==================== instr_fetch
===== config.mk =====
export PLATFORM = sky130hd
export DESIGN_NAME = instr_fetch
export DESIGN_NICKNAME = d
export VERILOG_FILES = /design/src/rtl/instr_fetch.sv
export SDC_FILE = /design/constraint.sdc
export NUM_CORES = 1
export LEC_CHECK = 0
export CAP_MARGIN = 20
export CORE_ASPECT_RATIO = 1.25
export CORE_UTILIZATION = 52
export DETAILED_ROUTE_END_ITERATION = 16
export PLACE_DENSITY = 0.89
export REMOVE_ABC_BUFFERS = 1
export SETUP_SLACK_MARGIN = 0.02
export SKIP_LAST_GASP = 1
export SLEW_MARGIN = 0
export SYNTH_ARGS = -nofsm -noshare
export SYNTH_HDL_FRONTEND = slang
export SYNTH_SLANG_ARGS = --single-unit

===== constraint.sdc =====
create_clock -name clk -period 3.8 [get_ports clk]
set_input_delay 0.76 -clock clk [delete_from_list [all_inputs] [get_ports clk]]
set_output_delay 0.76 -clock clk [all_outputs]
set_load 0.005 [all_outputs]

===== src/rtl/instr_fetch.sv =====
// Fetch stage: owns the PC, reads the 1-cycle-latency instruction ROM and feeds a 2-deep FIFO
// to the decoder. Define FETCH_HALT_EN to stop fetching after the func/done word (9'h1FF).
module instr_fetch #(
  parameter int              PC_W     = 32'd10,
  parameter int              INSTR_W  = 32'd9,
  parameter logic [PC_W-1:0] RESET_PC = {PC_W{1'b0}}
) (
  input  logic               clk,
  input  logic               reset_n,
  input  logic               start,
  output logic               rom_rd_en,
  output logic [PC_W-1:0]    rom_addr,
  input  logic [INSTR_W-1:0] rom_data,
  input  logic               redirect_valid,
  input  logic [PC_W-1:0]    redirect_pc,
  output logic               ir_valid,
  output logic [INSTR_W-1:0] ir_data,
  output logic [PC_W-1:0]    ir_pc,
  input  logic               ir_ready,
  output logic               halted
);

  localparam int ENT_W = PC_W + INSTR_W;

  typedef enum logic [1:0] {IDLE = 2'd0, RUN = 2'd1, HALT = 2'd2} state_t;

  state_t             state_r, state_s;
  logic [PC_W-1:0]    pc_r, pc_s;
  logic               inflight_r;
  logic [PC_W-1:0]    inflight_pc_r;
  logic [ENT_W-1:0]   buf0_r, buf1_r, buf0_s, buf1_s;
  logic [1:0]         count_r, count_s;
  logic [2:0]         occ_s;
  logic               flush_s, pop_s, push_s, issue_s, stop_s;

`ifdef FETCH_HALT_EN
  logic stop_r;

  function automatic logic is_done(input logic [INSTR_W-1:0] w);
    return (w[8:4] == 5'b11111) && (w[3:0] == 4'hF);
  endfunction

  // Latch the stop request once the done word is captured; a redirect cancels it.
  always_ff @(posedge clk) begin
    if (!reset_n)
      stop_r <= 1'b0;
    else if (flush_s)
      stop_r <= 1'b0;
    else if (push_s && is_done(rom_data))
      stop_r <= 1'b1;
    else
      stop_r <= stop_r;
  end

  assign stop_s = stop_r;
  assign halted = (state_r == HALT);
`else
  assign stop_s = 1'b0;
  assign halted = 1'b0;
`endif

  // Handshake and issue decisions; occupancy counts this cycle's pop so fetch runs back-to-back.
  always_comb begin
    flush_s = (state_r == RUN) && redirect_valid;
    pop_s   = (count_r != 2'd0) && ir_ready;
    push_s  = (state_r == RUN) && inflight_r && !redirect_valid && !stop_s;
    occ_s   = {1'b0, count_r} + {2'b00, inflight_r} - {2'b00, pop_s};
    issue_s = (state_r == RUN) && !redirect_valid && !stop_s && (occ_s < 3'd2);
  end

  // Next FIFO contents: head in buf0, shift on pop, returned word lands behind the survivors.
  always_comb begin
    buf0_s  = buf0_r;
    buf1_s  = buf1_r;
    count_s = count_r;
    if (flush_s) begin
      count_s = 2'd0;
    end else begin
      if (pop_s) begin
        buf0_s  = buf1_r;
        count_s = count_r - 2'd1;
      end else begin
        count_s = count_r;
      end
      if (push_s) begin
        if (count_s == 2'd0)
          buf0_s = {inflight_pc_r, rom_data};
        else
          buf1_s = {inflight_pc_r, rom_data};
        count_s = count_s + 2'd1;
      end else begin
        count_s = count_s;
      end
    end
  end

  // Next state and PC.
  always_comb begin
    state_s = state_r;
    pc_s    = pc_r;
    case (state_r)
      IDLE: begin
        if (redirect_valid)
          pc_s = redirect_pc;
        else if (start)
          state_s = RUN;
        else
          state_s = IDLE;
      end
      RUN: begin
        if (redirect_valid) begin
          pc_s = redirect_pc;
        end else begin
          if (issue_s)
            pc_s = pc_r + {{(PC_W-1){1'b0}}, 1'b1};
          else
            pc_s = pc_r;
          if (stop_s && (count_s == 2'd0))
            state_s = HALT;
          else
            state_s = RUN;
        end
      end
      HALT:    state_s = HALT;
      default: state_s = IDLE;
    endcase
  end

  // State, PC, in-flight tracking and FIFO storage.
  always_ff @(posedge clk) begin
    if (!reset_n) begin
      state_r       <= IDLE;
      pc_r          <= RESET_PC;
      inflight_r    <= 1'b0;
      inflight_pc_r <= {PC_W{1'b0}};
      buf0_r        <= {ENT_W{1'b0}};
      buf1_r        <= {ENT_W{1'b0}};
      count_r       <= 2'd0;
    end else begin
      state_r    <= state_s;
      pc_r       <= pc_s;
      inflight_r <= issue_s;
      if (issue_s)
        inflight_pc_r <= pc_r;
      else
        inflight_pc_r <= inflight_pc_r;
      buf0_r  <= buf0_s;
      buf1_r  <= buf1_s;
      count_r <= count_s;
    end
  end

  assign rom_rd_en = issue_s;
  assign rom_addr  = issue_s ? pc_r : {PC_W{1'b0}};
  assign ir_valid  = (count_r != 2'd0);
  assign ir_data   = buf0_r[INSTR_W-1:0];
  assign ir_pc     = buf0_r[ENT_W-1:INSTR_W];

endmodule


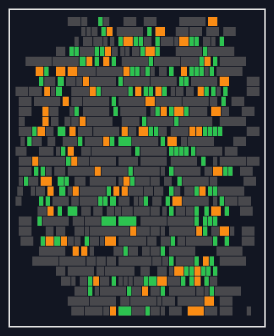
*Gate-type map, instr_fetch*
green -> nand cells  # cells 145, where spread over the die
orange -> aoi and oai cells  # cells 71, where spread over the die
logic share of the area: 38.64%
final cell count without fillers: 553
Top cell excl fill/tap: nand2_1

==> run_results.csv <==
group,metric,value,unit
global_route,grt.total_usage,28.40,%
critical_path,r2r_start,"count_r[1]",
critical_path,path_delay_family,"buffers and inverters",
yosys,yosys-stat-cells,405,
critical_path,critical_path_arrival,4.12,ns
critical_path,critical_path_buf_inv_count,16,
pwr,leakage,1.611,nW
yosys,yosys.area.top_type_share,42.88,%
floorplanning,nWellTaps,64,
critical_path,critPathCapture,"buf1_r[9]",
yosys,ys_async_sr_fraction,0,%
pwr,p_comb_share,11.5,%
yosys,synthCells,405,
sta,setup_viol,7,
yosys,ys_top_logic_family,"simple AND/OR/NAND/NOR gates",
sta,finalWorstSetupSlack,-0.06261,ns
run_status,status,"finished with violations",
clocking,post_cts_resized,19,
route,wire_per_inst,16.40,um
pwr,power.internal,1.149,mW
clocking,clock_sink_count,63,
critical_path,crit_path_max_fanout,20,
pwr,powerComb,0.175,mW
route,ant_nets,0,
placed_design,dpl-instance-area,3573,sq um
critical_path,startpoint,"ir_ready",
sta,clock_skew,0.007519,ns
sta,hold_violations,0,
sta,tightestPinTransition,0.8246,ns
run_status,violations,"negative setup slack",
yosys,edf_count,0,
placed_design,post-dp-hpwl,4874,um
finish,clock_area_share,5.488,%
sta,maxSlewViolCount,0,
yosys,ys.flop_type,"dfxtp_1",
sta,rsz0062_at_grt,"true",
yosys,aoi_share,16.67,%
clocking,h-tree-depth,3,
global_route,met2_usage,48.98,%
sta,relSlewSlack,44.89,%
clocking,cts_root_buffer,"clkbuf_8",
route,routed.top_layer,"met4",
pwr,power_density,377.4,nW/um^2
floorplanning,chipWidth,69.27,um
clocking,post_cts_buffers,18,
clocking,holdBufCountCts,0,
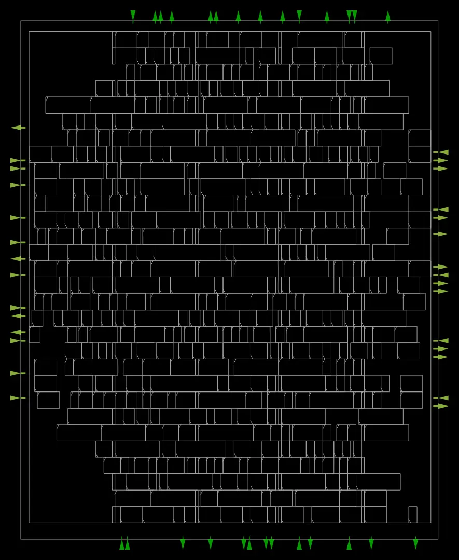
*Placement view, instr_fetch*
fin util: 74.14%
fill cell count: 357
seq_cells: 63
sequential cell area share: 31.29%
num rows: 30


==================== chaos_keystream_ctrl
### Gate-type map, chaos_keystream_ctrl

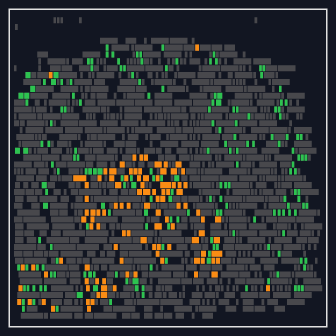
### Placement view, chaos_keystream_ctrl

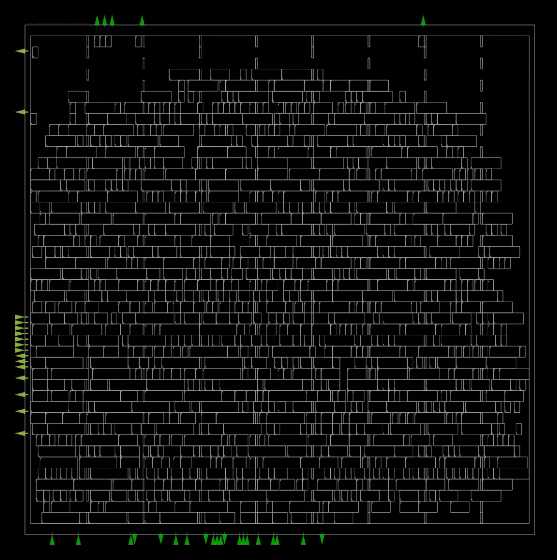
--- config.mk ---
export PLATFORM = sky130hd
export DESIGN_NAME = chaos_keystream_ctrl
export DESIGN_NICKNAME = d
export VERILOG_FILES = /design/src/rtl/chaos_keystream_ctrl.sv
export SDC_FILE = /design/constraint.sdc
export NUM_CORES = 1
export LEC_CHECK = 0
export CORE_UTILIZATION = 65
export DETAILED_ROUTE_END_ITERATION = 16
export PLACE_DENSITY = 0.91
export SLEW_MARGIN = 0
export SYNTH_ARGS = -nofsm -noshare
export SYNTH_HDL_FRONTEND = slang
export SYNTH_SLANG_ARGS = --single-unit
--- constraint.sdc ---
create_clock -name clk -period 19.17 [get_ports clk]
set_input_delay 5.751 -clock clk [delete_from_list [all_inputs] [get_ports clk]]
set_output_delay 5.751 -clock clk [all_outputs]
set_load 0.03 [all_outputs]
--- src/rtl/chaos_keystream_ctrl.sv ---
// chaos_keystream_ctrl: logistic-map keystream sequencer (Q1.15).
// Optional fixed-point recovery: define CHAOS_STUCK_RESEED_EN.
module chaos_keystream_ctrl #(
  parameter int WARMUP_CYCLES = 64,
  parameter int WORD_W        = 8
) (
  input  logic              clk,
  input  logic              rst,
  input  logic [15:0]       seed,
  input  logic              seed_valid,
  output logic              seed_ready,
  input  logic              start,
  input  logic              stop,
  output logic [WORD_W-1:0] ks_data,
  output logic              ks_valid,
  input  logic              ks_ready,
  output logic              busy,
  output logic [7:0]        stuck_cnt
);
  localparam int WCW =
    (WARMUP_CYCLES < 1) ? 1 : $clog2(WARMUP_CYCLES + 1);
  localparam int BCW = $clog2(WORD_W);
  localparam logic [WCW-1:0] WARM_INIT = WCW'(WARMUP_CYCLES);
  localparam logic [BCW-1:0] BIT_LAST  = BCW'(WORD_W - 1);

  typedef enum logic [1:0] {IDLE, WARMUP, RUN} state_e;

  state_e              state_q;
  logic [15:0]         x_q;
  logic [WCW-1:0]      warm_cnt_q;
  logic [BCW-1:0]      bit_cnt_q;
  logic [WORD_W-2:0]   pack_q;
  logic [WORD_W-1:0]   ks_data_q;
  logic                ks_valid_q;
  logic                busy_q;

  logic [15:0]         diff_w;
  logic [31:0]         prod_w;
  logic [31:0]         m_w;
  logic [15:0]         xn_w;
  logic [15:0]         x_d;
  logic                bit_w;
  logic [WORD_W-1:0]   word_w;
  logic                last_w;
  logic                slot_w;
  logic                step_w;
  logic                unused_m;

  assign diff_w   = 16'h7FFF - x_q;
  assign prod_w   = {16'h0, x_q} * {16'h0, diff_w};
  assign m_w      = {prod_w[29:0], 2'b00};
  assign xn_w     = m_w[30:15];
  assign bit_w    = xn_w[15];
  assign unused_m = ^{prod_w[31:30], m_w[31], m_w[14:0]};
  assign word_w   = {pack_q, bit_w};

`ifdef CHAOS_STUCK_RESEED_EN
  logic       fixed_w;
  logic [7:0] stuck_q;

  assign fixed_w = (xn_w == x_q);
  assign x_d     = fixed_w ? (x_q ^ 16'h2A55) : xn_w;

  // Count fixed-point recoveries, saturating at 255
  always_ff @(posedge clk or negedge rst) begin
    if (!rst) begin
      stuck_q <= 8'd0;
    end else if (step_w && fixed_w && stuck_q != 8'hFF) begin
      stuck_q <= stuck_q + 8'd1;
    end
  end

  assign stuck_cnt = stuck_q;
`else
  assign x_d       = xn_w;
  assign stuck_cnt = 8'd0;
`endif

  assign last_w = (bit_cnt_q == BIT_LAST);
  assign slot_w = !ks_valid_q || ks_ready;

  // A cycle steps the map unless stopping or stalled on a full slot
  always_comb begin
    step_w = 1'b0;
    unique case (state_q)
      WARMUP:  step_w = !stop;
      RUN:     step_w = !stop && (!last_w || slot_w);
      default: step_w = 1'b0;
    endcase
  end

  // Sequencer, map state, bit packing and output slot
  always_ff @(posedge clk or negedge rst) begin
    if (!rst) begin
      state_q    <= IDLE;
      x_q        <= 16'h4000;
      warm_cnt_q <= '0;
      bit_cnt_q  <= '0;
      pack_q     <= '0;
      ks_data_q  <= '0;
      ks_valid_q <= 1'b0;
      busy_q     <= 1'b0;
    end else begin
      if (ks_valid_q && ks_ready) ks_valid_q <= 1'b0;
      if (step_w) x_q <= x_d;
      unique case (state_q)
        IDLE: begin
          if (seed_valid) x_q <= seed;
          if (start) begin
            busy_q    <= 1'b1;
            bit_cnt_q <= '0;
            pack_q    <= '0;
            if (WARMUP_CYCLES == 0) begin
              state_q <= RUN;
            end else begin
              state_q    <= WARMUP;
              warm_cnt_q <= WARM_INIT;
            end
          end
        end
        WARMUP: begin
          if (stop) begin
            state_q <= IDLE;
            busy_q  <= 1'b0;
          end else begin
            warm_cnt_q <= warm_cnt_q - WCW'(1);
            if (warm_cnt_q == WCW'(1)) begin
              state_q   <= RUN;
              bit_cnt_q <= '0;
              pack_q    <= '0;
            end
          end
        end
        RUN: begin
          if (stop) begin
            state_q   <= IDLE;
            busy_q    <= 1'b0;
            bit_cnt_q <= '0;
            pack_q    <= '0;
          end else if (step_w) begin
            pack_q <= word_w[WORD_W-2:0];
            if (last_w) begin
              ks_data_q  <= word_w;
              ks_valid_q <= 1'b1;
              bit_cnt_q  <= '0;
            end else begin
              bit_cnt_q <= bit_cnt_q + BCW'(1);
            end
          end
        end
        default: begin
          state_q <= IDLE;
          busy_q  <= 1'b0;
        end
      endcase
    end
  end

  assign seed_ready = (state_q == IDLE);
  assign ks_data    = ks_data_q;
  assign ks_valid   = ks_valid_q;
  assign busy       = busy_q;

endmodule

==> run_results.csv <==
group,metric,value,unit
run_status,status,"finished clean",
critical_path,startpoint,"stop",
finish,area_growth,4.944,%
finish,clock_area_share,1.344,%
yosys,yosysWarningCount,0,
yosys,ys_seq_share,11.45,%
global_route,grt.total_usage,31.18,%
route,via_count,7658,
placed_design,dpl-instance-area,10190,sq um
route,vias_per_cell,5.819,
finish,drive_above_1_share,2.739,%
clocking,post_cts_buffers,0,
finish,largest_register,"x_q",
finish,n_antenna_cell,0,
clocking,cts_tree,"done",
floorplanning,row_count,44,
critical_path,critPathLaunchType,"input pin",
route,routed.top_layer,"met4",
critical_path,crit_type,"input pin to flop",
finish,logic_gates,799,
placed_design,portBuffers,32,
finish,finalNetCount,1447,
sta,finalCritPeriodShare,42.41,%
flow_run,maxCapViolCount,0,
route,route.met3.wl,1742,um
yosys,ys_top_logic_family,"adder cells",
Notes on 'Gate-type map' of chaos_keystream_ctrl above:
orange -> aoi and oai cells  # cells 106
green -> nand cells  # cells 185, where spread over the die
logic share of the area: 73.23%
final cell count without fillers: 1,316
Top cell excl fill/tap: inv_1

Notes on 'Placement view' of chaos_keystream_ctrl above:
# Taps: 184
fill cell count: 1,099


==================== mem_arbiter
File: config.mk
export PLATFORM = sky130hd
export DESIGN_NAME = mem_arbiter
export DESIGN_NICKNAME = d
export VERILOG_FILES = /design/src/rtl/mem_arbiter_pkg.sv /design/src/rtl/mem_arbiter_mux2.sv /design/src/rtl/mem_arbiter.sv
export SDC_FILE = /design/constraint.sdc
export NUM_CORES = 1
export LEC_CHECK = 0
export ABC_CLOCK_PERIOD_IN_PS = 2000
export CORE_UTILIZATION = 22
export CTS_BUF_LIST = sky130_fd_sc_hd__clkbuf_8
export CTS_CLUSTER_SIZE = 20
export DETAILED_ROUTE_END_ITERATION = 8
export PLACE_DENSITY = 0.91
export SLEW_MARGIN = 15
export SYNTH_ARGS = -nofsm -noshare
export SYNTH_HDL_FRONTEND = slang
export SYNTH_SLANG_ARGS = --single-unit
File: constraint.sdc
create_clock -name clk -period 2 [get_ports clk]
set_clock_uncertainty 0.1 [all_clocks]
set_input_delay 0.6 -clock clk [delete_from_list [all_inputs] [get_ports clk]]
set_output_delay 0.6 -clock clk [all_outputs]
set_load 0.005 [all_outputs]
File: src/rtl/mem_arbiter_pkg.sv
// Shared LC-3b memory types plus the arbiter's state and port encodings.
package mem_arbiter_pkg;

  typedef logic [15:0] lc3b_word;
  typedef logic [1:0]  lc3b_mem_wmask;

  // Arbiter FSM states: idle, instruction port granted, data port granted.
  typedef enum logic [1:0] {
    S_IDLE = 2'd0,
    S_INST = 2'd1,
    S_DATA = 2'd2
  } lc3b_arb_state;

  // Requester identity, used to remember which port was served last.
  typedef enum logic {
    port_inst = 1'b0,
    port_data = 1'b1
  } lc3b_mem_port;

  localparam lc3b_word      WORD_ZERO  = 16'h0000;
  localparam lc3b_mem_wmask WMASK_ZERO = 2'b00;

endpackage

File: src/rtl/mem_arbiter_mux2.sv
// Word-wide 2:1 multiplexer; sel_i=1 selects b_i.
module mem_arbiter_mux2
  import mem_arbiter_pkg::*;
(
  input  logic     sel_i,
  input  lc3b_word a_i,
  input  lc3b_word b_i,
  output lc3b_word y_o
);

  assign y_o = sel_i ? b_i : a_i;

endmodule

File: src/rtl/mem_arbiter.sv
// Two-port memory arbiter: shares one LC-3b memory port between the
// instruction-fetch and data requesters. Data wins over instruction by
// default; defining ARB_ROUND_ROBIN_EN makes simultaneous requests
// alternate between the two ports.
module mem_arbiter
  import mem_arbiter_pkg::*;
(
  input  logic          clk,
  input  logic          rst,
  // instruction requester
  input  logic          i_read,
  input  lc3b_word      i_address,
  output logic          i_resp,
  output lc3b_word      i_rdata,
  // data requester
  input  logic          d_read,
  input  logic          d_write,
  input  lc3b_word      d_address,
  input  lc3b_word      d_wdata,
  input  lc3b_mem_wmask d_byte_enable,
  output logic          d_resp,
  output lc3b_word      d_rdata,
  // physical memory
  output logic          mem_read,
  output logic          mem_write,
  output lc3b_word      mem_address,
  output lc3b_word      mem_wdata,
  output lc3b_mem_wmask mem_byte_enable,
  input  logic          mem_resp,
  input  lc3b_word      mem_rdata
);

  lc3b_arb_state state_q, state_d;
  logic          d_req;
  logic          grant_data;
  lc3b_word      addr_sel;

`ifdef ARB_ROUND_ROBIN_EN
  lc3b_mem_port  last_grant_q, last_grant_d;
`endif

  assign d_req = d_read | d_write;

  // Pick the winning port for a request seen in S_IDLE.
  always_comb begin
`ifdef ARB_ROUND_ROBIN_EN
    // On a tie, the port that was not served last goes first.
    grant_data = d_req & (~i_read | (last_grant_q == port_inst));
`else
    grant_data = d_req;
`endif
  end

  // Next-state logic: grant from idle, release on the memory response.
  always_comb begin
    state_d = state_q;
`ifdef ARB_ROUND_ROBIN_EN
    last_grant_d = last_grant_q;
`endif
    unique case (state_q)
      S_IDLE: begin
        if (d_req || i_read) begin
          state_d = grant_data ? S_DATA : S_INST;
`ifdef ARB_ROUND_ROBIN_EN
          last_grant_d = grant_data ? port_data : port_inst;
`endif
        end
      end
      S_INST, S_DATA: begin
        // A requester that drops its request early still holds the grant
        // until memory answers, so the outstanding access is not orphaned.
        if (mem_resp) state_d = S_IDLE;
      end
      default: state_d = S_IDLE;
    endcase
  end

  // Grant state register; reset abandons any outstanding access.
  always_ff @(posedge clk) begin
    if (rst) begin
      state_q <= S_IDLE;
`ifdef ARB_ROUND_ROBIN_EN
      last_grant_q <= port_inst;
`endif
    end else begin
      state_q <= state_d;
`ifdef ARB_ROUND_ROBIN_EN
      last_grant_q <= last_grant_d;
`endif
    end
  end

  mem_arbiter_mux2 u_addr_mux (
    .sel_i (state_q == S_DATA),
    .a_i   (i_address),
    .b_i   (d_address),
    .y_o   (addr_sel)
  );

  // Route the granted requester to memory and the response back to it.
  always_comb begin
    mem_read        = 1'b0;
    mem_write       = 1'b0;
    mem_address     = WORD_ZERO;
    mem_wdata       = WORD_ZERO;
    mem_byte_enable = WMASK_ZERO;
    i_resp          = 1'b0;
    d_resp          = 1'b0;
    unique case (state_q)
      S_INST: begin
        mem_read    = i_read;
        mem_address = addr_sel;
        i_resp      = mem_resp;
      end
      S_DATA: begin
        // Read and write together are treated as a write.
        mem_read        = d_read & ~d_write;
        mem_write       = d_write;
        mem_address     = addr_sel;
        mem_wdata       = d_wdata;
        mem_byte_enable = d_byte_enable;
        d_resp          = mem_resp;
      end
      default: begin
        // Idle: memory is quiet and any stray response is dropped.
      end
    endcase
  end

  // Read data fans out to both ports; only the resp strobe qualifies it.
  assign i_rdata = mem_rdata;
  assign d_rdata = mem_rdata;

endmodule

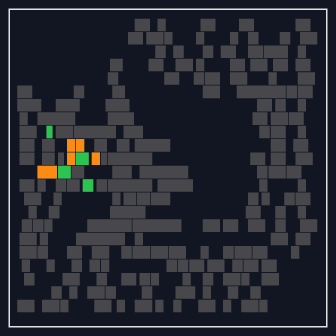
*Gate-type map, mem_arbiter*
orange -> aoi and oai cells  # cells 5, where west
green -> nand cells  # cells 4, where west
logic share of the area: 33.60%
Top cell excl fill/tap: dlygate4sd2_1

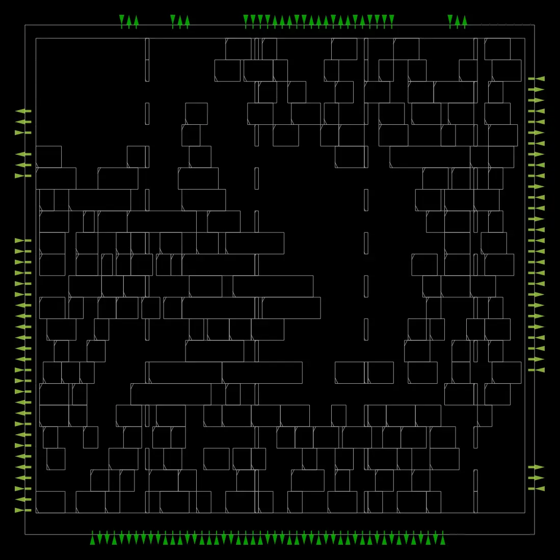
*Placement view, mem_arbiter*
final cell count without fillers: 237
num rows: 22
area of the core: 3689 sq um
sequential cell area share: 2.647%

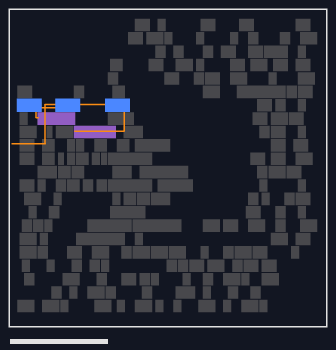
*Clock network drawn from the DEF, mem_arbiter*
Bar = 20 um.
purple -> flip-flops  # count 2
orange -> clock wires  # length 54.7 um
blue -> clock drivers  # count 3
routed clock nets = 4
clk pwr: 0.154 mW
clock share of power: 18.7%

==> run_results.csv <==
group,metric,value,unit
run_status,status,"finished with violations",
run_status,violations,"negative setup slack",
finish,post-route-util,46.13,%
placed_design,portBuffers,93,
finish,finalInstanceArea,1702,sq um
finish,biggestCellCategory,"buffers",
placed_design,gp_congestion,0.6951,
route,dr.pass1.iters,4,
worst_hold_path,whs_path_depth,3,
finish,logic_gates,70,
sta,tightestPinTransition,0.1895,ns
finish,non_clock_buffer_count,112,
yosys,ys_async_sr_fraction,0,%
yosys,ys_sh_xor,0,%
finish,nFillCells,421,
critical_path,path_delay_family,"buffers and inverters",
global_route,grt_pass1_wl,4402,um
yosys,yosysTopAreaCell,"buf_4",
finish,drive_above_1_share,38.10,%
finish,largest_reg_flops,2,
yosys,yosys-stat-cells,111,
yosys,synthCells,111,
critical_path,critical_path_buf_inv_count,4,
route,via_count,960,
placed_design,dpl-instance-area,1688,sq um
route,route.met3.wl,283,um
finish,flops,2,
global_route,grt_pass1_vias,936,
yosys,synth-adder-area-share,5.874,%
sta,relSlewSlack,87.36,%
finish,area_growth,99.71,%
sta,setup_viol,37,
finish,clock_area_share,2.426,%
sta,maxSlewViolCount,0,
critical_path,critical_path_arrival,1.40,ns
sta,finalWorstSetupSlack,-0.1004,ns
clocking,cts_tree,"done",
critical_path,r2r_start,"state_q[0]",
finish,seqCellArea,45.04,sq um
route,wire_per_inst,11.92,um
placed_design,post-dp-hpwl,2166,um
pwr,p_total,0.8233,mW
global_route,grt.overflow.total,0,
critical_path,crit_path_max_fanout,5,
route,ant_nets,0,
clocking,post_cts_resized,203,
global_route,grt_max_degree,15,
global_route,grt_most_used_layer,"met2",

==================== cyl_result_serializer_flat
==> src/rtl/cyl_result_serializer_if.sv <==
// Handshake bundle between the converter, the serializer and the byte pins.
// The slave side is the serializer: it takes the triple and drives the byte bus.
interface cyl_result_serializer_if;
  // triple from the converter
  logic [15:0] in_r;
  logic [15:0] in_theta;
  logic [15:0] in_z;
  logic        in_valid;
  logic        in_ready;
  // byte stream towards the chip pins
  logic [7:0]  out_data;
  logic        out_valid;
  logic        out_ready;
  logic        out_last;

  modport slave (
    input  in_r, in_theta, in_z, in_valid, out_ready,
    output in_ready, out_data, out_valid, out_last
  );

  modport master (
    output in_r, in_theta, in_z, in_valid, out_ready,
    input  in_ready, out_data, out_valid, out_last
  );
endinterface

==> src/rtl/cyl_result_serializer.sv <==
// Result serializer: captures one {r, theta, z} triple and streams it as
// bytes (optionally followed by an XOR checksum byte) with valid/ready/last.
// A new triple can be taken on the same edge the last byte leaves, so
// consecutive frames go out with no idle cycle between them.
module cyl_result_serializer #(
  parameter bit CHECKSUM_EN = 1'b1,
  parameter bit MSB_FIRST   = 1'b1
) (
  input  logic                     clk,
  input  logic                     rst,
  cyl_result_serializer_if.slave   bus,
  output logic                     busy,
  output logic [7:0]               frame_cnt
);

  localparam int         NWORDS   = 3;
  localparam int         NBYTES   = 6 + int'(CHECKSUM_EN);
  localparam logic [2:0] LAST_IDX = 3'(NBYTES - 1);

  typedef enum logic {IDLE, SEND} state_e;

  state_e                        state_q, state_d;
  logic [2:0]                    idx_q, idx_d;
  logic [NWORDS-1:0][15:0]       word_q, word_d;
  logic [7:0]                    chk_q, chk_d;
  logic [7:0]                    frame_cnt_q, frame_cnt_d;

  // word 0 is r, word 1 theta, word 2 z: this is also the transmit order
  logic [NWORDS-1:0][15:0]       in_word;
  logic [7:0]                    in_chk;
  // 8 slots so a 3-bit index is always in range; unused slots read as zero
  logic [7:0][7:0]               frame_bytes;

  logic take;
  logic is_last;
  logic accept;

  assign in_word = {bus.in_z, bus.in_theta, bus.in_r};

  assign take    = (state_q == SEND) && bus.out_ready;
  assign is_last = (idx_q == LAST_IDX);

  // Ready while idle, or when the final byte is being taken this cycle so the
  // next frame follows without a bubble. Held low throughout reset.
  assign bus.in_ready = !rst && ((state_q == IDLE) || (take && is_last));
  assign accept       = bus.in_valid && bus.in_ready;

  // Checksum is built from the incoming triple so it is ready at the accept edge
  always_comb begin
    in_chk = 8'h00;
    for (int w = 0; w < NWORDS; w++) begin
      in_chk = in_chk ^ in_word[w][15:8] ^ in_word[w][7:0];
    end
  end

  // Lay out the held frame byte by byte; byte order within a word follows MSB_FIRST
  always_comb begin
    frame_bytes = '0;
    for (int w = 0; w < NWORDS; w++) begin
      if (MSB_FIRST) begin
        frame_bytes[2*w]   = word_q[w][15:8];
        frame_bytes[2*w+1] = word_q[w][7:0];
      end else begin
        frame_bytes[2*w]   = word_q[w][7:0];
        frame_bytes[2*w+1] = word_q[w][15:8];
      end
    end
    if (CHECKSUM_EN) frame_bytes[6] = chk_q;
  end

  // Next state: advance on each taken byte, close the frame on the last one,
  // and load a new triple whenever one is accepted
  always_comb begin
    state_d     = state_q;
    idx_d       = idx_q;
    word_d      = word_q;
    chk_d       = chk_q;
    frame_cnt_d = frame_cnt_q;
    if (take) begin
      idx_d = idx_q + 3'd1;
      if (is_last) begin
        frame_cnt_d = frame_cnt_q + 8'd1;
        state_d     = IDLE;
        idx_d       = 3'd0;
      end
    end
    if (accept) begin
      word_d  = in_word;
      chk_d   = in_chk;
      idx_d   = 3'd0;
      state_d = SEND;
    end
  end

  // State and frame registers; reset drops any partly sent frame
  always_ff @(posedge clk or posedge rst) begin
    if (rst) begin
      state_q     <= IDLE;
      idx_q       <= 3'd0;
      word_q      <= '0;
      chk_q       <= 8'h00;
      frame_cnt_q <= 8'h00;
    end else begin
      state_q     <= state_d;
      idx_q       <= idx_d;
      word_q      <= word_d;
      chk_q       <= chk_d;
      frame_cnt_q <= frame_cnt_d;
    end
  end

  // Byte bus is a pure decode of registered state, so it holds while stalled
  // and drops as soon as reset clears the state
  always_comb begin
    bus.out_valid = (state_q == SEND);
    bus.out_last  = (state_q == SEND) && is_last;
    bus.out_data  = (state_q == SEND) ? frame_bytes[idx_q] : 8'h00;
  end

  assign busy      = (state_q == SEND);
  assign frame_cnt = frame_cnt_q;

endmodule
==> src/flat_wrapper.sv <==
// flat-port wrapper written by rule: the top's interface ports become plain ports
module cyl_result_serializer_flat 
#(
  parameter bit CHECKSUM_EN = 1'b1,
  parameter bit MSB_FIRST   = 1'b1
)
  (clk, rst, busy, frame_cnt, bus_in_r, bus_in_theta, bus_in_z, bus_in_valid, bus_out_ready, bus_in_ready, bus_out_data, bus_out_valid, bus_out_last);
  cyl_result_serializer_if bus_i ();
  input  logic clk;
  input  logic rst;
  output logic busy;
  output logic [7:0] frame_cnt;
  input wire logic [$bits(bus_i.in_r)-1:0] bus_in_r;
  input wire logic [$bits(bus_i.in_theta)-1:0] bus_in_theta;
  input wire logic [$bits(bus_i.in_z)-1:0] bus_in_z;
  input wire logic [$bits(bus_i.in_valid)-1:0] bus_in_valid;
  input wire logic [$bits(bus_i.out_ready)-1:0] bus_out_ready;
  output wire logic [$bits(bus_i.in_ready)-1:0] bus_in_ready;
  output wire logic [$bits(bus_i.out_data)-1:0] bus_out_data;
  output wire logic [$bits(bus_i.out_valid)-1:0] bus_out_valid;
  output wire logic [$bits(bus_i.out_last)-1:0] bus_out_last;
  assign bus_i.in_r = bus_in_r;
  assign bus_i.in_theta = bus_in_theta;
  assign bus_i.in_z = bus_in_z;
  assign bus_i.in_valid = bus_in_valid;
  assign bus_i.out_ready = bus_out_ready;
  assign bus_in_ready = bus_i.in_ready;
  assign bus_out_data = bus_i.out_data;
  assign bus_out_valid = bus_i.out_valid;
  assign bus_out_last = bus_i.out_last;
  cyl_result_serializer #(.CHECKSUM_EN(CHECKSUM_EN), .MSB_FIRST(MSB_FIRST)) u_core (.clk(clk), .rst(rst), .bus(bus_i), .busy(busy), .frame_cnt(frame_cnt));
endmodule
==> config.mk <==
export PLATFORM = sky130hd
export DESIGN_NAME = cyl_result_serializer_flat
export DESIGN_NICKNAME = d
export VERILOG_FILES = /design/src/rtl/cyl_result_serializer_if.sv /design/src/rtl/cyl_result_serializer.sv /design/src/flat_wrapper.sv
export SDC_FILE = /design/constraint.sdc
export NUM_CORES = 1
export LEC_CHECK = 0
export CAP_MARGIN = 20
export CORE_MARGIN = 4
export CORE_UTILIZATION = 38
export CTS_CLUSTER_DIAMETER = 200
export DETAILED_ROUTE_END_ITERATION = 16
export SLEW_MARGIN = 20
export SYNTH_ARGS = -nofsm -noshare
export SYNTH_HDL_FRONTEND = slang
export SYNTH_SLANG_ARGS = --single-unit
==> constraint.sdc <==
create_clock -name clk -period 2.4 [get_ports clk]
set_input_delay 0.36 -clock clk [delete_from_list [all_inputs] [get_ports clk]]
set_output_delay 0.36 -clock clk [all_outputs]
set_load 0.005 [all_outputs]
==> run_results.csv <==
group,metric,value,unit
critical_path,crit_type,"flop to output port",
run_status,status,"finished clean",
global_route,grt.overflow.total,0,
clocking,clk_pin_slew,0.08,ns
sta,layout_min_cycle_time,2.301,ns
global_route,met1_usage,18.48,%
clocking,clock_sink_count,68,
finish,clock_buffers,11,
pwr,power.internal,3.431,mW
critical_path,critical_path_depth,3,
flow_run,warnings,27,
critical_path,startpoint,"u_core.bus.out_valid",
route,route.met3.wl,426,um
critical_path,reg2regPathDepth,5,
yosys,ys_sh_xor,11.67,%
critical_path,path_cells,"buf_4, nor3b_1, clkdlybuf4s50_1",
critical_path,timing.rr.end,"u_core.frame_bytes[39]",
clocking,clockBufferDepth,2,
finish,seqCellArea,1703,sq um
placed_design,gp_congestion,0.7351,
critical_path,slowest_delay,0.57,ns
yosys,yosys.area.top_type_share,48.23,%
sta,clock_skew,0.01118,ns
critical_path,cp_slowest_cell,"dfrtp_1",
finish,non_clock_buffer_count,82,
yosys,yosys-stat-cells,281,
yosys,yosysWarningCount,0,
critical_path,crit_required,2.04,ns
finish,area_growth,30.96,%
finish,nonClkBufAreaFrac,18.63,%
finish,final-instance-count-excl-fill,471,
clocking,cts_root_buffer,"clkbuf_8",
global_route,grt_most_used_layer,"met2",
yosys,ys_top_logic_family,"multiplexers",
yosys,synthCells,281,
global_route,grt_max_degree,69,
yosys,ys.flop_type,"dfrtp_1",
route,met2WireLength,3543,um
clocking,clk_latency,0.34,ns
global_route,grt.total_usage,13.91,%
sta,maxSlewViolCount,0,
global_route,grt_pass1_vias,2404,
yosys,synthTopCellsByCount,"dfrtp_1 (68), mux2_2 (46), xnor2_1 (46)",
sta,tns,0,ns
clocking,holdBufCountCts,0,
route,routed.top_layer,"met4",
clocking,cts_made_buffers,9,
finish,nFillCells,821,
clocking,post_cts_buffers,0,
finish,sh_comb_area,37.53,%
global_route,antenna_found_initial,0,
critical_path,critical_path_arrival,1.94,ns
critical_path,reg2reg_slack,0.53,ns
sta,tightestPinTransition,0.6365,ns
critical_path,critPathCapture,"bus_out_last",
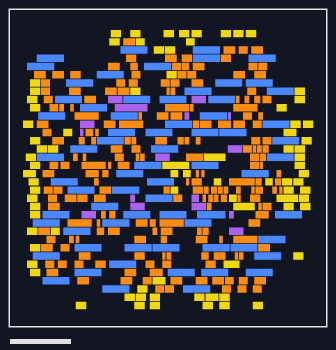
*Placed cells, one color a class, cyl_result_serializer_flat*
Bar = 20 um.
orange -> combinational and other logic  # cells 197, share of their area 39%
yellow -> remaining buffers and delay cells  # cells 82, share of their area 19%
purple -> clock drivers and dummy loads  # cells 16, share of their area 4.1%
blue -> sequential cells  # cells 68, share of their area 38%
fin util: 51.97%
final instance area: 4621 sq um

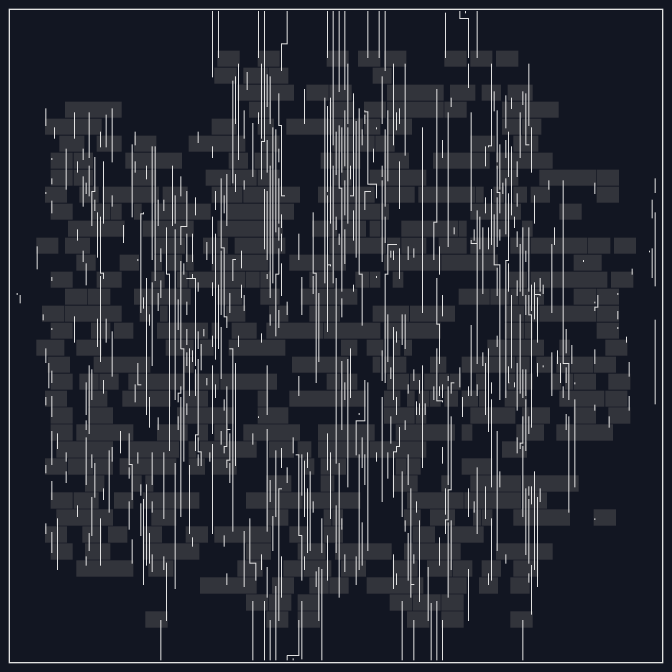
*Metal 2, cyl_result_serializer_flat*
Cells faint in the background.
nets with wire on the layer = 355
wire length on this layer = 3,540 um
share of all routed wire = 47%
main direction = vertical
longest straight run = 29.6 um
Via Count: 2,353
met2 GRT Util: 21.77%
total routed wirelength: 7504 um


==================== exponent_subtractor
### Gate-type map, exponent_subtractor

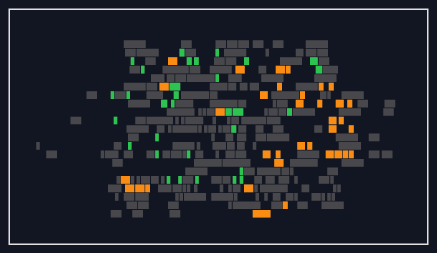
### Metal 2, exponent_subtractor

Cells faint in the background.
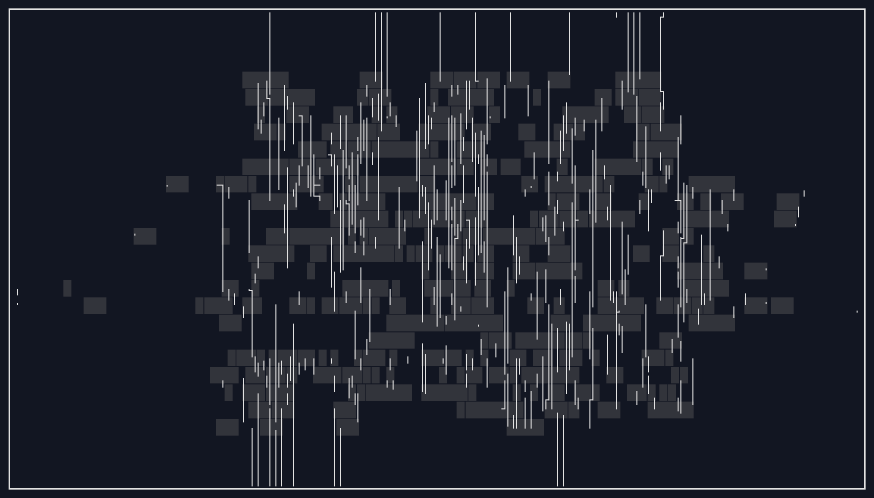
===== src/rtl/fp_arith_pkg.sv =====
// Shared floating-point arithmetic types: exponent width, exponent type and the
// 4-bit carry-lookahead group result bundle.
package fp_arith_pkg;

  localparam int EXP_W             = 8;
  localparam int SHIFT_MAX_DEFAULT = 27;

  typedef logic [EXP_W-1:0] exp_t;

  typedef struct packed {
    logic [3:0] sum;
    logic       gg;
    logic       gp;
    logic       cout;
  } cla4_t;

endpackage


===== src/rtl/cla4_block.sv =====
// Purely combinational 4-bit carry-lookahead group: per-bit generate/propagate,
// group generate/propagate and lookahead carry out.
module cla4_block
  import fp_arith_pkg::*;
(
  input  logic [3:0] a,
  input  logic [3:0] b,
  input  logic       cin,
  output cla4_t      res
);

  logic [3:0] g_s;
  logic [3:0] p_s;
  logic [3:0] c_s;

  // Every carry is expanded from g/p/cin directly so no carry waits on another.
  always_comb begin
    g_s    = a & b;
    p_s    = a ^ b;
    c_s[0] = cin;
    c_s[1] = g_s[0] | (p_s[0] & cin);
    c_s[2] = g_s[1] | (p_s[1] & g_s[0]) | (p_s[1] & p_s[0] & cin);
    c_s[3] = g_s[2] | (p_s[2] & g_s[1]) | (p_s[2] & p_s[1] & g_s[0])
           | (p_s[2] & p_s[1] & p_s[0] & cin);
    res.sum  = p_s ^ c_s;
    res.gg   = g_s[3] | (p_s[3] & g_s[2]) | (p_s[3] & p_s[2] & g_s[1])
             | (p_s[3] & p_s[2] & p_s[1] & g_s[0]);
    res.gp   = &p_s;
    res.cout = res.gg | (res.gp & cin);
  end

endmodule


===== src/rtl/exponent_subtractor.sv =====
// Two-stage pipelined exponent subtractor: |A-B|, swap flag and equality flag.
// Optional alignment-shift clamp is enabled by defining EXP_SUB_CLAMP_EN.
module exponent_subtractor
  import fp_arith_pkg::*;
#(
  parameter int WIDTH     = EXP_W,
  parameter int SHIFT_MAX = SHIFT_MAX_DEFAULT
) (
  input  logic             clk,
  input  logic             rst_n,
  input  logic             in_valid,
  output logic             in_ready,
  input  logic [WIDTH-1:0] a_exp,
  input  logic [WIDTH-1:0] b_exp,
  output logic             out_valid,
  input  logic             out_ready,
  output logic [WIDTH-1:0] diff,
  output logic             a_lt_b,
  output logic             eq,
  output logic             sat
);

  localparam int NG   = WIDTH / 4;
  localparam int LO_G = NG / 2;
  localparam int HI_G = NG - LO_G;
  localparam int LO_W = LO_G * 4;
  localparam int HI_W = HI_G * 4;

  if ((WIDTH % 4 != 0) || (WIDTH < 8) || (SHIFT_MAX < 0)) begin : g_param_err
    $error("exponent_subtractor: WIDTH must be a multiple of 4 and >= 8");
  end

  logic             adv2_s;
  logic             in_fire_s;
  logic [WIDTH-1:0] nb_s;
  logic [LO_W-1:0]  lo_sum_s;
  logic [HI_W-1:0]  hi_sum_s;
  logic [WIDTH-1:0] raw_s;
  logic [WIDTH-1:0] inv_raw_s;
  logic [WIDTH-1:0] neg_s;
  logic             c_mid_s;
  logic             cout_s;
  logic             raw_zero_s;
  logic             lt_s;
  logic [WIDTH-1:0] mag_s;
  logic [WIDTH-1:0] diff_nx_s;
  logic             sat_nx_s;

  logic             s1_valid_r;
  logic [LO_W-1:0]  s1_lo_sum_r;
  logic             s1_c_r;
  logic [HI_W-1:0]  s1_a_hi_r;
  logic [HI_W-1:0]  s1_nb_hi_r;
  logic             out_valid_r;
  logic [WIDTH-1:0] diff_r;
  logic             a_lt_b_r;
  logic             eq_r;
  logic             sat_r;

  assign nb_s      = ~b_exp;
  assign adv2_s    = ~out_valid_r | out_ready;
  assign in_ready  = ~s1_valid_r | adv2_s;
  assign in_fire_s = in_valid & in_ready;

  // Low groups of A + ~B + 1, carry-in of one injected at group 0.
  for (genvar i = 0; i < LO_G; i++) begin : g_lo
    cla4_t res_s;
    logic  c_in_s;
    logic  unused_gp_s;
    if (i == 0) begin : g_first
      assign c_in_s = 1'b1;
    end else begin : g_next
      assign c_in_s = g_lo[i-1].res_s.cout;
    end
    cla4_block u_cla (.a(a_exp[4*i +: 4]), .b(nb_s[4*i +: 4]), .cin(c_in_s), .res(res_s));
    assign lo_sum_s[4*i +: 4] = res_s.sum;
    assign unused_gp_s        = res_s.gg ^ res_s.gp;
  end
  assign c_mid_s = g_lo[LO_G-1].res_s.cout;

  // Upper groups finish the subtraction from the registered mid carry.
  for (genvar i = 0; i < HI_G; i++) begin : g_hi
    cla4_t res_s;
    logic  c_in_s;
    logic  unused_gp_s;
    if (i == 0) begin : g_first
      assign c_in_s = s1_c_r;
    end else begin : g_next
      assign c_in_s = g_hi[i-1].res_s.cout;
    end
    cla4_block u_cla (.a(s1_a_hi_r[4*i +: 4]), .b(s1_nb_hi_r[4*i +: 4]), .cin(c_in_s), .res(res_s));
    assign hi_sum_s[4*i +: 4] = res_s.sum;
    assign unused_gp_s        = res_s.gg ^ res_s.gp;
  end
  assign cout_s    = g_hi[HI_G-1].res_s.cout;
  assign raw_s     = {hi_sum_s, s1_lo_sum_r};
  assign inv_raw_s = ~raw_s;

  // Negation ~raw + 1; its final carry out is set exactly when raw is zero.
  for (genvar i = 0; i < NG; i++) begin : g_neg
    cla4_t res_s;
    logic  c_in_s;
    logic  unused_gp_s;
    if (i == 0) begin : g_first
      assign c_in_s = 1'b1;
    end else begin : g_next
      assign c_in_s = g_neg[i-1].res_s.cout;
    end
    cla4_block u_cla (.a(inv_raw_s[4*i +: 4]), .b(4'b0000), .cin(c_in_s), .res(res_s));
    assign neg_s[4*i +: 4] = res_s.sum;
    assign unused_gp_s     = res_s.gg ^ res_s.gp;
  end
  assign raw_zero_s = g_neg[NG-1].res_s.cout;

`ifdef EXP_SUB_CLAMP_EN
  localparam logic [WIDTH-1:0] SHIFT_LIM = WIDTH'(SHIFT_MAX);
`endif

  // Stage S2 result: magnitude select and optional clamp.
  always_comb begin
    lt_s = ~cout_s;
    if (lt_s) begin
      mag_s = neg_s;
    end else begin
      mag_s = raw_s;
    end
`ifdef EXP_SUB_CLAMP_EN
    if (mag_s > SHIFT_LIM) begin
      diff_nx_s = SHIFT_LIM;
      sat_nx_s  = 1'b1;
    end else begin
      diff_nx_s = mag_s;
      sat_nx_s  = 1'b0;
    end
`else
    diff_nx_s = mag_s;
    sat_nx_s  = 1'b0;
`endif
  end

  // Stage S1 register: low sums, mid carry and raw upper operand bits.
  always_ff @(posedge clk) begin
    if (!rst_n) begin
      s1_valid_r  <= 1'b0;
      s1_lo_sum_r <= {LO_W{1'b0}};
      s1_c_r      <= 1'b0;
      s1_a_hi_r   <= {HI_W{1'b0}};
      s1_nb_hi_r  <= {HI_W{1'b0}};
    end else if (in_fire_s) begin
      s1_valid_r  <= 1'b1;
      s1_lo_sum_r <= lo_sum_s;
      s1_c_r      <= c_mid_s;
      s1_a_hi_r   <= a_exp[WIDTH-1:LO_W];
      s1_nb_hi_r  <= nb_s[WIDTH-1:LO_W];
    end else if (adv2_s) begin
      s1_valid_r  <= 1'b0;
    end
  end

  // Stage S2 output register; data only moves when a real entry advances.
  always_ff @(posedge clk) begin
    if (!rst_n) begin
      out_valid_r <= 1'b0;
      diff_r      <= {WIDTH{1'b0}};
      a_lt_b_r    <= 1'b0;
      eq_r        <= 1'b0;
      sat_r       <= 1'b0;
    end else if (adv2_s) begin
      out_valid_r <= s1_valid_r;
      if (s1_valid_r) begin
        diff_r   <= diff_nx_s;
        a_lt_b_r <= lt_s;
        eq_r     <= raw_zero_s;
        sat_r    <= sat_nx_s;
      end
    end
  end

  assign out_valid = out_valid_r;
  assign diff      = diff_r;
  assign a_lt_b    = a_lt_b_r;
  assign eq        = eq_r;
  assign sat       = sat_r;

endmodule


===== config.mk =====
export PLATFORM = sky130hd
export DESIGN_NAME = exponent_subtractor
export DESIGN_NICKNAME = d
export VERILOG_FILES = /design/src/rtl/fp_arith_pkg.sv /design/src/rtl/cla4_block.sv /design/src/rtl/exponent_subtractor.sv
export SDC_FILE = /design/constraint.sdc
export NUM_CORES = 1
export LEC_CHECK = 0
export CORE_ASPECT_RATIO = 0.5
export CORE_MARGIN = 8
export CORE_UTILIZATION = 25
export CTS_CLUSTER_SIZE = 8
export DETAILED_ROUTE_END_ITERATION = 6
export PLACE_DENSITY = 0.47
export REMOVE_ABC_BUFFERS = 1
export SLEW_MARGIN = 20
export SYNTH_ARGS = -nofsm -noshare
export SYNTH_HDL_FRONTEND = slang
export SYNTH_HIERARCHICAL = 1
export SYNTH_SLANG_ARGS = --single-unit
export TNS_END_PERCENT = 20

===== constraint.sdc =====
create_clock -name clk -period 2.1 [get_ports clk]
set_input_delay 0.42 -clock clk [delete_from_list [all_inputs] [get_ports clk]]
set_output_delay 0.42 -clock clk [all_outputs]
set_load 0.05 [all_outputs]

==> run_results.csv <==
group,metric,value,unit
route,drtIter0Drc,70,
floorplanning,fp_util,25.88,%
critical_path,critPathLaunchType,"flop",
sta,relSlewSlack,66.04,%
finish,seqCellArea,509.2,sq um
worst_hold_path,min_to,"s1_a_hi_r[3]",
floorplanning,chipWidth,133.8,um
clocking,h-tree-depth,1,
worst_hold_path,hp-class,"flop to flop",
pwr,powerClk,0.428,mW
critical_path,crit_required,2.28,ns
finish,finalInstanceArea,2557,sq um
sta,finalWorstSetupSlack,-0.01669,ns
run_status,status,"finished with violations",
placed_design,dpl-instance-area,2318,sq um
floorplanning,row_count,21,
critical_path,path_delay_family,"AND-OR/OR-AND gates",
floorplanning,coreArea,6700,sq um
sta,tightestPinTransition,0.5078,ns
clocking,clk_pin_slew,0.06,ns
finish,drive_above_1_share,24.42,%
sta,whs,0.4657,ns
finish,finalNetCount,299,
critical_path,r2r_start,"s1_nb_hi_r[0]",
critical_path,critical_path_depth,11,
finish,lay_top_cells,"clkdlybuf4s50_1 (30), inv_1 (23), buf_4 (23)",
finish,seq_share,19.91,%
run_status,violations,"negative setup slack",
pwr,pwr-share-clk,25.6,%
route,wire_per_inst,11.90,um
sta,setup_viol,1,
finish,non_clock_buffer_count,54,
global_route,met3_usage,2.197,%
critical_path,critical_path_buf_inv_count,1,
finish,flops,25,
pwr,power.internal,1.127,mW
worst_hold_path,whs_path_depth,2,
route,wl_met1,2097,um
critical_path,startpoint,"s1_nb_hi_r[0]",
clocking,clock_sink_count,25,
finish,clock_buffers,4,
pwr,leakage,1.169,nW
route,ant_nets,0,
flow_run,warnings,27,
sta,clock_skew,0.004245,ns
route,drc,0,
global_route,grt_max_degree,14,
finish,nFillCells,688,
clocking,clk_latency,0.26,ns
finish,area_growth,47.47,%
sta,hold_violations,0,
critical_path,path_cells,"ha_4, a21o_1, a21oi_2, xnor2_2, inv_1, ha_4, nand4_1, nand3_2, xor2_1, mux2i_1, a211oi_1",
yosys,syn_area,1734,sq um
placed_design,numPlacedInstances,342,
finish,logic_gates,146,
sta,layout_min_cycle_time,2.117,ns
clocking,cts_made_buffers,3,
floorplanning,fp.dieArea,10020,sq um
sta,rsz0062_at_grt,"true",
global_route,grt.overflow.total,0,
sta,fmax,472.4,MHz
critical_path,cp_slowest_cell,"dfxtp_4",
pwr,power_density,654.8,nW/um^2
critical_path,critical_path_arrival,2.29,ns
finish,clock_area_share,3.082,%
clocking,cts_root_buffer,"clkbuf_16",
Notes on 'Gate-type map' of exponent_subtractor above:
orange -> aoi and oai cells  # cells 35
green -> nand cells  # cells 31
logic share of the area: 48.97%
final cell count without fillers: 350
Top cell excl fill/tap: clkdlybuf4s50_1

Notes on 'Metal 2' of exponent_subtractor above:
wire length on this layer = 1,820 um
nets with wire on the layer = 230
longest straight run = 25.3 um
Via Count: 1,430
met2 GRT Util: 12.56%
total routed wirelength: 4166 um


==================== avg_window_ctrl_flat
### Clock network drawn from the DEF, avg_window_ctrl_flat

Bar = 20 um.
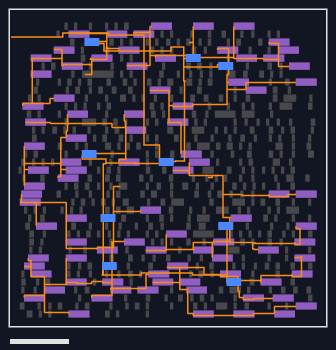
### Placement view, avg_window_ctrl_flat

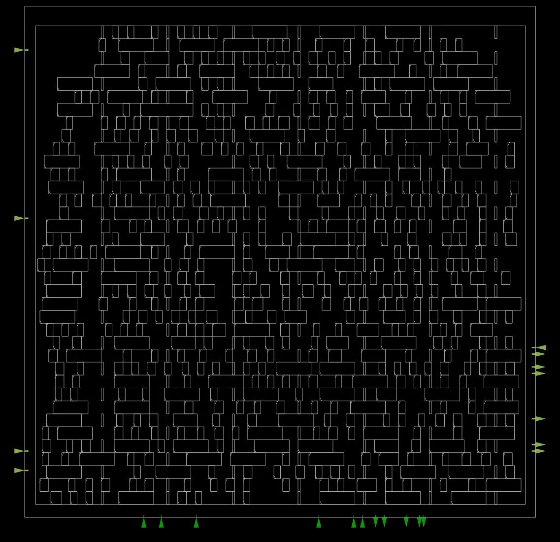
--- src/rtl/avg_pkg.sv ---
// Shared types and constants for the moving-average window controller.
package avg_pkg;

  localparam int AVG_DATA_W = 8;
  localparam int AVG_LOG2_N = 3;
  localparam int AVG_SUM_W  = AVG_DATA_W + AVG_LOG2_N;

  typedef enum logic [1:0] {
    ST_IDLE  = 2'd0,
    ST_ACCUM = 2'd1,
    ST_DONE  = 2'd2
  } avg_state_e;

endpackage

--- src/rtl/avg_window_ctrl_if.sv ---
// Sample-in / average-out handshake bundle for avg_window_ctrl.
interface avg_window_ctrl_if #(
  parameter int DATA_W = 8
);
  logic              in_valid;
  logic              in_ready;
  logic [DATA_W-1:0] in_num;
  logic [DATA_W-1:0] avg8;
  logic              out_valid;
  logic              busy;

  modport master (
    output in_valid, in_num,
    input  in_ready, avg8, out_valid, busy
  );

  modport slave (
    input  in_valid, in_num,
    output in_ready, avg8, out_valid, busy
  );
endinterface

--- src/rtl/avg_window_mux.sv ---
// N:1 window entry select feeding the shared accumulator adder.
module avg_window_mux #(
  parameter int DATA_W = 8,
  parameter int LOG2_N = 3
) (
  input  logic [(2**LOG2_N)-1:0][DATA_W-1:0] win_i,
  input  logic [LOG2_N-1:0]                  sel_i,
  output logic [DATA_W-1:0]                  entry_o
);
  assign entry_o = win_i[sel_i];
endmodule

--- src/rtl/avg_window_ctrl.sv ---
// Start/busy/done sequencer for an 8-entry moving average with one shared adder.
// Define AVG_ROUND_EN to round the mean half up instead of truncating.
module avg_window_ctrl
  import avg_pkg::*;
#(
  parameter int DATA_W = AVG_DATA_W,
  parameter int LOG2_N = AVG_LOG2_N
) (
  input  logic          clk,
  input  logic          rs,
  avg_window_ctrl_if.slave bus
);
  localparam int N     = 2 ** LOG2_N;
  localparam int SUM_W = DATA_W + LOG2_N;

  avg_state_e                  state_q, state_d;
  logic [N-1:0][DATA_W-1:0]    win_q;
  logic [SUM_W-1:0]            acc_q, acc_d;
  logic [LOG2_N-1:0]           idx_q, idx_d;
  logic [DATA_W-1:0]           avg_q, avg_d;
  logic                        out_valid_q;
  logic                        shift_s;
  logic [DATA_W-1:0]           entry_s;
  logic [SUM_W-1:0]            mean_src_s;

  avg_window_mux #(.DATA_W(DATA_W), .LOG2_N(LOG2_N)) u_mux (
    .win_i   (win_q),
    .sel_i   (idx_q),
    .entry_o (entry_s)
  );

`ifdef AVG_ROUND_EN
  // Half-LSB bias; worst case 2040 + 4 still fits in SUM_W.
  assign mean_src_s = acc_q + SUM_W'(N / 2);
`else
  assign mean_src_s = acc_q;
`endif

  // Next-state, accumulate and output-latch decisions.
  always_comb begin
    state_d = state_q;
    acc_d   = acc_q;
    idx_d   = idx_q;
    avg_d   = avg_q;
    shift_s = 1'b0;
    case (state_q)
      ST_IDLE: begin
        if (bus.in_valid) begin
          shift_s = 1'b1;
          acc_d   = '0;
          idx_d   = '0;
          state_d = ST_ACCUM;
        end else begin
          state_d = ST_IDLE;
        end
      end
      ST_ACCUM: begin
        acc_d = acc_q + SUM_W'(entry_s);
        idx_d = idx_q + LOG2_N'(1);
        if (idx_q == LOG2_N'(N - 1)) begin
          state_d = ST_DONE;
        end else begin
          state_d = ST_ACCUM;
        end
      end
      ST_DONE: begin
        avg_d   = DATA_W'(mean_src_s >> LOG2_N);
        state_d = ST_IDLE;
      end
      default: begin
        state_d = ST_IDLE;
      end
    endcase
  end

  // State, window, accumulator and output registers.
  always_ff @(posedge clk) begin
    if (rs) begin
      state_q     <= ST_IDLE;
      win_q       <= '0;
      acc_q       <= '0;
      idx_q       <= '0;
      avg_q       <= '0;
      out_valid_q <= 1'b0;
    end else begin
      state_q     <= state_d;
      acc_q       <= acc_d;
      idx_q       <= idx_d;
      avg_q       <= avg_d;
      out_valid_q <= (state_q == ST_DONE);
      if (shift_s) begin
        for (int k = 0; k < N - 1; k++) begin
          win_q[k] <= win_q[k+1];
        end
        win_q[N-1] <= bus.in_num;
      end
    end
  end

  assign bus.in_ready  = (state_q == ST_IDLE);
  assign bus.busy      = (state_q != ST_IDLE);
  assign bus.avg8      = avg_q;
  assign bus.out_valid = out_valid_q;
endmodule

--- src/flat_wrapper.sv ---
// flat-port wrapper written by rule: the top's interface ports become plain ports
module avg_window_ctrl_flat import avg_pkg::*;
#(
  parameter int DATA_W = AVG_DATA_W,
  parameter int LOG2_N = AVG_LOG2_N
)
  (clk, rs, bus_in_valid, bus_in_num, bus_in_ready, bus_avg8, bus_out_valid, bus_busy);
  avg_window_ctrl_if #(.DATA_W(DATA_W)) bus_i ();
  input  logic clk;
  input  logic rs;
  input wire logic [$bits(bus_i.in_valid)-1:0] bus_in_valid;
  input wire logic [$bits(bus_i.in_num)-1:0] bus_in_num;
  output wire logic [$bits(bus_i.in_ready)-1:0] bus_in_ready;
  output wire logic [$bits(bus_i.avg8)-1:0] bus_avg8;
  output wire logic [$bits(bus_i.out_valid)-1:0] bus_out_valid;
  output wire logic [$bits(bus_i.busy)-1:0] bus_busy;
  assign bus_i.in_valid = bus_in_valid;
  assign bus_i.in_num = bus_in_num;
  assign bus_in_ready = bus_i.in_ready;
  assign bus_avg8 = bus_i.avg8;
  assign bus_out_valid = bus_i.out_valid;
  assign bus_busy = bus_i.busy;
  avg_window_ctrl #(.DATA_W(DATA_W), .LOG2_N(LOG2_N)) u_core (.clk(clk), .rs(rs), .bus(bus_i));
endmodule
--- config.mk ---
export PLATFORM = sky130hd
export DESIGN_NAME = avg_window_ctrl_flat
export DESIGN_NICKNAME = d
export VERILOG_FILES = /design/src/rtl/avg_pkg.sv /design/src/rtl/avg_window_ctrl_if.sv /design/src/rtl/avg_window_mux.sv /design/src/rtl/avg_window_ctrl.sv /design/src/flat_wrapper.sv
export SDC_FILE = /design/constraint.sdc
export NUM_CORES = 1
export LEC_CHECK = 0
export ABC_AREA = 1
export CAP_MARGIN = 25
export CELL_PAD_IN_SITES_DETAIL_PLACEMENT = 2
export CELL_PAD_IN_SITES_GLOBAL_PLACEMENT = 2
export CORE_MARGIN = 2
export CORE_UTILIZATION = 39
export CTS_CLUSTER_SIZE = 25
export DETAILED_ROUTE_END_ITERATION = 16
export DONT_BUFFER_PORTS = 1
export PLACE_DENSITY_LB_ADDON = 0.1
export SETUP_SLACK_MARGIN = 0.05
export SLEW_MARGIN = 20
export SYNTH_ARGS = -nofsm -noshare
export SYNTH_HDL_FRONTEND = slang
export SYNTH_SLANG_ARGS = --single-unit
--- constraint.sdc ---
create_clock -name clk -period 5.3 [get_ports clk]
set_input_delay 0.53 -clock clk [delete_from_list [all_inputs] [get_ports clk]]
set_output_delay 0.53 -clock clk [all_outputs]
set_load 0.03 [all_outputs]
==> run_results.csv <==
group,metric,value,unit
run_status,status,"finished clean",
yosys,synthTopCellsByCount,"nor2_1 (196), dfxtp_1 (89), o21ai_0 (79)",
pwr,power_density,339.8,nW/um^2
finish,clock_area_share,4.566,%
sta,finalCritPeriodShare,56.17,%
critical_path,reg2reg_slack,2.32,ns
finish,lay_top_cells,"nor2_1 (196), dfxtp_1 (89), o21ai_0 (79)",
sta,fmax,335.9,MHz
yosys,ys_seq_share,42.67,%
yosys,synthSimpleGateAreaFrac,27.96,%
critical_path,critPathCapture,"u_core.acc_q[10]",
worst_hold_path,whs_path_depth,1,
critical_path,crit_required,5.58,ns
yosys,ys_sh_xor,0,%
pwr,ir_worst_vdd,0.1347,mV
pwr,powerComb,0.224,mW
floorplanning,nWellTaps,136,
critical_path,startpoint,"u_core.idx_q[0]",
yosys,floorplan.nets,623,
sta,maxSlewViolCount,0,
pwr,p_total,1.471,mW
yosys,yosysTopAreaCell,"dfxtp_1",
finish,flops,89,
clocking,clk_pin_slew,0.10,ns
route,routed.top_layer,"met4",
sta,relSlewSlack,51.13,%
clocking,cts_tree,"done",
route,drc,0,
pwr,p_comb_share,15.2,%
sta,tns,0,ns
global_route,grt_most_used_layer,"met2",
critical_path,crit_type,"flop to flop",
pwr,largestPowerGroup,"sequential cells",
finish,nFillCells,1278,
finish,n_antenna_cell,0,
global_route,grt.total_usage,22.98,%
flow_run,maxCapViolCount,0,
placed_design,post-dp-hpwl,8115,um
yosys,top_cell,"nor2_1",
critical_path,worst_path_most_repeated_cell,"nand2_1",
yosys,syn_avg_cell_area,6.947,sq um
finish,largest_register,"u_core.win_q",
About 'Clock network drawn from the DEF' of avg_window_ctrl_flat:
orange -> clock wires  # length 1,290 um
blue -> clock drivers  # count 9
purple -> flip-flops  # count 89
routed clock nets = 10
clk pwr: 0.488 mW
clock latency (worst-skew pair): 0.38 ns
clock share of power: 33.2%
clk_skew: 0.01474 ns

About 'Placement view' of avg_window_ctrl_flat:
area of the core: 10,370 sq um
sequential cell area share: 41.16%


==================== rc4_stream_encryptor
### Metal 2, rc4_stream_encryptor

Cells faint in the background.
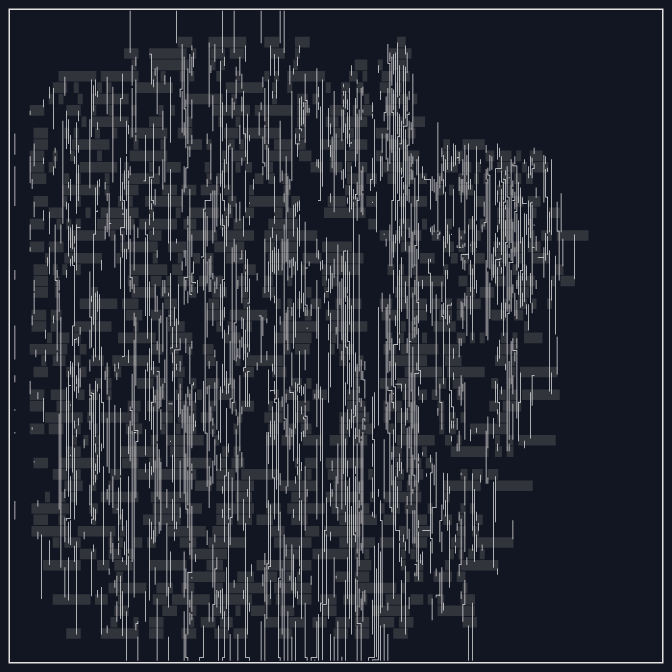
### Clock network drawn from the DEF, rc4_stream_encryptor

Bar = 50 um.
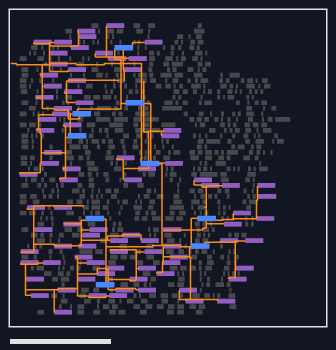
### Placement view, rc4_stream_encryptor

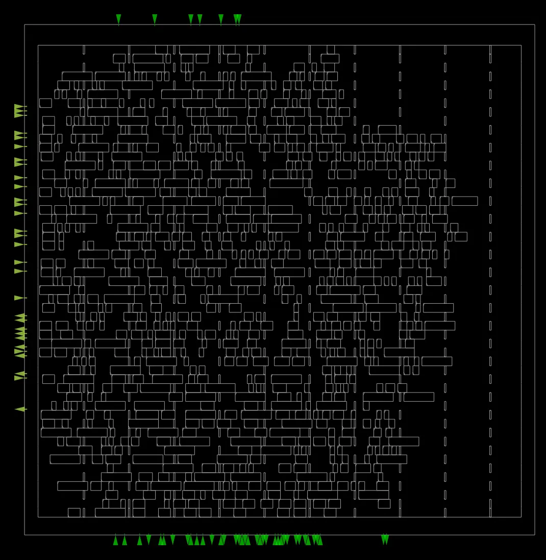
`src/rtl/rc4_pkg.sv`:
```
// rc4_pkg: shared types, states and constants for the RC4 stream encryptor
package rc4_pkg;
    typedef logic [7:0] byte_t;
    localparam int S_SIZE = 256;
    localparam int INIT_CYCLES = 256;
    localparam int KSA_CYCLES_PER_I = 6;
    typedef enum logic [3:0] {
        ST_IDLE, ST_INIT, ST_KSA, ST_ACCEPT, ST_SWAP, ST_RD_K, ST_LAT_K, ST_OUT, ST_DONE
    } state_t;
    typedef enum logic [2:0] {
        SW_RD_I, SW_LAT_I, SW_RD_J, SW_LAT_J, SW_WR_I, SW_WR_J
    } swap_state_t;
endpackage

```
`src/rtl/rc4_swap_unit.sv`:
```
// rc4_swap_unit: reads S[i], advances j, reads S[j], then writes both back swapped
module rc4_swap_unit
    import rc4_pkg::*;
(
    input  logic       clk,
    input  logic       reset,
    input  logic       start_swap,
    input  logic       j_clear,
    input  logic [7:0] i,
    input  logic [7:0] j_increment,
    input  logic [7:0] s_rdata,
    output logic [7:0] si,
    output logic [7:0] sj,
    output logic [7:0] s_addr,
    output logic [7:0] s_wdata,
    output logic       s_wren,
    output logic       swap_done
);
    swap_state_t state, state_next;
    byte_t j, j_new;

    // memory port drive and sequencing; SW_RD_I doubles as idle so back-to-back swaps take 6 cycles
    always_comb begin
        state_next = state;
        j_new = j + si + j_increment;
        s_addr = (state == SW_RD_J) ? j_new : (state == SW_WR_J) ? j : i;
        s_wdata = (state == SW_WR_J) ? si : sj;
        s_wren = (state == SW_WR_I) || (state == SW_WR_J);
        swap_done = (state == SW_WR_J);
        if (state == SW_RD_I)
            state_next = start_swap ? SW_LAT_I : SW_RD_I;
        else if (state == SW_WR_J)
            state_next = SW_RD_I;
        else
            state_next = swap_state_t'(state + 3'd1);
    end

    // sequence register, latched S[i]/S[j] and the running j index
    always_ff @(posedge clk or posedge reset) begin
        if (reset) begin
            state <= SW_RD_I;
            si <= '0;
            sj <= '0;
            j <= '0;
        end else begin
            state <= state_next;
            if (state == SW_LAT_I)
                si <= s_rdata;
            if (state == SW_LAT_J)
                sj <= s_rdata;
            if (j_clear)
                j <= '0;
            else if (state == SW_RD_J)
                j <= j_new;
        end
    end
endmodule

```
`src/rtl/rc4_stream_encryptor.sv`:
```
// rc4_stream_encryptor: RC4 KSA + PRGA over an external S-memory, XORing plaintext into ciphertext
module rc4_stream_encryptor
    import rc4_pkg::*;
#(
    parameter int KEY_BYTES = 3,
    parameter int MSG_LEN = 32
) (
    input  logic                   clk,
    input  logic                   reset,
    input  logic                   start,
    input  logic [8*KEY_BYTES-1:0] key,
    input  logic [7:0]             pt_data,
    input  logic                   pt_valid,
    output logic                   pt_ready,
    output logic [7:0]             ct_data,
    output logic                   ct_valid,
    input  logic                   ct_ready,
    output logic                   busy,
    output logic                   done,
    output logic [7:0]             s_addr,
    output logic [7:0]             s_wdata,
    output logic                   s_wren,
    input  logic [7:0]             s_rdata
);
    state_t state, state_next;
    byte_t i, count, pt_r, si, sj, sw_addr, sw_wdata, key_byte;
    logic [8*KEY_BYTES-1:0] key_r;
    logic sw_wren, swap_done, start_swap, j_clear, last_i;
    int kidx;

    assign kidx = int'(i) % KEY_BYTES;
    assign key_byte = byte_t'(key_r >> (8 * (KEY_BYTES - 1 - kidx)));
    assign last_i = (i == byte_t'(S_SIZE - 1));

    rc4_swap_unit u_swap (
        .clk(clk),
        .reset(reset),
        .start_swap(start_swap),
        .j_clear(j_clear),
        .i(i),
        .j_increment((state == ST_KSA) ? key_byte : 8'h00),
        .s_rdata(s_rdata),
        .si(si),
        .sj(sj),
        .s_addr(sw_addr),
        .s_wdata(sw_wdata),
        .s_wren(sw_wren),
        .swap_done(swap_done)
    );

    // phase sequencing and all handshake / memory outputs; the swap unit owns the memory during KSA and PRGA swaps
    always_comb begin
        state_next = state;
        case (state)
            ST_IDLE:   if (start) state_next = ST_INIT;
            ST_INIT:   if (i == byte_t'(INIT_CYCLES - 1)) state_next = ST_KSA;
            ST_KSA:    if (swap_done && last_i) state_next = (MSG_LEN == 0) ? ST_DONE : ST_ACCEPT;
            ST_ACCEPT: if (pt_valid) state_next = ST_SWAP;
            ST_SWAP:   if (swap_done) state_next = ST_RD_K;
            ST_RD_K:   state_next = ST_LAT_K;
            ST_LAT_K:  state_next = ST_OUT;
            ST_OUT:    if (ct_ready) state_next = (count == byte_t'(MSG_LEN - 1)) ? ST_DONE : ST_ACCEPT;
            default:   state_next = ST_IDLE;
        endcase
        start_swap = (state == ST_KSA) || (state == ST_SWAP);
        j_clear = ((state == ST_IDLE) && start) || ((state == ST_KSA) && swap_done && last_i);
        pt_ready = (state == ST_ACCEPT);
        ct_valid = (state == ST_OUT);
        busy = (state != ST_IDLE) && (state != ST_DONE);
        done = (state == ST_DONE);
        s_wren = (state == ST_INIT) || (start_swap && sw_wren);
        s_addr = (state == ST_INIT) ? i : start_swap ? sw_addr : (state == ST_RD_K) ? si + sj : 8'h00;
        s_wdata = (state == ST_INIT) ? i : start_swap ? sw_wdata : 8'h00;
    end

    // state, i, byte count, latched key/plaintext and the held ciphertext byte
    always_ff @(posedge clk or posedge reset) begin
        if (reset) begin
            state <= ST_IDLE;
            i <= '0;
            count <= '0;
            key_r <= '0;
            pt_r <= '0;
            ct_data <= '0;
        end else begin
            state <= state_next;
            if (state == ST_IDLE && start) begin
                key_r <= key;
                i <= '0;
                count <= '0;
            end
            if (state == ST_INIT || (state == ST_KSA && swap_done) || (pt_ready && pt_valid))
                i <= i + 8'd1;
            if (pt_ready && pt_valid)
                pt_r <= pt_data;
            if (state == ST_LAT_K)
                ct_data <= pt_r ^ s_rdata;
            if (ct_valid && ct_ready)
                count <= count + 8'd1;
        end
    end
endmodule

```
`config.mk`:
```
export PLATFORM = sky130hd
export DESIGN_NAME = rc4_stream_encryptor
export DESIGN_NICKNAME = d
export VERILOG_FILES = /design/src/rtl/rc4_pkg.sv /design/src/rtl/rc4_swap_unit.sv /design/src/rtl/rc4_stream_encryptor.sv
export SDC_FILE = /design/constraint.sdc
export NUM_CORES = 1
export LEC_CHECK = 0
export CAP_MARGIN = 20
export CELL_PAD_IN_SITES_DETAIL_PLACEMENT = 1
export CELL_PAD_IN_SITES_GLOBAL_PLACEMENT = 1
export CORE_MARGIN = 4
export CORE_UTILIZATION = 30
export CTS_CLUSTER_DIAMETER = 30
export CTS_CLUSTER_SIZE = 40
export DETAILED_ROUTE_END_ITERATION = 16
export HOLD_SLACK_MARGIN = 0.02
export PLACE_DENSITY = 0.62
export SETUP_SLACK_MARGIN = 0.15
export SLEW_MARGIN = 10
export SYNTH_ARGS = -nofsm -noshare
export SYNTH_HDL_FRONTEND = slang
export SYNTH_HIERARCHICAL = 1
export SYNTH_SLANG_ARGS = --single-unit
export TNS_END_PERCENT = 1
```
`constraint.sdc`:
```
create_clock -name clk -period 23.6 [get_ports clk]
set_clock_uncertainty 0.15 [all_clocks]
set_input_delay 4.72 -clock clk [delete_from_list [all_inputs] [get_ports clk]]
set_output_delay 4.72 -clock clk [all_outputs]
set_load 0.03 [all_outputs]
```
==> run_results.csv <==
group,metric,value,unit
run_status,status,"finished clean",
sta,hold_violations,0,
critical_path,critPathCapture,"s_addr[7]",
yosys,syn_avg_cell_area,8.616,sq um
sta,whs,0.3263,ns
route,drtIter0Drc,317,
yosys,yosys_area,6565,sq um
pwr,largestPowerGroup,"combinational cells",
pwr,p_total,1.235,mW
pwr,seq-power,0.283,mW
sta,setup_viol,0,
critical_path,critical_path_buf_inv_count,2,
clocking,clk_pin_slew,0.07,ns
global_route,grt_pass1_wl,32770,um
critical_path,crit_path_max_fanout,17,
route,routed.top_layer,"met4",
worst_hold_path,whs_path_depth,2,
floorplanning,io_pins,74,
pwr,leakage,3.413,nW
finish,logic_area,4118,sq um
pwr,p_sw,0.6021,mW
critical_path,timing.rr.end,"u_swap/j[7]",
route,vias_per_cell,5.312,
sta,layout_min_cycle_time,14.35,ns
yosys,synthCells,762,
critical_path,crit_required,18.73,ns
clocking,clock_sink_count,87,
critical_path,endpoint_kind,"output port",
global_route,grt.overflow.total,0,
Notes on 'Metal 2' of rc4_stream_encryptor above:
longest straight run = 59.8 um
main direction = vertical
share of all routed wire = 49%
met2 GRT Util: 28.72%
Via Count: 5,801
total routed wirelength: 19,830 um

Notes on 'Clock network drawn from the DEF' of rc4_stream_encryptor above:
purple -> flip-flops  # count 87
blue -> clock drivers  # count 9
orange -> clock wires  # length 1,410 um
routed clock nets = 10
clock latency (worst-skew pair): 0.36 ns
clk pwr: 0.150 mW
clock share of power: 12.1%

Notes on 'Placement view' of rc4_stream_encryptor above:
fin util: 36.82%
fill cell count: 2,517


==================== cs_mseq_flat
### Placement view, cs_mseq_flat

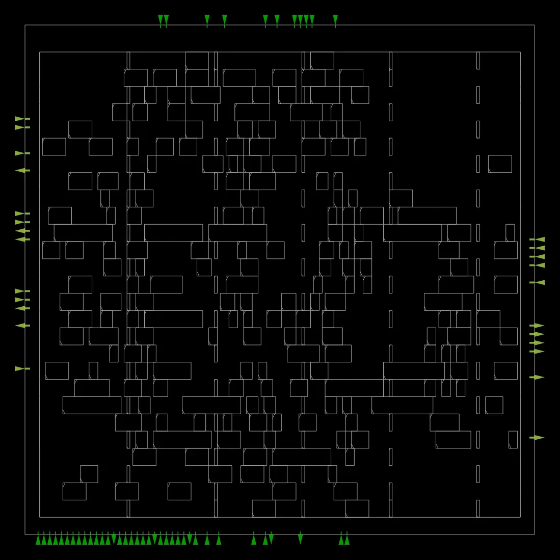
[src/rtl/cs_mseq_pkg.sv]
// ---------------------------------------------------------------------------
// cs_mseq_pkg
// Shared definitions for the microsequencer slice: control-store geometry,
// MIR COND field encodings, sequencer state encodings and the bit positions
// used to build a DECODE dispatch address from the macroinstruction.
// Ports: none (package).
// ---------------------------------------------------------------------------
package cs_mseq_pkg;

    localparam int CS_ADDR_W  = 11;
    localparam int CS_COND_W  = 3;
    localparam int CS_INSTR_W = 32;
    localparam int CS_PSR_W   = 4;

    // MIR COND field: how the next microaddress is chosen
    typedef enum logic [CS_COND_W-1:0] {
        COND_NEXT   = 3'b000,
        COND_N      = 3'b001,
        COND_Z      = 3'b010,
        COND_V      = 3'b011,
        COND_C      = 3'b100,
        COND_IR13   = 3'b101,
        COND_JUMP   = 3'b110,
        COND_DECODE = 3'b111
    } condCode_t;

    // Sequencer states, also exported on the debug state output
    localparam logic [1:0] ST_IDLE  = 2'b00;
    localparam logic [1:0] ST_FETCH = 2'b01;
    localparam logic [1:0] ST_EXEC  = 2'b10;
    localparam logic [1:0] ST_WAIT  = 2'b11;

    // PSR bit positions inside {n,z,v,c}
    localparam int PSR_N = 3;
    localparam int PSR_Z = 2;
    localparam int PSR_V = 1;
    localparam int PSR_C = 0;

    // DECODE dispatch fields: op in IR[31:30], op3 in IR[24:19]
    localparam int DEC_OP_MSB    = 31;
    localparam int DEC_OP_LSB    = 30;
    localparam int DEC_OP3_MSB   = 24;
    localparam int DEC_OP3_LSB   = 19;
    localparam int IR_BRANCH_BIT = 13;

    // Dispatch address: upper half of the control store, 4-word slots per opcode
    function automatic logic [CS_ADDR_W-1:0] decodeAddr(input logic [CS_INSTR_W-1:0] ir);
        return {1'b1, ir[DEC_OP_MSB:DEC_OP_LSB], ir[DEC_OP3_MSB:DEC_OP3_LSB], 2'b00};
    endfunction

endpackage

[src/rtl/cs_mseq_if.sv]
// ---------------------------------------------------------------------------
// cs_mseq_if
// Bundle of MIR fields, status inputs and sequencer outputs around cs_mseq.
// Inputs to the sequencer: COND, ADDRESS, RD, WR, PSR {n,z,v,c}, IR, MEMREADY.
// Outputs from the sequencer: MPC, MIRload (active-low), EXEC strobe,
// debug STATE, sticky TIMEOUT flag.
// Modports: master (drives MIR/status, observes sequencer), slave (cs_mseq).
// ---------------------------------------------------------------------------
interface cs_mseq_if
    import cs_mseq_pkg::*;
#(
    parameter int ADDR_W  = CS_ADDR_W,
    parameter int COND_W  = CS_COND_W,
    parameter int INSTR_W = CS_INSTR_W
) ();

    logic [COND_W-1:0]   CS_MSEQ_COND_data_InBUS;
    logic [ADDR_W-1:0]   CS_MSEQ_ADDRESS_data_InBUS;
    logic                CS_MSEQ_RD_data_In;
    logic                CS_MSEQ_WR_data_In;
    logic [CS_PSR_W-1:0] CS_MSEQ_PSR_data_InBUS;
    logic [INSTR_W-1:0]  CS_MSEQ_IR_data_InBUS;
    logic                CS_MSEQ_MEMREADY_InHigh;
    logic [ADDR_W-1:0]   CS_MSEQ_MPC_data_OutBUS;
    logic                CS_MSEQ_MIRload_OutLow;
    logic                CS_MSEQ_EXEC_Out;
    logic [1:0]          CS_MSEQ_STATE_OutBUS;
    logic                CS_MSEQ_TIMEOUT_Out;

    modport master (
        output CS_MSEQ_COND_data_InBUS, CS_MSEQ_ADDRESS_data_InBUS,
               CS_MSEQ_RD_data_In, CS_MSEQ_WR_data_In,
               CS_MSEQ_PSR_data_InBUS, CS_MSEQ_IR_data_InBUS,
               CS_MSEQ_MEMREADY_InHigh,
        input  CS_MSEQ_MPC_data_OutBUS, CS_MSEQ_MIRload_OutLow,
               CS_MSEQ_EXEC_Out, CS_MSEQ_STATE_OutBUS, CS_MSEQ_TIMEOUT_Out
    );

    modport slave (
        input  CS_MSEQ_COND_data_InBUS, CS_MSEQ_ADDRESS_data_InBUS,
               CS_MSEQ_RD_data_In, CS_MSEQ_WR_data_In,
               CS_MSEQ_PSR_data_InBUS, CS_MSEQ_IR_data_InBUS,
               CS_MSEQ_MEMREADY_InHigh,
        output CS_MSEQ_MPC_data_OutBUS, CS_MSEQ_MIRload_OutLow,
               CS_MSEQ_EXEC_Out, CS_MSEQ_STATE_OutBUS, CS_MSEQ_TIMEOUT_Out
    );

endinterface

[src/rtl/cs_mseq_next_addr.sv]
// ---------------------------------------------------------------------------
// cs_mseq_next_addr
// Purely combinational next-microaddress selector.
// Ports:
//   i_cond     MIR COND field
//   i_address  MIR jump address
//   i_psr      flags {n,z,v,c}
//   i_ir       current macroinstruction
//   i_mpc      current micro PC
//   o_nextAddr microaddress to load on commit
// ---------------------------------------------------------------------------
module cs_mseq_next_addr
    import cs_mseq_pkg::*;
#(
    parameter int ADDR_W  = CS_ADDR_W,
    parameter int COND_W  = CS_COND_W,
    parameter int INSTR_W = CS_INSTR_W
) (
    input  logic [COND_W-1:0]   i_cond,
    input  logic [ADDR_W-1:0]   i_address,
    input  logic [CS_PSR_W-1:0] i_psr,
    input  logic [INSTR_W-1:0]  i_ir,
    input  logic [ADDR_W-1:0]   i_mpc,
    output logic [ADDR_W-1:0]   o_nextAddr
);

    logic [ADDR_W-1:0] w_seqAddr;
    logic              w_unusedIrBits;

    // Sequential successor wraps naturally at the top of the control store
    assign w_seqAddr = i_mpc + ADDR_W'(1);

    // IR bits that play no part in sequencing, gathered into one sink
    assign w_unusedIrBits = ^{i_ir[29:25], i_ir[18:14], i_ir[12:0]};

    // Pick the successor: conditional branches fall through to MPC+1,
    // JUMP always takes ADDRESS, DECODE dispatches on the opcode fields
    always_comb begin
        o_nextAddr = w_seqAddr;
        case (i_cond)
            COND_NEXT:   o_nextAddr = w_seqAddr;
            COND_N:      o_nextAddr = i_psr[PSR_N] ? i_address : w_seqAddr;
            COND_Z:      o_nextAddr = i_psr[PSR_Z] ? i_address : w_seqAddr;
            COND_V:      o_nextAddr = i_psr[PSR_V] ? i_address : w_seqAddr;
            COND_C:      o_nextAddr = i_psr[PSR_C] ? i_address : w_seqAddr;
            COND_IR13:   o_nextAddr = i_ir[IR_BRANCH_BIT] ? i_address : w_seqAddr;
            COND_JUMP:   o_nextAddr = i_address;
            COND_DECODE: o_nextAddr = decodeAddr(i_ir);
            default:     o_nextAddr = w_seqAddr;
        endcase
    end

endmodule

[src/rtl/cs_mseq.sv]
// ---------------------------------------------------------------------------
// cs_mseq
// Microsequencer: owns the micro PC, sequences IDLE -> FETCH -> EXEC
// (-> WAIT while a memory access is outstanding) and commits one
// microinstruction per EXEC pulse.
// Optional feature macro: CS_MSEQ_TIMEOUT_EN bounds WAIT at TIMEOUT_CYCLES
// and traps to TRAP_ADDR, raising a sticky timeout flag.
// Ports:
//   CS_MSEQ_CLOCK_50     system clock, rising edge
//   CS_MSEQ_RESET_InLow  asynchronous active-low reset
//   bus                  cs_mseq_if.slave (MIR fields, flags, IR, MEMREADY in;
//                        MPC, MIRload_n, EXEC strobe, STATE, TIMEOUT out)
// ---------------------------------------------------------------------------
module cs_mseq
    import cs_mseq_pkg::*;
#(
    parameter int ADDR_W         = CS_ADDR_W,
    parameter int COND_W         = CS_COND_W,
    parameter int INSTR_W        = CS_INSTR_W,
    parameter int TIMEOUT_CYCLES = 255,
    parameter int TRAP_ADDR      = 2047
) (
    input logic       CS_MSEQ_CLOCK_50,
    input logic       CS_MSEQ_RESET_InLow,
    cs_mseq_if.slave  bus
);

    logic [1:0]        r_state;
    logic [1:0]        w_stateNext;
    logic [ADDR_W-1:0] r_mpc;
    logic [ADDR_W-1:0] w_nextAddr;
    logic              w_memOp;
    logic              w_commit;
    logic              w_trap;

    // RD and WR together still form a single handshake
    assign w_memOp = bus.CS_MSEQ_RD_data_In | bus.CS_MSEQ_WR_data_In;

    cs_mseq_next_addr #(
        .ADDR_W  (ADDR_W),
        .COND_W  (COND_W),
        .INSTR_W (INSTR_W)
    ) u_nextAddr (
        .i_cond     (bus.CS_MSEQ_COND_data_InBUS),
        .i_address  (bus.CS_MSEQ_ADDRESS_data_InBUS),
        .i_psr      (bus.CS_MSEQ_PSR_data_InBUS),
        .i_ir       (bus.CS_MSEQ_IR_data_InBUS),
        .i_mpc      (r_mpc),
        .o_nextAddr (w_nextAddr)
    );

`ifdef CS_MSEQ_TIMEOUT_EN
    localparam int CNT_W = ($clog2(TIMEOUT_CYCLES + 1) > 8) ? $clog2(TIMEOUT_CYCLES + 1) : 8;

    logic [CNT_W-1:0] r_waitCount;
    logic             r_timeout;

    // Trap fires in the WAIT cycle that completes the budget; a MEMREADY in
    // that same cycle wins because the commit path is checked first
    assign w_trap = (r_state == ST_WAIT) && !bus.CS_MSEQ_MEMREADY_InHigh
                    && (r_waitCount == CNT_W'(TIMEOUT_CYCLES - 1));

    // Count WAIT cycles already spent; cleared whenever WAIT is left
    always_ff @(posedge CS_MSEQ_CLOCK_50 or negedge CS_MSEQ_RESET_InLow) begin
        if (!CS_MSEQ_RESET_InLow) begin
            r_waitCount <= '0;
        end else if ((r_state == ST_WAIT) && (w_stateNext == ST_WAIT)) begin
            r_waitCount <= r_waitCount + 1'b1;
        end else begin
            r_waitCount <= '0;
        end
    end

    // Timeout flag stays set until the next reset so software can inspect it
    always_ff @(posedge CS_MSEQ_CLOCK_50 or negedge CS_MSEQ_RESET_InLow) begin
        if (!CS_MSEQ_RESET_InLow) begin
            r_timeout <= 1'b0;
        end else if (w_trap) begin
            r_timeout <= 1'b1;
        end
    end

    assign bus.CS_MSEQ_TIMEOUT_Out = r_timeout;
`else
    logic [31:0] w_unusedTimeoutCycles;

    // Without the watchdog WAIT is unbounded and the flag never rises
    assign w_trap                  = 1'b0;
    assign bus.CS_MSEQ_TIMEOUT_Out = 1'b0;
    assign w_unusedTimeoutCycles   = TIMEOUT_CYCLES;
`endif

    // Next-state and commit decision; MEMREADY only matters in EXEC/WAIT
    always_comb begin
        w_commit    = 1'b0;
        w_stateNext = r_state;
        case (r_state)
            ST_IDLE: begin
                w_stateNext = ST_FETCH;
            end
            ST_FETCH: begin
                w_stateNext = ST_EXEC;
            end
            ST_EXEC: begin
                if (!w_memOp || bus.CS_MSEQ_MEMREADY_InHigh) begin
                    w_commit    = 1'b1;
                    w_stateNext = ST_FETCH;
                end else begin
                    w_stateNext = ST_WAIT;
                end
            end
            ST_WAIT: begin
                if (bus.CS_MSEQ_MEMREADY_InHigh) begin
                    w_commit    = 1'b1;
                    w_stateNext = ST_FETCH;
                end else if (w_trap) begin
                    w_stateNext = ST_FETCH;
                end
            end
            default: begin
                w_stateNext = ST_IDLE;
            end
        endcase
    end

    // State register
    always_ff @(posedge CS_MSEQ_CLOCK_50 or negedge CS_MSEQ_RESET_InLow) begin
        if (!CS_MSEQ_RESET_InLow) begin
            r_state <= ST_IDLE;
        end else begin
            r_state <= w_stateNext;
        end
    end

    // MPC only moves on a commit or a trap, so it still addresses the current
    // microinstruction throughout EXEC/WAIT
    always_ff @(posedge CS_MSEQ_CLOCK_50 or negedge CS_MSEQ_RESET_InLow) begin
        if (!CS_MSEQ_RESET_InLow) begin
            r_mpc <= '0;
        end else if (w_commit) begin
            r_mpc <= w_nextAddr;
        end else if (w_trap) begin
            r_mpc <= ADDR_W'(TRAP_ADDR);
        end
    end

    assign bus.CS_MSEQ_MPC_data_OutBUS = r_mpc;
    assign bus.CS_MSEQ_MIRload_OutLow  = (r_state != ST_FETCH);
    assign bus.CS_MSEQ_EXEC_Out        = w_commit;
    assign bus.CS_MSEQ_STATE_OutBUS    = r_state;

endmodule

[src/flat_wrapper.sv]
// flat-port wrapper written by rule: the top's interface ports become plain ports
module cs_mseq_flat import cs_mseq_pkg::*;
#(
    parameter int ADDR_W         = CS_ADDR_W,
    parameter int COND_W         = CS_COND_W,
    parameter int INSTR_W        = CS_INSTR_W,
    parameter int TIMEOUT_CYCLES = 255,
    parameter int TRAP_ADDR      = 2047
)
  (CS_MSEQ_CLOCK_50, CS_MSEQ_RESET_InLow, bus_CS_MSEQ_COND_data_InBUS, bus_CS_MSEQ_ADDRESS_data_InBUS, bus_CS_MSEQ_RD_data_In, bus_CS_MSEQ_WR_data_In, bus_CS_MSEQ_PSR_data_InBUS, bus_CS_MSEQ_IR_data_InBUS, bus_CS_MSEQ_MEMREADY_InHigh, bus_CS_MSEQ_MPC_data_OutBUS, bus_CS_MSEQ_MIRload_OutLow, bus_CS_MSEQ_EXEC_Out, bus_CS_MSEQ_STATE_OutBUS, bus_CS_MSEQ_TIMEOUT_Out);
  cs_mseq_if #(.ADDR_W(ADDR_W), .COND_W(COND_W), .INSTR_W(INSTR_W)) bus_i ();
  input logic CS_MSEQ_CLOCK_50;
  input logic CS_MSEQ_RESET_InLow;
  input wire logic [$bits(bus_i.CS_MSEQ_COND_data_InBUS)-1:0] bus_CS_MSEQ_COND_data_InBUS;
  input wire logic [$bits(bus_i.CS_MSEQ_ADDRESS_data_InBUS)-1:0] bus_CS_MSEQ_ADDRESS_data_InBUS;
  input wire logic [$bits(bus_i.CS_MSEQ_RD_data_In)-1:0] bus_CS_MSEQ_RD_data_In;
  input wire logic [$bits(bus_i.CS_MSEQ_WR_data_In)-1:0] bus_CS_MSEQ_WR_data_In;
  input wire logic [$bits(bus_i.CS_MSEQ_PSR_data_InBUS)-1:0] bus_CS_MSEQ_PSR_data_InBUS;
  input wire logic [$bits(bus_i.CS_MSEQ_IR_data_InBUS)-1:0] bus_CS_MSEQ_IR_data_InBUS;
  input wire logic [$bits(bus_i.CS_MSEQ_MEMREADY_InHigh)-1:0] bus_CS_MSEQ_MEMREADY_InHigh;
  output wire logic [$bits(bus_i.CS_MSEQ_MPC_data_OutBUS)-1:0] bus_CS_MSEQ_MPC_data_OutBUS;
  output wire logic [$bits(bus_i.CS_MSEQ_MIRload_OutLow)-1:0] bus_CS_MSEQ_MIRload_OutLow;
  output wire logic [$bits(bus_i.CS_MSEQ_EXEC_Out)-1:0] bus_CS_MSEQ_EXEC_Out;
  output wire logic [$bits(bus_i.CS_MSEQ_STATE_OutBUS)-1:0] bus_CS_MSEQ_STATE_OutBUS;
  output wire logic [$bits(bus_i.CS_MSEQ_TIMEOUT_Out)-1:0] bus_CS_MSEQ_TIMEOUT_Out;
  assign bus_i.CS_MSEQ_COND_data_InBUS = bus_CS_MSEQ_COND_data_InBUS;
  assign bus_i.CS_MSEQ_ADDRESS_data_InBUS = bus_CS_MSEQ_ADDRESS_data_InBUS;
  assign bus_i.CS_MSEQ_RD_data_In = bus_CS_MSEQ_RD_data_In;
  assign bus_i.CS_MSEQ_WR_data_In = bus_CS_MSEQ_WR_data_In;
  assign bus_i.CS_MSEQ_PSR_data_InBUS = bus_CS_MSEQ_PSR_data_InBUS;
  assign bus_i.CS_MSEQ_IR_data_InBUS = bus_CS_MSEQ_IR_data_InBUS;
  assign bus_i.CS_MSEQ_MEMREADY_InHigh = bus_CS_MSEQ_MEMREADY_InHigh;
  assign bus_CS_MSEQ_MPC_data_OutBUS = bus_i.CS_MSEQ_MPC_data_OutBUS;
  assign bus_CS_MSEQ_MIRload_OutLow = bus_i.CS_MSEQ_MIRload_OutLow;
  assign bus_CS_MSEQ_EXEC_Out = bus_i.CS_MSEQ_EXEC_Out;
  assign bus_CS_MSEQ_STATE_OutBUS = bus_i.CS_MSEQ_STATE_OutBUS;
  assign bus_CS_MSEQ_TIMEOUT_Out = bus_i.CS_MSEQ_TIMEOUT_Out;
  cs_mseq #(.ADDR_W(ADDR_W), .COND_W(COND_W), .INSTR_W(INSTR_W), .TIMEOUT_CYCLES(TIMEOUT_CYCLES), .TRAP_ADDR(TRAP_ADDR)) u_core (.CS_MSEQ_CLOCK_50(CS_MSEQ_CLOCK_50), .CS_MSEQ_RESET_InLow(CS_MSEQ_RESET_InLow), .bus(bus_i));
endmodule
[config.mk]
export PLATFORM = sky130hd
export DESIGN_NAME = cs_mseq_flat
export DESIGN_NICKNAME = d
export VERILOG_FILES = /design/src/rtl/cs_mseq_pkg.sv /design/src/rtl/cs_mseq_if.sv /design/src/rtl/cs_mseq_next_addr.sv /design/src/rtl/cs_mseq.sv /design/src/flat_wrapper.sv
export SDC_FILE = /design/constraint.sdc
export NUM_CORES = 1
export LEC_CHECK = 0
export CELL_PAD_IN_SITES_DETAIL_PLACEMENT = 1
export CELL_PAD_IN_SITES_GLOBAL_PLACEMENT = 2
export CORE_MARGIN = 2
export CORE_UTILIZATION = 19
export CTS_BUF_LIST = sky130_fd_sc_hd__clkbuf_8
export DETAILED_ROUTE_END_ITERATION = 8
export PLACE_DENSITY_LB_ADDON = 0.15
export SKIP_CTS_REPAIR_TIMING = 1
export SYNTH_ARGS = -nofsm -noshare
export SYNTH_HDL_FRONTEND = slang
export SYNTH_SLANG_ARGS = --single-unit
[constraint.sdc]
create_clock -name CS_MSEQ_CLOCK_50 -period 1.95 [get_ports CS_MSEQ_CLOCK_50]
set_input_delay 0.2925 -clock CS_MSEQ_CLOCK_50 [delete_from_list [all_inputs] [get_ports CS_MSEQ_CLOCK_50]]
set_output_delay 0.2925 -clock CS_MSEQ_CLOCK_50 [all_outputs]
set_load 0.05 [all_outputs]
==> run_results.csv <==
group,metric,value,unit
finish,logic_gates,112,
finish,num-nonclk-inverters,6,
clocking,clockBufferDepth,2,
floorplanning,chipHeight,80.43,um
route,drc,0,
pwr,power.internal,1.212,mW
floorplanning,fp.dieArea,6468,sq um
pwr,power_frac_seq,22.0,%
route,drtIter0Drc,37,
pwr,power_density,1371,nW/um^2
critical_path,r2r_start,"u_core.bus.CS_MSEQ_STATE_OutBUS[0]",
global_route,antenna_found_initial,0,
route,met2WireLength,2098,um
sta,layout_min_cycle_time,1.856,ns
sta,tns,0,ns
yosys,synth.distinct_cells,45,
pwr,powerComb,1.74,mW
sta,fmax,538.9,MHz
finish,largest_reg_flops,11,
critical_path,path_delay_family,"AND-OR/OR-AND gates",
critical_path,path_cells,"inv_1, ha_2, o21a_1, a21oi_4, inv_4, buf_6",
yosys,synth-adder-area-share,4.510,%
route,wl_met1,1881,um
yosys,synthTopCellsByCount,"nand2_1 (16), nor2_1 (14), o21ai_0 (14)",
placed_design,numPlacedInstances,270,
pwr,pwr-share-clk,9.5,%
run_status,status,"finished clean",
global_route,grt_pass1_wl,6679,um
placed_design,post-dp-hpwl,3298,um
yosys,floorplan.nets,199,
finish,area_growth,66.85,%
global_route,met1_usage,17.08,%
global_route,grt_most_used_layer,"met2",
critical_path,startpoint,"u_core.bus.CS_MSEQ_STATE_OutBUS[0]",
yosys,yosysTopAreaCell,"dfrtp_1",
global_route,grt_pass1_vias,1403,
yosys,ys.flop_type,"dfrtp_1",
route,routed.top_layer,"met4",
global_route,met2_usage,23.67,%
yosys,ys_async_sr_fraction,100.0,%
sta,maxSlewViolCount,0,
global_route,met3_usage,2.809,%
global_route,grt_max_degree,14,
route,vias_per_cell,4.726,
sta,finalCritPeriodShare,95.16,%
critical_path,reg2regPathDepth,7,
placed_design,gp_congestion,0.7578,
finish,nonClkBufAreaFrac,34.53,%
placed_design,portBuffers,46,
placed_design,dpl-instance-area,1733,sq um
yosys,synthSimpleGateAreaFrac,26.04,%
yosys,syn_avg_cell_area,7.927,sq um
finish,nFillCells,679,
yosys,mux_share,1.804,%
yosys,topCellsByArea,"dfrtp_1 (29%), o21ai_0 (6.3%), nand2_1 (5.4%), buf_6 (5.1%), nor2_1 (4.7%)",
global_route,grt.total_usage,13.36,%
pwr,p_comb_share,68.5,%
floorplanning,io_pins,71,
clocking,cts_root_buffer,"clkbuf_8",
finish,seqCellArea,327.8,sq um
finish,finalInstanceArea,1852,sq um
clocking,clk_pin_slew,0.06,ns
pwr,ir_worst_vdd,0.7811,mV
sta,hold_violations,0,
floorplanning,fp_util,19.91,%
pwr,switching_share,52.24,%
critical_path,crit_type,"flop to output port",
sta,tightestPinTransition,0.4999,ns
Notes on 'Placement view' of cs_mseq_flat above:
area of the core: 5574 sq um
num rows: 27
# Taps: 72
fin util: 33.22%


==================== io_port_bank_flat
### Metal 2, io_port_bank_flat

Cells faint in the background.
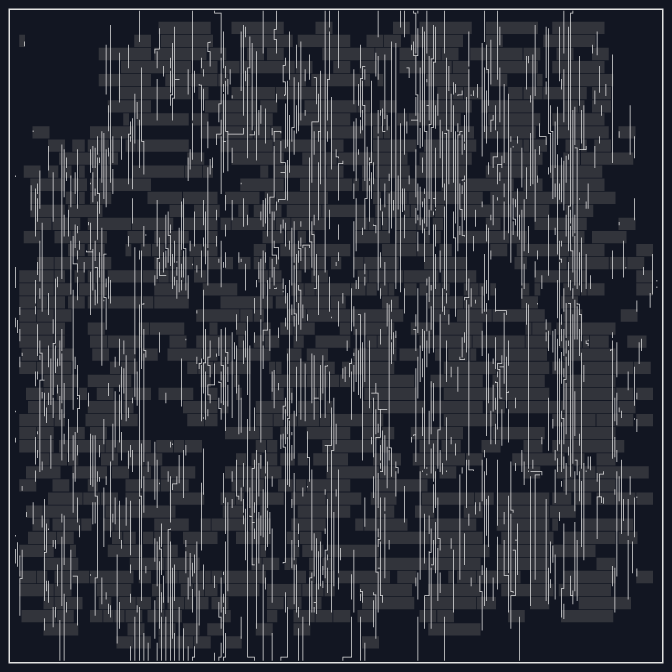
### Gate-type map, io_port_bank_flat

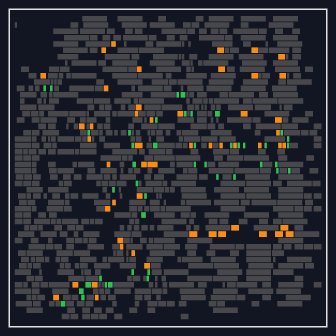
[src/rtl/io_port_pkg.sv]
// io_port_pkg: shared defaults, error-flag bit positions and the selector
// width helper used by the I/O port bank, its interface and its FIFOs.
package io_port_pkg;

  localparam int DEF_DATA_W     = 8;
  localparam int DEF_NUM_CH     = 4;
  localparam int DEF_FIFO_DEPTH = 4;

  // Bit positions inside err_flags
  localparam int ERR_UNDERFLOW = 0;
  localparam int ERR_OVERFLOW  = 1;

  // Channel selector width; a single-channel bank still needs a 1-bit selector
  function automatic int ch_w(input int n);
    if (n <= 1) return 1;
    return $clog2(n);
  endfunction

endpackage

[src/rtl/io_port_bank_if.sv]
// io_port_bank_if: CPU-side (IN/OUT instruction) and external-side
// (valid/ready) signals of the I/O port bank. The bank uses the slave
// modport; the CPU wrapper and external devices drive the master side.
interface io_port_bank_if #(
  parameter int DATA_W = io_port_pkg::DEF_DATA_W,
  parameter int NUM_CH = io_port_pkg::DEF_NUM_CH
);

  localparam int CH_W = io_port_pkg::ch_w(NUM_CH);

  // CPU side
  logic                     cpu_in_rd;
  logic [CH_W-1:0]          cpu_in_sel;
  logic [DATA_W-1:0]        cpu_in_data;
  logic                     cpu_out_wr;
  logic [CH_W-1:0]          cpu_out_sel;
  logic [DATA_W-1:0]        cpu_out_data;
  logic                     cpu_mask_wr;

  // External side
  logic [NUM_CH*DATA_W-1:0] ext_in_data;
  logic [NUM_CH-1:0]        ext_in_valid;
  logic [NUM_CH-1:0]        ext_in_ready;
  logic [NUM_CH*DATA_W-1:0] ext_out_data;
  logic [NUM_CH-1:0]        ext_out_valid;
  logic [NUM_CH-1:0]        ext_out_ready;

  // Status and interrupt
  logic [NUM_CH-1:0]        in_nonempty;
  logic [NUM_CH-1:0]        out_busy;
  logic [1:0]               err_flags;
  logic                     int_sig;

  modport master (
    output cpu_in_rd, cpu_in_sel, cpu_out_wr, cpu_out_sel, cpu_out_data,
           cpu_mask_wr, ext_in_data, ext_in_valid, ext_out_ready,
    input  cpu_in_data, ext_in_ready, ext_out_data, ext_out_valid,
           in_nonempty, out_busy, err_flags, int_sig
  );

  modport slave (
    input  cpu_in_rd, cpu_in_sel, cpu_out_wr, cpu_out_sel, cpu_out_data,
           cpu_mask_wr, ext_in_data, ext_in_valid, ext_out_ready,
    output cpu_in_data, ext_in_ready, ext_out_data, ext_out_valid,
           in_nonempty, out_busy, err_flags, int_sig
  );

endinterface

[src/rtl/io_fifo.sv]
// io_fifo: single-clock synchronous FIFO for one input channel. Pointers
// wrap modulo DEPTH (a power of two); the count carries one extra bit so
// that full and empty are told apart. The head entry is shown on rdata.
module io_fifo #(
  parameter int DATA_W = 8,
  parameter int DEPTH  = 4
) (
  input  logic                   clk,
  input  logic                   rstn,
  input  logic                   push,
  input  logic                   pop,
  input  logic [DATA_W-1:0]      wdata,
  output logic [DATA_W-1:0]      rdata,
  output logic                   full,
  output logic                   empty,
  output logic [$clog2(DEPTH):0] count
);

  localparam int PTR_W = $clog2(DEPTH);
  localparam logic [PTR_W:0] FULL_CNT = (PTR_W + 1)'(DEPTH);

  logic [DATA_W-1:0] mem [DEPTH];
  logic [PTR_W-1:0]  wr_ptr;
  logic [PTR_W-1:0]  rd_ptr;
  logic              do_push;
  logic              do_pop;

  assign full    = (count == FULL_CNT);
  assign empty   = (count == '0);
  assign do_push = push & ~full;
  assign do_pop  = pop & ~empty;
  assign rdata   = mem[rd_ptr];

  // Storage array; contents need no reset since count gates every read
  always_ff @(posedge clk) begin
    if (do_push) mem[wr_ptr] <= wdata;
  end

  // Pointer and occupancy bookkeeping; simultaneous push and pop keep count
  always_ff @(posedge clk) begin
    if (!rstn) begin
      wr_ptr <= '0;
      rd_ptr <= '0;
      count  <= '0;
    end else begin
      if (do_push) wr_ptr <= wr_ptr + 1'b1;
      if (do_pop)  rd_ptr <= rd_ptr + 1'b1;
      case ({do_push, do_pop})
        2'b10:   count <= count + 1'b1;
        2'b01:   count <= count - 1'b1;
        default: count <= count;
      endcase
    end
  end

endmodule

[src/rtl/io_port_bank.sv]
// io_port_bank: multi-channel I/O port bank for the CPU wrapper. Input
// channels buffer external bytes in io_fifo instances popped by IN; output
// channels hold one OUT byte until the external consumer takes it.
// Build option IO_PORT_IRQ_EN adds the interrupt mask register and a
// registered, level-sensitive int_sig; without it int_sig is tied low.
module io_port_bank
  import io_port_pkg::*;
#(
  parameter int DATA_W     = DEF_DATA_W,
  parameter int NUM_CH     = DEF_NUM_CH,
  parameter int FIFO_DEPTH = DEF_FIFO_DEPTH
) (
  input logic           clk,
  input logic           rstn,
  io_port_bank_if.slave bus
);

  localparam int CH_W  = ch_w(NUM_CH);
  localparam int CNT_W = $clog2(FIFO_DEPTH) + 1;

  logic [NUM_CH-1:0]        push;
  logic [NUM_CH-1:0]        pop;
  logic [NUM_CH-1:0]        full;
  logic [NUM_CH-1:0]        empty;
  logic [NUM_CH-1:0]        nonempty_next;
  logic [DATA_W-1:0]        head  [NUM_CH];
  logic [CNT_W-1:0]         count [NUM_CH];

  logic                     in_hit;
  logic                     in_empty_sel;
  logic [DATA_W-1:0]        in_head_sel;
  logic [DATA_W-1:0]        in_data_q;

  logic                     mask_wr;
  logic                     port_wr;
  logic [NUM_CH-1:0]        out_hs;
  logic [NUM_CH-1:0]        out_load;
  logic [NUM_CH-1:0]        out_drop;
  logic [NUM_CH-1:0]        out_valid_q;
  logic [NUM_CH*DATA_W-1:0] out_data_q;
  logic [1:0]               err_q;

  // Input channels: ready depends only on occupancy, so a pop in the same
  // cycle as a full FIFO never opens room for a push.
  for (genvar c = 0; c < NUM_CH; c++) begin : g_ch
    assign push[c] = bus.ext_in_valid[c] & ~full[c];
    assign pop[c]  = bus.cpu_in_rd & (bus.cpu_in_sel == CH_W'(c)) & ~empty[c];
    assign nonempty_next[c] = push[c] | (count[c] > CNT_W'(1)) | (~empty[c] & ~pop[c]);

    io_fifo #(
      .DATA_W (DATA_W),
      .DEPTH  (FIFO_DEPTH)
    ) u_fifo (
      .clk   (clk),
      .rstn  (rstn),
      .push  (push[c]),
      .pop   (pop[c]),
      .wdata (bus.ext_in_data[c*DATA_W +: DATA_W]),
      .rdata (head[c]),
      .full  (full[c]),
      .empty (empty[c]),
      .count (count[c])
    );
  end

  // Pick out the head byte and empty flag of the channel IN selects;
  // a selector past the last channel matches nothing.
  always_comb begin
    in_hit       = 1'b0;
    in_empty_sel = 1'b0;
    in_head_sel  = '0;
    for (int c = 0; c < NUM_CH; c++) begin
      if (bus.cpu_in_sel == CH_W'(c)) begin
        in_hit       = 1'b1;
        in_empty_sel = empty[c];
        in_head_sel  = head[c];
      end
    end
  end

  // IN result register: head byte on a normal pop, zero on an empty pop
  always_ff @(posedge clk) begin
    if (!rstn) begin
      in_data_q <= '0;
    end else if (bus.cpu_in_rd && in_hit) begin
      in_data_q <= in_empty_sel ? '0 : in_head_sel;
    end
  end

`ifdef IO_PORT_IRQ_EN
  assign mask_wr = bus.cpu_mask_wr;
`else
  assign mask_wr = 1'b0;
`endif

  // A mask write takes priority over a port write issued with it
  assign port_wr = bus.cpu_out_wr & ~mask_wr;
  assign out_hs  = out_valid_q & bus.ext_out_ready;

  // Decide per output channel whether an OUT loads or is dropped; a
  // handshake completing this cycle frees the holding register in time.
  always_comb begin
    out_load = '0;
    out_drop = '0;
    for (int c = 0; c < NUM_CH; c++) begin
      if (port_wr && (bus.cpu_out_sel == CH_W'(c))) begin
        if (!out_valid_q[c] || out_hs[c]) out_load[c] = 1'b1;
        else                              out_drop[c] = 1'b1;
      end
    end
  end

  // Output holding registers: load on accepted write, clear on handshake
  always_ff @(posedge clk) begin
    if (!rstn) begin
      out_valid_q <= '0;
      out_data_q  <= '0;
    end else begin
      for (int c = 0; c < NUM_CH; c++) begin
        if (out_load[c]) begin
          out_valid_q[c]                   <= 1'b1;
          out_data_q[c*DATA_W +: DATA_W] <= bus.cpu_out_data;
        end else if (out_hs[c]) begin
          out_valid_q[c] <= 1'b0;
        end
      end
    end
  end

  // Sticky error flags, cleared only by reset
  always_ff @(posedge clk) begin
    if (!rstn) begin
      err_q <= '0;
    end else begin
      if (bus.cpu_in_rd && in_hit && in_empty_sel) err_q[ERR_UNDERFLOW] <= 1'b1;
      if (|out_drop)                               err_q[ERR_OVERFLOW]  <= 1'b1;
    end
  end

`ifdef IO_PORT_IRQ_EN
  logic [NUM_CH-1:0] irq_mask;
  logic              int_q;

  // Mask register and interrupt request, computed from next-cycle occupancy
  // so int_sig rises on the same edge as in_nonempty.
  always_ff @(posedge clk) begin
    if (!rstn) begin
      irq_mask <= '0;
      int_q    <= 1'b0;
    end else begin
      if (bus.cpu_mask_wr) irq_mask <= bus.cpu_out_data[NUM_CH-1:0];
      int_q <= |(nonempty_next & irq_mask);
    end
  end

  assign bus.int_sig = int_q;
`else
  logic unused_irq;
  assign unused_irq  = ^{bus.cpu_mask_wr, nonempty_next};
  assign bus.int_sig = 1'b0;
`endif

  assign bus.cpu_in_data   = in_data_q;
  assign bus.ext_in_ready  = ~full;
  assign bus.in_nonempty   = ~empty;
  assign bus.ext_out_data  = out_data_q;
  assign bus.ext_out_valid = out_valid_q;
  assign bus.out_busy      = out_valid_q;
  assign bus.err_flags     = err_q;

endmodule

[src/flat_wrapper.sv]
// flat-port wrapper written by rule: the top's interface ports become plain ports
module io_port_bank_flat import io_port_pkg::*;
#(
  parameter int DATA_W     = DEF_DATA_W,
  parameter int NUM_CH     = DEF_NUM_CH,
  parameter int FIFO_DEPTH = DEF_FIFO_DEPTH
)
  (clk, rstn, bus_cpu_in_rd, bus_cpu_in_sel, bus_cpu_out_wr, bus_cpu_out_sel, bus_cpu_out_data, bus_cpu_mask_wr, bus_ext_in_data, bus_ext_in_valid, bus_ext_out_ready, bus_cpu_in_data, bus_ext_in_ready, bus_ext_out_data, bus_ext_out_valid, bus_in_nonempty, bus_out_busy, bus_err_flags, bus_int_sig);
  io_port_bank_if #(.DATA_W(DATA_W), .NUM_CH(NUM_CH)) bus_i ();
  input logic clk;
  input logic rstn;
  input wire logic [$bits(bus_i.cpu_in_rd)-1:0] bus_cpu_in_rd;
  input wire logic [$bits(bus_i.cpu_in_sel)-1:0] bus_cpu_in_sel;
  input wire logic [$bits(bus_i.cpu_out_wr)-1:0] bus_cpu_out_wr;
  input wire logic [$bits(bus_i.cpu_out_sel)-1:0] bus_cpu_out_sel;
  input wire logic [$bits(bus_i.cpu_out_data)-1:0] bus_cpu_out_data;
  input wire logic [$bits(bus_i.cpu_mask_wr)-1:0] bus_cpu_mask_wr;
  input wire logic [$bits(bus_i.ext_in_data)-1:0] bus_ext_in_data;
  input wire logic [$bits(bus_i.ext_in_valid)-1:0] bus_ext_in_valid;
  input wire logic [$bits(bus_i.ext_out_ready)-1:0] bus_ext_out_ready;
  output wire logic [$bits(bus_i.cpu_in_data)-1:0] bus_cpu_in_data;
  output wire logic [$bits(bus_i.ext_in_ready)-1:0] bus_ext_in_ready;
  output wire logic [$bits(bus_i.ext_out_data)-1:0] bus_ext_out_data;
  output wire logic [$bits(bus_i.ext_out_valid)-1:0] bus_ext_out_valid;
  output wire logic [$bits(bus_i.in_nonempty)-1:0] bus_in_nonempty;
  output wire logic [$bits(bus_i.out_busy)-1:0] bus_out_busy;
  output wire logic [$bits(bus_i.err_flags)-1:0] bus_err_flags;
  output wire logic [$bits(bus_i.int_sig)-1:0] bus_int_sig;
  assign bus_i.cpu_in_rd = bus_cpu_in_rd;
  assign bus_i.cpu_in_sel = bus_cpu_in_sel;
  assign bus_i.cpu_out_wr = bus_cpu_out_wr;
  assign bus_i.cpu_out_sel = bus_cpu_out_sel;
  assign bus_i.cpu_out_data = bus_cpu_out_data;
  assign bus_i.cpu_mask_wr = bus_cpu_mask_wr;
  assign bus_i.ext_in_data = bus_ext_in_data;
  assign bus_i.ext_in_valid = bus_ext_in_valid;
  assign bus_i.ext_out_ready = bus_ext_out_ready;
  assign bus_cpu_in_data = bus_i.cpu_in_data;
  assign bus_ext_in_ready = bus_i.ext_in_ready;
  assign bus_ext_out_data = bus_i.ext_out_data;
  assign bus_ext_out_valid = bus_i.ext_out_valid;
  assign bus_in_nonempty = bus_i.in_nonempty;
  assign bus_out_busy = bus_i.out_busy;
  assign bus_err_flags = bus_i.err_flags;
  assign bus_int_sig = bus_i.int_sig;
  io_port_bank #(.DATA_W(DATA_W), .NUM_CH(NUM_CH), .FIFO_DEPTH(FIFO_DEPTH)) u_core (.clk(clk), .rstn(rstn), .bus(bus_i));
endmodule
[config.mk]
export PLATFORM = sky130hd
export DESIGN_NAME = io_port_bank_flat
export DESIGN_NICKNAME = d
export VERILOG_FILES = /design/src/rtl/io_port_pkg.sv /design/src/rtl/io_port_bank_if.sv /design/src/rtl/io_fifo.sv /design/src/rtl/io_port_bank.sv /design/src/flat_wrapper.sv
export SDC_FILE = /design/constraint.sdc
export NUM_CORES = 1
export LEC_CHECK = 0
export CAP_MARGIN = 20
export CORE_MARGIN = 1.5
export CORE_UTILIZATION = 50
export DETAILED_ROUTE_END_ITERATION = 6
export PLACE_DENSITY_LB_ADDON = 0.1
export REMOVE_ABC_BUFFERS = 1
export SLEW_MARGIN = 40
export SYNTH_ARGS = -nofsm -noshare
export SYNTH_HDL_FRONTEND = slang
export SYNTH_SLANG_ARGS = --single-unit
[constraint.sdc]
create_clock -name clk -period 2.9 [get_ports clk]
set_input_delay 0.58 -clock clk [delete_from_list [all_inputs] [get_ports clk]]
set_output_delay 0.58 -clock clk [all_outputs]
set_load 0.005 [all_outputs]
==> run_results.csv <==
group,metric,value,unit
floorplanning,fp.dieArea,18400,sq um
finish,clock_buffers,29,
finish,flops,210,
route,routed.top_layer,"met5",
sta,finalWorstSetupSlack,0.3738,ns
finish,largest_register,"u_core.g_ch.u_fifo.mem",
yosys,ys_async_sr_fraction,0,%
placed_design,dpl-instance-area,10150,sq um
placed_design,place_ws,-0.1078,ns
yosys,mux_share,11.58,%
yosys,synth-adder-area-share,3.755,%
finish,num-nonclk-inverters,25,
clocking,post_cts_resized,0,
route,vias_per_cell,5.261,
critical_path,critPathCapture,"u_core.g_ch[0].u_fifo.count[2]",
finish,largest_reg_flops,128,
yosys,ys_top_logic_family,"multiplexers",
pwr,power.internal,5.340,mW
yosys,yosys_area,8796,sq um
pwr,p_sw,1.521,mW
yosys,topCellsByArea,"edfxtp_1 (44%), dfxtp_1 (19%), mux2i_1 (6.4%), mux2_2 (4.7%), nor2b_1 (3.3%)",
yosys,synth.distinct_cells,53,
clocking,post_cts_buffers,0,
yosys,yosys-stat-cells,649,
yosys,synthCells,649,
critical_path,endpoint_kind,"flop",
floorplanning,coreArea,17240,sq um
pwr,seq-power,3.41,mW
route,via_count,5319,
clocking,cts_made_buffers,22,
critical_path,reg2regPathDepth,9,
finish,n_antenna_cell,0,
run_status,status,"finished clean",
finish,logic_gates,377,
finish,biggestCellCategory,"flip-flops and latches",
## Picture notes: 'Metal 2' of io_port_bank_flat
wire length on this layer = 8,430 um
longest straight run = 54.3 um
share of all routed wire = 48%
met2 GRT Util: 32.15%
total routed wirelength: 17,710 um

## Picture notes: 'Gate-type map' of io_port_bank_flat
green -> nand cells  # cells 43
orange -> aoi and oai cells  # cells 51
Top cell excl fill/tap: edfxtp_1
logic share of the area: 27.69%


==================== exec_stage
### Placed cells, one color a class, exec_stage

Bar = 50 um.
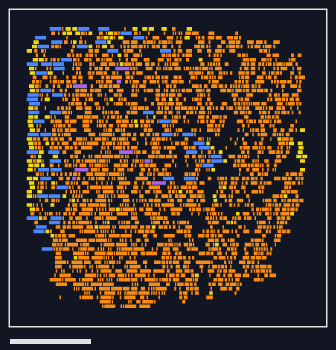
### Clock network drawn from the DEF, exec_stage

Bar = 50 um.
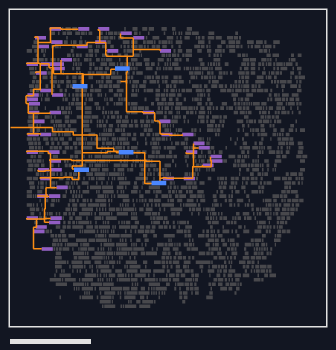
`src/rtl/exec_pkg.sv`:
```
// Shared definitions for the execute stage: opcode values and FSM state encoding.
package exec_pkg;

  // Opcode encoding as presented by decode.
  localparam logic [2:0] OC_ADD = 3'd0;
  localparam logic [2:0] OC_SUB = 3'd1;
  localparam logic [2:0] OC_MUL = 3'd2;
  localparam logic [2:0] OC_DIV = 3'd3;
  localparam logic [2:0] OC_NOT = 3'd4;
  localparam logic [2:0] OC_XOR = 3'd5;
  localparam logic [2:0] OC_OR  = 3'd6;
  localparam logic [2:0] OC_AND = 3'd7;

  // Stage FSM states; encoding 2'd3 is unused and falls back to idle.
  typedef enum logic [1:0] {
    ST_IDLE = 2'd0,
    ST_EXEC = 2'd1,
    ST_DONE = 2'd2
  } state_t;

  // True when the operation is an unsigned divide by zero, which the stage
  // resolves itself instead of trusting the ALU quotient.
  function automatic logic is_div_by_zero(input logic [2:0] op, input logic b_is_zero);
    return (op == OC_DIV) && b_is_zero;
  endfunction

endpackage

```
`src/rtl/alu.sv`:
```
// Combinational ALU: eight operations, all results truncated to DATA_WIDTH bits.
module alu
  import exec_pkg::*;
#(
  parameter int DATA_WIDTH = 16
) (
  input  logic [2:0]            oc,
  input  logic [DATA_WIDTH-1:0] a,
  input  logic [DATA_WIDTH-1:0] b,
  output logic [DATA_WIDTH-1:0] f
);

  // Operation select; divide by zero yields 0 here to keep the output defined.
  always_comb begin
    f = '0;
    case (oc)
      OC_ADD: f = a + b;
      OC_SUB: f = a - b;
      OC_MUL: f = a * b;
      OC_DIV: f = (b == '0) ? '0 : (a / b);
      OC_NOT: f = ~a;
      OC_XOR: f = a ^ b;
      OC_OR:  f = a | b;
      OC_AND: f = a & b;
      default: f = '0;
    endcase
  end

endmodule

```
`src/rtl/exec_stage.sv`:
```
// Registered execute stage: latches one operation through a valid/ready
// handshake, runs it through the ALU for one cycle and holds the result and
// flags until downstream takes them.
module exec_stage
  import exec_pkg::*;
#(
  parameter int DATA_WIDTH = 16,
  parameter int HIGH       = DATA_WIDTH - 1
) (
  input  logic                  clk,
  input  logic                  rst_n,
  input  logic                  in_valid,
  output logic                  in_ready,
  input  logic [2:0]            oc,
  input  logic [DATA_WIDTH-1:0] a,
  input  logic [DATA_WIDTH-1:0] b,
  output logic                  out_valid,
  input  logic                  out_ready,
  output logic [DATA_WIDTH-1:0] f,
  output logic                  z,
  output logic                  n,
  output logic                  err
);

  state_t                  state_reg;
  state_t                  state_next;

  logic [2:0]              oc_reg;
  logic [DATA_WIDTH-1:0]   a_reg;
  logic [DATA_WIDTH-1:0]   b_reg;

  logic [DATA_WIDTH-1:0]   f_reg;
  logic                    z_reg;
  logic                    n_reg;
  logic                    err_reg;

  logic                    accept;
  logic                    div_zero;
  logic [DATA_WIDTH-1:0]   alu_f;
  logic [DATA_WIDTH-1:0]   f_next;

  // The ALU only ever sees the latched operands, never the live inputs.
  alu #(
    .DATA_WIDTH(DATA_WIDTH)
  ) u_alu (
    .oc(oc_reg),
    .a (a_reg),
    .b (b_reg),
    .f (alu_f)
  );

  // in_ready depends combinationally on out_ready in DONE so a result can be
  // retired and the next operation accepted on the same edge.
  assign in_ready  = (state_reg == ST_IDLE) || ((state_reg == ST_DONE) && out_ready);
  assign out_valid = (state_reg == ST_DONE);
  assign accept    = in_valid && in_ready;

  // Divide by zero is forced to a zero result with err set.
  assign div_zero  = is_div_by_zero(oc_reg, (b_reg == '0));
  assign f_next    = div_zero ? '0 : alu_f;

  assign f   = f_reg;
  assign z   = z_reg;
  assign n   = n_reg;
  assign err = err_reg;

  // State register.
  always_ff @(posedge clk) begin
    if (!rst_n) begin
      state_reg <= ST_IDLE;
    end else begin
      state_reg <= state_next;
    end
  end

  // Next-state logic; the unused encoding recovers to idle.
  always_comb begin
    state_next = state_reg;
    case (state_reg)
      ST_IDLE: begin
        if (in_valid) begin
          state_next = ST_EXEC;
        end
      end
      ST_EXEC: begin
        state_next = ST_DONE;
      end
      ST_DONE: begin
        if (out_ready) begin
          state_next = in_valid ? ST_EXEC : ST_IDLE;
        end
      end
      default: begin
        state_next = ST_IDLE;
      end
    endcase
  end

  // Operand registers load only on an accepted handshake.
  always_ff @(posedge clk) begin
    if (!rst_n) begin
      oc_reg <= OC_ADD;
      a_reg  <= '0;
      b_reg  <= '0;
    end else if (accept) begin
      oc_reg <= oc;
      a_reg  <= a;
      b_reg  <= b;
    end
  end

  // Result and flags are captured at the end of EXEC and held through DONE.
  always_ff @(posedge clk) begin
    if (!rst_n) begin
      f_reg   <= '0;
      z_reg   <= 1'b0;
      n_reg   <= 1'b0;
      err_reg <= 1'b0;
    end else if (state_reg == ST_EXEC) begin
      f_reg   <= f_next;
      z_reg   <= (f_next == '0);
      n_reg   <= f_next[HIGH];
      err_reg <= div_zero;
    end
  end

endmodule

```
`config.mk`:
```
export PLATFORM = sky130hd
export DESIGN_NAME = exec_stage
export DESIGN_NICKNAME = d
export VERILOG_FILES = /design/src/rtl/exec_pkg.sv /design/src/rtl/alu.sv /design/src/rtl/exec_stage.sv
export SDC_FILE = /design/constraint.sdc
export NUM_CORES = 1
export LEC_CHECK = 0
export CAP_MARGIN = 40
export CORE_MARGIN = 10
export CORE_UTILIZATION = 50
export DETAILED_ROUTE_END_ITERATION = 7
export PLACE_DENSITY = 0.72
export SLEW_MARGIN = 20
export SYNTH_ARGS = -nofsm -noshare
export SYNTH_HDL_FRONTEND = slang
export SYNTH_SLANG_ARGS = --single-unit
```
`constraint.sdc`:
```
create_clock -name clk -period 40.6 [get_ports clk]
set_clock_uncertainty 0.15 [all_clocks]
set_input_delay 8.12 -clock clk [delete_from_list [all_inputs] [get_ports clk]]
set_output_delay 8.12 -clock clk [all_outputs]
set_load 0.02 [all_outputs]
```
==> run_results.csv <==
group,metric,value,unit
yosys,syn_area,15360,sq um
floorplanning,io_pins,60,
route,ant_nets,0,
sta,layout_min_cycle_time,31.51,ns
finish,biggestCellCategory,"logic gates",
yosys,ys.flop_type,"dfxtp_1",
yosys,yosys-stat-cells,2092,
clocking,post_cts_resized,0,
yosys,ys_top_logic_family,"adder cells",
yosys,syn_avg_cell_area,7.344,sq um
route,routed.top_layer,"met4",
placed_design,gp_congestion,1.025,
run_status,status,"finished clean",
global_route,grt.total_usage,29.53,%
sta,finalWorstSetupSlack,9.088,ns
worst_hold_path,hp-class,"flop to flop",
worst_hold_path,whs_path_depth,2,
floorplanning,nWellTaps,396,
route,wl_met1,23880,um
critical_path,critical_path_arrival,31.59,ns
yosys,edf_count,0,
yosys,yosys_area,15360,sq um
critical_path,crit_path_max_fanout,20,
critical_path,crit_required,40.68,ns
critical_path,critical_path_buf_inv_count,4,
global_route,grt_pass1_vias,15372,
finish,area_growth,7.908,%
yosys,ys_async_sr_fraction,0,%
clocking,post_cts_buffers,0,
floorplanning,fp.dieArea,38140,sq um
finish,flops,55,
yosys,yosysWarningCount,0,
critical_path,cp_slowest_cell,"or4_1",
placed_design,dpl-instance-area,16410,sq um
route,dr.pass1.iters,6,
clocking,cts_root_buffer,"clkbuf_16",
yosys,ys_sh_xor,7.159,%
yosys,mux_share,2.655,%
finish,drive_above_1_share,5.685,%
clocking,cts_tree,"done",
critical_path,startpoint,"b_reg[8]",
finish,seqCellArea,1101,sq um
sta,relSlewSlack,42.71,%
placed_design,portBuffers,59,
finish,final-instance-count-excl-fill,2507,
critical_path,slowest_delay,0.80,ns
sta,hold_violations,0,
critical_path,timing.rr.end,"z",
yosys,synthSimpleGateAreaFrac,22.21,%
yosys,yosys.area.top_type_share,19.22,%
yosys,synthTopCellsByCount,"nand2_1 (286), ha_1 (236), nor2_1 (188)",
critical_path,reg2reg_slack,9.09,ns
global_route,met3_usage,6.338,%
finish,lay_top_cells,"nand2_1 (286), ha_1 (236), nor2_1 (188)",
critical_path,path_delay_family,"AND-OR/OR-AND gates",
yosys,floorplan.nets,2448,
yosys,ys.flops,55,
About 'Placed cells, one color a class' of exec_stage:
orange -> combinational and other logic  # cells 1,942, share of their area 86%
blue -> sequential cells  # cells 55, share of their area 6.8%
purple -> clock drivers and dummy loads  # cells 8, share of their area 0.95%
yellow -> remaining buffers and delay cells  # cells 106, share of their area 5.8%
num rows: 64
final instance area: 16,580 sq um
area of the core: 30,430 sq um
sequential cell area share: 6.642%
fin util: 54.48%

About 'Clock network drawn from the DEF' of exec_stage:
blue -> clock drivers  # count 5
purple -> flip-flops  # count 55
orange -> clock wires  # length 990 um
routed clock nets = 6


==================== matrix_serializer
**config.mk**
```make
export PLATFORM = sky130hd
export DESIGN_NAME = matrix_serializer
export DESIGN_NICKNAME = d
export VERILOG_FILES = /design/src/rtl/matrix_serializer_pkg.sv /design/src/rtl/matrix_serializer.sv
export SDC_FILE = /design/constraint.sdc
export NUM_CORES = 2
export LEC_CHECK = 0
export ABC_CLOCK_PERIOD_IN_PS = 71500
export CORE_AREA = 5 5 693 695
export CTS_BUF_LIST = sky130_fd_sc_hd__clkbuf_16
export DETAILED_ROUTE_END_ITERATION = 12
export DIE_AREA = 0 0 698 700
export GPL_ROUTABILITY_DRIVEN = 0
export GPL_TIMING_DRIVEN = 0
export PLACE_DENSITY = 0.34
export SLEW_MARGIN = 15
export SYNTH_ARGS = -nofsm -noshare
export SYNTH_HDL_FRONTEND = slang
export SYNTH_SLANG_ARGS = --single-unit
```
**constraint.sdc**
```tcl
create_clock -name i_clk -period 71.5 [get_ports i_clk]
set_clock_uncertainty 0.05 [all_clocks]
set_input_delay 21.45 -clock i_clk [delete_from_list [all_inputs] [get_ports i_clk]]
set_output_delay 21.45 -clock i_clk [all_outputs]
set_load 0.01 [all_outputs]
```
**src/rtl/matrix_serializer_pkg.sv**
```systemverilog
// ============================================================================
// Module      : matrix_serializer_pkg
// Description : Shared widths, element counts and state type for the
//               normal-matrix serializer.
// Revision    : 1.0 - initial release
// ============================================================================
`default_nettype none

package matrix_serializer_pkg;

  localparam int MATRIX_BW  = 64;
  localparam int MAT_ELEM   = 21;
  localparam int VEC_ELEM   = 6;
  localparam int SER_ELEM   = 27;
  localparam int SER_IDX_BW = 5;

  localparam logic [SER_IDX_BW-1:0] SER_LAST_IDX = SER_IDX_BW'(SER_ELEM - 1);

  typedef enum logic {
    SER_IDLE = 1'b0,
    SER_SEND = 1'b1
  } ser_state_t;

endpackage

`default_nettype wire

```
**src/rtl/matrix_serializer.sv**
```systemverilog
// ============================================================================
// Module      : matrix_serializer
// Description : Snapshots the 21 lower-triangle matrix words and 6 vector
//               words on frame end and streams them over valid/ready.
// Revision    : 1.0 - initial release
// ============================================================================
`default_nettype none

module matrix_serializer
  import matrix_serializer_pkg::*;
#(
  parameter int DATA_BW = MATRIX_BW
) (
  input  logic                        i_clk,
  input  logic                        i_rst,
  input  logic                        i_frame_end,
  input  logic [MAT_ELEM*DATA_BW-1:0] i_mat,
  input  logic [VEC_ELEM*DATA_BW-1:0] i_vec,
  output logic                        o_valid,
  input  logic                        i_ready,
  output logic [DATA_BW-1:0]          o_data,
  output logic [SER_IDX_BW-1:0]       o_idx,
  output logic                        o_last,
  output logic                        o_busy,
  output logic                        o_overrun
);

  localparam logic [SER_IDX_BW-1:0] c_idx_one = SER_IDX_BW'(1);

  ser_state_t              r_state;
  ser_state_t              w_state_next;
  logic [DATA_BW-1:0]      r_bank    [SER_ELEM];
  logic [DATA_BW-1:0]      w_capture [SER_ELEM];
  logic [SER_IDX_BW-1:0]   w_idx_next;
  logic [DATA_BW-1:0]      w_data_next;
  logic                    w_last_next;
  logic                    w_load;
  logic                    w_overrun_set;
  logic                    w_hs;
  logic                    w_final_hs;

  assign w_hs       = o_valid & i_ready;
  assign w_final_hs = w_hs & (o_idx == SER_LAST_IDX);

  // Flatten the packed ports into serializer order: matrix first, then vector.
  always_comb begin
    for (int k = 0; k < MAT_ELEM; k++) begin
      w_capture[k] = i_mat[k*DATA_BW +: DATA_BW];
    end
    for (int k = 0; k < VEC_ELEM; k++) begin
      w_capture[MAT_ELEM+k] = i_vec[k*DATA_BW +: DATA_BW];
    end
  end

  always_comb begin
    w_state_next  = r_state;
    w_idx_next    = o_idx;
    w_load        = 1'b0;
    w_overrun_set = 1'b0;
    case (r_state)
      SER_IDLE: begin
        if (i_frame_end) begin
          w_load       = 1'b1;
          w_idx_next   = '0;
          w_state_next = SER_SEND;
        end
      end
      SER_SEND: begin
        if (w_final_hs) begin
          w_idx_next = '0;
          // A frame ending on the last handshake chains straight into the next stream.
          if (i_frame_end) begin
            w_load = 1'b1;
          end else begin
            w_state_next = SER_IDLE;
          end
        end else if (w_hs) begin
          w_idx_next = o_idx + c_idx_one;
        end
        if (i_frame_end && !w_final_hs) begin
          w_overrun_set = 1'b1;
        end
      end
      default: w_state_next = SER_IDLE;
    endcase
  end

  // Bypass the bank on a load so the first beat carries the fresh capture.
  always_comb begin
    w_data_next = w_load ? w_capture[w_idx_next] : r_bank[w_idx_next];
    w_last_next = (w_state_next == SER_SEND) && (w_idx_next == SER_LAST_IDX);
  end

  always_ff @(posedge i_clk) begin
    if (i_rst) begin
      r_state   <= SER_IDLE;
      o_valid   <= 1'b0;
      o_busy    <= 1'b0;
      o_idx     <= '0;
      o_last    <= 1'b0;
      o_data    <= '0;
      o_overrun <= 1'b0;
    end else begin
      r_state   <= w_state_next;
      o_valid   <= (w_state_next == SER_SEND);
      o_busy    <= (w_state_next == SER_SEND);
      o_idx     <= w_idx_next;
      o_last    <= w_last_next;
      o_data    <= w_data_next;
      if (w_overrun_set) begin
        o_overrun <= 1'b1;
      end
    end
  end

  always_ff @(posedge i_clk) begin
    if (w_load && !i_rst) begin
      for (int k = 0; k < SER_ELEM; k++) begin
        r_bank[k] <= w_capture[k];
      end
    end
  end

endmodule

`default_nettype wire
```
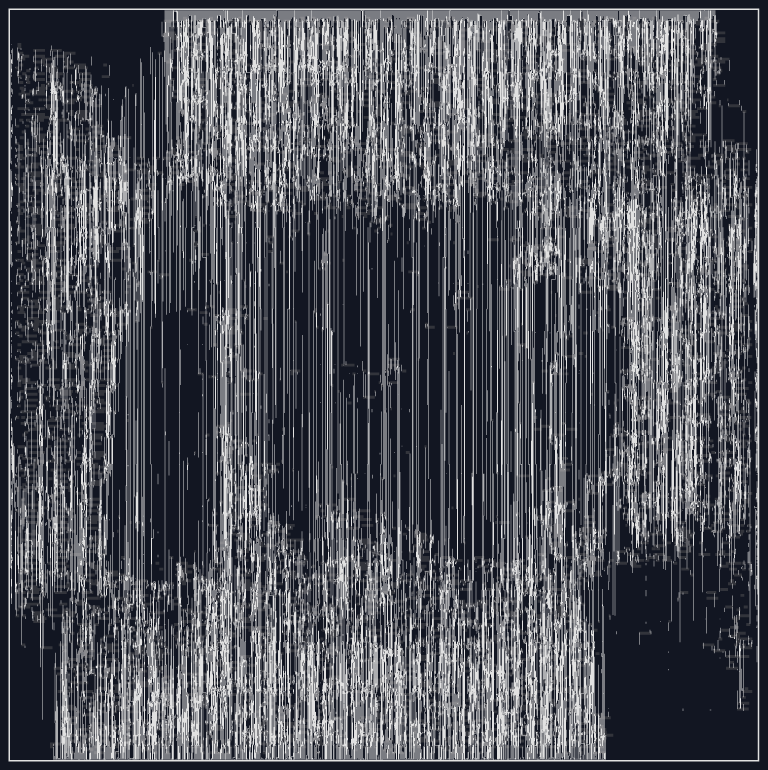
*Metal 2, matrix_serializer*
Cells faint in the background.
share of all routed wire = 51%
longest straight run = 498 um
Via Count: 66,391
met2 GRT Util: 43.30%
total routed wirelength: 610,200 um

==> run_results.csv <==
group,metric,value,unit
route,met2WireLength,313900,um
yosys,ys_async_sr_fraction,0,%
finish,flops,1800,
sta,maxSlewViolCount,0,
clocking,cts_root_buffer,"clkbuf_16",
critical_path,reg2reg_slack,65.26,ns
yosys,ys_sh_xor,0.01120,%
pwr,largestPowerGroup,"sequential cells",
yosys,yosys-stat-cells,6077,
pwr,switching_share,26.49,%
flow_run,maxCapViolCount,0,
global_route,grt_max_degree,104,
sta,setup_viol,0,
yosys,synthSimpleGateAreaFrac,10.44,%
clocking,h-tree-depth,4,
clocking,clock_sink_count,1800,
yosys,ys_seq_share,68.18,%
finish,drive_above_1_share,8.296,%
yosys,floorplan.nets,7811,
yosys,synth-adder-area-share,0.03199,%
critical_path,cp_slowest_cell,"buf_2",
pwr,pwr-share-clk,43.3,%
yosys,yosys.area.top_type_share,66.34,%
route,drtIter0Drc,6910,
finish,post-route-util,23.95,%
flow_run,warnings,31,
critical_path,startpoint,"i_ready",
finish,finalNetCount,9904,
route,routed.top_layer,"met5",
yosys,synthTopCellsByCount,"edfxtp_1 (1,728), nand2_1 (1,525), mux2i_1 (579)",
clocking,clk_latency,0.96,ns
finish,finalInstanceArea,113400,sq um
floorplanning,coreArea,473200,sq um
route,route.met3.wl,43210,um
global_route,met1_usage,27.53,%
worst_hold_path,min-delay-start,"o_overrun",
finish,non_clock_buffer_count,2334,
critical_path,reg2regPathDepth,12,
run_status,status,"finished clean",
clocking,cts_made_buffers,235,
clocking,clk_pin_slew,0.06,ns
floorplanning,fp_util,16.53,%
route,drc,0,
finish,reg.largest.list,"r_bank x1728, o_data x64, o_idx x5",
critical_path,critical_path_depth,13,
critical_path,slowest_delay,0.83,ns
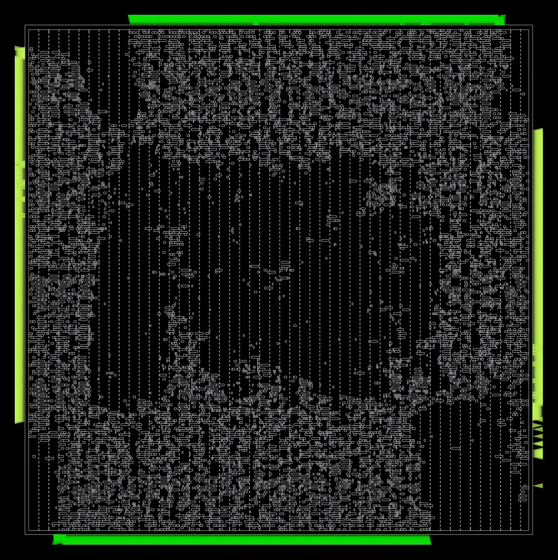
*Placement view, matrix_serializer*
sequential cell area share: 47.04%
# Taps: 6,247
fill cell count: 50,053
final cell count without fillers: 14,794


==================== stream_demux4
[src/rtl/mux_pkg.sv]
// rtl/mux_pkg.sv - shared types and constants for the four-way stream demultiplexer
package mux_pkg;

  localparam int NUM_OUT = 4;

  typedef logic [1:0] sel_t;

  typedef enum logic {
    EMPTY = 1'b0,
    FULL  = 1'b1
  } slot_state_t;

endpackage

[src/rtl/demux_slot.sv]
// rtl/demux_slot.sv - one-entry holding register with valid/ready and a delivery counter
module demux_slot
  import mux_pkg::*;
#(
  parameter int WIDTH = 8,
  parameter int CNT_W = 8
) (
  input  logic             clk,
  input  logic             rst_n,
  input  logic             load,
  input  logic [WIDTH-1:0] in_data,
  input  logic             out_ready,
  input  logic             cnt_clr,
  output logic             slot_ready,
  output logic             out_valid,
  output logic [WIDTH-1:0] dout,
  output logic [CNT_W-1:0] cnt
);

  slot_state_t      state_q;
  slot_state_t      state_d;
  logic [WIDTH-1:0] data_q;
  logic [CNT_W-1:0] cnt_q;
  logic             pop;

  always_ff @(posedge clk or negedge rst_n) begin
    if (!rst_n) begin
      state_q <= EMPTY;
    end else begin
      state_q <= state_d;
    end
  end

  always_comb begin
    state_d = state_q;
    case (state_q)
      EMPTY:   if (load) state_d = FULL;
      FULL:    if (pop && !load) state_d = EMPTY;
      default: state_d = EMPTY;
    endcase
  end

  always_comb begin
    out_valid  = (state_q == FULL);
    pop        = out_valid && out_ready;
    // Slot can accept when empty or when the held word leaves this same cycle.
    slot_ready = !out_valid || out_ready;
  end

  always_ff @(posedge clk or negedge rst_n) begin
    if (!rst_n) begin
      data_q <= '0;
    end else if (load) begin
      data_q <= in_data;
    end
  end

  // Clear wins over a concurrent pop.
  always_ff @(posedge clk or negedge rst_n) begin
    if (!rst_n) begin
      cnt_q <= '0;
    end else if (cnt_clr) begin
      cnt_q <= '0;
    end else if (pop) begin
      cnt_q <= cnt_q + {{(CNT_W-1){1'b0}}, 1'b1};
    end
  end

  assign dout = data_q;
  assign cnt  = cnt_q;

endmodule

[src/rtl/stream_demux4.sv]
// rtl/stream_demux4.sv - four-way registered stream demultiplexer with per-output counters
module stream_demux4
  import mux_pkg::*;
#(
  parameter int WIDTH = 8,
  parameter int CNT_W = 8
) (
  input  logic             clk,
  input  logic             rst_n,
  input  logic             in_valid,
  output logic             in_ready,
  input  logic [WIDTH-1:0] in_data,
  input  logic [1:0]       in_sel,
  output logic [3:0]       out_valid,
  input  logic [3:0]       out_ready,
  output logic [WIDTH-1:0] dout1,
  output logic [WIDTH-1:0] dout2,
  output logic [WIDTH-1:0] dout3,
  output logic [WIDTH-1:0] dout4,
  input  logic             cnt_clr,
  output logic [CNT_W-1:0] cnt1,
  output logic [CNT_W-1:0] cnt2,
  output logic [CNT_W-1:0] cnt3,
  output logic [CNT_W-1:0] cnt4
);

  logic [NUM_OUT-1:0] slot_ready;
  logic [NUM_OUT-1:0] load;
  logic [WIDTH-1:0]   dout_a [NUM_OUT];
  logic [CNT_W-1:0]   cnt_a  [NUM_OUT];
  logic               push;
  sel_t               sel;

  assign sel = in_sel;

  // Readiness depends only on the addressed slot, so stalled slots never block others.
  assign in_ready = slot_ready[sel];
  assign push     = in_valid && in_ready;

  for (genvar k = 0; k < NUM_OUT; k++) begin : g_slot
    assign load[k] = push && (sel == sel_t'(k));

    demux_slot #(
      .WIDTH (WIDTH),
      .CNT_W (CNT_W)
    ) u_slot (
      .clk        (clk),
      .rst_n      (rst_n),
      .load       (load[k]),
      .in_data    (in_data),
      .out_ready  (out_ready[k]),
      .cnt_clr    (cnt_clr),
      .slot_ready (slot_ready[k]),
      .out_valid  (out_valid[k]),
      .dout       (dout_a[k]),
      .cnt        (cnt_a[k])
    );
  end

  assign dout1 = dout_a[0];
  assign dout2 = dout_a[1];
  assign dout3 = dout_a[2];
  assign dout4 = dout_a[3];
  assign cnt1  = cnt_a[0];
  assign cnt2  = cnt_a[1];
  assign cnt3  = cnt_a[2];
  assign cnt4  = cnt_a[3];

endmodule

[config.mk]
export PLATFORM = sky130hd
export DESIGN_NAME = stream_demux4
export DESIGN_NICKNAME = d
export VERILOG_FILES = /design/src/rtl/mux_pkg.sv /design/src/rtl/demux_slot.sv /design/src/rtl/stream_demux4.sv
export SDC_FILE = /design/constraint.sdc
export NUM_CORES = 1
export LEC_CHECK = 0
export CORE_UTILIZATION = 42
export CTS_CLUSTER_DIAMETER = 50
export DETAILED_ROUTE_END_ITERATION = 10
export PLACE_DENSITY = 0.84
export SETUP_SLACK_MARGIN = 0.3
export SLEW_MARGIN = 20
export SYNTH_ARGS = -nofsm -noshare
export SYNTH_HDL_FRONTEND = slang
export SYNTH_HIERARCHICAL = 1
export SYNTH_SLANG_ARGS = --single-unit
[constraint.sdc]
create_clock -name clk -period 1.7 [get_ports clk]
set_input_delay 0.17 -clock clk [delete_from_list [all_inputs] [get_ports clk]]
set_output_delay 0.17 -clock clk [all_outputs]
set_load 0.005 [all_outputs]
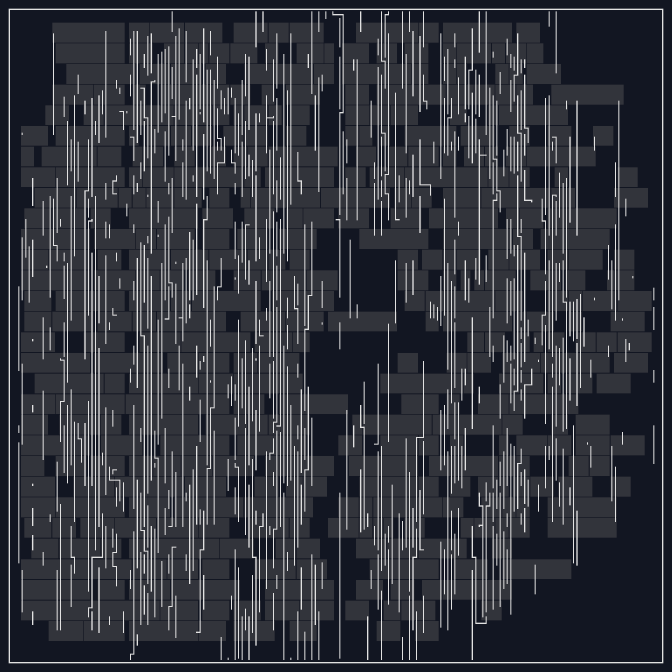
*Metal 2, stream_demux4*
Cells faint in the background.
nets with wire on the layer = 410
longest straight run = 46.6 um
total routed wirelength: 8817 um
met2 GRT Util: 38.31%
Via Count: 2,700

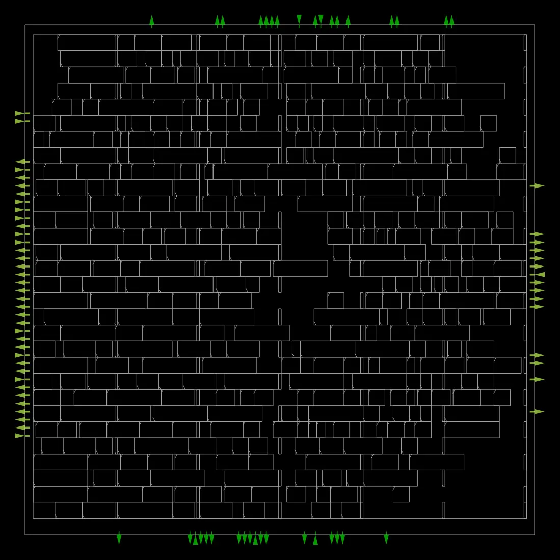
*Placement view, stream_demux4*
# Taps: 96
seq_cells: 68
sequential cell area share: 33.36%
num rows: 30
fin util: 75.19%

==> run_results.csv <==
group,metric,value,unit
run_status,status,"finished with violations",
run_status,violations,"negative setup slack",
placed_design,post-dp-hpwl,4697,um
global_route,antenna_found_initial,0,
yosys,mux_share,12.93,%
global_route,grt_pass1_wl,13050,um
finish,area_growth,72.57,%
floorplanning,chipWidth,85.96,um
sta,setup_viol,1,
pwr,powerClk,1.50,mW
worst_hold_path,hp-class,"input pin to async pin",
yosys,synthSimpleGateAreaFrac,15.89,%
placed_design,numPlacedInstances,434,
yosys,floorplan.nets,267,
sta,fmax,569.6,MHz
flow_run,warnings,29,
clocking,cts_tree,"done",
yosys,ys_async_sr_fraction,100.0,%
route,ant_nets,0,
yosys,ys_seq_share,57.48,%
pwr,power_density,846.7,nW/um^2
sta,clock_skew,0.006954,ns
critical_path,cp_slowest_cell,"mux4_2",
sta,finalWorstSetupSlack,-0.05563,ns
sta,rsz0062_at_grt,"true",
yosys,synth.distinct_cells,26,
route,drtIter0Drc,126,
route,vias_per_cell,5.315,
clocking,cts_root_buffer,"clkbuf_8",
yosys,ys_top_logic_family,"simple AND/OR/NAND/NOR gates",
critical_path,critical_path_buf_inv_count,1,
clocking,clockBufferDepth,2,
finish,seqCellArea,1704,sq um
pwr,power.internal,3.290,mW
critical_path,crit_path_max_fanout,2,
yosys,edf_count,0,
pwr,pwr-share-clk,34.7,%
finish,nFillCells,422,
clocking,holdBufCountCts,1,

==================== fetch_stage_flat
### Gate-type map, fetch_stage_flat

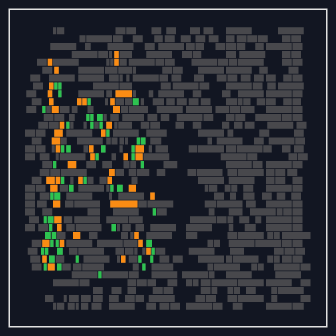
### Clock network drawn from the DEF, fetch_stage_flat

Bar = 20 um.
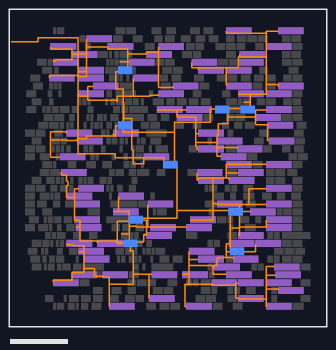
### Placed cells, one color a class, fetch_stage_flat

Bar = 20 um.
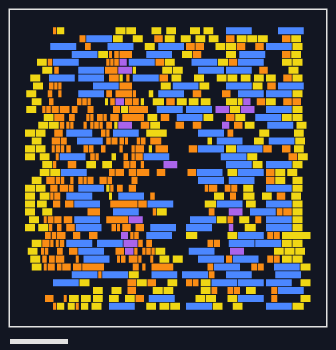
[src/rtl/cpu_pkg.sv]
// Shared CPU definitions: data widths, the NOP encoding and the fetch FSM state type.
package cpu_pkg;

   localparam int XLEN = 32;
   localparam int ILEN = 32;

   localparam logic [ILEN-1:0] NOP_INSTR = 32'h0000_0000;

   typedef enum logic [1:0] {
      ST_IDLE = 2'd0,
      ST_LOAD = 2'd1,
      ST_RUN  = 2'd2,
      ST_HALT = 2'd3
   } fetch_state_e;

   function automatic logic [XLEN-1:0] align_word(input logic [XLEN-1:0] addr);
      return addr & ~XLEN'(3);
   endfunction

endpackage

[src/rtl/fetch_stage_if.sv]
// Fetch-stage bus: control inputs, instruction-memory port and the IF/ID outputs.
interface fetch_stage_if;

   logic                      start;
   logic                      stall;
   logic                      branch_taken;
   logic [cpu_pkg::XLEN-1:0]  branch_target;
   logic [cpu_pkg::ILEN-1:0]  imem_instr;
   logic [cpu_pkg::XLEN-1:0]  imem_addr;
   logic                      imem_load;
   logic [cpu_pkg::ILEN-1:0]  if_id_instr;
   logic [cpu_pkg::XLEN-1:0]  if_id_pc4;
   logic                      if_id_valid;
   logic                      running;
   logic                      halted;

   // master: the fetch stage itself
   modport master (
      input  start, stall, branch_taken, branch_target, imem_instr,
      output imem_addr, imem_load, if_id_instr, if_id_pc4, if_id_valid, running, halted
   );

   // slave: hazard unit, ID stage and instruction memory side
   modport slave (
      output start, stall, branch_taken, branch_target, imem_instr,
      input  imem_addr, imem_load, if_id_instr, if_id_pc4, if_id_valid, running, halted
   );

endinterface

[src/rtl/if_id_reg.sv]
// IF/ID pipeline register; flush inserts a bubble and wins over enable.
module if_id_reg
   import cpu_pkg::*;
(
   input  logic            clk,
   input  logic            rst_n,
   input  logic            en,
   input  logic            flush,
   input  logic [ILEN-1:0] in_instr,
   input  logic [XLEN-1:0] in_pc4,
   output logic [ILEN-1:0] instr,
   output logic [XLEN-1:0] pc4,
   output logic            valid
);

   logic [ILEN-1:0] instr_q, instr_d;
   logic [XLEN-1:0] pc4_q, pc4_d;
   logic            valid_q, valid_d;

   always_comb begin
      instr_d = instr_q;
      pc4_d   = pc4_q;
      valid_d = valid_q;
      if (flush) begin
         instr_d = NOP_INSTR;
         pc4_d   = '0;
         valid_d = 1'b0;
      end else if (en) begin
         instr_d = in_instr;
         pc4_d   = in_pc4;
         valid_d = 1'b1;
      end
   end

   always_ff @(posedge clk or negedge rst_n) begin
      if (!rst_n) begin
         instr_q <= NOP_INSTR;
         pc4_q   <= '0;
         valid_q <= 1'b0;
      end else begin
         instr_q <= instr_d;
         pc4_q   <= pc4_d;
         valid_q <= valid_d;
      end
   end

   assign instr = instr_q;
   assign pc4   = pc4_q;
   assign valid = valid_q;

endmodule

[src/rtl/fetch_stage.sv]
// Instruction-fetch stage: PC register, next-PC selection, load/run/halt FSM and IF/ID register.
//
//   state   | meaning
//   --------+-----------------------------------------------------------
//   IDLE    | after reset, waiting for start; IF/ID held as bubble
//   LOAD    | one-cycle imem initialisation strobe, PC set to RESET_PC
//   RUN     | one fetch per cycle (branch > stall > end-of-program > fetch)
//   HALT    | program ended; PC frozen, branches ignored, start reloads
module fetch_stage
   import cpu_pkg::*;
#(
   parameter logic [XLEN-1:0] RESET_PC   = 32'h0,
   parameter int unsigned     PROG_BYTES = 60
)
(
   input  logic          clk,
   input  logic          rst_n,
   fetch_stage_if.master bus
);

   localparam logic [XLEN-1:0] PROG_LIMIT = XLEN'(PROG_BYTES);

   fetch_state_e    state_q, state_d;
   logic [XLEN-1:0] pc_q, pc_d;
   logic            load_q, load_d;
   logic            running_q, running_d;
   logic            halted_q, halted_d;
   logic            ifid_en;
   logic            ifid_flush;
   logic [XLEN-1:0] pc_plus4;

   assign pc_plus4 = pc_q + XLEN'(4);

   always_comb begin
      state_d    = state_q;
      pc_d       = pc_q;
      ifid_en    = 1'b0;
      ifid_flush = 1'b0;
      unique case (state_q)
         ST_IDLE: begin
            ifid_flush = 1'b1;
            if (bus.start) state_d = ST_LOAD;
         end
         ST_LOAD: begin
            ifid_flush = 1'b1;
            pc_d       = RESET_PC;
            state_d    = ST_RUN;
         end
         ST_RUN: begin
            if (bus.branch_taken) begin
               // the flush must happen even under stall, or the wrong-path word survives
               pc_d       = align_word(bus.branch_target);
               ifid_flush = 1'b1;
            end else if (bus.stall) begin
               pc_d = pc_q;
            end else if (pc_q >= PROG_LIMIT) begin
               ifid_flush = 1'b1;
               state_d    = ST_HALT;
            end else begin
               ifid_en = 1'b1;
               pc_d    = pc_plus4;
            end
         end
         ST_HALT: begin
            ifid_flush = 1'b1;
            if (bus.start) state_d = ST_LOAD;
         end
         default: begin
            ifid_flush = 1'b1;
            state_d    = ST_IDLE;
         end
      endcase
      load_d    = (state_d == ST_LOAD);
      running_d = (state_d == ST_RUN);
      halted_d  = (state_d == ST_HALT);
   end

   always_ff @(posedge clk or negedge rst_n) begin
      if (!rst_n) begin
         state_q   <= ST_IDLE;
         pc_q      <= RESET_PC;
         load_q    <= 1'b0;
         running_q <= 1'b0;
         halted_q  <= 1'b0;
      end else begin
         state_q   <= state_d;
         pc_q      <= pc_d;
         load_q    <= load_d;
         running_q <= running_d;
         halted_q  <= halted_d;
      end
   end

   if_id_reg u_if_id_reg (
      .clk      (clk),
      .rst_n    (rst_n),
      .en       (ifid_en),
      .flush    (ifid_flush),
      .in_instr (bus.imem_instr),
      .in_pc4   (pc_plus4),
      .instr    (bus.if_id_instr),
      .pc4      (bus.if_id_pc4),
      .valid    (bus.if_id_valid)
   );

   assign bus.imem_addr = pc_q;
   assign bus.imem_load = load_q;
   assign bus.running   = running_q;
   assign bus.halted    = halted_q;

endmodule
[src/flat_wrapper.sv]
// flat-port wrapper written by rule: the top's interface ports become plain ports
module fetch_stage_flat import cpu_pkg::*;
#(
   parameter logic [XLEN-1:0] RESET_PC   = 32'h0,
   parameter int unsigned     PROG_BYTES = 60
)
  (clk, rst_n, bus_start, bus_stall, bus_branch_taken, bus_branch_target, bus_imem_instr, bus_imem_addr, bus_imem_load, bus_if_id_instr, bus_if_id_pc4, bus_if_id_valid, bus_running, bus_halted);
  fetch_stage_if bus_i ();
  input  logic clk;
  input  logic rst_n;
  input wire logic [$bits(bus_i.start)-1:0] bus_start;
  input wire logic [$bits(bus_i.stall)-1:0] bus_stall;
  input wire logic [$bits(bus_i.branch_taken)-1:0] bus_branch_taken;
  input wire logic [$bits(bus_i.branch_target)-1:0] bus_branch_target;
  input wire logic [$bits(bus_i.imem_instr)-1:0] bus_imem_instr;
  output wire logic [$bits(bus_i.imem_addr)-1:0] bus_imem_addr;
  output wire logic [$bits(bus_i.imem_load)-1:0] bus_imem_load;
  output wire logic [$bits(bus_i.if_id_instr)-1:0] bus_if_id_instr;
  output wire logic [$bits(bus_i.if_id_pc4)-1:0] bus_if_id_pc4;
  output wire logic [$bits(bus_i.if_id_valid)-1:0] bus_if_id_valid;
  output wire logic [$bits(bus_i.running)-1:0] bus_running;
  output wire logic [$bits(bus_i.halted)-1:0] bus_halted;
  assign bus_i.start = bus_start;
  assign bus_i.stall = bus_stall;
  assign bus_i.branch_taken = bus_branch_taken;
  assign bus_i.branch_target = bus_branch_target;
  assign bus_i.imem_instr = bus_imem_instr;
  assign bus_imem_addr = bus_i.imem_addr;
  assign bus_imem_load = bus_i.imem_load;
  assign bus_if_id_instr = bus_i.if_id_instr;
  assign bus_if_id_pc4 = bus_i.if_id_pc4;
  assign bus_if_id_valid = bus_i.if_id_valid;
  assign bus_running = bus_i.running;
  assign bus_halted = bus_i.halted;
  fetch_stage #(.RESET_PC(RESET_PC), .PROG_BYTES(PROG_BYTES)) u_core (.clk(clk), .rst_n(rst_n), .bus(bus_i));
endmodule
[config.mk]
export PLATFORM = sky130hd
export DESIGN_NAME = fetch_stage_flat
export DESIGN_NICKNAME = d
export VERILOG_FILES = /design/src/rtl/cpu_pkg.sv /design/src/rtl/fetch_stage_if.sv /design/src/rtl/if_id_reg.sv /design/src/rtl/fetch_stage.sv /design/src/flat_wrapper.sv
export SDC_FILE = /design/constraint.sdc
export NUM_CORES = 1
export LEC_CHECK = 0
export CAP_MARGIN = 20
export CORE_MARGIN = 5
export CORE_UTILIZATION = 43
export DETAILED_ROUTE_END_ITERATION = 12
export GPL_TIMING_DRIVEN = 0
export PLACE_DENSITY_LB_ADDON = 0.15
export SLEW_MARGIN = 20
export SYNTH_ARGS = -nofsm -noshare
export SYNTH_HDL_FRONTEND = slang
export SYNTH_SLANG_ARGS = --single-unit
[constraint.sdc]
create_clock -name clk -period 2.6 [get_ports clk]
set_clock_uncertainty 0.15 [all_clocks]
set_input_delay 0.26 -clock clk [delete_from_list [all_inputs] [get_ports clk]]
set_output_delay 0.26 -clock clk [all_outputs]
set_load 0.05 [all_outputs]
==> run_results.csv <==
group,metric,value,unit
critical_path,slowest_delay,0.48,ns
placed_design,numPlacedInstances,660,
global_route,grt.overflow.total,0,
yosys,synth-adder-area-share,1.478,%
yosys,synth.distinct_cells,47,
pwr,largestPowerGroup,"combinational cells",
yosys,ys_sh_xor,0.4140,%
critical_path,critical_path_depth,8,
clocking,post_cts_resized,2,
placed_design,portBuffers,162,
pwr,power.internal,3.140,mW
sta,relSlewSlack,61.44,%
pwr,leakage,2.732,nW
finish,lay_top_cells,"clkdlybuf4s50_1 (161), dfrtp_1 (98), a22o_1 (54)",
finish,finalNetCount,614,
finish,clock_buffers,9,
finish,post-route-util,64.95,%
run_status,status,"finished clean",
global_route,grt_most_used_layer,"met2",
floorplanning,chipWidth,109.2,um
floorplanning,row_count,36,
finish,nonClkBufAreaFrac,29.18,%
yosys,aoi_share,19.28,%
pwr,switching_share,46.41,%
finish,logic_gates,231,
About 'Gate-type map' of fetch_stage_flat:
orange -> aoi and oai cells  # cells 46
green -> nand cells  # cells 52
final cell count without fillers: 678
Top cell excl fill/tap: clkdlybuf4s50_1
logic share of the area: 25.66%

About 'Clock network drawn from the DEF' of fetch_stage_flat:
blue -> clock drivers  # count 9
purple -> flip-flops  # count 98
orange -> clock wires  # length 1,170 um
routed clock nets = 10
flops lie = spread over the die
clock latency (worst-skew pair): 0.36 ns
clock share of power: 15.5%
clk pwr: 0.909 mW

About 'Placed cells, one color a class' of fetch_stage_flat:
orange -> combinational and other logic  # cells 243, share of their area 27%
blue -> sequential cells  # cells 98, share of their area 40%
yellow -> remaining buffers and delay cells  # cells 188, share of their area 30%
purple -> clock drivers and dummy loads  # cells 16, share of their area 2.9%
final instance area: 6290 sq um
area of the core: 9684 sq um


==================== sseg_frame_decoder
### Placed cells, one color a class, sseg_frame_decoder

Bar = 50 um.
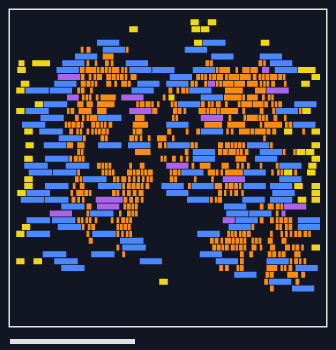
### src/rtl/sseg_frame_decoder.sv
// Receive-side decoder for a 3-digit multiplexed, active-low seven-segment bus.
// It synchronises the bus and waits for each digit to hold steady before latching it.
// Each latched pattern is decoded back to BCD.
// Complete frames are published as 12-bit BCD plus 10-bit binary (0..999).
// Error flags report bad patterns, misplaced decimal points and overlapping enables.
// A stale flag reports a bus that has stopped producing frames.
//
// Handshake: frame_valid is a single-cycle strobe with no back-pressure.
// bcd_out, value_out and changed are valid in the cycle frame_valid is high.
// bcd_out and value_out then hold until the next frame.
module sseg_frame_decoder #(
    parameter int SYNC_STAGES = 2,
    parameter int SETTLE      = 16,
    parameter int TIMEOUT     = 48000,
    parameter int DP_DIGIT    = 1
) (
    input  logic        clk,
    input  logic        rst,
    input  logic [2:0]  en_in,
    input  logic [7:0]  sseg_in,
    output logic [11:0] bcd_out,
    output logic [9:0]  value_out,
    output logic        frame_valid,
    output logic        changed,
    output logic        seg_err,
    output logic        dp_err,
    output logic        en_err,
    output logic        stale,
    output logic [1:0]  dbg_state
);

    localparam int CW = $clog2(SETTLE + 1);
    localparam int TW = $clog2(TIMEOUT + 1);
    localparam logic [CW-1:0] SETTLE_M1 = CW'(SETTLE - 1);
    localparam logic [CW-1:0] CNT_ONE   = CW'(1);
    localparam logic [TW-1:0] TMAX      = TW'(TIMEOUT);
    localparam logic [1:0]    DPD       = 2'(DP_DIGIT);

    typedef enum logic [1:0] {
        ST_IDLE   = 2'd0,
        ST_SETTLE = 2'd1,
        ST_HOLD   = 2'd2
    } state_t;

    state_t            state;
    logic [CW-1:0]     cnt;
    logic [2:0]        snap_en;
    logic [7:0]        snap_seg;
    logic [2:0][3:0]   slot;
    logic [2:0]        mask;
    logic              frame_pend;
    logic              have_frame;
    logic [TW-1:0]     tcnt;

    logic [2:0]        en_s;
    logic [7:0]        sseg_s;

    // Input synchroniser; idle bus (all ones) is the reset value
    generate
        if (SYNC_STAGES == 0) begin : g_nosync
            assign en_s   = en_in;
            assign sseg_s = sseg_in;
        end else begin : g_sync
            logic [2:0] en_pipe  [SYNC_STAGES];
            logic [7:0] seg_pipe [SYNC_STAGES];
            // Shift raw bus through SYNC_STAGES flops
            always_ff @(posedge clk or negedge rst) begin
                if (!rst) begin
                    for (int i = 0; i < SYNC_STAGES; i++) begin
                        en_pipe[i]  <= '1;
                        seg_pipe[i] <= '1;
                    end
                end else begin
                    en_pipe[0]  <= en_in;
                    seg_pipe[0] <= sseg_in;
                    for (int i = 1; i < SYNC_STAGES; i++) begin
                        en_pipe[i]  <= en_pipe[i-1];
                        seg_pipe[i] <= seg_pipe[i-1];
                    end
                end
            end
            assign en_s   = en_pipe[SYNC_STAGES-1];
            assign sseg_s = seg_pipe[SYNC_STAGES-1];
        end
    endgenerate

    // Exact-match segment decode: {valid, bcd}; input is sseg[7:1] = a..g
    function automatic logic [4:0] dec7(input logic [6:0] p);
        case (p)
            7'h01:   dec7 = {1'b1, 4'd0};
            7'h4F:   dec7 = {1'b1, 4'd1};
            7'h12:   dec7 = {1'b1, 4'd2};
            7'h06:   dec7 = {1'b1, 4'd3};
            7'h4C:   dec7 = {1'b1, 4'd4};
            7'h24:   dec7 = {1'b1, 4'd5};
            7'h20:   dec7 = {1'b1, 4'd6};
            7'h0F:   dec7 = {1'b1, 4'd7};
            7'h00:   dec7 = {1'b1, 4'd8};
            7'h04:   dec7 = {1'b1, 4'd9};
            default: dec7 = 5'd0;
        endcase
    endfunction

    // Digit index of a one-hot-low enable
    function automatic logic [1:0] en_idx(input logic [2:0] e);
        case (e)
            3'b110:  en_idx = 2'd0;
            3'b101:  en_idx = 2'd1;
            3'b011:  en_idx = 2'd2;
            default: en_idx = 2'd0;
        endcase
    endfunction

    logic        one_low;
    logic        multi_low;
    logic        same;
    logic        latch_fire;
    logic [4:0]  dec;
    logic [1:0]  latch_digit;
    logic [2:0]  latch_bit;
    logic [2:0]  mask_base;
    logic [2:0]  mask_next;
    logic [11:0] frame_bcd;
    logic [9:0]  frame_val;
    logic [9:0]  h10, t10, o10;

    // Classification of the current sample and latch/frame bookkeeping
    always_comb begin
        one_low     = (en_s == 3'b110) || (en_s == 3'b101) || (en_s == 3'b011);
        multi_low   = !one_low && (en_s != 3'b111);
        same        = (en_s == snap_en) && (sseg_s == snap_seg);
        latch_fire  = (state == ST_SETTLE) && same && (cnt == SETTLE_M1);
        dec         = dec7(snap_seg[7:1]);
        latch_digit = en_idx(snap_en);
        latch_bit   = 3'b001 << latch_digit;
        // A frame publishing this cycle clears the mask under any new latch
        mask_base   = frame_pend ? 3'b000 : mask;
        mask_next   = mask_base | ((latch_fire && dec[4]) ? latch_bit : 3'b000);
        frame_bcd   = {slot[2], slot[1], slot[0]};
        h10         = {6'd0, slot[2]};
        t10         = {6'd0, slot[1]};
        o10         = {6'd0, slot[0]};
        frame_val   = (h10 << 6) + (h10 << 5) + (h10 << 2)
                    + (t10 << 3) + (t10 << 1) + o10;
    end

    // Digit FSM, slot/mask capture, error flags and frame publication
    always_ff @(posedge clk or negedge rst) begin
        if (!rst) begin
            state       <= ST_IDLE;
            cnt         <= '0;
            snap_en     <= 3'b111;
            snap_seg    <= 8'hFF;
            slot        <= '0;
            mask        <= 3'b000;
            frame_pend  <= 1'b0;
            have_frame  <= 1'b0;
            bcd_out     <= '0;
            value_out   <= '0;
            frame_valid <= 1'b0;
            changed     <= 1'b0;
            seg_err     <= 1'b0;
            dp_err      <= 1'b0;
            en_err      <= 1'b0;
        end else begin
            en_err      <= multi_low;
            frame_valid <= 1'b0;
            changed     <= 1'b0;

            case (state)
                ST_IDLE: begin
                    if (one_low) begin
                        state    <= ST_SETTLE;
                        cnt      <= CNT_ONE;
                        snap_en  <= en_s;
                        snap_seg <= sseg_s;
                    end
                end
                ST_SETTLE: begin
                    if (same) begin
                        if (cnt == SETTLE_M1) begin
                            state <= ST_HOLD;
                        end else begin
                            cnt <= cnt + CNT_ONE;
                        end
                    end else if (one_low) begin
                        cnt      <= CNT_ONE;
                        snap_en  <= en_s;
                        snap_seg <= sseg_s;
                    end else begin
                        state <= ST_IDLE;
                        cnt   <= '0;
                    end
                end
                ST_HOLD: begin
                    // Only an enable change ends the hold window
                    if (en_s != snap_en) begin
                        if (one_low) begin
                            state    <= ST_SETTLE;
                            cnt      <= CNT_ONE;
                            snap_en  <= en_s;
                            snap_seg <= sseg_s;
                        end else begin
                            state <= ST_IDLE;
                            cnt   <= '0;
                        end
                    end
                end
                default: begin
                    state <= ST_IDLE;
                    cnt   <= '0;
                end
            endcase

            if (latch_fire) begin
                if (dec[4]) begin
                    slot[latch_digit] <= dec[3:0];
                    // dp lit (low) must coincide exactly with the dp digit
                    if ((!snap_seg[0]) != (latch_digit == DPD)) begin
                        dp_err <= 1'b1;
                    end
                end else begin
                    seg_err <= 1'b1;
                end
            end

            mask       <= mask_next;
            frame_pend <= latch_fire && dec[4] && (mask_next == 3'b111);

            if (frame_pend) begin
                bcd_out     <= frame_bcd;
                value_out   <= frame_val;
                frame_valid <= 1'b1;
                changed     <= !have_frame || (frame_bcd != bcd_out);
                have_frame  <= 1'b1;
            end
        end
    end

    // Frame timeout counter, restarted whenever a frame is published
    always_ff @(posedge clk or negedge rst) begin
        if (!rst) begin
            tcnt <= '0;
        end else if (frame_pend) begin
            tcnt <= '0;
        end else if (tcnt != TMAX) begin
            tcnt <= tcnt + TW'(1);
        end
    end

    assign stale     = (tcnt == TMAX);
    assign dbg_state = state;

endmodule

### config.mk
export PLATFORM = sky130hd
export DESIGN_NAME = sseg_frame_decoder
export DESIGN_NICKNAME = d
export VERILOG_FILES = /design/src/rtl/sseg_frame_decoder.sv
export SDC_FILE = /design/constraint.sdc
export NUM_CORES = 1
export LEC_CHECK = 0
export ABC_AREA = 1
export CORE_MARGIN = 2
export CORE_UTILIZATION = 33
export CTS_CLUSTER_SIZE = 28
export DETAILED_ROUTE_END_ITERATION = 8
export PLACE_DENSITY = 0.6
export SYNTH_ARGS = -nofsm -noshare
export SYNTH_HDL_FRONTEND = slang
export SYNTH_SLANG_ARGS = --single-unit
### constraint.sdc
create_clock -name clk -period 3.3 [get_ports clk]
set_input_delay 0.66 -clock clk [delete_from_list [all_inputs] [get_ports clk]]
set_output_delay 0.66 -clock clk [all_outputs]
set_load 0.005 [all_outputs]
==> run_results.csv <==
group,metric,value,unit
clocking,cts_root_buffer,"clkbuf_16",
yosys,yosys-stat-cells,552,
worst_hold_path,hp-class,"flop to flop",
yosys,topCellsByArea,"dfrtp_1 (34%), dfstp_2 (18%), nand2_1 (10%), inv_1 (6.2%), o21ai_0 (5.3%)",
route,wl_met1,4586,um
pwr,powerClk,1.13,mW
pwr,power_frac_seq,48.9,%
yosys,yosysTopAreaCell,"dfrtp_1",
finish,drive_above_1_share,11.96,%
finish,sh_comb_area,34.42,%
yosys,yosys.area.top_type_share,33.65,%
clocking,clock_sink_count,99,
finish,logic_gates,358,
pwr,largestPowerGroup,"sequential cells",
clocking,cts_tree,"done",
finish,logic_area,2026,sq um
sta,finalWorstSetupSlack,0.4483,ns
sta,fmax,350.7,MHz
finish,largest_reg_flops,16,
critical_path,critical_path_depth,13,
sta,whs,0.3502,ns
finish,non_clock_buffer_count,45,
yosys,ys.flops,99,
floorplanning,fp.dieArea,15870,sq um
finish,n_antenna_cell,0,
sta,setup_viol,0,
route,wire_per_inst,12.00,um
sta,relSlewSlack,42.69,%
global_route,met1_usage,16.46,%
finish,nonClkBufAreaFrac,7.908,%
finish,num-nonclk-inverters,84,
critical_path,startpoint,"frame_bcd[4]",
worst_hold_path,min_to,"sseg_s[6]",
yosys,syn_area,4908,sq um
pwr,power_density,465.2,nW/um^2
finish,lay_top_count,"nand2_1",
finish,nFillCells,1422,
yosys,yosys_area,4908,sq um
global_route,grt_max_degree,100,
critical_path,crit_type,"flop to flop",
sta,layout_min_cycle_time,2.852,ns
critical_path,crit_path_max_fanout,5,
yosys,top_cell,"nand2_1",
pwr,p_total,2.738,mW
run_status,status,"finished clean",
pwr,switching_share,24.64,%
global_route,grt_most_used_layer,"met2",
worst_hold_path,whs_path_depth,0,
route,via_count,3631,
finish,biggestCellCategory,"flip-flops and latches",
finish,clock_buffers,12,
sta,maxSlewViolCount,0,
clocking,h-tree-depth,3,
sta,hold_violations,0,
critical_path,endpoint_kind,"flop",
yosys,synth-adder-area-share,7.698,%
## Picture notes: 'Placed cells, one color a class' of sseg_frame_decoder
yellow -> remaining buffers and delay cells  # cells 45, share of their area 8.2%
purple -> clock drivers and dummy loads  # cells 16, share of their area 5.8%
orange -> combinational and other logic  # cells 442, share of their area 41%
blue -> sequential cells  # cells 99, share of their area 45%
area of the core: 14,530 sq um
num rows: 44
fin util: 40.50%
final instance area: 5886 sq um


==================== nibble_add_seq
File: src/rtl/nibble_add_seq.sv
// nibble_add_seq: adds two WIDTH-bit operands over NIB = WIDTH/4 cycles. A
// single 4-bit ripple adder is shared across the nibbles, least significant
// first, and a carry register links one nibble to the next.
//
// Optional build macro: NIBBLE_ADD_SUB_EN adds a 'sub' input. When sub=1 the
// block computes a - b mod 2^WIDTH, and cout=1 means no borrow.
//
// Ports:
//   clk        rising-edge clock
//   rst        synchronous active-high reset
//   in_valid   operand request valid
//   in_ready   operands accepted (high only in IDLE)
//   a, b       WIDTH-bit operands
//   cin        carry into nibble 0
//   sub        (NIBBLE_ADD_SUB_EN only) 1 = subtract
//   out_valid  result valid (DONE state)
//   out_ready  consumer accepts result
//   sum        registered WIDTH-bit result
//   cout       registered carry out of the top nibble
//   busy       high in RUN or DONE

module Adder4bit_using_FA (
  input  logic [3:0] a,
  input  logic [3:0] b,
  input  logic       cin,
  output logic [3:0] s,
  output logic       cout
);
  logic [4:0] c;

  always_comb begin
    c    = '0;
    s    = '0;
    c[0] = cin;
    for (int unsigned i = 0; i < 4; i++) begin
      s[i]   = a[i] ^ b[i] ^ c[i];
      c[i+1] = (a[i] & b[i]) | (c[i] & (a[i] ^ b[i]));
    end
    cout = c[4];
  end
endmodule

module nibble_add_seq #(
  parameter int unsigned WIDTH = 16
) (
  input  logic             clk,
  input  logic             rst,
  input  logic             in_valid,
  output logic             in_ready,
  input  logic [WIDTH-1:0] a,
  input  logic [WIDTH-1:0] b,
  input  logic             cin,
`ifdef NIBBLE_ADD_SUB_EN
  input  logic             sub,
`endif
  output logic             out_valid,
  input  logic             out_ready,
  output logic [WIDTH-1:0] sum,
  output logic             cout,
  output logic             busy
);
  localparam int unsigned NIB = WIDTH / 4;
  localparam int unsigned IW  = (NIB > 1) ? $clog2(NIB) : 1;

  if ((WIDTH % 4) != 0 || WIDTH < 4) begin : g_width_check
    $error("nibble_add_seq: WIDTH must be a multiple of 4 and >= 4");
  end

  typedef enum logic [1:0] {
    IDLE = 2'd0,
    RUN  = 2'd1,
    DONE = 2'd2
  } state_t;

  state_t           state, state_nxt;
  logic [WIDTH-1:0] a_q, b_q, sum_q;
  logic [IW-1:0]    idx;
  logic             carry_q, cout_q;
  logic [3:0]       nib_a, nib_b, nib_s;
  logic             nib_c;
  logic             last;

  assign nib_a = a_q[4*idx +: 4];
  assign nib_b = b_q[4*idx +: 4];
  assign last  = (idx == IW'(NIB - 1));

  Adder4bit_using_FA u_add (
    .a    (nib_a),
    .b    (nib_b),
    .cin  (carry_q),
    .s    (nib_s),
    .cout (nib_c)
  );

  always_comb begin
    state_nxt = state;
    case (state)
      IDLE:    if (in_valid)  state_nxt = RUN;
      RUN:     if (last)      state_nxt = DONE;
      DONE:    if (out_ready) state_nxt = IDLE;
      default:                state_nxt = IDLE;
    endcase
  end

  always_ff @(posedge clk) begin
    if (rst) begin
      state   <= IDLE;
      idx     <= '0;
      carry_q <= 1'b0;
      sum_q   <= '0;
      cout_q  <= 1'b0;
      a_q     <= '0;
      b_q     <= '0;
    end else begin
      state <= state_nxt;
      case (state)
        IDLE: begin
          if (in_valid) begin
            a_q <= a;
            idx <= '0;
`ifdef NIBBLE_ADD_SUB_EN
            // Subtraction is a + ~b + 1, so B is inverted when it is captured
            // and the initial carry is forced high.
            b_q     <= sub ? ~b : b;
            carry_q <= sub | cin;
`else
            b_q     <= b;
            carry_q <= cin;
`endif
          end
        end
        RUN: begin
          sum_q[4*idx +: 4] <= nib_s;
          carry_q           <= nib_c;
          idx               <= last ? '0 : idx + 1'b1;
          if (last) cout_q  <= nib_c;
        end
        default: ;
      endcase
    end
  end

  assign in_ready  = (state == IDLE);
  assign busy      = (state != IDLE);
  assign out_valid = (state == DONE);
  assign sum       = sum_q;
  assign cout      = cout_q;
endmodule

File: config.mk
export PLATFORM = sky130hd
export DESIGN_NAME = nibble_add_seq
export DESIGN_NICKNAME = d
export VERILOG_FILES = /design/src/rtl/nibble_add_seq.sv
export SDC_FILE = /design/constraint.sdc
export NUM_CORES = 1
export LEC_CHECK = 0
export ABC_AREA = 0
export CORE_MARGIN = 2
export CORE_UTILIZATION = 40
export DETAILED_ROUTE_END_ITERATION = 10
export GPL_ROUTABILITY_DRIVEN = 1
export PLACE_DENSITY = 0.67
export SETUP_SLACK_MARGIN = 0.02
export SLEW_MARGIN = 40
export SYNTH_ARGS = -nofsm -noshare
export SYNTH_HDL_FRONTEND = slang
export SYNTH_SLANG_ARGS = --single-unit
File: constraint.sdc
create_clock -name clk -period 3.1 [get_ports clk]
set_input_delay 0.62 -clock clk [delete_from_list [all_inputs] [get_ports clk]]
set_output_delay 0.62 -clock clk [all_outputs]
set_load 0.05 [all_outputs]
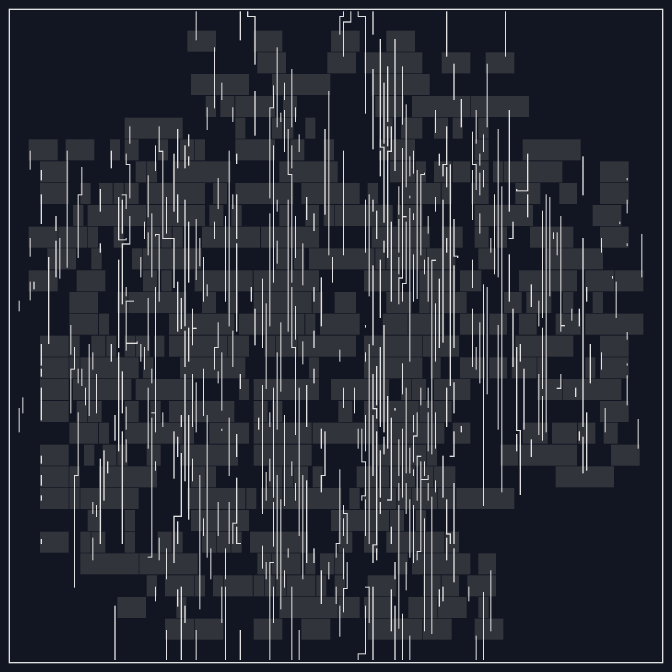
*Metal 2, nibble_add_seq*
Cells faint in the background.
main direction = vertical
share of all routed wire = 49%
longest straight run = 38.1 um
total routed wirelength: 5125 um
met2 GRT Util: 29.92%

==> run_results.csv <==
group,metric,value,unit
run_status,status,"finished clean",
pwr,p_comb_share,17.2,%
pwr,powerClk,0.419,mW
pwr,power.internal,1.026,mW
finish,seqCellArea,1081,sq um
global_route,antenna_found_initial,0,
sta,tightestPinTransition,0.6438,ns
pwr,powerComb,0.242,mW
global_route,grt_max_degree,40,
pwr,switching_share,27.30,%
yosys,synth-adder-area-share,6.475,%
finish,lay_top_cells,"nand2_1 (70), clkdlybuf4s50_1 (55), dfxtp_1 (54)",
yosys,edf_count,0,
finish,clock_buffers,6,
yosys,synthCells,270,
worst_hold_path,min_to,"a_q[5]",
critical_path,r2r_start,"idx[0]",
pwr,p_total,1.412,mW
critical_path,critical_path_buf_inv_count,2,
route,vias_per_cell,4.987,
finish,flops,54,
clocking,cts_made_buffers,5,
route,wl_met1,2380,um
yosys,synth.distinct_cells,27,
route,ant_nets,0,
yosys,ys_async_sr_fraction,0,%
pwr,power_density,451.9,nW/um^2
finish,logic_area,1186,sq um
finish,nFillCells,564,
clocking,post_cts_buffers,0,
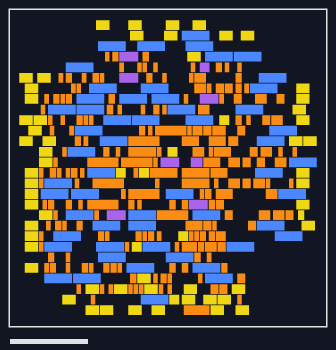
*Placed cells, one color a class, nibble_add_seq*
Bar = 20 um.
orange -> combinational and other logic  # cells 198, share of their area 41%
blue -> sequential cells  # cells 54, share of their area 36%
purple -> clock drivers and dummy loads  # cells 8, share of their area 3.3%
yellow -> remaining buffers and delay cells  # cells 63, share of their area 20%
fin util: 53.40%
area of the core: 5851 sq um


==================== led_scan_ctrl
### Metal 2, led_scan_ctrl

Cells faint in the background.
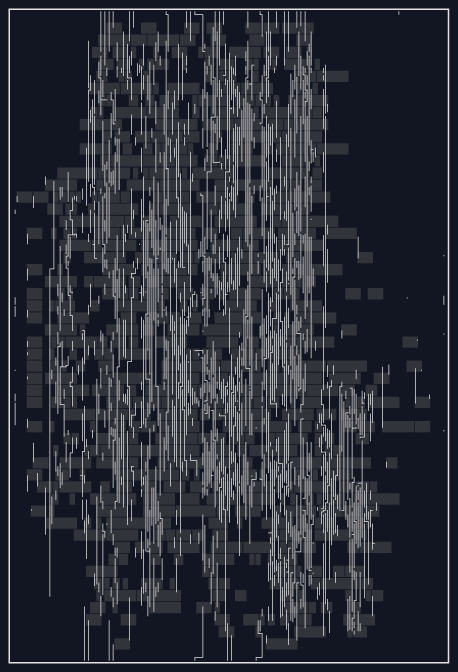
### Placed cells, one color a class, led_scan_ctrl

Bar = 20 um.
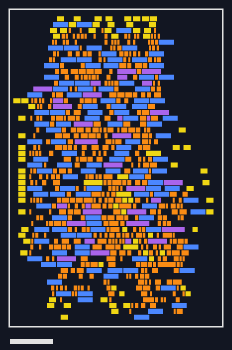
--- config.mk ---
export PLATFORM = sky130hd
export DESIGN_NAME = led_scan_ctrl
export DESIGN_NICKNAME = d
export VERILOG_FILES = /design/src/rtl/led_scan_ctrl_pkg.sv /design/src/rtl/led_dwell_timer.sv /design/src/rtl/led_scan_ctrl.sv
export SDC_FILE = /design/constraint.sdc
export NUM_CORES = 1
export LEC_CHECK = 0
export CAP_MARGIN = 10
export CORE_ASPECT_RATIO = 1.5
export CORE_UTILIZATION = 39
export DETAILED_ROUTE_END_ITERATION = 12
export PLACE_DENSITY = 0.73
export SLEW_MARGIN = 40
export SYNTH_ARGS = -nofsm -noshare
export SYNTH_HDL_FRONTEND = slang
export SYNTH_HIERARCHICAL = 1
export SYNTH_SLANG_ARGS = --single-unit
export TNS_END_PERCENT = 50
--- constraint.sdc ---
create_clock -name clock -period 2.5 [get_ports clock]
set_clock_uncertainty 0.15 [all_clocks]
set_input_delay 0.5 -clock clock [delete_from_list [all_inputs] [get_ports clock]]
set_output_delay 0.5 -clock clock [all_outputs]
set_load 0.05 [all_outputs]
--- src/rtl/led_scan_ctrl_pkg.sv ---
// Shared types and defaults for the multiplexed LED scan controller.
package led_scan_ctrl_pkg;

   typedef enum logic [1:0] {
      ST_IDLE,
      ST_BLANK,
      ST_DRIVE
   } scan_state_e;

   localparam int DEF_NUM_COLS = 5;
   localparam int DEF_NUM_ROWS = 8;

   function automatic int max_int(input int a, input int b);
      return (a > b) ? a : b;
   endfunction

endpackage

--- src/rtl/led_dwell_timer.sv ---
// Loadable down-counter; done is high while the count sits at zero.
module led_dwell_timer #(
   parameter int WIDTH = 14
) (
   input  logic             clock,
   input  logic             reset,
   input  logic             load,
   input  logic [WIDTH-1:0] load_value,
   output logic             done
);

   logic [WIDTH-1:0] count;

   // NOTE: state registers use non-blocking assignments so every flop samples pre-edge values.
   always_ff @(posedge clock) begin
      if (reset) begin
         count <= '0;
      end else if (load) begin
         count <= load_value;
      end else if (count != '0) begin
         count <= count - WIDTH'(1);
      end
   end

   assign done = (count == '0);

endmodule

--- src/rtl/led_scan_ctrl.sv ---
// Column-multiplexed LED scanner: double-buffered frame, blank gap before each
// column, frame swap only at the column-0 boundary.
module led_scan_ctrl
   import led_scan_ctrl_pkg::*;
#(
   parameter int NUM_COLS     = DEF_NUM_COLS,
   parameter int NUM_ROWS     = DEF_NUM_ROWS,
   parameter int DWELL_CYCLES = 10000,
   parameter int BLANK_CYCLES = 500
) (
   input  logic                         clock,
   input  logic                         reset,
   input  logic                         enable,
   input  logic [NUM_COLS*NUM_ROWS-1:0] grid_in,
   input  logic                         grid_valid,
   output logic                         grid_ready,
   output logic [NUM_COLS-1:0]          col_active,
   output logic [NUM_ROWS-1:0]          row_data,
   output logic                         frame_start,
   output logic                         display_on
);

   localparam int GRID_W = NUM_COLS * NUM_ROWS;
   localparam int IDX_W  = (NUM_COLS > 1) ? $clog2(NUM_COLS) : 1;
   localparam int CNT_W  = $clog2(max_int(DWELL_CYCLES, BLANK_CYCLES) + 1);

   localparam logic [CNT_W-1:0] BLANK_LOAD = CNT_W'(BLANK_CYCLES - 1);
   localparam logic [CNT_W-1:0] DWELL_LOAD = CNT_W'(DWELL_CYCLES - 1);
   localparam logic [IDX_W-1:0] LAST_IDX   = IDX_W'(NUM_COLS - 1);

   scan_state_e         state;
   logic [IDX_W-1:0]    col_idx;
   logic                pending_full;
   logic [GRID_W-1:0]   shadow_buf;
   logic [GRID_W-1:0]   active_buf;

   logic                tmr_load;
   logic [CNT_W-1:0]    tmr_value;
   logic                tmr_done;
   logic                frame_boundary;
   logic [NUM_COLS-1:0] col_onehot;
   logic [NUM_ROWS-1:0] col_byte;

   assign grid_ready = ~pending_full;

   // Timer loads with N-1 on each state entry, so done marks the last cycle of that state.
   // NOTE: every always_comb output gets a default first so no latch is inferred.
   always_comb begin
      tmr_load       = 1'b0;
      tmr_value      = '0;
      frame_boundary = 1'b0;
      if (!enable) begin
         tmr_load = 1'b1;
      end else begin
         unique case (state)
            ST_IDLE: if (display_on || pending_full) begin
               tmr_load       = 1'b1;
               tmr_value      = BLANK_LOAD;
               frame_boundary = 1'b1;
            end
            ST_BLANK: if (tmr_done) begin
               tmr_load  = 1'b1;
               tmr_value = DWELL_LOAD;
            end
            ST_DRIVE: if (tmr_done) begin
               tmr_load       = 1'b1;
               tmr_value      = BLANK_LOAD;
               frame_boundary = (col_idx == LAST_IDX);
            end
            default: ;
         endcase
      end
   end

   // Index 0 is column 1, which lives in the MSB column bit and the MSB byte.
   always_comb begin
      col_onehot = '0;
      col_byte   = '0;
      for (int c = 0; c < NUM_COLS; c++) begin
         if (int'(col_idx) == c) begin
            col_onehot[NUM_COLS-1-c] = 1'b1;
            col_byte = active_buf[(NUM_COLS-1-c)*NUM_ROWS +: NUM_ROWS];
         end
      end
   end

   led_dwell_timer #(.WIDTH(CNT_W)) u_timer (
      .clock      (clock),
      .reset      (reset),
      .load       (tmr_load),
      .load_value (tmr_value),
      .done       (tmr_done)
   );

   // NOTE: frame buffers are reset too, so a stale frame can never be shown after reset.
   always_ff @(posedge clock) begin
      if (reset) begin
         state        <= ST_IDLE;
         col_idx      <= '0;
         pending_full <= 1'b0;
         shadow_buf   <= '0;
         active_buf   <= '0;
         col_active   <= '0;
         row_data     <= '0;
         frame_start  <= 1'b0;
         display_on   <= 1'b0;
      end else begin
         frame_start <= frame_boundary;

         if (grid_valid && !pending_full) begin
            shadow_buf   <= grid_in;
            pending_full <= 1'b1;
         end

         // Capture needs !pending_full and the swap needs pending_full, so they never collide.
         if (frame_boundary && pending_full) begin
            active_buf   <= shadow_buf;
            pending_full <= 1'b0;
            display_on   <= 1'b1;
         end

         if (!enable) begin
            state      <= ST_IDLE;
            col_idx    <= '0;
            col_active <= '0;
            row_data   <= '0;
         end else begin
            unique case (state)
               ST_IDLE: if (display_on || pending_full) begin
                  state   <= ST_BLANK;
                  col_idx <= '0;
               end
               ST_BLANK: if (tmr_done) begin
                  state      <= ST_DRIVE;
                  col_active <= col_onehot;
                  row_data   <= col_byte;
               end
               ST_DRIVE: if (tmr_done) begin
                  state      <= ST_BLANK;
                  col_active <= '0;
                  row_data   <= '0;
                  col_idx    <= (col_idx == LAST_IDX) ? '0 : col_idx + IDX_W'(1);
               end
               default: state <= ST_IDLE;
            endcase
         end
      end
   end

endmodule

==> run_results.csv <==
group,metric,value,unit
run_status,status,"finished clean",
floorplanning,chipHeight,146.9,um
yosys,ys_top_logic_family,"simple AND/OR/NAND/NOR gates",
route,routed.top_layer,"met4",
sta,finalWorstSetupSlack,0.1503,ns
critical_path,slowest_delay,0.30,ns
yosys,synth-adder-area-share,2.751,%
yosys,yosysTopAreaCell,"dfxtp_1",
sta,whs,0.3020,ns
critical_path,r2r_start,"u_timer/count[0]",
finish,final-instance-count-excl-fill,859,
route,route.met3.wl,480,um
clocking,clk_pin_slew,0.05,ns
finish,n_antenna_cell,0,
yosys,yosys-stat-cells,629,
placed_design,dpl-instance-area,6176,sq um
sta,layout_min_cycle_time,2.350,ns
yosys,synthSimpleGateAreaFrac,25.52,%
finish,reg.largest.list,"active_buf x40, shadow_buf x40, u_timer/count x14",
sta,tightestPinTransition,0.6539,ns
About 'Metal 2' of led_scan_ctrl:
nets with wire on the layer = 627
main direction = vertical
wire length on this layer = 6,800 um
share of all routed wire = 53%
longest straight run = 73.8 um
total routed wirelength: 12,770 um
Via Count: 4,547
met2 GRT Util: 32.11%

About 'Placed cells, one color a class' of led_scan_ctrl:
orange -> combinational and other logic  # cells 472, share of their area 44%
purple -> clock drivers and dummy loads  # cells 31, share of their area 9.6%
blue -> sequential cells  # cells 115, share of their area 35%
yellow -> remaining buffers and delay cells  # cells 79, share of their area 12%
fin util: 50.55%
final instance area: 6874 sq um
area of the core: 13,600 sq um
num rows: 52
sequential cell area share: 33.49%


==================== mux_rr_arbiter
===== src/rtl/mux_arb_pkg.sv =====
// Shared definitions for the round-robin mux arbiter: FSM state encoding
// and the select-width helper.
package mux_arb_pkg;

    typedef enum logic {
        ARB_IDLE  = 1'b0,
        ARB_GRANT = 1'b1
    } arb_state_t;

    // Smallest width that can encode n distinct values (n >= 2).
    function automatic int sel_width(input int n);
        int w;
        w = 0;
        for (int i = 0; i < 31; i++) begin
            if ((1 << i) < n) begin
                w = i + 1;
            end
        end
        return w;
    endfunction

endpackage


===== src/rtl/mux_rr_arbiter_rr_pick.sv =====
// Combinational round-robin pick: rotates the request vector so rr_ptr sits
// at bit 0, then priority-encodes the lowest set bit back into an index.
module rr_pick
    import mux_arb_pkg::*;
#(
    parameter int N     = 4,
    parameter int SEL_W = sel_width(N)
) (
    input  logic [N-1:0]     req,
    input  logic [SEL_W-1:0] rr_ptr,
    output logic [SEL_W-1:0] winner,
    output logic             any_req
);

    localparam logic [SEL_W:0] N_EXT = (SEL_W + 1)'(N);

    logic [2*N-1:0]   dbl;
    logic [N-1:0]     window;
    logic [SEL_W-1:0] offset;
    logic [SEL_W:0]   sum;

    // Doubling the vector makes the wrap from N-1 back to 0 a plain shift.
    assign dbl     = {req, req};
    assign window  = N'(dbl >> rr_ptr);
    assign any_req = |req;

    always_comb begin
        offset = '0;
        for (int k = N - 1; k >= 0; k--) begin
            if (window[k]) begin
                offset = SEL_W'(k);
            end
        end
    end

    assign sum    = {1'b0, rr_ptr} + {1'b0, offset};
    assign winner = (sum >= N_EXT) ? SEL_W'(sum - N_EXT) : SEL_W'(sum);

endmodule


===== src/rtl/mux_rr_arbiter.sv =====
// Round-robin arbiter owning the select of a shared N-to-1 mux.
// Optional hold limit enabled by defining ARB_TIMEOUT_EN.
module mux_rr_arbiter
    import mux_arb_pkg::*;
#(
    parameter  int N        = 4,
    parameter  int MAX_HOLD = 8,
    localparam int SEL_W    = sel_width(N)
) (
    input  logic             clk,
    input  logic             rst,
    input  logic [N-1:0]     req,
    output logic [N-1:0]     gnt,
    output logic [SEL_W-1:0] sel,
    output logic             sel_vld,
    output logic             timeout
);

    if (N < 2 || MAX_HOLD < 2) begin : g_param_err
        $error("mux_rr_arbiter: N and MAX_HOLD must both be >= 2");
    end

    arb_state_t       state_reg, state_next;
    logic [SEL_W-1:0] rr_ptr_reg, rr_ptr_next;
    logic [N-1:0]     gnt_reg, gnt_next;
    logic [SEL_W-1:0] sel_reg, sel_next;
    logic             sel_vld_reg, sel_vld_next;
    logic             timeout_reg, timeout_next;
    logic [SEL_W-1:0] winner;
    logic             any_req;
    logic             hold_expire;

    rr_pick #(
        .N     (N),
        .SEL_W (SEL_W)
    ) u_rr_pick (
        .req     (req),
        .rr_ptr  (rr_ptr_reg),
        .winner  (winner),
        .any_req (any_req)
    );

`ifdef ARB_TIMEOUT_EN
    localparam int HOLD_W = sel_width(MAX_HOLD);

    logic [HOLD_W-1:0] hold_cnt_reg, hold_cnt_next;

    // Counts grant cycles already spent by the current owner.
    always_comb begin
        hold_cnt_next = hold_cnt_reg;
        if (state_reg == ARB_IDLE) begin
            hold_cnt_next = '0;
        end else if (hold_cnt_reg != HOLD_W'(MAX_HOLD - 1)) begin
            hold_cnt_next = hold_cnt_reg + 1'b1;
        end
    end

    always_ff @(posedge clk or posedge rst) begin
        if (rst) begin
            hold_cnt_reg <= '0;
        end else begin
            hold_cnt_reg <= hold_cnt_next;
        end
    end

    assign hold_expire = (hold_cnt_reg == HOLD_W'(MAX_HOLD - 1));
`else
    assign hold_expire = 1'b0;
`endif

    always_comb begin
        state_next   = state_reg;
        rr_ptr_next  = rr_ptr_reg;
        gnt_next     = gnt_reg;
        sel_next     = sel_reg;
        sel_vld_next = sel_vld_reg;
        timeout_next = 1'b0;
        case (state_reg)
            ARB_IDLE: begin
                if (any_req) begin
                    state_next   = ARB_GRANT;
                    gnt_next     = {{(N - 1){1'b0}}, 1'b1} << winner;
                    sel_next     = winner;
                    sel_vld_next = 1'b1;
                    rr_ptr_next  = (winner == SEL_W'(N - 1)) ? '0 : winner + 1'b1;
                end
            end
            ARB_GRANT: begin
                // Release and forced revoke both leave sel at the last owner.
                if (!req[sel_reg]) begin
                    state_next   = ARB_IDLE;
                    gnt_next     = '0;
                    sel_vld_next = 1'b0;
                end else if (hold_expire) begin
                    state_next   = ARB_IDLE;
                    gnt_next     = '0;
                    sel_vld_next = 1'b0;
                    timeout_next = 1'b1;
                end
            end
            default: begin
                state_next   = ARB_IDLE;
                gnt_next     = '0;
                sel_vld_next = 1'b0;
            end
        endcase
    end

    always_ff @(posedge clk or posedge rst) begin
        if (rst) begin
            state_reg   <= ARB_IDLE;
            rr_ptr_reg  <= '0;
            gnt_reg     <= '0;
            sel_reg     <= '0;
            sel_vld_reg <= 1'b0;
            timeout_reg <= 1'b0;
        end else begin
            state_reg   <= state_next;
            rr_ptr_reg  <= rr_ptr_next;
            gnt_reg     <= gnt_next;
            sel_reg     <= sel_next;
            sel_vld_reg <= sel_vld_next;
            timeout_reg <= timeout_next;
        end
    end

    assign gnt     = gnt_reg;
    assign sel     = sel_reg;
    assign sel_vld = sel_vld_reg;
    assign timeout = timeout_reg;

endmodule

===== config.mk =====
export PLATFORM = sky130hd
export DESIGN_NAME = mux_rr_arbiter
export DESIGN_NICKNAME = d
export VERILOG_FILES = /design/src/rtl/mux_arb_pkg.sv /design/src/rtl/mux_rr_arbiter_rr_pick.sv /design/src/rtl/mux_rr_arbiter.sv
export SDC_FILE = /design/constraint.sdc
export NUM_CORES = 1
export LEC_CHECK = 0
export ABC_AREA = 1
export CORE_MARGIN = 4
export CORE_UTILIZATION = 40
export DETAILED_ROUTE_END_ITERATION = 10
export DONT_BUFFER_PORTS = 1
export PLACE_DENSITY = 0.58
export RECOVER_POWER = 50
export SETUP_SLACK_MARGIN = 0.1
export SKIP_CTS_REPAIR_TIMING = 1
export SLEW_MARGIN = 40
export SYNTH_ARGS = -nofsm -noshare
export SYNTH_HDL_FRONTEND = slang
export SYNTH_HIERARCHICAL = 1
export SYNTH_SLANG_ARGS = --single-unit

===== constraint.sdc =====
create_clock -name clk -period 3.25 [get_ports clk]
set_input_delay 0.975 -clock clk [delete_from_list [all_inputs] [get_ports clk]]
set_output_delay 0.975 -clock clk [all_outputs]
set_load 0.05 [all_outputs]

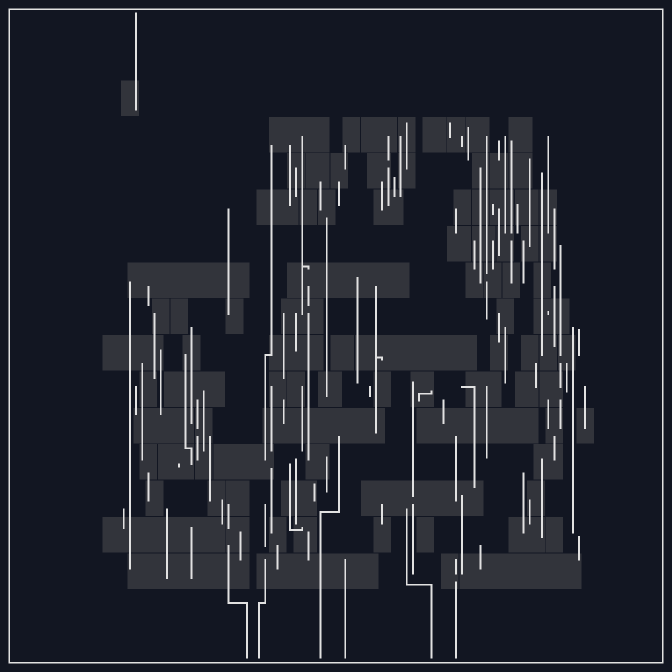
*Metal 2, mux_rr_arbiter*
Cells faint in the background.
share of all routed wire = 44%
wire length on this layer = 519 um
longest straight run = 21.4 um
main direction = vertical
nets with wire on the layer = 84
Via Count: 547
total routed wirelength: 1188 um
met2 GRT Util: 16.09%

==> run_results.csv <==
group,metric,value,unit
run_status,status,"finished clean",
critical_path,endpoint_kind,"flop",
global_route,grt.overflow.total,0,
critical_path,critPathCapture,"rr_ptr_reg[1]",
critical_path,path_delay_family,"simple AND/OR/NAND/NOR gates",
critical_path,reg2regPathDepth,15,
placed_design,post-dp-hpwl,966.1,um
critical_path,path_cells,"nand2_1, nand3_1, nand2_1, nand3_1, a21boi_1, ha_1, xor2_1, inv_1, nand3_1, nand2_1, inv_1, ha_1, nand2_1, nand2_1",
sta,tns,0,ns
critical_path,critical_path_arrival,2.47,ns
route,ant_nets,0,
sta,tightestPinTransition,0.5194,ns
global_route,grt_max_degree,11,
route,dr.pass1.iters,3,
sta,layout_min_cycle_time,2.313,ns
clocking,clk_pin_slew,0.06,ns
finish,sh_comb_area,51.45,%
route,wl_met1,565,um
route,met2WireLength,519,um
critical_path,cp_slowest_cell,"ha_1",
clocking,h-tree-depth,1,
yosys,ys_top_logic_family,"simple AND/OR/NAND/NOR gates",
yosys,yosys_area,664.4,sq um
finish,flops,10,
critical_path,crit_required,3.40,ns
finish,seqCellArea,250.2,sq um
finish,lay_top_count,"nand2_1",
route,wire_per_inst,11.00,um
yosys,edf_count,0,
finish,clock_area_share,3.261,%
finish,logic_gates,68,
finish,finalNetCount,105,
route,drc,0,
global_route,antenna_found_initial,0,
finish,final-instance-count-excl-fill,108,
critical_path,worst_path_most_repeated_cell,"nand2_1",
route,vias_per_cell,5.065,
critical_path,r2r_start,"rr_ptr_reg[0]",
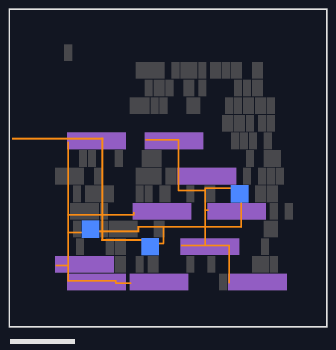
*Clock network drawn from the DEF, mux_rr_arbiter*
Bar = 10 um.
orange -> clock wires  # length 168 um
purple -> flip-flops  # count 10
blue -> clock drivers  # count 3
routed clock nets = 4
clock latency (worst-skew pair): 0.26 ns
clk_skew: 0.0003907 ns


==================== uvma_cvmcu_intr_ctrl
==> src/rtl/uvma_cvmcu_intr_ctrl.sv <==
// Interrupt controller for the CORE-V MCU interrupt interface: pending register,
// enable mask, fixed-priority selection and an irq/irq_id/irq_ack handshake FSM.
module uvma_cvmcu_intr_ctrl #(
  parameter int NUM_SRC = 32,
  parameter int ID_W    = $clog2(NUM_SRC),
  parameter int CNT_W   = 16
) (
  input  logic               clk,
  input  logic               reset,
  input  logic [NUM_SRC-1:0] src_i,
  input  logic [NUM_SRC-1:0] edge_mode_i,
  input  logic [NUM_SRC-1:0] en_i,
  input  logic [NUM_SRC-1:0] sw_set_i,
  input  logic [NUM_SRC-1:0] sw_clr_i,
  output logic               irq_o,
  output logic [ID_W-1:0]    irq_id_o,
  input  logic               irq_ack_i,
  output logic [NUM_SRC-1:0] pending_o,
  output logic               spurious_ack_o,
  output logic [CNT_W-1:0]   irq_count_o
);

  typedef enum logic [1:0] {
    IDLE = 2'd0,
    REQ  = 2'd1,
    GAP  = 2'd2
  } state_e;

  state_e             state_q, state_d;
  logic [NUM_SRC-1:0] src_q;
  logic [NUM_SRC-1:0] pending_q, pending_d;
  logic               irq_q, irq_d;
  logic [ID_W-1:0]    irq_id_q, irq_id_d;
  logic               spurious_q, spurious_d;
  logic [CNT_W-1:0]   count_q, count_d;

  logic [NUM_SRC-1:0] event_w;
  logic [NUM_SRC-1:0] ack_clr;
  logic [NUM_SRC-1:0] cand;
  logic               cand_valid;
  logic [ID_W-1:0]    cand_id;
  logic               ack_fire;
  logic               cur_pending;
  logic               cur_enabled;

  // Set terms dominate clear terms so an event coinciding with its own ack is kept.
  always_comb begin
    event_w  = (src_i & ~src_q & edge_mode_i) | (src_i & ~edge_mode_i);
    ack_fire = (state_q == REQ) && irq_ack_i;
    ack_clr  = '0;
    for (int i = 0; i < NUM_SRC; i++) begin
      ack_clr[i] = ack_fire && (irq_id_q == ID_W'(i));
    end
    pending_d = (pending_q & ~(sw_clr_i | ack_clr)) | event_w | sw_set_i;
  end

  // Lowest index wins; scanning downward lets the last hit be the lowest one.
  always_comb begin
    cand       = pending_q & en_i;
    cand_valid = |cand;
    cand_id    = '0;
    for (int i = NUM_SRC - 1; i >= 0; i--) begin
      if (cand[i]) begin
        cand_id = ID_W'(i);
      end
    end
  end

  always_comb begin
    cur_pending = 1'b0;
    cur_enabled = 1'b0;
    for (int i = 0; i < NUM_SRC; i++) begin
      if (irq_id_q == ID_W'(i)) begin
        cur_pending = pending_q[i];
        cur_enabled = en_i[i];
      end
    end
  end

  // Handshake sequencing; ack takes precedence over a withdraw in the same cycle.
  always_comb begin
    state_d    = state_q;
    irq_d      = irq_q;
    irq_id_d   = irq_id_q;
    count_d    = count_q;
    spurious_d = irq_ack_i && (state_q != REQ);
    case (state_q)
      IDLE: begin
        if (cand_valid) begin
          state_d  = REQ;
          irq_d    = 1'b1;
          irq_id_d = cand_id;
        end
      end
      REQ: begin
        if (irq_ack_i) begin
          state_d = GAP;
          irq_d   = 1'b0;
          if (count_q != {CNT_W{1'b1}}) begin
            count_d = count_q + {{(CNT_W-1){1'b0}}, 1'b1};
          end
        end else if (!cur_pending || !cur_enabled) begin
          state_d = IDLE;
          irq_d   = 1'b0;
        end
      end
      GAP: begin
        state_d = IDLE;
        irq_d   = 1'b0;
      end
      default: begin
        state_d = IDLE;
        irq_d   = 1'b0;
      end
    endcase
  end

  always_ff @(posedge clk or posedge reset) begin
    if (reset) begin
      state_q    <= IDLE;
      src_q      <= '0;
      pending_q  <= '0;
      irq_q      <= 1'b0;
      irq_id_q   <= '0;
      spurious_q <= 1'b0;
      count_q    <= '0;
    end else begin
      state_q    <= state_d;
      src_q      <= src_i;
      pending_q  <= pending_d;
      irq_q      <= irq_d;
      irq_id_q   <= irq_id_d;
      spurious_q <= spurious_d;
      count_q    <= count_d;
    end
  end

  assign irq_o          = irq_q;
  assign irq_id_o       = irq_id_q;
  assign pending_o      = pending_q;
  assign spurious_ack_o = spurious_q;
  assign irq_count_o    = count_q;

endmodule
==> config.mk <==
export PLATFORM = sky130hd
export DESIGN_NAME = uvma_cvmcu_intr_ctrl
export DESIGN_NICKNAME = d
export VERILOG_FILES = /design/src/rtl/uvma_cvmcu_intr_ctrl.sv
export SDC_FILE = /design/constraint.sdc
export NUM_CORES = 1
export LEC_CHECK = 0
export CORE_MARGIN = 2
export CORE_UTILIZATION = 30
export DETAILED_ROUTE_END_ITERATION = 10
export SLEW_MARGIN = 15
export SYNTH_ARGS = -nofsm -noshare
export SYNTH_HDL_FRONTEND = slang
export SYNTH_SLANG_ARGS = --single-unit
==> constraint.sdc <==
create_clock -name clk -period 3.9 [get_ports clk]
set_input_delay 0.78 -clock clk [delete_from_list [all_inputs] [get_ports clk]]
set_output_delay 0.78 -clock clk [all_outputs]
set_load 0.01 [all_outputs]
==> run_results.csv <==
group,metric,value,unit
critical_path,path_cells,"clkdlybuf4s50_1",
clocking,holdBufCountCts,0,
pwr,seq-power,1.25,mW
finish,lay_top_count,"clkdlybuf4s50_1",
finish,nonClkBufAreaFrac,29.32,%
critical_path,startpoint,"irq_id_o[1]",
finish,lay_top_cells,"clkdlybuf4s50_1 (217), nand2_1 (137), dfrtp_1 (88)",
pwr,p_sw,1.160,mW
critical_path,crit_type,"flop to output port",
pwr,power_frac_seq,37.2,%
clocking,post_cts_resized,0,
worst_hold_path,min_to,"irq_count_o[15]",
yosys,yosysTopAreaCell,"dfrtp_1",
sta,hold_violations,0,
critical_path,critPathLaunchType,"flop",
yosys,ys_top_logic_family,"simple AND/OR/NAND/NOR gates",
placed_design,place_ws,0.9128,ns
run_status,status,"finished clean",
clocking,h-tree-depth,3,
finish,sh_comb_area,32.80,%
pwr,ir_worst_vdd,0.2930,mV
pwr,leakage,2.985,nW
flow_run,maxCapViolCount,0,
placed_design,numPlacedInstances,954,
finish,area_growth,56.25,%
yosys,ys.flop_type,"dfrtp_1",
clocking,clk_pin_slew,0.07,ns
global_route,grt_pass1_wl,27090,um
floorplanning,chipHeight,130.6,um
finish,nFillCells,1575,
placed_design,portBuffers,217,
sta,relSlewSlack,26.79,%
pwr,power.internal,2.188,mW
floorplanning,row_count,46,
global_route,antenna_found_initial,0,
yosys,floorplan.nets,697,
route,vias_per_cell,5.061,
route,routed.top_layer,"met4",
pwr,p_total,3.348,mW
global_route,grt.overflow.total,0,
route,dr.pass1.iters,5,
pwr,switching_share,34.64,%
global_route,grt_pass1_vias,5044,
critical_path,critPathCapture,"irq_id_o[1]",
finish,post-route-util,47.63,%
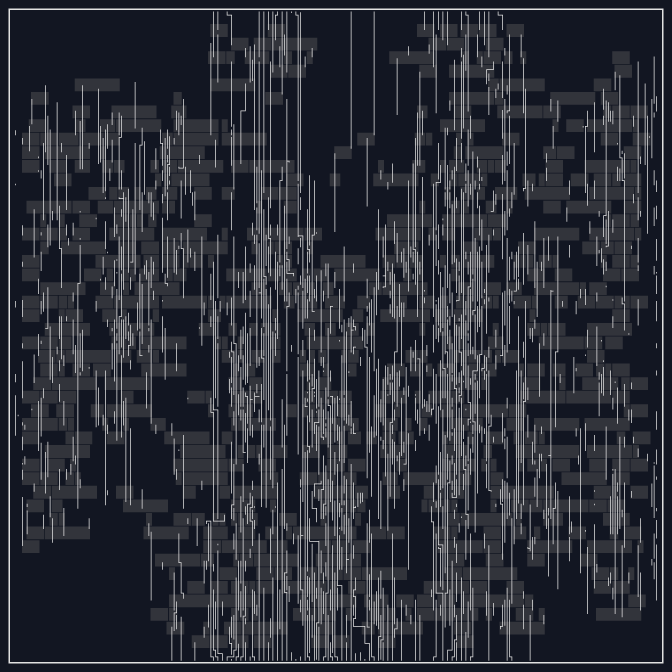
*Metal 2, uvma_cvmcu_intr_ctrl*
Cells faint in the background.
wire length on this layer = 8,230 um
nets with wire on the layer = 775
main direction = vertical
share of all routed wire = 47%
Via Count: 4,909
met2 GRT Util: 34.28%

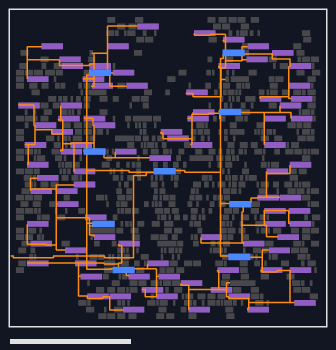
*Clock network drawn from the DEF, uvma_cvmcu_intr_ctrl*
Bar = 50 um.
orange -> clock wires  # length 1,310 um
purple -> flip-flops  # count 88
blue -> clock drivers  # count 9
routed clock nets = 10
clk pwr: 0.945 mW
clock share of power: 28.2%


==================== ulpb_ext_int_ctrl
### Gate-type map, ulpb_ext_int_ctrl

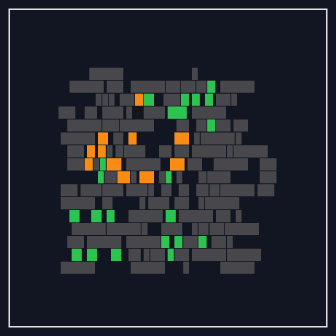
### Placed cells, one color a class, ulpb_ext_int_ctrl

Bar = 20 um.
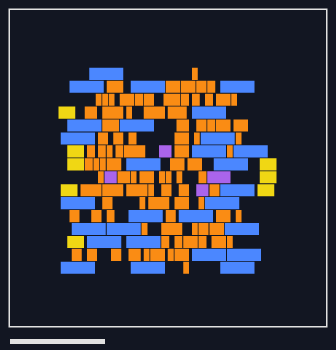
File: src/rtl/ulpb_ext_int_ctrl_pkg.sv
// rtl/ulpb_ext_int_ctrl_pkg.sv - shared state encodings and helpers for the external interrupt controller
package ulpb_ext_int_ctrl_pkg;

  // 2-bit state encodings, kept as plain constants so legacy code can share them
  localparam logic [1:0] EI_IDLE    = 2'd0;
  localparam logic [1:0] EI_WAIT    = 2'd1;
  localparam logic [1:0] EI_ASSERT  = 2'd2;
  localparam logic [1:0] EI_RELEASE = 2'd3;

  // High-to-low transition between a delayed sample and the current sample
  function automatic logic fell(input logic prev, input logic cur);
    return prev & ~cur;
  endfunction

endpackage

File: src/rtl/ulpb_sync2.sv
// rtl/ulpb_sync2.sv - two-flop synchronizer with a configurable reset value
//
// Ports:
//   clk    in  - destination clock
//   resetn in  - synchronous active-low reset, loads RST_VAL into both flops
//   d      in  - asynchronous input
//   q      out - synchronized output
module ulpb_sync2 #(
  parameter logic RST_VAL = 1'b1
) (
  input  logic clk,
  input  logic resetn,
  input  logic d,
  output logic q
);

  logic meta;

  always_ff @(posedge clk) begin
    if (!resetn) begin
      meta <= RST_VAL;
      q    <= RST_VAL;
    end else begin
      meta <= d;
      q    <= meta;
    end
  end

endmodule

File: src/rtl/ulpb_ext_int_ctrl.sv
// rtl/ulpb_ext_int_ctrl.sv - sequences EXTERNAL_INT to wake the MBus master
//
// Waits for the ring to be idle, forces the node's data output low through
// EXTERNAL_INT, watches the synchronized bus clock for the master's response
// and reports completion or timeout back to the layer.
//
// Ports:
//   CLK          in  - block clock
//   RESETn       in  - synchronous active-low reset
//   INT_REQ      in  - single-cycle interrupt request from the layer
//   DIN          in  - asynchronous ring data from the upstream node
//   CLKIN        in  - asynchronous ring clock from the upstream node
//   EXTERNAL_INT out - registered; high forces the wire controller's DOUT low
//   INT_BUSY     out - registered; state is not IDLE or a request is pending
//   INT_DONE     out - one-cycle pulse, the master responded
//   INT_FAIL     out - one-cycle pulse, no response before HOLD_MAX cycles
module ulpb_ext_int_ctrl
  import ulpb_ext_int_ctrl_pkg::*;
#(
  parameter int IDLE_CYCLES = 4,
  parameter int HOLD_MAX    = 255,
  parameter int CNT_W       = 8
) (
  input  logic CLK,
  input  logic RESETn,
  input  logic INT_REQ,
  input  logic DIN,
  input  logic CLKIN,
  output logic EXTERNAL_INT,
  output logic INT_BUSY,
  output logic INT_DONE,
  output logic INT_FAIL
);

  localparam logic [CNT_W-1:0] IDLE_MAX  = CNT_W'(IDLE_CYCLES);
  localparam logic [CNT_W-1:0] HOLD_LAST = CNT_W'(HOLD_MAX - 1);

  logic             din_s;
  logic             clk_s;
  logic             clk_s_d;
  logic [1:0]       state;
  logic [1:0]       state_nxt;
  logic             pending;
  logic             pending_nxt;
  logic [CNT_W-1:0] idle_cnt;
  logic [CNT_W-1:0] hold_cnt;
  logic             ext_nxt;
  logic             done_nxt;
  logic             fail_nxt;
  logic             clk_fall;

  // Bus idles high, so both synchronizers come out of reset reading 1
  ulpb_sync2 #(.RST_VAL(1'b1)) u_sync_din (
    .clk    (CLK),
    .resetn (RESETn),
    .d      (DIN),
    .q      (din_s)
  );

  ulpb_sync2 #(.RST_VAL(1'b1)) u_sync_clk (
    .clk    (CLK),
    .resetn (RESETn),
    .d      (CLKIN),
    .q      (clk_s)
  );

  assign clk_fall = fell(clk_s_d, clk_s);

  always_comb begin
    state_nxt   = state;
    pending_nxt = pending | INT_REQ;
    ext_nxt     = 1'b0;
    done_nxt    = 1'b0;
    fail_nxt    = 1'b0;
    case (state)
      EI_IDLE: begin
        if (INT_REQ || pending) state_nxt = EI_WAIT;
      end
      EI_WAIT: begin
        // Entering ASSERT consumes every request merged so far
        if (idle_cnt == IDLE_MAX) begin
          state_nxt   = EI_ASSERT;
          ext_nxt     = 1'b1;
          pending_nxt = 1'b0;
        end
      end
      EI_ASSERT: begin
        ext_nxt = 1'b1;
        // A master response on the timeout cycle still counts as success
        if (clk_fall) begin
          state_nxt = EI_RELEASE;
          ext_nxt   = 1'b0;
          done_nxt  = 1'b1;
        end else if (hold_cnt == HOLD_LAST) begin
          state_nxt = EI_RELEASE;
          ext_nxt   = 1'b0;
          fail_nxt  = 1'b1;
        end
      end
      EI_RELEASE: begin
        // Hold off until the forced-low data has come back around the ring
        if (din_s) state_nxt = EI_IDLE;
      end
      default: state_nxt = EI_IDLE;
    endcase
  end

  always_ff @(posedge CLK) begin
    if (!RESETn) begin
      state        <= EI_IDLE;
      pending      <= 1'b0;
      idle_cnt     <= '0;
      hold_cnt     <= '0;
      clk_s_d      <= 1'b1;
      EXTERNAL_INT <= 1'b0;
      INT_BUSY     <= 1'b0;
      INT_DONE     <= 1'b0;
      INT_FAIL     <= 1'b0;
    end else begin
      state        <= state_nxt;
      pending      <= pending_nxt;
      clk_s_d      <= clk_s;
      EXTERNAL_INT <= ext_nxt;
      INT_BUSY     <= (state_nxt != EI_IDLE) | pending_nxt;
      INT_DONE     <= done_nxt;
      INT_FAIL     <= fail_nxt;

      if (din_s && clk_s) begin
        if (idle_cnt != IDLE_MAX) idle_cnt <= idle_cnt + CNT_W'(1);
      end else begin
        idle_cnt <= '0;
      end

      // Zero outside ASSERT, so every assertion starts counting from 0
      if (state == EI_ASSERT) hold_cnt <= hold_cnt + CNT_W'(1);
      else                    hold_cnt <= '0;
    end
  end

endmodule

File: config.mk
export PLATFORM = sky130hd
export DESIGN_NAME = ulpb_ext_int_ctrl
export DESIGN_NICKNAME = d
export VERILOG_FILES = /design/src/rtl/ulpb_ext_int_ctrl_pkg.sv /design/src/rtl/ulpb_sync2.sv /design/src/rtl/ulpb_ext_int_ctrl.sv
export SDC_FILE = /design/constraint.sdc
export NUM_CORES = 1
export LEC_CHECK = 0
export CORE_MARGIN = 10
export CORE_UTILIZATION = 55
export DETAILED_ROUTE_END_ITERATION = 12
export PLACE_DENSITY = 0.76
export SYNTH_ARGS = -nofsm -noshare
export SYNTH_HDL_FRONTEND = slang
export SYNTH_HIERARCHICAL = 1
export SYNTH_SLANG_ARGS = --single-unit
export TNS_END_PERCENT = 20
File: constraint.sdc
create_clock -name CLK -period 2.4 [get_ports CLK]
set_clock_uncertainty 0.05 [all_clocks]
set_input_delay 0.24 -clock CLK [delete_from_list [all_inputs] [get_ports CLK]]
set_output_delay 0.24 -clock CLK [all_outputs]
set_load 0.03 [all_outputs]
==> run_results.csv <==
group,metric,value,unit
finish,reg.largest.list,"hold_cnt x8, idle_cnt x8, state x2",
critical_path,endpoint_kind,"flop",
yosys,synth-adder-area-share,8.430,%
placed_design,post-dp-hpwl,1510,um
pwr,p_sw,0.2834,mW
yosys,ys.flop_type,"dfxtp_1",
critical_path,crit_type,"flop to flop",
worst_hold_path,min-delay-start,"u_sync_clk/meta",
yosys,yosysTopAreaCell,"dfxtp_1",
global_route,antenna_found_initial,0,
route,drc,0,
pwr,switching_share,29.05,%
critical_path,crit_path_max_fanout,6,
global_route,grt_max_degree,16,
critical_path,cp_slowest_cell,"or4b_1",
run_status,status,"finished clean",
pwr,power.internal,0.6923,mW
clocking,holdBufCountCts,0,
flow_run,warnings,31,
pwr,power_density,733.6,nW/um^2
clocking,post_cts_resized,0,
critical_path,critical_path_depth,6,
route,via_count,857,
clocking,post_cts_buffers,0,
critical_path,crit_required,2.57,ns
global_route,met3_usage,3.679,%
pwr,powerClk,0.218,mW
sta,hold_violations,0,
pwr,p_comb_share,22.7,%
yosys,synth.distinct_cells,32,
pwr,pwr-share-clk,22.4,%
critical_path,timing.rr.end,"INT_BUSY",
yosys,edf_count,0,
yosys,ys.flops,28,
pwr,seq-power,0.536,mW
yosys,yosys.area.top_type_share,47.21,%
placed_design,portBuffers,8,
yosys,yosys-stat-cells,124,
floorplanning,chipHeight,66.47,um
placed_design,numPlacedInstances,157,
yosys,ys_seq_share,47.21,%
sta,setup_viol,0,
yosys,floorplan.nets,137,
yosys,synthTopCellsByCount,"dfxtp_1 (28), nor2_1 (17), xor2_1 (10)",
critical_path,critical_path_arrival,2.10,ns
yosys,synthCells,124,
finish,nFillCells,167,
clocking,cts_made_buffers,3,
sta,whs,0.3750,ns
route,drtIter0Drc,38,
finish,clock_buffers,4,
finish,biggestCellCategory,"logic gates",
About 'Gate-type map' of ulpb_ext_int_ctrl:
green -> nand cells  # cells 21
orange -> aoi and oai cells  # cells 11
final cell count without fillers: 161
Top cell excl fill/tap: dfxtp_1
logic share of the area: 44.87%

About 'Placed cells, one color a class' of ulpb_ext_int_ctrl:
yellow -> remaining buffers and delay cells  # cells 8, share of their area 6.2%
purple -> clock drivers and dummy loads  # cells 4, share of their area 2.8%
blue -> sequential cells  # cells 28, share of their area 43%
orange -> combinational and other logic  # cells 94, share of their area 48%
sequential cell area share: 42.14%
fin util: 66.44%
final instance area: 1330 sq um
num rows: 16


==================== csa_pipe_flat
### Placement view, csa_pipe_flat

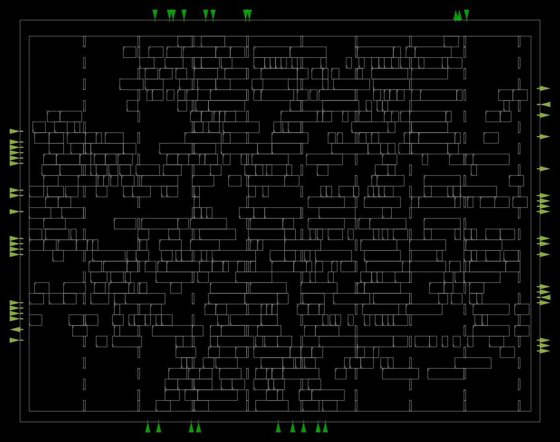
### Gate-type map, csa_pipe_flat

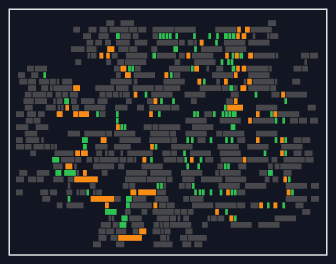
### src/rtl/csa_pipe_if.sv
// Operand/result handshake bundle for csa_pipe.
// master = producer/consumer side, slave = adder side.
interface csa_pipe_if #(
    parameter int W = 16
);
    logic         in_valid;
    logic         in_ready;
    logic [W-1:0] a;
    logic [W-1:0] b;
    logic         c_in;
    logic         sub;
    logic         out_valid;
    logic         out_ready;
    logic [W-1:0] s;
    logic         c_out;
    logic         ovf;

    modport master (
        output in_valid, a, b, c_in, sub, out_ready,
        input  in_ready, out_valid, s, c_out, ovf
    );

    modport slave (
        input  in_valid, a, b, c_in, sub, out_ready,
        output in_ready, out_valid, s, c_out, ovf
    );
endinterface

### src/rtl/csa_pipe.sv
// Two-stage carry-select adder/subtractor with valid/ready on both sides.
// Stage 1 registers per-block sums for carry-in 0 and 1; stage 2 resolves the select chain.
module csa_pipe #(
    parameter int BLK  = 4,
    parameter int NBLK = 4
) (
    input  logic        clk,
    input  logic        rst,
    csa_pipe_if.slave   bus
);
    localparam logic [BLK:0] ONE = (BLK+1)'(1);

    logic [NBLK-1:0][BLK-1:0] a_blk, bb_blk;
    logic                     ci;
    logic                     msbc_z, msbc_o;
    logic                     s1_adv, s2_adv;

    logic                     v1_q, v1_d, v2_q, v2_d;
    logic [NBLK-1:0][BLK-1:0] sz_q, sz_d, so_q, so_d;
    logic [NBLK-1:0]          cz_q, cz_d, co_q, co_d;
    logic                     ci_q, ci_d, mz_q, mz_d, mo_q, mo_d;
    logic [NBLK-1:0][BLK-1:0] s_q, s_d;
    logic                     c_out_q, c_out_d, ovf_q, ovf_d;
    logic [NBLK:0]            cy;

    assign a_blk  = bus.a;
    assign bb_blk = bus.sub ? ~bus.b : bus.b;
    assign ci     = bus.sub | bus.c_in;

    // Carry into bit W-1 for each top-block carry-in; with a 1-bit block it is the carry-in itself.
    generate
        if (BLK == 1) begin : g_msb1
            assign msbc_z = 1'b0;
            assign msbc_o = 1'b1;
        end else begin : g_msbn
            localparam int L = BLK - 1;
            logic [L:0] lo;
            assign lo     = {1'b0, a_blk[NBLK-1][L-1:0]} + {1'b0, bb_blk[NBLK-1][L-1:0]};
            assign msbc_z = lo >  {1'b0, {L{1'b1}}};
            assign msbc_o = lo >= {1'b0, {L{1'b1}}};
        end
    endgenerate

    assign s2_adv       = !v2_q | bus.out_ready;
    assign s1_adv       = !v1_q | s2_adv;
    assign bus.in_ready = s1_adv;

    always_comb begin
        v1_d = s1_adv ? bus.in_valid : v1_q;
        sz_d = sz_q;
        so_d = so_q;
        cz_d = cz_q;
        co_d = co_q;
        ci_d = ci_q;
        mz_d = mz_q;
        mo_d = mo_q;
        if (s1_adv && bus.in_valid) begin
            for (int k = 0; k < NBLK; k++) begin
                {cz_d[k], sz_d[k]} = {1'b0, a_blk[k]} + {1'b0, bb_blk[k]};
                {co_d[k], so_d[k]} = {1'b0, a_blk[k]} + {1'b0, bb_blk[k]} + ONE;
            end
            ci_d = ci;
            mz_d = msbc_z;
            mo_d = msbc_o;
        end
    end

    always_comb begin
        cy    = '0;
        cy[0] = ci_q;
        for (int k = 0; k < NBLK; k++)
            cy[k+1] = cy[k] ? co_q[k] : cz_q[k];
    end

    always_comb begin
        v2_d    = s2_adv ? v1_q : v2_q;
        s_d     = s_q;
        c_out_d = c_out_q;
        ovf_d   = ovf_q;
        if (s2_adv && v1_q) begin
            for (int k = 0; k < NBLK; k++)
                s_d[k] = cy[k] ? so_q[k] : sz_q[k];
            c_out_d = cy[NBLK];
            ovf_d   = (cy[NBLK-1] ? mo_q : mz_q) ^ cy[NBLK];
        end
    end

    always_ff @(posedge clk or posedge rst) begin
        if (rst) begin
            v1_q    <= 1'b0;
            v2_q    <= 1'b0;
            sz_q    <= '0;
            so_q    <= '0;
            cz_q    <= '0;
            co_q    <= '0;
            ci_q    <= 1'b0;
            mz_q    <= 1'b0;
            mo_q    <= 1'b0;
            s_q     <= '0;
            c_out_q <= 1'b0;
            ovf_q   <= 1'b0;
        end else begin
            v1_q    <= v1_d;
            v2_q    <= v2_d;
            sz_q    <= sz_d;
            so_q    <= so_d;
            cz_q    <= cz_d;
            co_q    <= co_d;
            ci_q    <= ci_d;
            mz_q    <= mz_d;
            mo_q    <= mo_d;
            s_q     <= s_d;
            c_out_q <= c_out_d;
            ovf_q   <= ovf_d;
        end
    end

    assign bus.out_valid = v2_q;
    assign bus.s         = s_q;
    assign bus.c_out     = c_out_q;
    assign bus.ovf       = ovf_q;
endmodule

### src/flat_wrapper.sv
// flat-port wrapper written by rule: the top's interface ports become plain ports
module csa_pipe_flat 
#(
    parameter int BLK  = 4,
    parameter int NBLK = 4
)
  (clk, rst, bus_in_valid, bus_a, bus_b, bus_c_in, bus_sub, bus_out_ready, bus_in_ready, bus_out_valid, bus_s, bus_c_out, bus_ovf);
  csa_pipe_if #(.W(16)) bus_i ();
  input  logic clk;
  input  logic rst;
  input wire logic [$bits(bus_i.in_valid)-1:0] bus_in_valid;
  input wire logic [$bits(bus_i.a)-1:0] bus_a;
  input wire logic [$bits(bus_i.b)-1:0] bus_b;
  input wire logic [$bits(bus_i.c_in)-1:0] bus_c_in;
  input wire logic [$bits(bus_i.sub)-1:0] bus_sub;
  input wire logic [$bits(bus_i.out_ready)-1:0] bus_out_ready;
  output wire logic [$bits(bus_i.in_ready)-1:0] bus_in_ready;
  output wire logic [$bits(bus_i.out_valid)-1:0] bus_out_valid;
  output wire logic [$bits(bus_i.s)-1:0] bus_s;
  output wire logic [$bits(bus_i.c_out)-1:0] bus_c_out;
  output wire logic [$bits(bus_i.ovf)-1:0] bus_ovf;
  assign bus_i.in_valid = bus_in_valid;
  assign bus_i.a = bus_a;
  assign bus_i.b = bus_b;
  assign bus_i.c_in = bus_c_in;
  assign bus_i.sub = bus_sub;
  assign bus_i.out_ready = bus_out_ready;
  assign bus_in_ready = bus_i.in_ready;
  assign bus_out_valid = bus_i.out_valid;
  assign bus_s = bus_i.s;
  assign bus_c_out = bus_i.c_out;
  assign bus_ovf = bus_i.ovf;
  csa_pipe #(.BLK(BLK), .NBLK(NBLK)) u_core (.clk(clk), .rst(rst), .bus(bus_i));
endmodule
### config.mk
export PLATFORM = sky130hd
export DESIGN_NAME = csa_pipe_flat
export DESIGN_NICKNAME = d
export VERILOG_FILES = /design/src/rtl/csa_pipe_if.sv /design/src/rtl/csa_pipe.sv /design/src/flat_wrapper.sv
export SDC_FILE = /design/constraint.sdc
export NUM_CORES = 1
export LEC_CHECK = 0
export CAP_MARGIN = 20
export CORE_AREA = 2 2 130 100
export DETAILED_ROUTE_END_ITERATION = 16
export DIE_AREA = 0 0 132 102
export PLACE_DENSITY_LB_ADDON = 0.12
export RECOVER_POWER = 25
export SLEW_MARGIN = 30
export SYNTH_ARGS = -nofsm -noshare
export SYNTH_HDL_FRONTEND = slang
export SYNTH_SLANG_ARGS = --single-unit
### constraint.sdc
create_clock -name clk -period 2.4 [get_ports clk]
set_clock_uncertainty 0.2 [all_clocks]
set_input_delay 0.48 -clock clk [delete_from_list [all_inputs] [get_ports clk]]
set_output_delay 0.48 -clock clk [all_outputs]
set_load 0.005 [all_outputs]
==> run_results.csv <==
group,metric,value,unit
run_status,status,"finished with violations",
run_status,violations,"negative setup slack",
finish,finalInstanceArea,5564,sq um
route,wire_per_inst,13.57,um
sta,finalWorstSetupSlack,-0.04077,ns
route,ant_nets,0,
sta,maxSlewViolCount,0,
placed_design,gp_congestion,0.7568,
global_route,met1_usage,22.32,%
yosys,syn_area,3709,sq um
floorplanning,chipHeight,102,um
yosys,ys.flops,63,
critical_path,reg2regPathDepth,7,
placed_design,dpl-instance-area,5042,sq um
sta,setup_viol,1,
finish,nFillCells,1183,
clocking,clk_latency,0.32,ns
Notes on 'Placement view' of csa_pipe_flat above:
num rows: 35
seq_cells: 63
area of the core: 12,130 sq um
sequential cell area share: 28.33%
fin util: 45.87%

Notes on 'Gate-type map' of csa_pipe_flat above:
green -> nand cells  # cells 100
orange -> aoi and oai cells  # cells 65
logic share of the area: 40.93%
Top cell excl fill/tap: nand2_1
final cell count without fillers: 675


==================== rr_grant_controller_flat
`config.mk`:
```
export PLATFORM = sky130hd
export DESIGN_NAME = rr_grant_controller_flat
export DESIGN_NICKNAME = d
export VERILOG_FILES = /design/src/rtl/rr_grant_if.sv /design/src/rtl/rr_grant_controller.sv /design/src/flat_wrapper.sv
export SDC_FILE = /design/constraint.sdc
export NUM_CORES = 1
export LEC_CHECK = 0
export CELL_PAD_IN_SITES_DETAIL_PLACEMENT = 1
export CELL_PAD_IN_SITES_GLOBAL_PLACEMENT = 1
export CORE_MARGIN = 3
export CORE_UTILIZATION = 49
export DETAILED_ROUTE_END_ITERATION = 10
export DONT_BUFFER_PORTS = 1
export PLACE_DENSITY_LB_ADDON = 0.05
export SYNTH_ARGS = -nofsm -noshare
export SYNTH_HDL_FRONTEND = slang
export SYNTH_SLANG_ARGS = --single-unit
```
`constraint.sdc`:
```
create_clock -name clock -period 2.6 [get_ports clock]
set_input_delay 0.78 -clock clock [delete_from_list [all_inputs] [get_ports clock]]
set_output_delay 0.78 -clock clock [all_outputs]
set_load 0.02 [all_outputs]
```
`src/rtl/rr_grant_if.sv`:
```
// Request/grant bundle between the requester FSMs and the round-robin arbiter.
// The master side is the arbiter (drives grants); the slave side is the requester group.
interface rr_grant_if #(
  parameter int N_REQ = 4,
  parameter int ID_W  = 2
);
  logic [N_REQ-1:0] req;
  logic             release_grant;
  logic [N_REQ-1:0] grant;
  logic [ID_W-1:0]  grant_id;
  logic             busy;
  logic             timeout;

  modport master (
    input  req,
    input  release_grant,
    output grant,
    output grant_id,
    output busy,
    output timeout
  );

  modport slave (
    output req,
    output release_grant,
    input  grant,
    input  grant_id,
    input  busy,
    input  timeout
  );
endinterface

```
`src/rtl/rr_grant_controller.sv`:
```
// Round-robin arbiter: one grant at a time, held until release, request drop or hold limit,
// followed by a one-cycle recovery gap. grant_id feeds the shared datapath's source mux.
module rr_grant_controller #(
  parameter int N_REQ    = 4,
  parameter int ID_W     = 2,
  parameter int MAX_HOLD = 8
) (
  input  logic       clock,
  input  logic       reset,
  rr_grant_if.master bus
);

  typedef enum logic [1:0] {
    IDLE    = 2'd0,
    GRANT   = 2'd1,
    RECOVER = 2'd2
  } state_t;

  localparam logic [ID_W:0] N_REQ_W  = (ID_W + 1)'(N_REQ);
  localparam logic [7:0]    HOLD_LIM = 8'(MAX_HOLD);

  state_t           state;
  logic [N_REQ-1:0] grant_q;
  logic [ID_W-1:0]  grant_id_q;
  logic             busy_q;
  logic             timeout_q;
  logic [7:0]       hold_cnt;
  logic [ID_W-1:0]  rr_ptr;

  logic [N_REQ-1:0] req;
  logic             rel;
  logic             win_found;
  logic [ID_W-1:0]  win_id;
  logic             owner_req;
  logic             at_limit;
  logic             grant_end;
  logic [ID_W-1:0]  next_ptr;

  // Increment modulo N_REQ; also correct for non-power-of-two requester counts.
  function automatic logic [ID_W-1:0] wrap_inc(input logic [ID_W-1:0] v);
    logic [ID_W:0] s;
    s = {1'b0, v} + (ID_W + 1)'(1);
    if (s >= N_REQ_W) s = '0;
    return s[ID_W-1:0];
  endfunction

  // Scan downward so the last hit kept is the nearest asserted request at or above ptr.
  function automatic logic [ID_W:0] rr_pick(input logic [N_REQ-1:0] r,
                                            input logic [ID_W-1:0]  p);
    logic [ID_W:0]    k;
    logic [N_REQ-1:0] sh;
    logic [ID_W:0]    res;
    res = '0;
    for (int i = N_REQ - 1; i >= 0; i--) begin
      k = {1'b0, p} + (ID_W + 1)'(i);
      if (k >= N_REQ_W) k = k - N_REQ_W;
      sh = r >> k;
      if (sh[0]) res = {1'b1, k[ID_W-1:0]};
    end
    return res;
  endfunction

  assign req = bus.req;
  assign rel = bus.release_grant;

  always_comb begin
    {win_found, win_id} = rr_pick(req, rr_ptr);
    owner_req = |(req & grant_q);
    at_limit  = (hold_cnt == HOLD_LIM);
    grant_end = rel || !owner_req || at_limit;
    next_ptr  = wrap_inc(grant_id_q);
  end

  always_ff @(posedge clock) begin
    if (reset) begin
      state      <= IDLE;
      grant_q    <= '0;
      grant_id_q <= '0;
      busy_q     <= 1'b0;
      timeout_q  <= 1'b0;
      hold_cnt   <= '0;
      rr_ptr     <= '0;
    end else begin
      timeout_q <= 1'b0;
      case (state)
        IDLE: begin
          if (win_found) begin
            state      <= GRANT;
            grant_q    <= N_REQ'(1) << win_id;
            grant_id_q <= win_id;
            busy_q     <= 1'b1;
            hold_cnt   <= 8'd1;
          end
        end
        GRANT: begin
          if (grant_end) begin
            state      <= RECOVER;
            grant_q    <= '0;
            grant_id_q <= '0;
            busy_q     <= 1'b0;
            hold_cnt   <= '0;
            rr_ptr     <= next_ptr;
            // Only a revocation forced purely by the hold limit is flagged.
            timeout_q  <= !rel && owner_req;
          end else begin
            hold_cnt <= hold_cnt + 8'd1;
          end
        end
        RECOVER: state <= IDLE;
        default: state <= IDLE;
      endcase
    end
  end

  assign bus.grant    = grant_q;
  assign bus.grant_id = grant_id_q;
  assign bus.busy     = busy_q;
  assign bus.timeout  = timeout_q;

  a_onehot: assert property (@(posedge clock) disable iff (reset) $onehot0(grant_q));
  a_busy:   assert property (@(posedge clock) disable iff (reset) busy_q == (|grant_q));
  a_id:     assert property (@(posedge clock) disable iff (reset)
                             (grant_q == '0) ? (grant_id_q == '0)
                                             : (grant_q == (N_REQ'(1) << grant_id_q)));

endmodule

```
`src/flat_wrapper.sv`:
```
// flat-port wrapper written by rule: the top's interface ports become plain ports
module rr_grant_controller_flat 
#(
  parameter int N_REQ    = 4,
  parameter int ID_W     = 2,
  parameter int MAX_HOLD = 8
)
  (clock, reset, bus_req, bus_release_grant, bus_grant, bus_grant_id, bus_busy, bus_timeout);
  rr_grant_if #(.N_REQ(N_REQ), .ID_W(ID_W)) bus_i ();
  input  logic clock;
  input  logic reset;
  input wire logic [$bits(bus_i.req)-1:0] bus_req;
  input wire logic [$bits(bus_i.release_grant)-1:0] bus_release_grant;
  output wire logic [$bits(bus_i.grant)-1:0] bus_grant;
  output wire logic [$bits(bus_i.grant_id)-1:0] bus_grant_id;
  output wire logic [$bits(bus_i.busy)-1:0] bus_busy;
  output wire logic [$bits(bus_i.timeout)-1:0] bus_timeout;
  assign bus_i.req = bus_req;
  assign bus_i.release_grant = bus_release_grant;
  assign bus_grant = bus_i.grant;
  assign bus_grant_id = bus_i.grant_id;
  assign bus_busy = bus_i.busy;
  assign bus_timeout = bus_i.timeout;
  rr_grant_controller #(.N_REQ(N_REQ), .ID_W(ID_W), .MAX_HOLD(MAX_HOLD)) u_core (.clock(clock), .reset(reset), .bus(bus_i));
endmodule
```
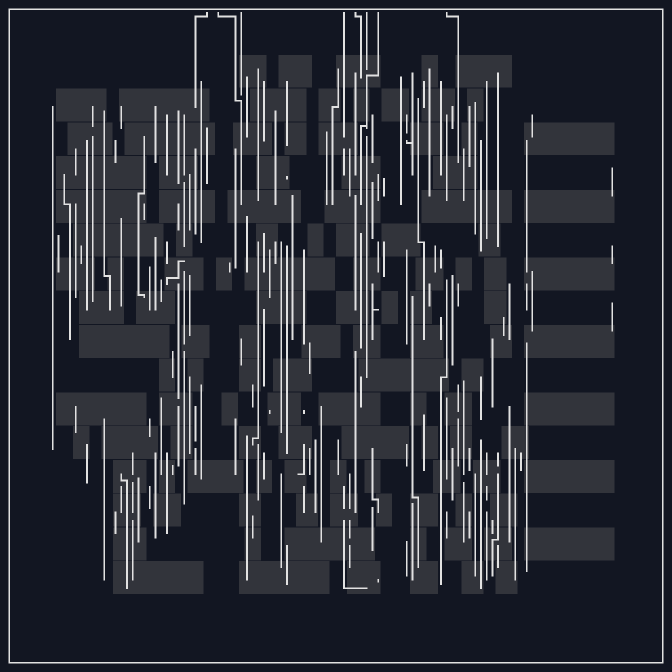
*Metal 2, rr_grant_controller_flat*
Cells faint in the background.
share of all routed wire = 45%
longest straight run = 27.5 um
Via Count: 884
total routed wirelength: 2426 um
met2 GRT Util: 28.93%

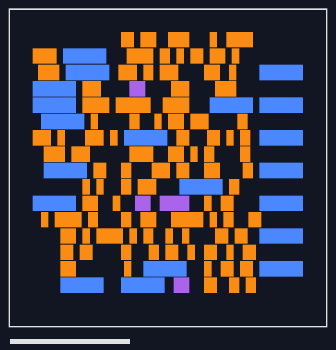
*Placed cells, one color a class, rr_grant_controller_flat*
Bar = 20 um.
orange -> combinational and other logic  # cells 95, share of their area 59%
blue -> sequential cells  # cells 20, share of their area 38%
purple -> clock drivers and dummy loads  # cells 4, share of their area 3.4%
sequential cell area share: 36.41%
fin util: 54.94%

==> run_results.csv <==
group,metric,value,unit
run_status,status,"finished clean",
critical_path,endpoint_kind,"flop",
route,dr.pass1.iters,3,
sta,maxSlewViolCount,0,
clocking,holdBufCountCts,0,
floorplanning,io_pins,15,
critical_path,crit_path_max_fanout,10,
finish,num-nonclk-inverters,4,
floorplanning,fp_util,53.00,%
route,route.met3.wl,65,um
pwr,pwr-share-clk,29.1,%
global_route,met3_usage,6.268,%
finish,logic_area,614.3,sq um
global_route,grt_pass1_vias,905,
sta,finalWorstSetupSlack,0.6919,ns
finish,biggestCellCategory,"logic gates",
finish,lay_top_cells,"dfxtp_1 (20), nand2_1 (13), nor2_1 (7), nand3_1 (7), a21oi_1 (6)",
yosys,synth-adder-area-share,3.538,%
clocking,cts_tree,"done",
pwr,seq-power,0.357,mW
placed_design,numPlacedInstances,142,
clocking,clockBufferDepth,2,
yosys,ys_async_sr_fraction,0,%
yosys,yosysWarningCount,0,
critical_path,critPathLaunchType,"flop",

==================== memory_arbiter
### Gate-type map, memory_arbiter

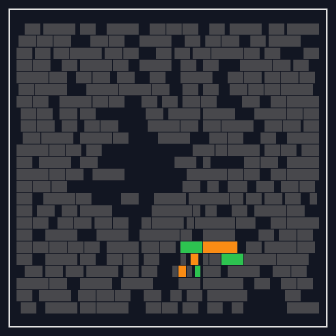
### Clock network drawn from the DEF, memory_arbiter

Bar = 20 um.
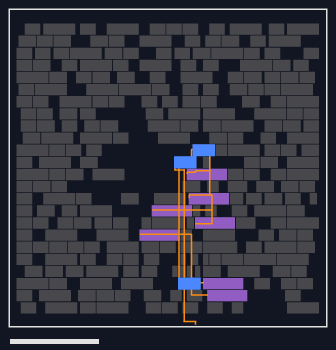
===== src/rtl/memory_arbiter.sv =====
// Per-cycle arbiter sharing one synchronous-read memory between the CPU and the IOP.
// IOP has fixed priority; a lock holds the bus for RMW and a starvation counter bounds CPU wait.
module memory_arbiter #(
    parameter int unsigned STARVE_LIMIT = 4,
    parameter int unsigned CNT_W        = 3
) (
    input  logic         clock,
    input  logic         reset,

    input  logic         cpu_req,
    input  logic         cpu_lock,
    input  logic [15:31] cpu_address,
    input  logic [0:3]   cpu_write_en,
    input  logic [0:31]  cpu_data,
    output logic         cpu_gnt,
    output logic         cpu_rvalid,

    input  logic         iop_req,
    input  logic         iop_lock,
    input  logic [15:31] iop_address,
    input  logic [0:3]   iop_write_en,
    input  logic [0:31]  iop_data,
    output logic         iop_gnt,
    output logic         iop_rvalid,

    output logic [15:31] memory_address,
    output logic [0:3]   mem_write_en,
    output logic [0:31]  memory_data_in,
    output logic         cpu_active
);

    typedef enum logic {
        OWN_CPU = 1'b0,
        OWN_IOP = 1'b1
    } owner_e;

    localparam logic [CNT_W-1:0] LIMIT = CNT_W'(STARVE_LIMIT);

    owner_e           owner_q, owner_d;
    logic             locked_q, locked_d;
    logic [CNT_W-1:0] starve_q, starve_d;
    logic             rvalid_cpu_q, rvalid_iop_q;

    // Grant priority: lock hold, then starvation relief, then IOP, then CPU.
    always_comb begin
        cpu_gnt = 1'b0;
        iop_gnt = 1'b0;
        if (locked_q && owner_q == OWN_CPU && cpu_req) begin
            cpu_gnt = 1'b1;
        end else if (locked_q && owner_q == OWN_IOP && iop_req) begin
            iop_gnt = 1'b1;
        end else if (starve_q >= LIMIT && cpu_req) begin
            cpu_gnt = 1'b1;
        end else if (iop_req) begin
            iop_gnt = 1'b1;
        end else if (cpu_req) begin
            cpu_gnt = 1'b1;
        end
    end

    always_comb begin
        memory_address = '0;
        mem_write_en   = '0;
        memory_data_in = '0;
        if (cpu_gnt) begin
            memory_address = cpu_address;
            mem_write_en   = cpu_write_en;
            memory_data_in = cpu_data;
        end else if (iop_gnt) begin
            memory_address = iop_address;
            mem_write_en   = iop_write_en;
            memory_data_in = iop_data;
        end
    end

    always_comb begin
        owner_d  = owner_q;
        locked_d = 1'b0;
        if (cpu_gnt) begin
            owner_d  = OWN_CPU;
            locked_d = cpu_lock;
        end else if (iop_gnt) begin
            owner_d  = OWN_IOP;
            locked_d = iop_lock;
        end

        starve_d = '0;
        if (cpu_req && !cpu_gnt) begin
            starve_d = (starve_q == '1) ? starve_q : starve_q + 1'b1;
        end
    end

    always_ff @(posedge clock or negedge reset) begin
        if (!reset) begin
            owner_q      <= OWN_CPU;
            locked_q     <= 1'b0;
            starve_q     <= '0;
            rvalid_cpu_q <= 1'b0;
            rvalid_iop_q <= 1'b0;
        end else begin
            owner_q      <= owner_d;
            locked_q     <= locked_d;
            starve_q     <= starve_d;
            rvalid_cpu_q <= cpu_gnt;
            rvalid_iop_q <= iop_gnt;
        end
    end

    assign cpu_rvalid = rvalid_cpu_q;
    assign iop_rvalid = rvalid_iop_q;
    assign cpu_active = (owner_q == OWN_CPU);

endmodule


===== config.mk =====
export PLATFORM = sky130hd
export DESIGN_NAME = memory_arbiter
export DESIGN_NICKNAME = d
export VERILOG_FILES = /design/src/rtl/memory_arbiter.sv
export SDC_FILE = /design/constraint.sdc
export NUM_CORES = 1
export LEC_CHECK = 0
export CAP_MARGIN = 5
export CORE_MARGIN = 1
export CORE_UTILIZATION = 23
export DETAILED_ROUTE_END_ITERATION = 7
export PLACE_DENSITY = 0.86
export SYNTH_ARGS = -nofsm -noshare
export SYNTH_HDL_FRONTEND = slang
export SYNTH_SLANG_ARGS = --single-unit

===== constraint.sdc =====
create_clock -name clock -period 2 [get_ports clock]
set_clock_uncertainty 0.05 [all_clocks]
set_input_delay 0.2 -clock clock [delete_from_list [all_inputs] [get_ports clock]]
set_output_delay 0.2 -clock clock [all_outputs]
set_load 0.1 [all_outputs]

==> run_results.csv <==
group,metric,value,unit
route,ant_nets,0,
global_route,antenna_found_initial,0,
finish,biggestCellCategory,"buffers",
pwr,p_sw,1.142,mW
yosys,syn_area,1092,sq um
pwr,p_total,2.165,mW
floorplanning,coreArea,4444,sq um
global_route,met3_usage,5.413,%
critical_path,crit_type,"flop to output port",
pwr,power_density,642.1,nW/um^2
yosys,yosysWarningCount,0,
pwr,p_comb_share,83.3,%
route,dr.pass1.iters,6,
clocking,holdBufCountCts,0,
yosys,yosys_area,1092,sq um
global_route,grt_pass1_vias,1704,
route,vias_per_cell,5.240,
yosys,ys_sh_xor,0.8018,%
clocking,clock_sink_count,7,
sta,fmax,513.9,MHz
yosys,synth-adder-area-share,2.291,%
yosys,yosys-stat-cells,98,
yosys,ys.flop_type,"dfrtp_1",
yosys,ys_seq_share,16.04,%
finish,drive_above_1_share,48.08,%
finish,n_antenna_cell,0,
critical_path,endpoint_kind,"output port",
sta,relSlewSlack,79.42,%
run_status,status,"finished with violations",
finish,largest_reg_flops,3,
flow_run,maxCapViolCount,0,
finish,flops,7,
floorplanning,chipHeight,70.92,um
critical_path,reg2reg_slack,0.59,ns
sta,tns,0,ns
route,drc,22,
yosys,topCellsByArea,"a32o_2 (33%), a32o_1 (20%), dfrtp_1 (16%), buf_8 (6.9%), buf_6 (4.1%)",
yosys,synth.distinct_cells,21,
finish,clock_area_share,1.336,%
placed_design,post-dp-hpwl,4491,um
finish,seq_share,5.195,%
route,via_count,1635,
finish,num-nonclk-inverters,2,
route,routed_wl,5521,um
critical_path,critPathLaunchType,"flop",
critical_path,critPathCapture,"memory_data_in[27]",
clocking,cts_made_buffers,3,
critical_path,critical_path_buf_inv_count,2,
route,drtIter0Drc,74,
run_status,violations,"design-rule violations",
pwr,largestPowerGroup,"combinational cells",
pwr,leakage,1.539,nW
global_route,met2_usage,40.60,%
yosys,ys_top_logic_family,"AND-OR/OR-AND gates",
yosys,syn_avg_cell_area,11.15,sq um
global_route,grt_pass1_wl,8411,um
placed_design,portBuffers,169,
yosys,synthSimpleGateAreaFrac,5.155,%
yosys,yosysTopAreaCell,"a32o_2",
sta,rsz0062_at_grt,"false",
sta,hold_violations,0,
finish,area_growth,208.7,%
sta,finalCritPeriodShare,97.30,%
critical_path,startpoint,"locked_q",
About 'Gate-type map' of memory_arbiter:
green -> nand cells  # cells 3
orange -> aoi and oai cells  # cells 3
Top cell excl fill/tap: clkdlybuf4s50_1
final cell count without fillers: 312

About 'Clock network drawn from the DEF' of memory_arbiter:
orange -> clock wires  # length 150 um
blue -> clock drivers  # count 3
purple -> flip-flops  # count 7
routed clock nets = 4
clock share of power: 9.3%
clock latency (worst-skew pair): 0.23 ns
clk pwr: 0.201 mW


==================== rr_arbiter
### Clock network drawn from the DEF, rr_arbiter

Bar = 20 um.
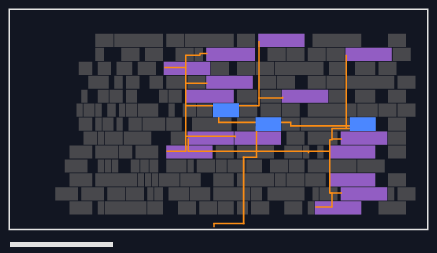
### Placed cells, one color a class, rr_arbiter

Bar = 20 um.
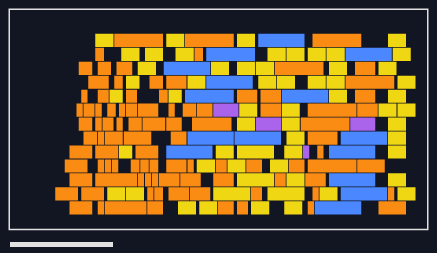
### Metal 2, rr_arbiter

Cells faint in the background.
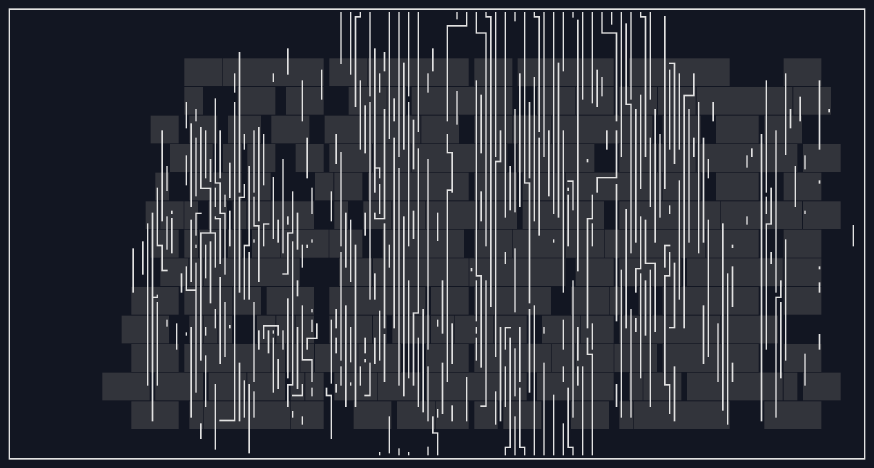
`src/rtl/arb_pkg.sv`:
```
// rtl/arb_pkg.sv - shared state encodings and pointer-width helper for rr_arbiter
package arb_pkg;

   typedef enum logic {
      ST_EMPTY = 1'b0,
      ST_FULL  = 1'b1
   } state_t;

   function automatic int ptr_w(input int n);
      return (n > 1) ? $clog2(n) : 1;
   endfunction

endpackage

```
`src/rtl/rr_pick.sv`:
```
// rtl/rr_pick.sv - rotating-priority pick: first requester after ptr, as one-hot and index
module rr_pick
   import arb_pkg::*;
#(
   parameter int PORT_NUM = 4,
   parameter int PTR_W    = ptr_w(PORT_NUM)
) (
   input  logic [PORT_NUM-1:0] req,
   input  logic [PTR_W-1:0]    ptr,
   output logic [PORT_NUM-1:0] win,
   output logic [PTR_W-1:0]    idx
);

   logic             found;
   logic [PTR_W-1:0] cand;

   // Scanning ptr+1, ptr+2, ... modulo PORT_NUM is the rotate/lowest-bit/rotate-back
   // pick folded into one loop.
   always_comb begin
      win   = '0;
      idx   = '0;
      found = 1'b0;
      cand  = '0;
      for (int i = 1; i <= PORT_NUM; i++) begin
         cand = PTR_W'((int'(ptr) + i) % PORT_NUM);
         if (!found && req[cand]) begin
            found     = 1'b1;
            win[cand] = 1'b1;
            idx       = cand;
         end
      end
   end

endmodule

```
`src/rtl/rr_arbiter.sv`:
```
// rtl/rr_arbiter.sv - round-robin arbiter with single-entry output register
// Optional packet lock (last_i/last_o) enabled by defining RR_ARBITER_LOCK_EN.
module rr_arbiter
   import arb_pkg::*;
#(
   parameter int DATA_WIDTH = 8,
   parameter int PORT_NUM   = 4
) (
   input  logic                           clk_i,
   input  logic                           rst_i,
   input  logic [PORT_NUM-1:0]            req_i,
   input  logic [DATA_WIDTH*PORT_NUM-1:0] data_i,
   output logic [PORT_NUM-1:0]            ready_o,
`ifdef RR_ARBITER_LOCK_EN
   input  logic [PORT_NUM-1:0]            last_i,
   output logic                           last_o,
`endif
   output logic                           valid_o,
   output logic [DATA_WIDTH-1:0]          data_o,
   output logic [PORT_NUM-1:0]            grant_o,
   input  logic                           ready_i
);

   localparam int PTR_W = ptr_w(PORT_NUM);

   state_t                state_q, state_d;
   logic [PTR_W-1:0]      ptr_q, pick_idx, sel_idx;
   logic [PORT_NUM-1:0]   pick_win, sel_win, grant_q;
   logic [DATA_WIDTH-1:0] data_q;
   logic                  any_req, load;
   logic [DATA_WIDTH-1:0] port_data [PORT_NUM];

   for (genvar k = 0; k < PORT_NUM; k++) begin : g_slice
      assign port_data[k] = data_i[k*DATA_WIDTH +: DATA_WIDTH];
   end

   rr_pick #(
      .PORT_NUM (PORT_NUM),
      .PTR_W    (PTR_W)
   ) u_pick (
      .req (req_i),
      .ptr (ptr_q),
      .win (pick_win),
      .idx (pick_idx)
   );

`ifdef RR_ARBITER_LOCK_EN
   logic lock_q, last_q;

   // While locked, ptr_q still names the port that owns the open packet.
   assign sel_idx = lock_q ? ptr_q : pick_idx;
   assign sel_win = lock_q ? (PORT_NUM'(1) << ptr_q) : pick_win;
   assign any_req = lock_q ? req_i[ptr_q] : |req_i;
   assign last_o  = last_q;
`else
   assign sel_idx = pick_idx;
   assign sel_win = pick_win;
   assign any_req = |req_i;
`endif

   assign valid_o = (state_q == ST_FULL);
   assign data_o  = data_q;
   assign grant_o = grant_q;
   assign load    = any_req & (~valid_o | ready_i);
   assign ready_o = (load && !rst_i) ? sel_win : '0;

   always_comb begin
      state_d = state_q;
      case (state_q)
         ST_EMPTY: if (load) state_d = ST_FULL;
         ST_FULL:  if (ready_i && !load) state_d = ST_EMPTY;
         default:  state_d = ST_EMPTY;
      endcase
   end

   always_ff @(posedge clk_i or posedge rst_i) begin
      if (rst_i) begin
         state_q <= ST_EMPTY;
         ptr_q   <= PTR_W'(PORT_NUM - 1);
         data_q  <= '0;
         grant_q <= '0;
`ifdef RR_ARBITER_LOCK_EN
         lock_q  <= 1'b0;
         last_q  <= 1'b0;
`endif
      end else begin
         state_q <= state_d;
         if (load) begin
            data_q  <= port_data[sel_idx];
            grant_q <= sel_win;
            ptr_q   <= sel_idx;
`ifdef RR_ARBITER_LOCK_EN
            lock_q  <= ~last_i[sel_idx];
            last_q  <= last_i[sel_idx];
`endif
         end else if (valid_o && ready_i) begin
            grant_q <= '0;
         end
      end
   end

endmodule
```
`config.mk`:
```
export PLATFORM = sky130hd
export DESIGN_NAME = rr_arbiter
export DESIGN_NICKNAME = d
export VERILOG_FILES = /design/src/rtl/arb_pkg.sv /design/src/rtl/rr_pick.sv /design/src/rtl/rr_arbiter.sv
export SDC_FILE = /design/constraint.sdc
export NUM_CORES = 1
export LEC_CHECK = 0
export CORE_ASPECT_RATIO = 0.5
export CORE_MARGIN = 2
export CORE_UTILIZATION = 47
export DETAILED_ROUTE_END_ITERATION = 12
export PLACE_DENSITY = 0.95
export SKIP_LAST_GASP = 1
export SLEW_MARGIN = 0
export SYNTH_ARGS = -nofsm -noshare
export SYNTH_HDL_FRONTEND = slang
export SYNTH_HIERARCHICAL = 1
export SYNTH_SLANG_ARGS = --single-unit
```
`constraint.sdc`:
```
create_clock -name clk_i -period 4.8 [get_ports clk_i]
set_clock_uncertainty 0.2 [all_clocks]
set_input_delay 0.96 -clock clk_i [delete_from_list [all_inputs] [get_ports clk_i]]
set_output_delay 0.96 -clock clk_i [all_outputs]
set_load 0.05 [all_outputs]
```
==> run_results.csv <==
group,metric,value,unit
pwr,switching_share,47.47,%
floorplanning,nWellTaps,37,
floorplanning,fp_util,51.68,%
pwr,leakage,0.8355,nW
critical_path,critical_path_depth,7,
finish,seq_share,18.58,%
critical_path,critical_path_buf_inv_count,2,
pwr,p_total,1.274,mW
sta,maxSlewViolCount,0,
finish,drive_above_1_share,20.81,%
clocking,post_cts_buffers,0,
sta,rsz0062_at_grt,"false",
route,wl_met1,1707,um
critical_path,timing.rr.end,"data_o[6]",
critical_path,startpoint,"req_i[2]",
sta,hold_violations,0,
yosys,yosysTopAreaCell,"dfrtp_1",
pwr,largestPowerGroup,"combinational cells",
yosys,yosys_area,1404,sq um
worst_hold_path,hp-class,"flop to flop",
yosys,synthSimpleGateAreaFrac,13.01,%
finish,logic_area,924.6,sq um
worst_hold_path,min-delay-start,"data_o[3]",
finish,largest_reg_flops,8,
route,drc,0,
critical_path,slowest_delay,0.78,ns
critical_path,reg2regPathDepth,9,
critical_path,endpoint_kind,"output port",
floorplanning,chipWidth,81.29,um
pwr,power_density,626.6,nW/um^2
critical_path,critPathCapture,"ready_o[2]",
yosys,yosys-stat-cells,119,
critical_path,path_cells,"clkdlybuf4s50_1, or3b_1, a2111o_1, nand2_1, a221o_2, and3_1, buf_12",
sta,finalCritPeriodShare,90.81,%
clocking,holdBufCountCts,0,
floorplanning,coreArea,2716,sq um
critical_path,crit_path_max_fanout,12,
placed_design,gp_congestion,0.9397,
finish,biggestCellCategory,"logic gates",
run_status,status,"finished clean",
sta,setup_viol,0,
floorplanning,fp.dieArea,3467,sq um
pwr,p_comb_share,71.5,%
finish,num-nonclk-inverters,5,
clocking,cts_tree,"done",
route,wire_per_inst,19.44,um
yosys,ys_seq_share,26.92,%
critical_path,crit_type,"input pin to output port",
clocking,cts_made_buffers,3,
global_route,met3_usage,3.879,%
placed_design,dpl-instance-area,1988,sq um
finish,finalNetCount,221,
finish,seqCellArea,377.9,sq um
clocking,post_cts_resized,0,
finish,non_clock_buffer_count,59,
yosys,synth.distinct_cells,36,
route,dr.pass1.iters,4,
yosys,ys_top_logic_family,"multiplexers",
Notes on 'Clock network drawn from the DEF' of rr_arbiter above:
blue -> clock drivers  # count 3
purple -> flip-flops  # count 15
orange -> clock wires  # length 216 um
routed clock nets = 4
clk pwr: 0.105 mW
clock latency (worst-skew pair): 0.25 ns
clock share of power: 8.3%

Notes on 'Placed cells, one color a class' of rr_arbiter above:
orange -> combinational and other logic  # cells 95, share of their area 47%
purple -> clock drivers and dummy loads  # cells 4, share of their area 2.3%
blue -> sequential cells  # cells 15, share of their area 19%
yellow -> remaining buffers and delay cells  # cells 59, share of their area 31%
final instance area: 2033 sq um
fin util: 74.85%

Notes on 'Metal 2' of rr_arbiter above:
nets with wire on the layer = 196
longest straight run = 30.3 um
Via Count: 1,271
total routed wirelength: 4083 um
met2 GRT Util: 42.95%


==================== decoder_n_bit_seq
## config.mk

```make
export PLATFORM = sky130hd
export DESIGN_NAME = decoder_n_bit_seq
export DESIGN_NICKNAME = d
export VERILOG_FILES = /design/src/rtl/decoder_n_bit_seq_pkg.sv /design/src/rtl/decoder_n_bit_seq_dec.sv /design/src/rtl/decoder_n_bit_seq.sv
export SDC_FILE = /design/constraint.sdc
export NUM_CORES = 1
export LEC_CHECK = 0
export ABC_AREA = 1
export CAP_MARGIN = 15
export CORE_MARGIN = 1.5
export CORE_UTILIZATION = 43
export CTS_CLUSTER_SIZE = 10
export DETAILED_ROUTE_END_ITERATION = 8
export GPL_TIMING_DRIVEN = 0
export PLACE_DENSITY = 0.89
export SLEW_MARGIN = 0
export SYNTH_ARGS = -nofsm -noshare
export SYNTH_HDL_FRONTEND = slang
export SYNTH_SLANG_ARGS = --single-unit
```

## constraint.sdc

```tcl
create_clock -name clk -period 2.2 [get_ports clk]
set_input_delay 0.22 -clock clk [delete_from_list [all_inputs] [get_ports clk]]
set_output_delay 0.22 -clock clk [all_outputs]
set_load 0.005 [all_outputs]
```

## src/rtl/decoder_n_bit_seq_pkg.sv

```systemverilog
// -----------------------------------------------------------------------------
// decoder_pkg
// Shared types and constants for the sequenced one-hot decoder.
//   dec_state_e     : FSM state encoding (IDLE / HOLD / SWEEP)
//   DEC_MODE_*      : command mode values carried on in_mode
//   DEC_MAX_W/N     : widest supported index / one-hot word
//   onehot_of()     : reference helper returning 1 << idx for an index width w
// -----------------------------------------------------------------------------
package decoder_pkg;

    typedef enum logic [1:0] {
        IDLE  = 2'd0,
        HOLD  = 2'd1,
        SWEEP = 2'd2
    } dec_state_e;

    localparam logic DEC_MODE_SINGLE = 1'b0;
    localparam logic DEC_MODE_SWEEP  = 1'b1;

    localparam int DEC_MAX_W = 8;
    localparam int DEC_MAX_N = 1 << DEC_MAX_W;

    // Returns 1 << idx within a DEC_MAX_N-bit word; indices outside 2^w
    // give an all-zero word rather than a wrapped bit.
    function automatic logic [DEC_MAX_N-1:0] onehot_of(
        input logic [DEC_MAX_W-1:0] idx,
        input int                   w
    );
        logic [DEC_MAX_N-1:0] v;
        v = '0;
        if (int'(idx) < (1 << w)) begin
            v[idx] = 1'b1;
        end
        return v;
    endfunction

endpackage

```

## src/rtl/decoder_n_bit_seq_dec.sv

```systemverilog
// -----------------------------------------------------------------------------
// onehot_dec_comb
// Pure combinational W -> 2^W one-hot decoder with selectable port polarity.
//   i_idx  : binary index to decode
//   i_en   : 0 forces the "nothing selected" word (all 0, or all 1 one-cold)
//   o_word : 1 << i_idx, inverted when ACTIVE_LOW = 1
// -----------------------------------------------------------------------------
module onehot_dec_comb
    import decoder_pkg::*;
#(
    parameter int W          = 4,
    parameter bit ACTIVE_LOW = 1'b0
)
(
    input  logic [W-1:0]        i_idx,
    input  logic                i_en,
    output logic [(1<<W)-1:0]   o_word
);

    localparam int N = 1 << W;
    localparam logic [N-1:0] LSB_ONE = {{(N-1){1'b0}}, 1'b1};

    logic [N-1:0] w_hot;

    always_comb begin
        w_hot = '0;
        if (i_en) begin
            w_hot = LSB_ONE << i_idx;
        end
    end

    // Polarity is applied only at the boundary so the core logic is identical
    // for one-hot and one-cold builds.
    assign o_word = ACTIVE_LOW ? ~w_hot : w_hot;

endmodule

```

## src/rtl/decoder_n_bit_seq.sv

```systemverilog
// -----------------------------------------------------------------------------
// decoder_n_bit_seq
// Registered W -> 2^W one-hot decoder behind a valid/ready handshake, with a
// sweep mode that walks the one-hot bit from 0 up to the commanded index, one
// beat per accepted output.
//   clk, rst     : clock, synchronous active-high reset
//   in_valid/in_ready, in_sel, in_mode : command channel (mode 0 decode, 1 sweep)
//   out_valid/out_ready                : beat channel
//   out_onehot   : decoded word (one-cold when ACTIVE_LOW = 1)
//   out_idx      : binary index of the asserted bit
//   out_last     : final beat of the current command
//
// state | meaning
// IDLE  | no beat held
// HOLD  | final (last) beat of a command is presented
// SWEEP | non-final sweep beat is presented
// -----------------------------------------------------------------------------
module decoder_n_bit_seq
    import decoder_pkg::*;
#(
    parameter int W          = 4,
    parameter bit ACTIVE_LOW = 1'b0
)
(
    input  logic                clk,
    input  logic                rst,
    input  logic                in_valid,
    output logic                in_ready,
    input  logic [W-1:0]        in_sel,
    input  logic                in_mode,
    output logic                out_valid,
    input  logic                out_ready,
    output logic [(1<<W)-1:0]   out_onehot,
    output logic [W-1:0]        out_idx,
    output logic                out_last
);

    dec_state_e   r_state;
    dec_state_e   w_state_nxt;
    logic [W-1:0] r_idx;
    logic [W-1:0] w_idx_nxt;
    logic [W-1:0] r_target;
    logic [W-1:0] w_target_nxt;
    logic         r_last;
    logic         w_last_nxt;
    logic         r_loaded;
    logic         w_loaded_nxt;

    logic         w_in_ready;
    logic         w_accept;
    logic         w_adv;
    logic [W-1:0] w_idx_inc;
    logic         w_step_last;

    assign out_valid = (r_state != IDLE);

    // Output register may load when nothing is held or the held beat leaves.
    assign w_adv = !out_valid || out_ready;

    // A new command can only be taken when no sweep is in flight; in HOLD it
    // replaces the final beat on the same edge that beat is consumed.
    always_comb begin
        w_in_ready = 1'b0;
        if (!rst) begin
            case (r_state)
                IDLE:    w_in_ready = 1'b1;
                HOLD:    w_in_ready = out_ready;
                SWEEP:   w_in_ready = 1'b0;
                default: w_in_ready = 1'b0;
            endcase
        end
    end

    assign in_ready = w_in_ready;
    assign w_accept = in_valid && w_in_ready;

    // In SWEEP r_idx is always below r_target, so the increment never wraps.
    assign w_idx_inc   = r_idx + 1'b1;
    assign w_step_last = (w_idx_inc == r_target);

    always_comb begin
        w_state_nxt  = r_state;
        w_idx_nxt    = r_idx;
        w_target_nxt = r_target;
        w_last_nxt   = r_last;
        w_loaded_nxt = r_loaded;

        case (r_state)
            IDLE, HOLD: begin
                if (w_accept) begin
                    w_loaded_nxt = 1'b1;
                    if (in_mode == DEC_MODE_SWEEP) begin
                        w_idx_nxt    = '0;
                        w_target_nxt = in_sel;
                        w_last_nxt   = (in_sel == '0);
                        if (in_sel == '0) begin
                            w_state_nxt = HOLD;
                        end else begin
                            w_state_nxt = SWEEP;
                        end
                    end else begin
                        w_idx_nxt   = in_sel;
                        w_last_nxt  = 1'b1;
                        w_state_nxt = HOLD;
                    end
                end else if ((r_state == HOLD) && w_adv) begin
                    // Beat consumed with nothing behind it; the word and index
                    // stay visible, only out_valid drops.
                    w_state_nxt = IDLE;
                end
            end

            SWEEP: begin
                if (w_adv) begin
                    w_idx_nxt  = w_idx_inc;
                    w_last_nxt = w_step_last;
                    if (w_step_last) begin
                        w_state_nxt = HOLD;
                    end
                end
            end

            default: begin
                w_state_nxt = IDLE;
            end
        endcase
    end

    always_ff @(posedge clk) begin
        if (rst) begin
            r_state  <= IDLE;
            r_idx    <= '0;
            r_target <= '0;
            r_last   <= 1'b0;
            r_loaded <= 1'b0;
        end else begin
            r_state  <= w_state_nxt;
            r_idx    <= w_idx_nxt;
            r_target <= w_target_nxt;
            r_last   <= w_last_nxt;
            r_loaded <= w_loaded_nxt;
        end
    end

    assign out_idx  = r_idx;
    assign out_last = r_last;

    // r_loaded keeps the port at its reset word until the first command lands,
    // since index 0 would otherwise decode to bit 0 straight out of reset.
    onehot_dec_comb #(
        .W          (W),
        .ACTIVE_LOW (ACTIVE_LOW)
    ) u_dec (
        .i_idx  (r_idx),
        .i_en   (r_loaded),
        .o_word (out_onehot)
    );

endmodule

```

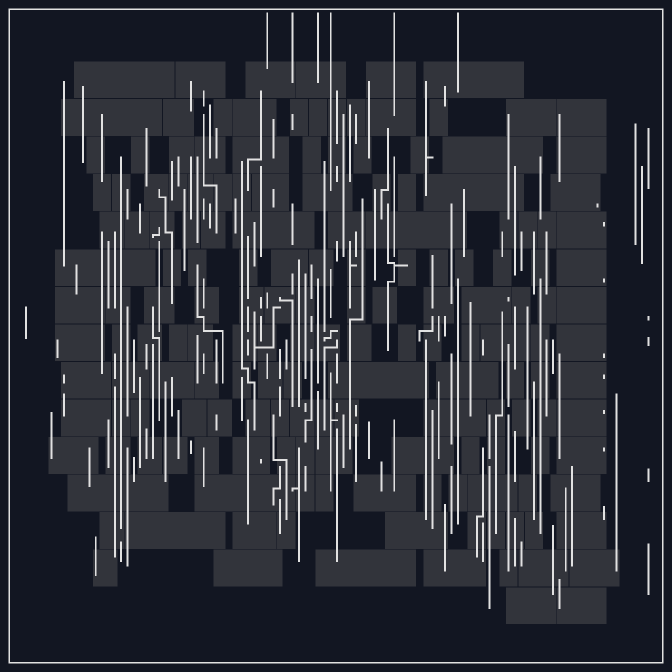
*Metal 2, decoder_n_bit_seq*
Cells faint in the background.
share of all routed wire = 47%
main direction = vertical
longest straight run = 26.9 um
wire length on this layer = 934 um
total routed wirelength: 1980 um
met2 GRT Util: 34.59%
Via Count: 943

==> run_results.csv <==
group,metric,value,unit
pwr,ir_worst_vdd,0.3949,mV
critical_path,critical_path_depth,5,
finish,flops,12,
finish,logic_gates,98,
finish,n_antenna_cell,0,
critical_path,crit_required,1.98,ns
route,drtIter0Drc,21,
run_status,status,"finished clean",
critical_path,path_cells,"ha_1, ha_1, inv_1, nor2_1, clkdlybuf4s50_1",
yosys,yosysWarningCount,0,
critical_path,path_delay_family,"buffers and inverters",
route,wire_per_inst,10.31,um
finish,lay_top_cells,"clkdlybuf4s50_1 (31), nand2_1 (24), nor2_1 (24)",
route,wl_met1,907,um
finish,nonClkBufAreaFrac,25.46,%
finish,num-nonclk-inverters,22,
route,ant_nets,0,
yosys,aoi_share,17.86,%
placed_design,portBuffers,31,
worst_hold_path,hp-class,"flop to flop",
pwr,power_density,627.6,nW/um^2
yosys,ys.flops,12,
route,vias_per_cell,4.911,
yosys,yosys-stat-cells,132,
finish,finalInstanceArea,1219,sq um
sta,tns,0,ns
finish,finalNetCount,183,
pwr,switching_share,35.61,%
pwr,seq-power,0.282,mW
global_route,met3_usage,3.462,%
critical_path,r2r_start,"out_idx[0]",
critical_path,crit_type,"flop to output port",
critical_path,crit_path_max_fanout,8,
clocking,post_cts_resized,0,
critical_path,reg2regPathDepth,10,
floorplanning,io_pins,32,
floorplanning,coreArea,1783,sq um
yosys,ys_top_logic_family,"simple AND/OR/NAND/NOR gates",
worst_hold_path,min_to,"r_target[0]",
finish,non_clock_buffer_count,31,
global_route,antenna_found_initial,0,
global_route,grt_max_degree,10,
pwr,p_total,0.7648,mW
critical_path,reg2reg_slack,0.38,ns
floorplanning,fp.dieArea,2230,sq um
sta,fmax,487.0,MHz
sta,whs,0.4778,ns
floorplanning,nWellTaps,25,
pwr,leakage,0.5222,nW
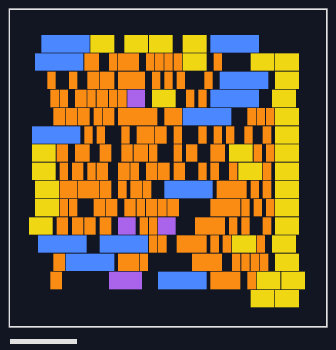
*Placed cells, one color a class, decoder_n_bit_seq*
Bar = 10 um.
purple -> clock drivers and dummy loads  # cells 4, share of their area 3.1%
blue -> sequential cells  # cells 12, share of their area 20%
yellow -> remaining buffers and delay cells  # cells 31, share of their area 26%
orange -> combinational and other logic  # cells 120, share of their area 51%
num rows: 15
fin util: 68.35%



## Gallery

Placement view.
(a)
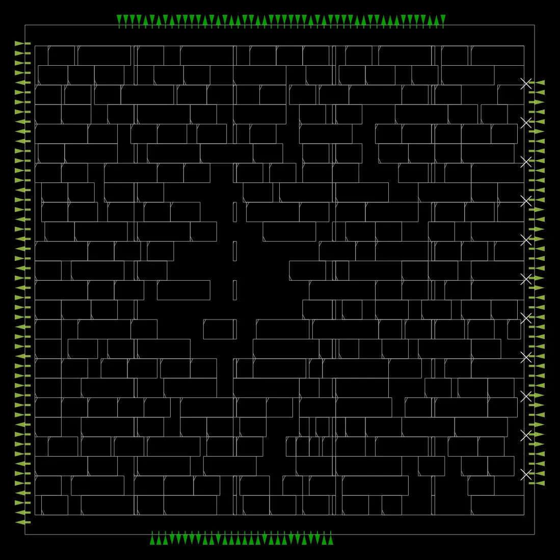
(b)
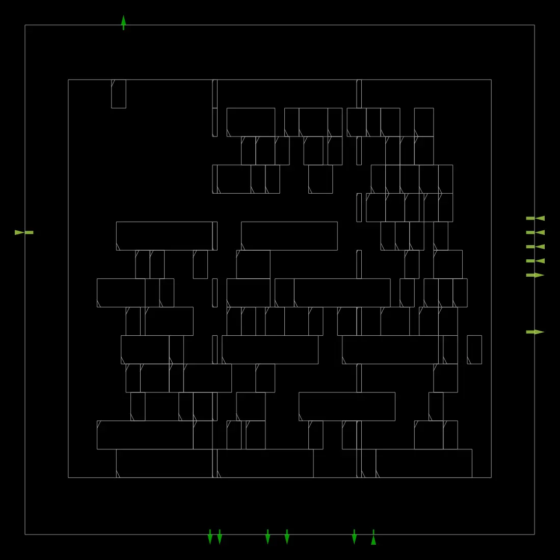
(c)
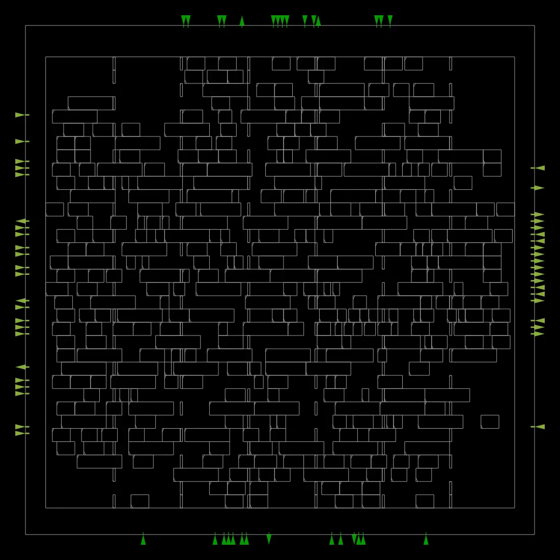
(d)
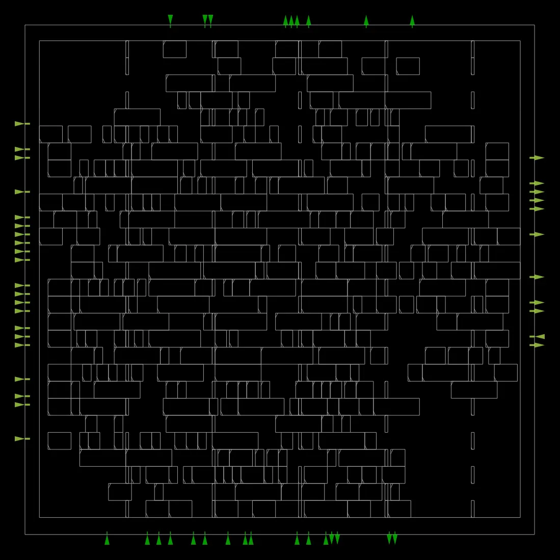
(e)
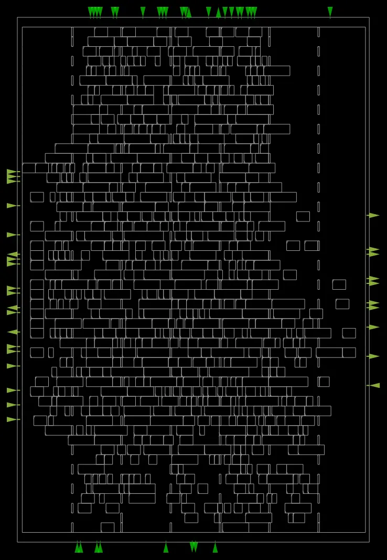
(f)
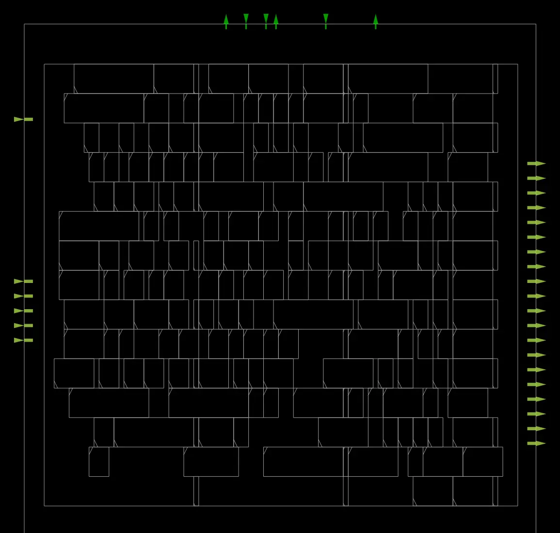
(b) comes from mux_rr_arbiter.
(d) comes from nibble_add_seq.
(c) comes from cyl_result_serializer_flat.
(f) comes from decoder_n_bit_seq.
(a) comes from memory_arbiter.
(e) comes from led_scan_ctrl.
The one with the most cells is (e).


## Gallery

Clock network drawn from the DEF.
Plate I
Bar = 20 um.
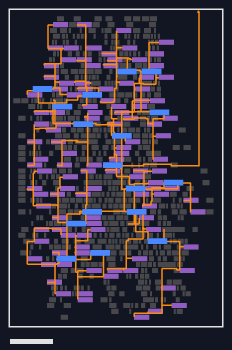
Plate II
Bar = 50 um.
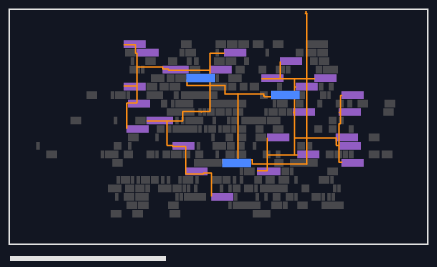
Plate III
Bar = 20 um.
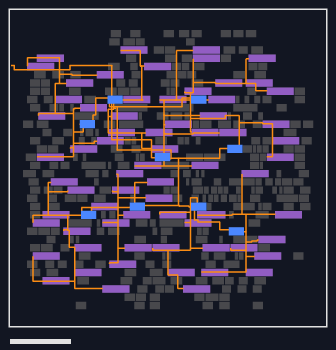
Plate IV
Bar = 20 um.
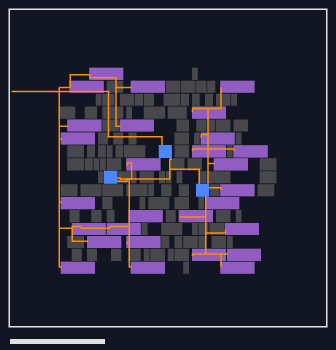
Plate V
Bar = 20 um.
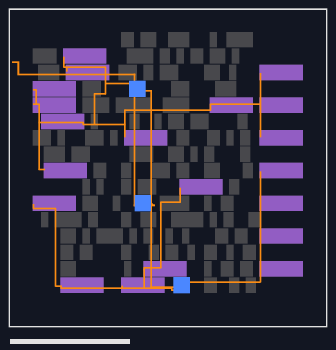
Plate VI
Bar = 10 um.
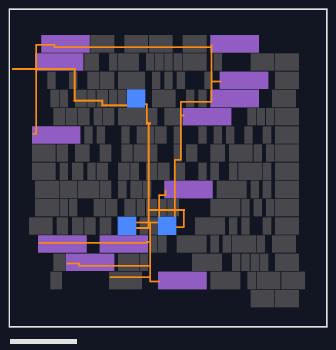
The one with the largest die is Plate I.
The one with the smallest die is Plate VI.
Plate II: exponent_subtractor
Plate VI: decoder_n_bit_seq
Plate III: cyl_result_serializer_flat
Plate I: led_scan_ctrl
Plate V: rr_grant_controller_flat
Plate IV: ulpb_ext_int_ctrl

Power is estimated from default activity; no workload was simulated.
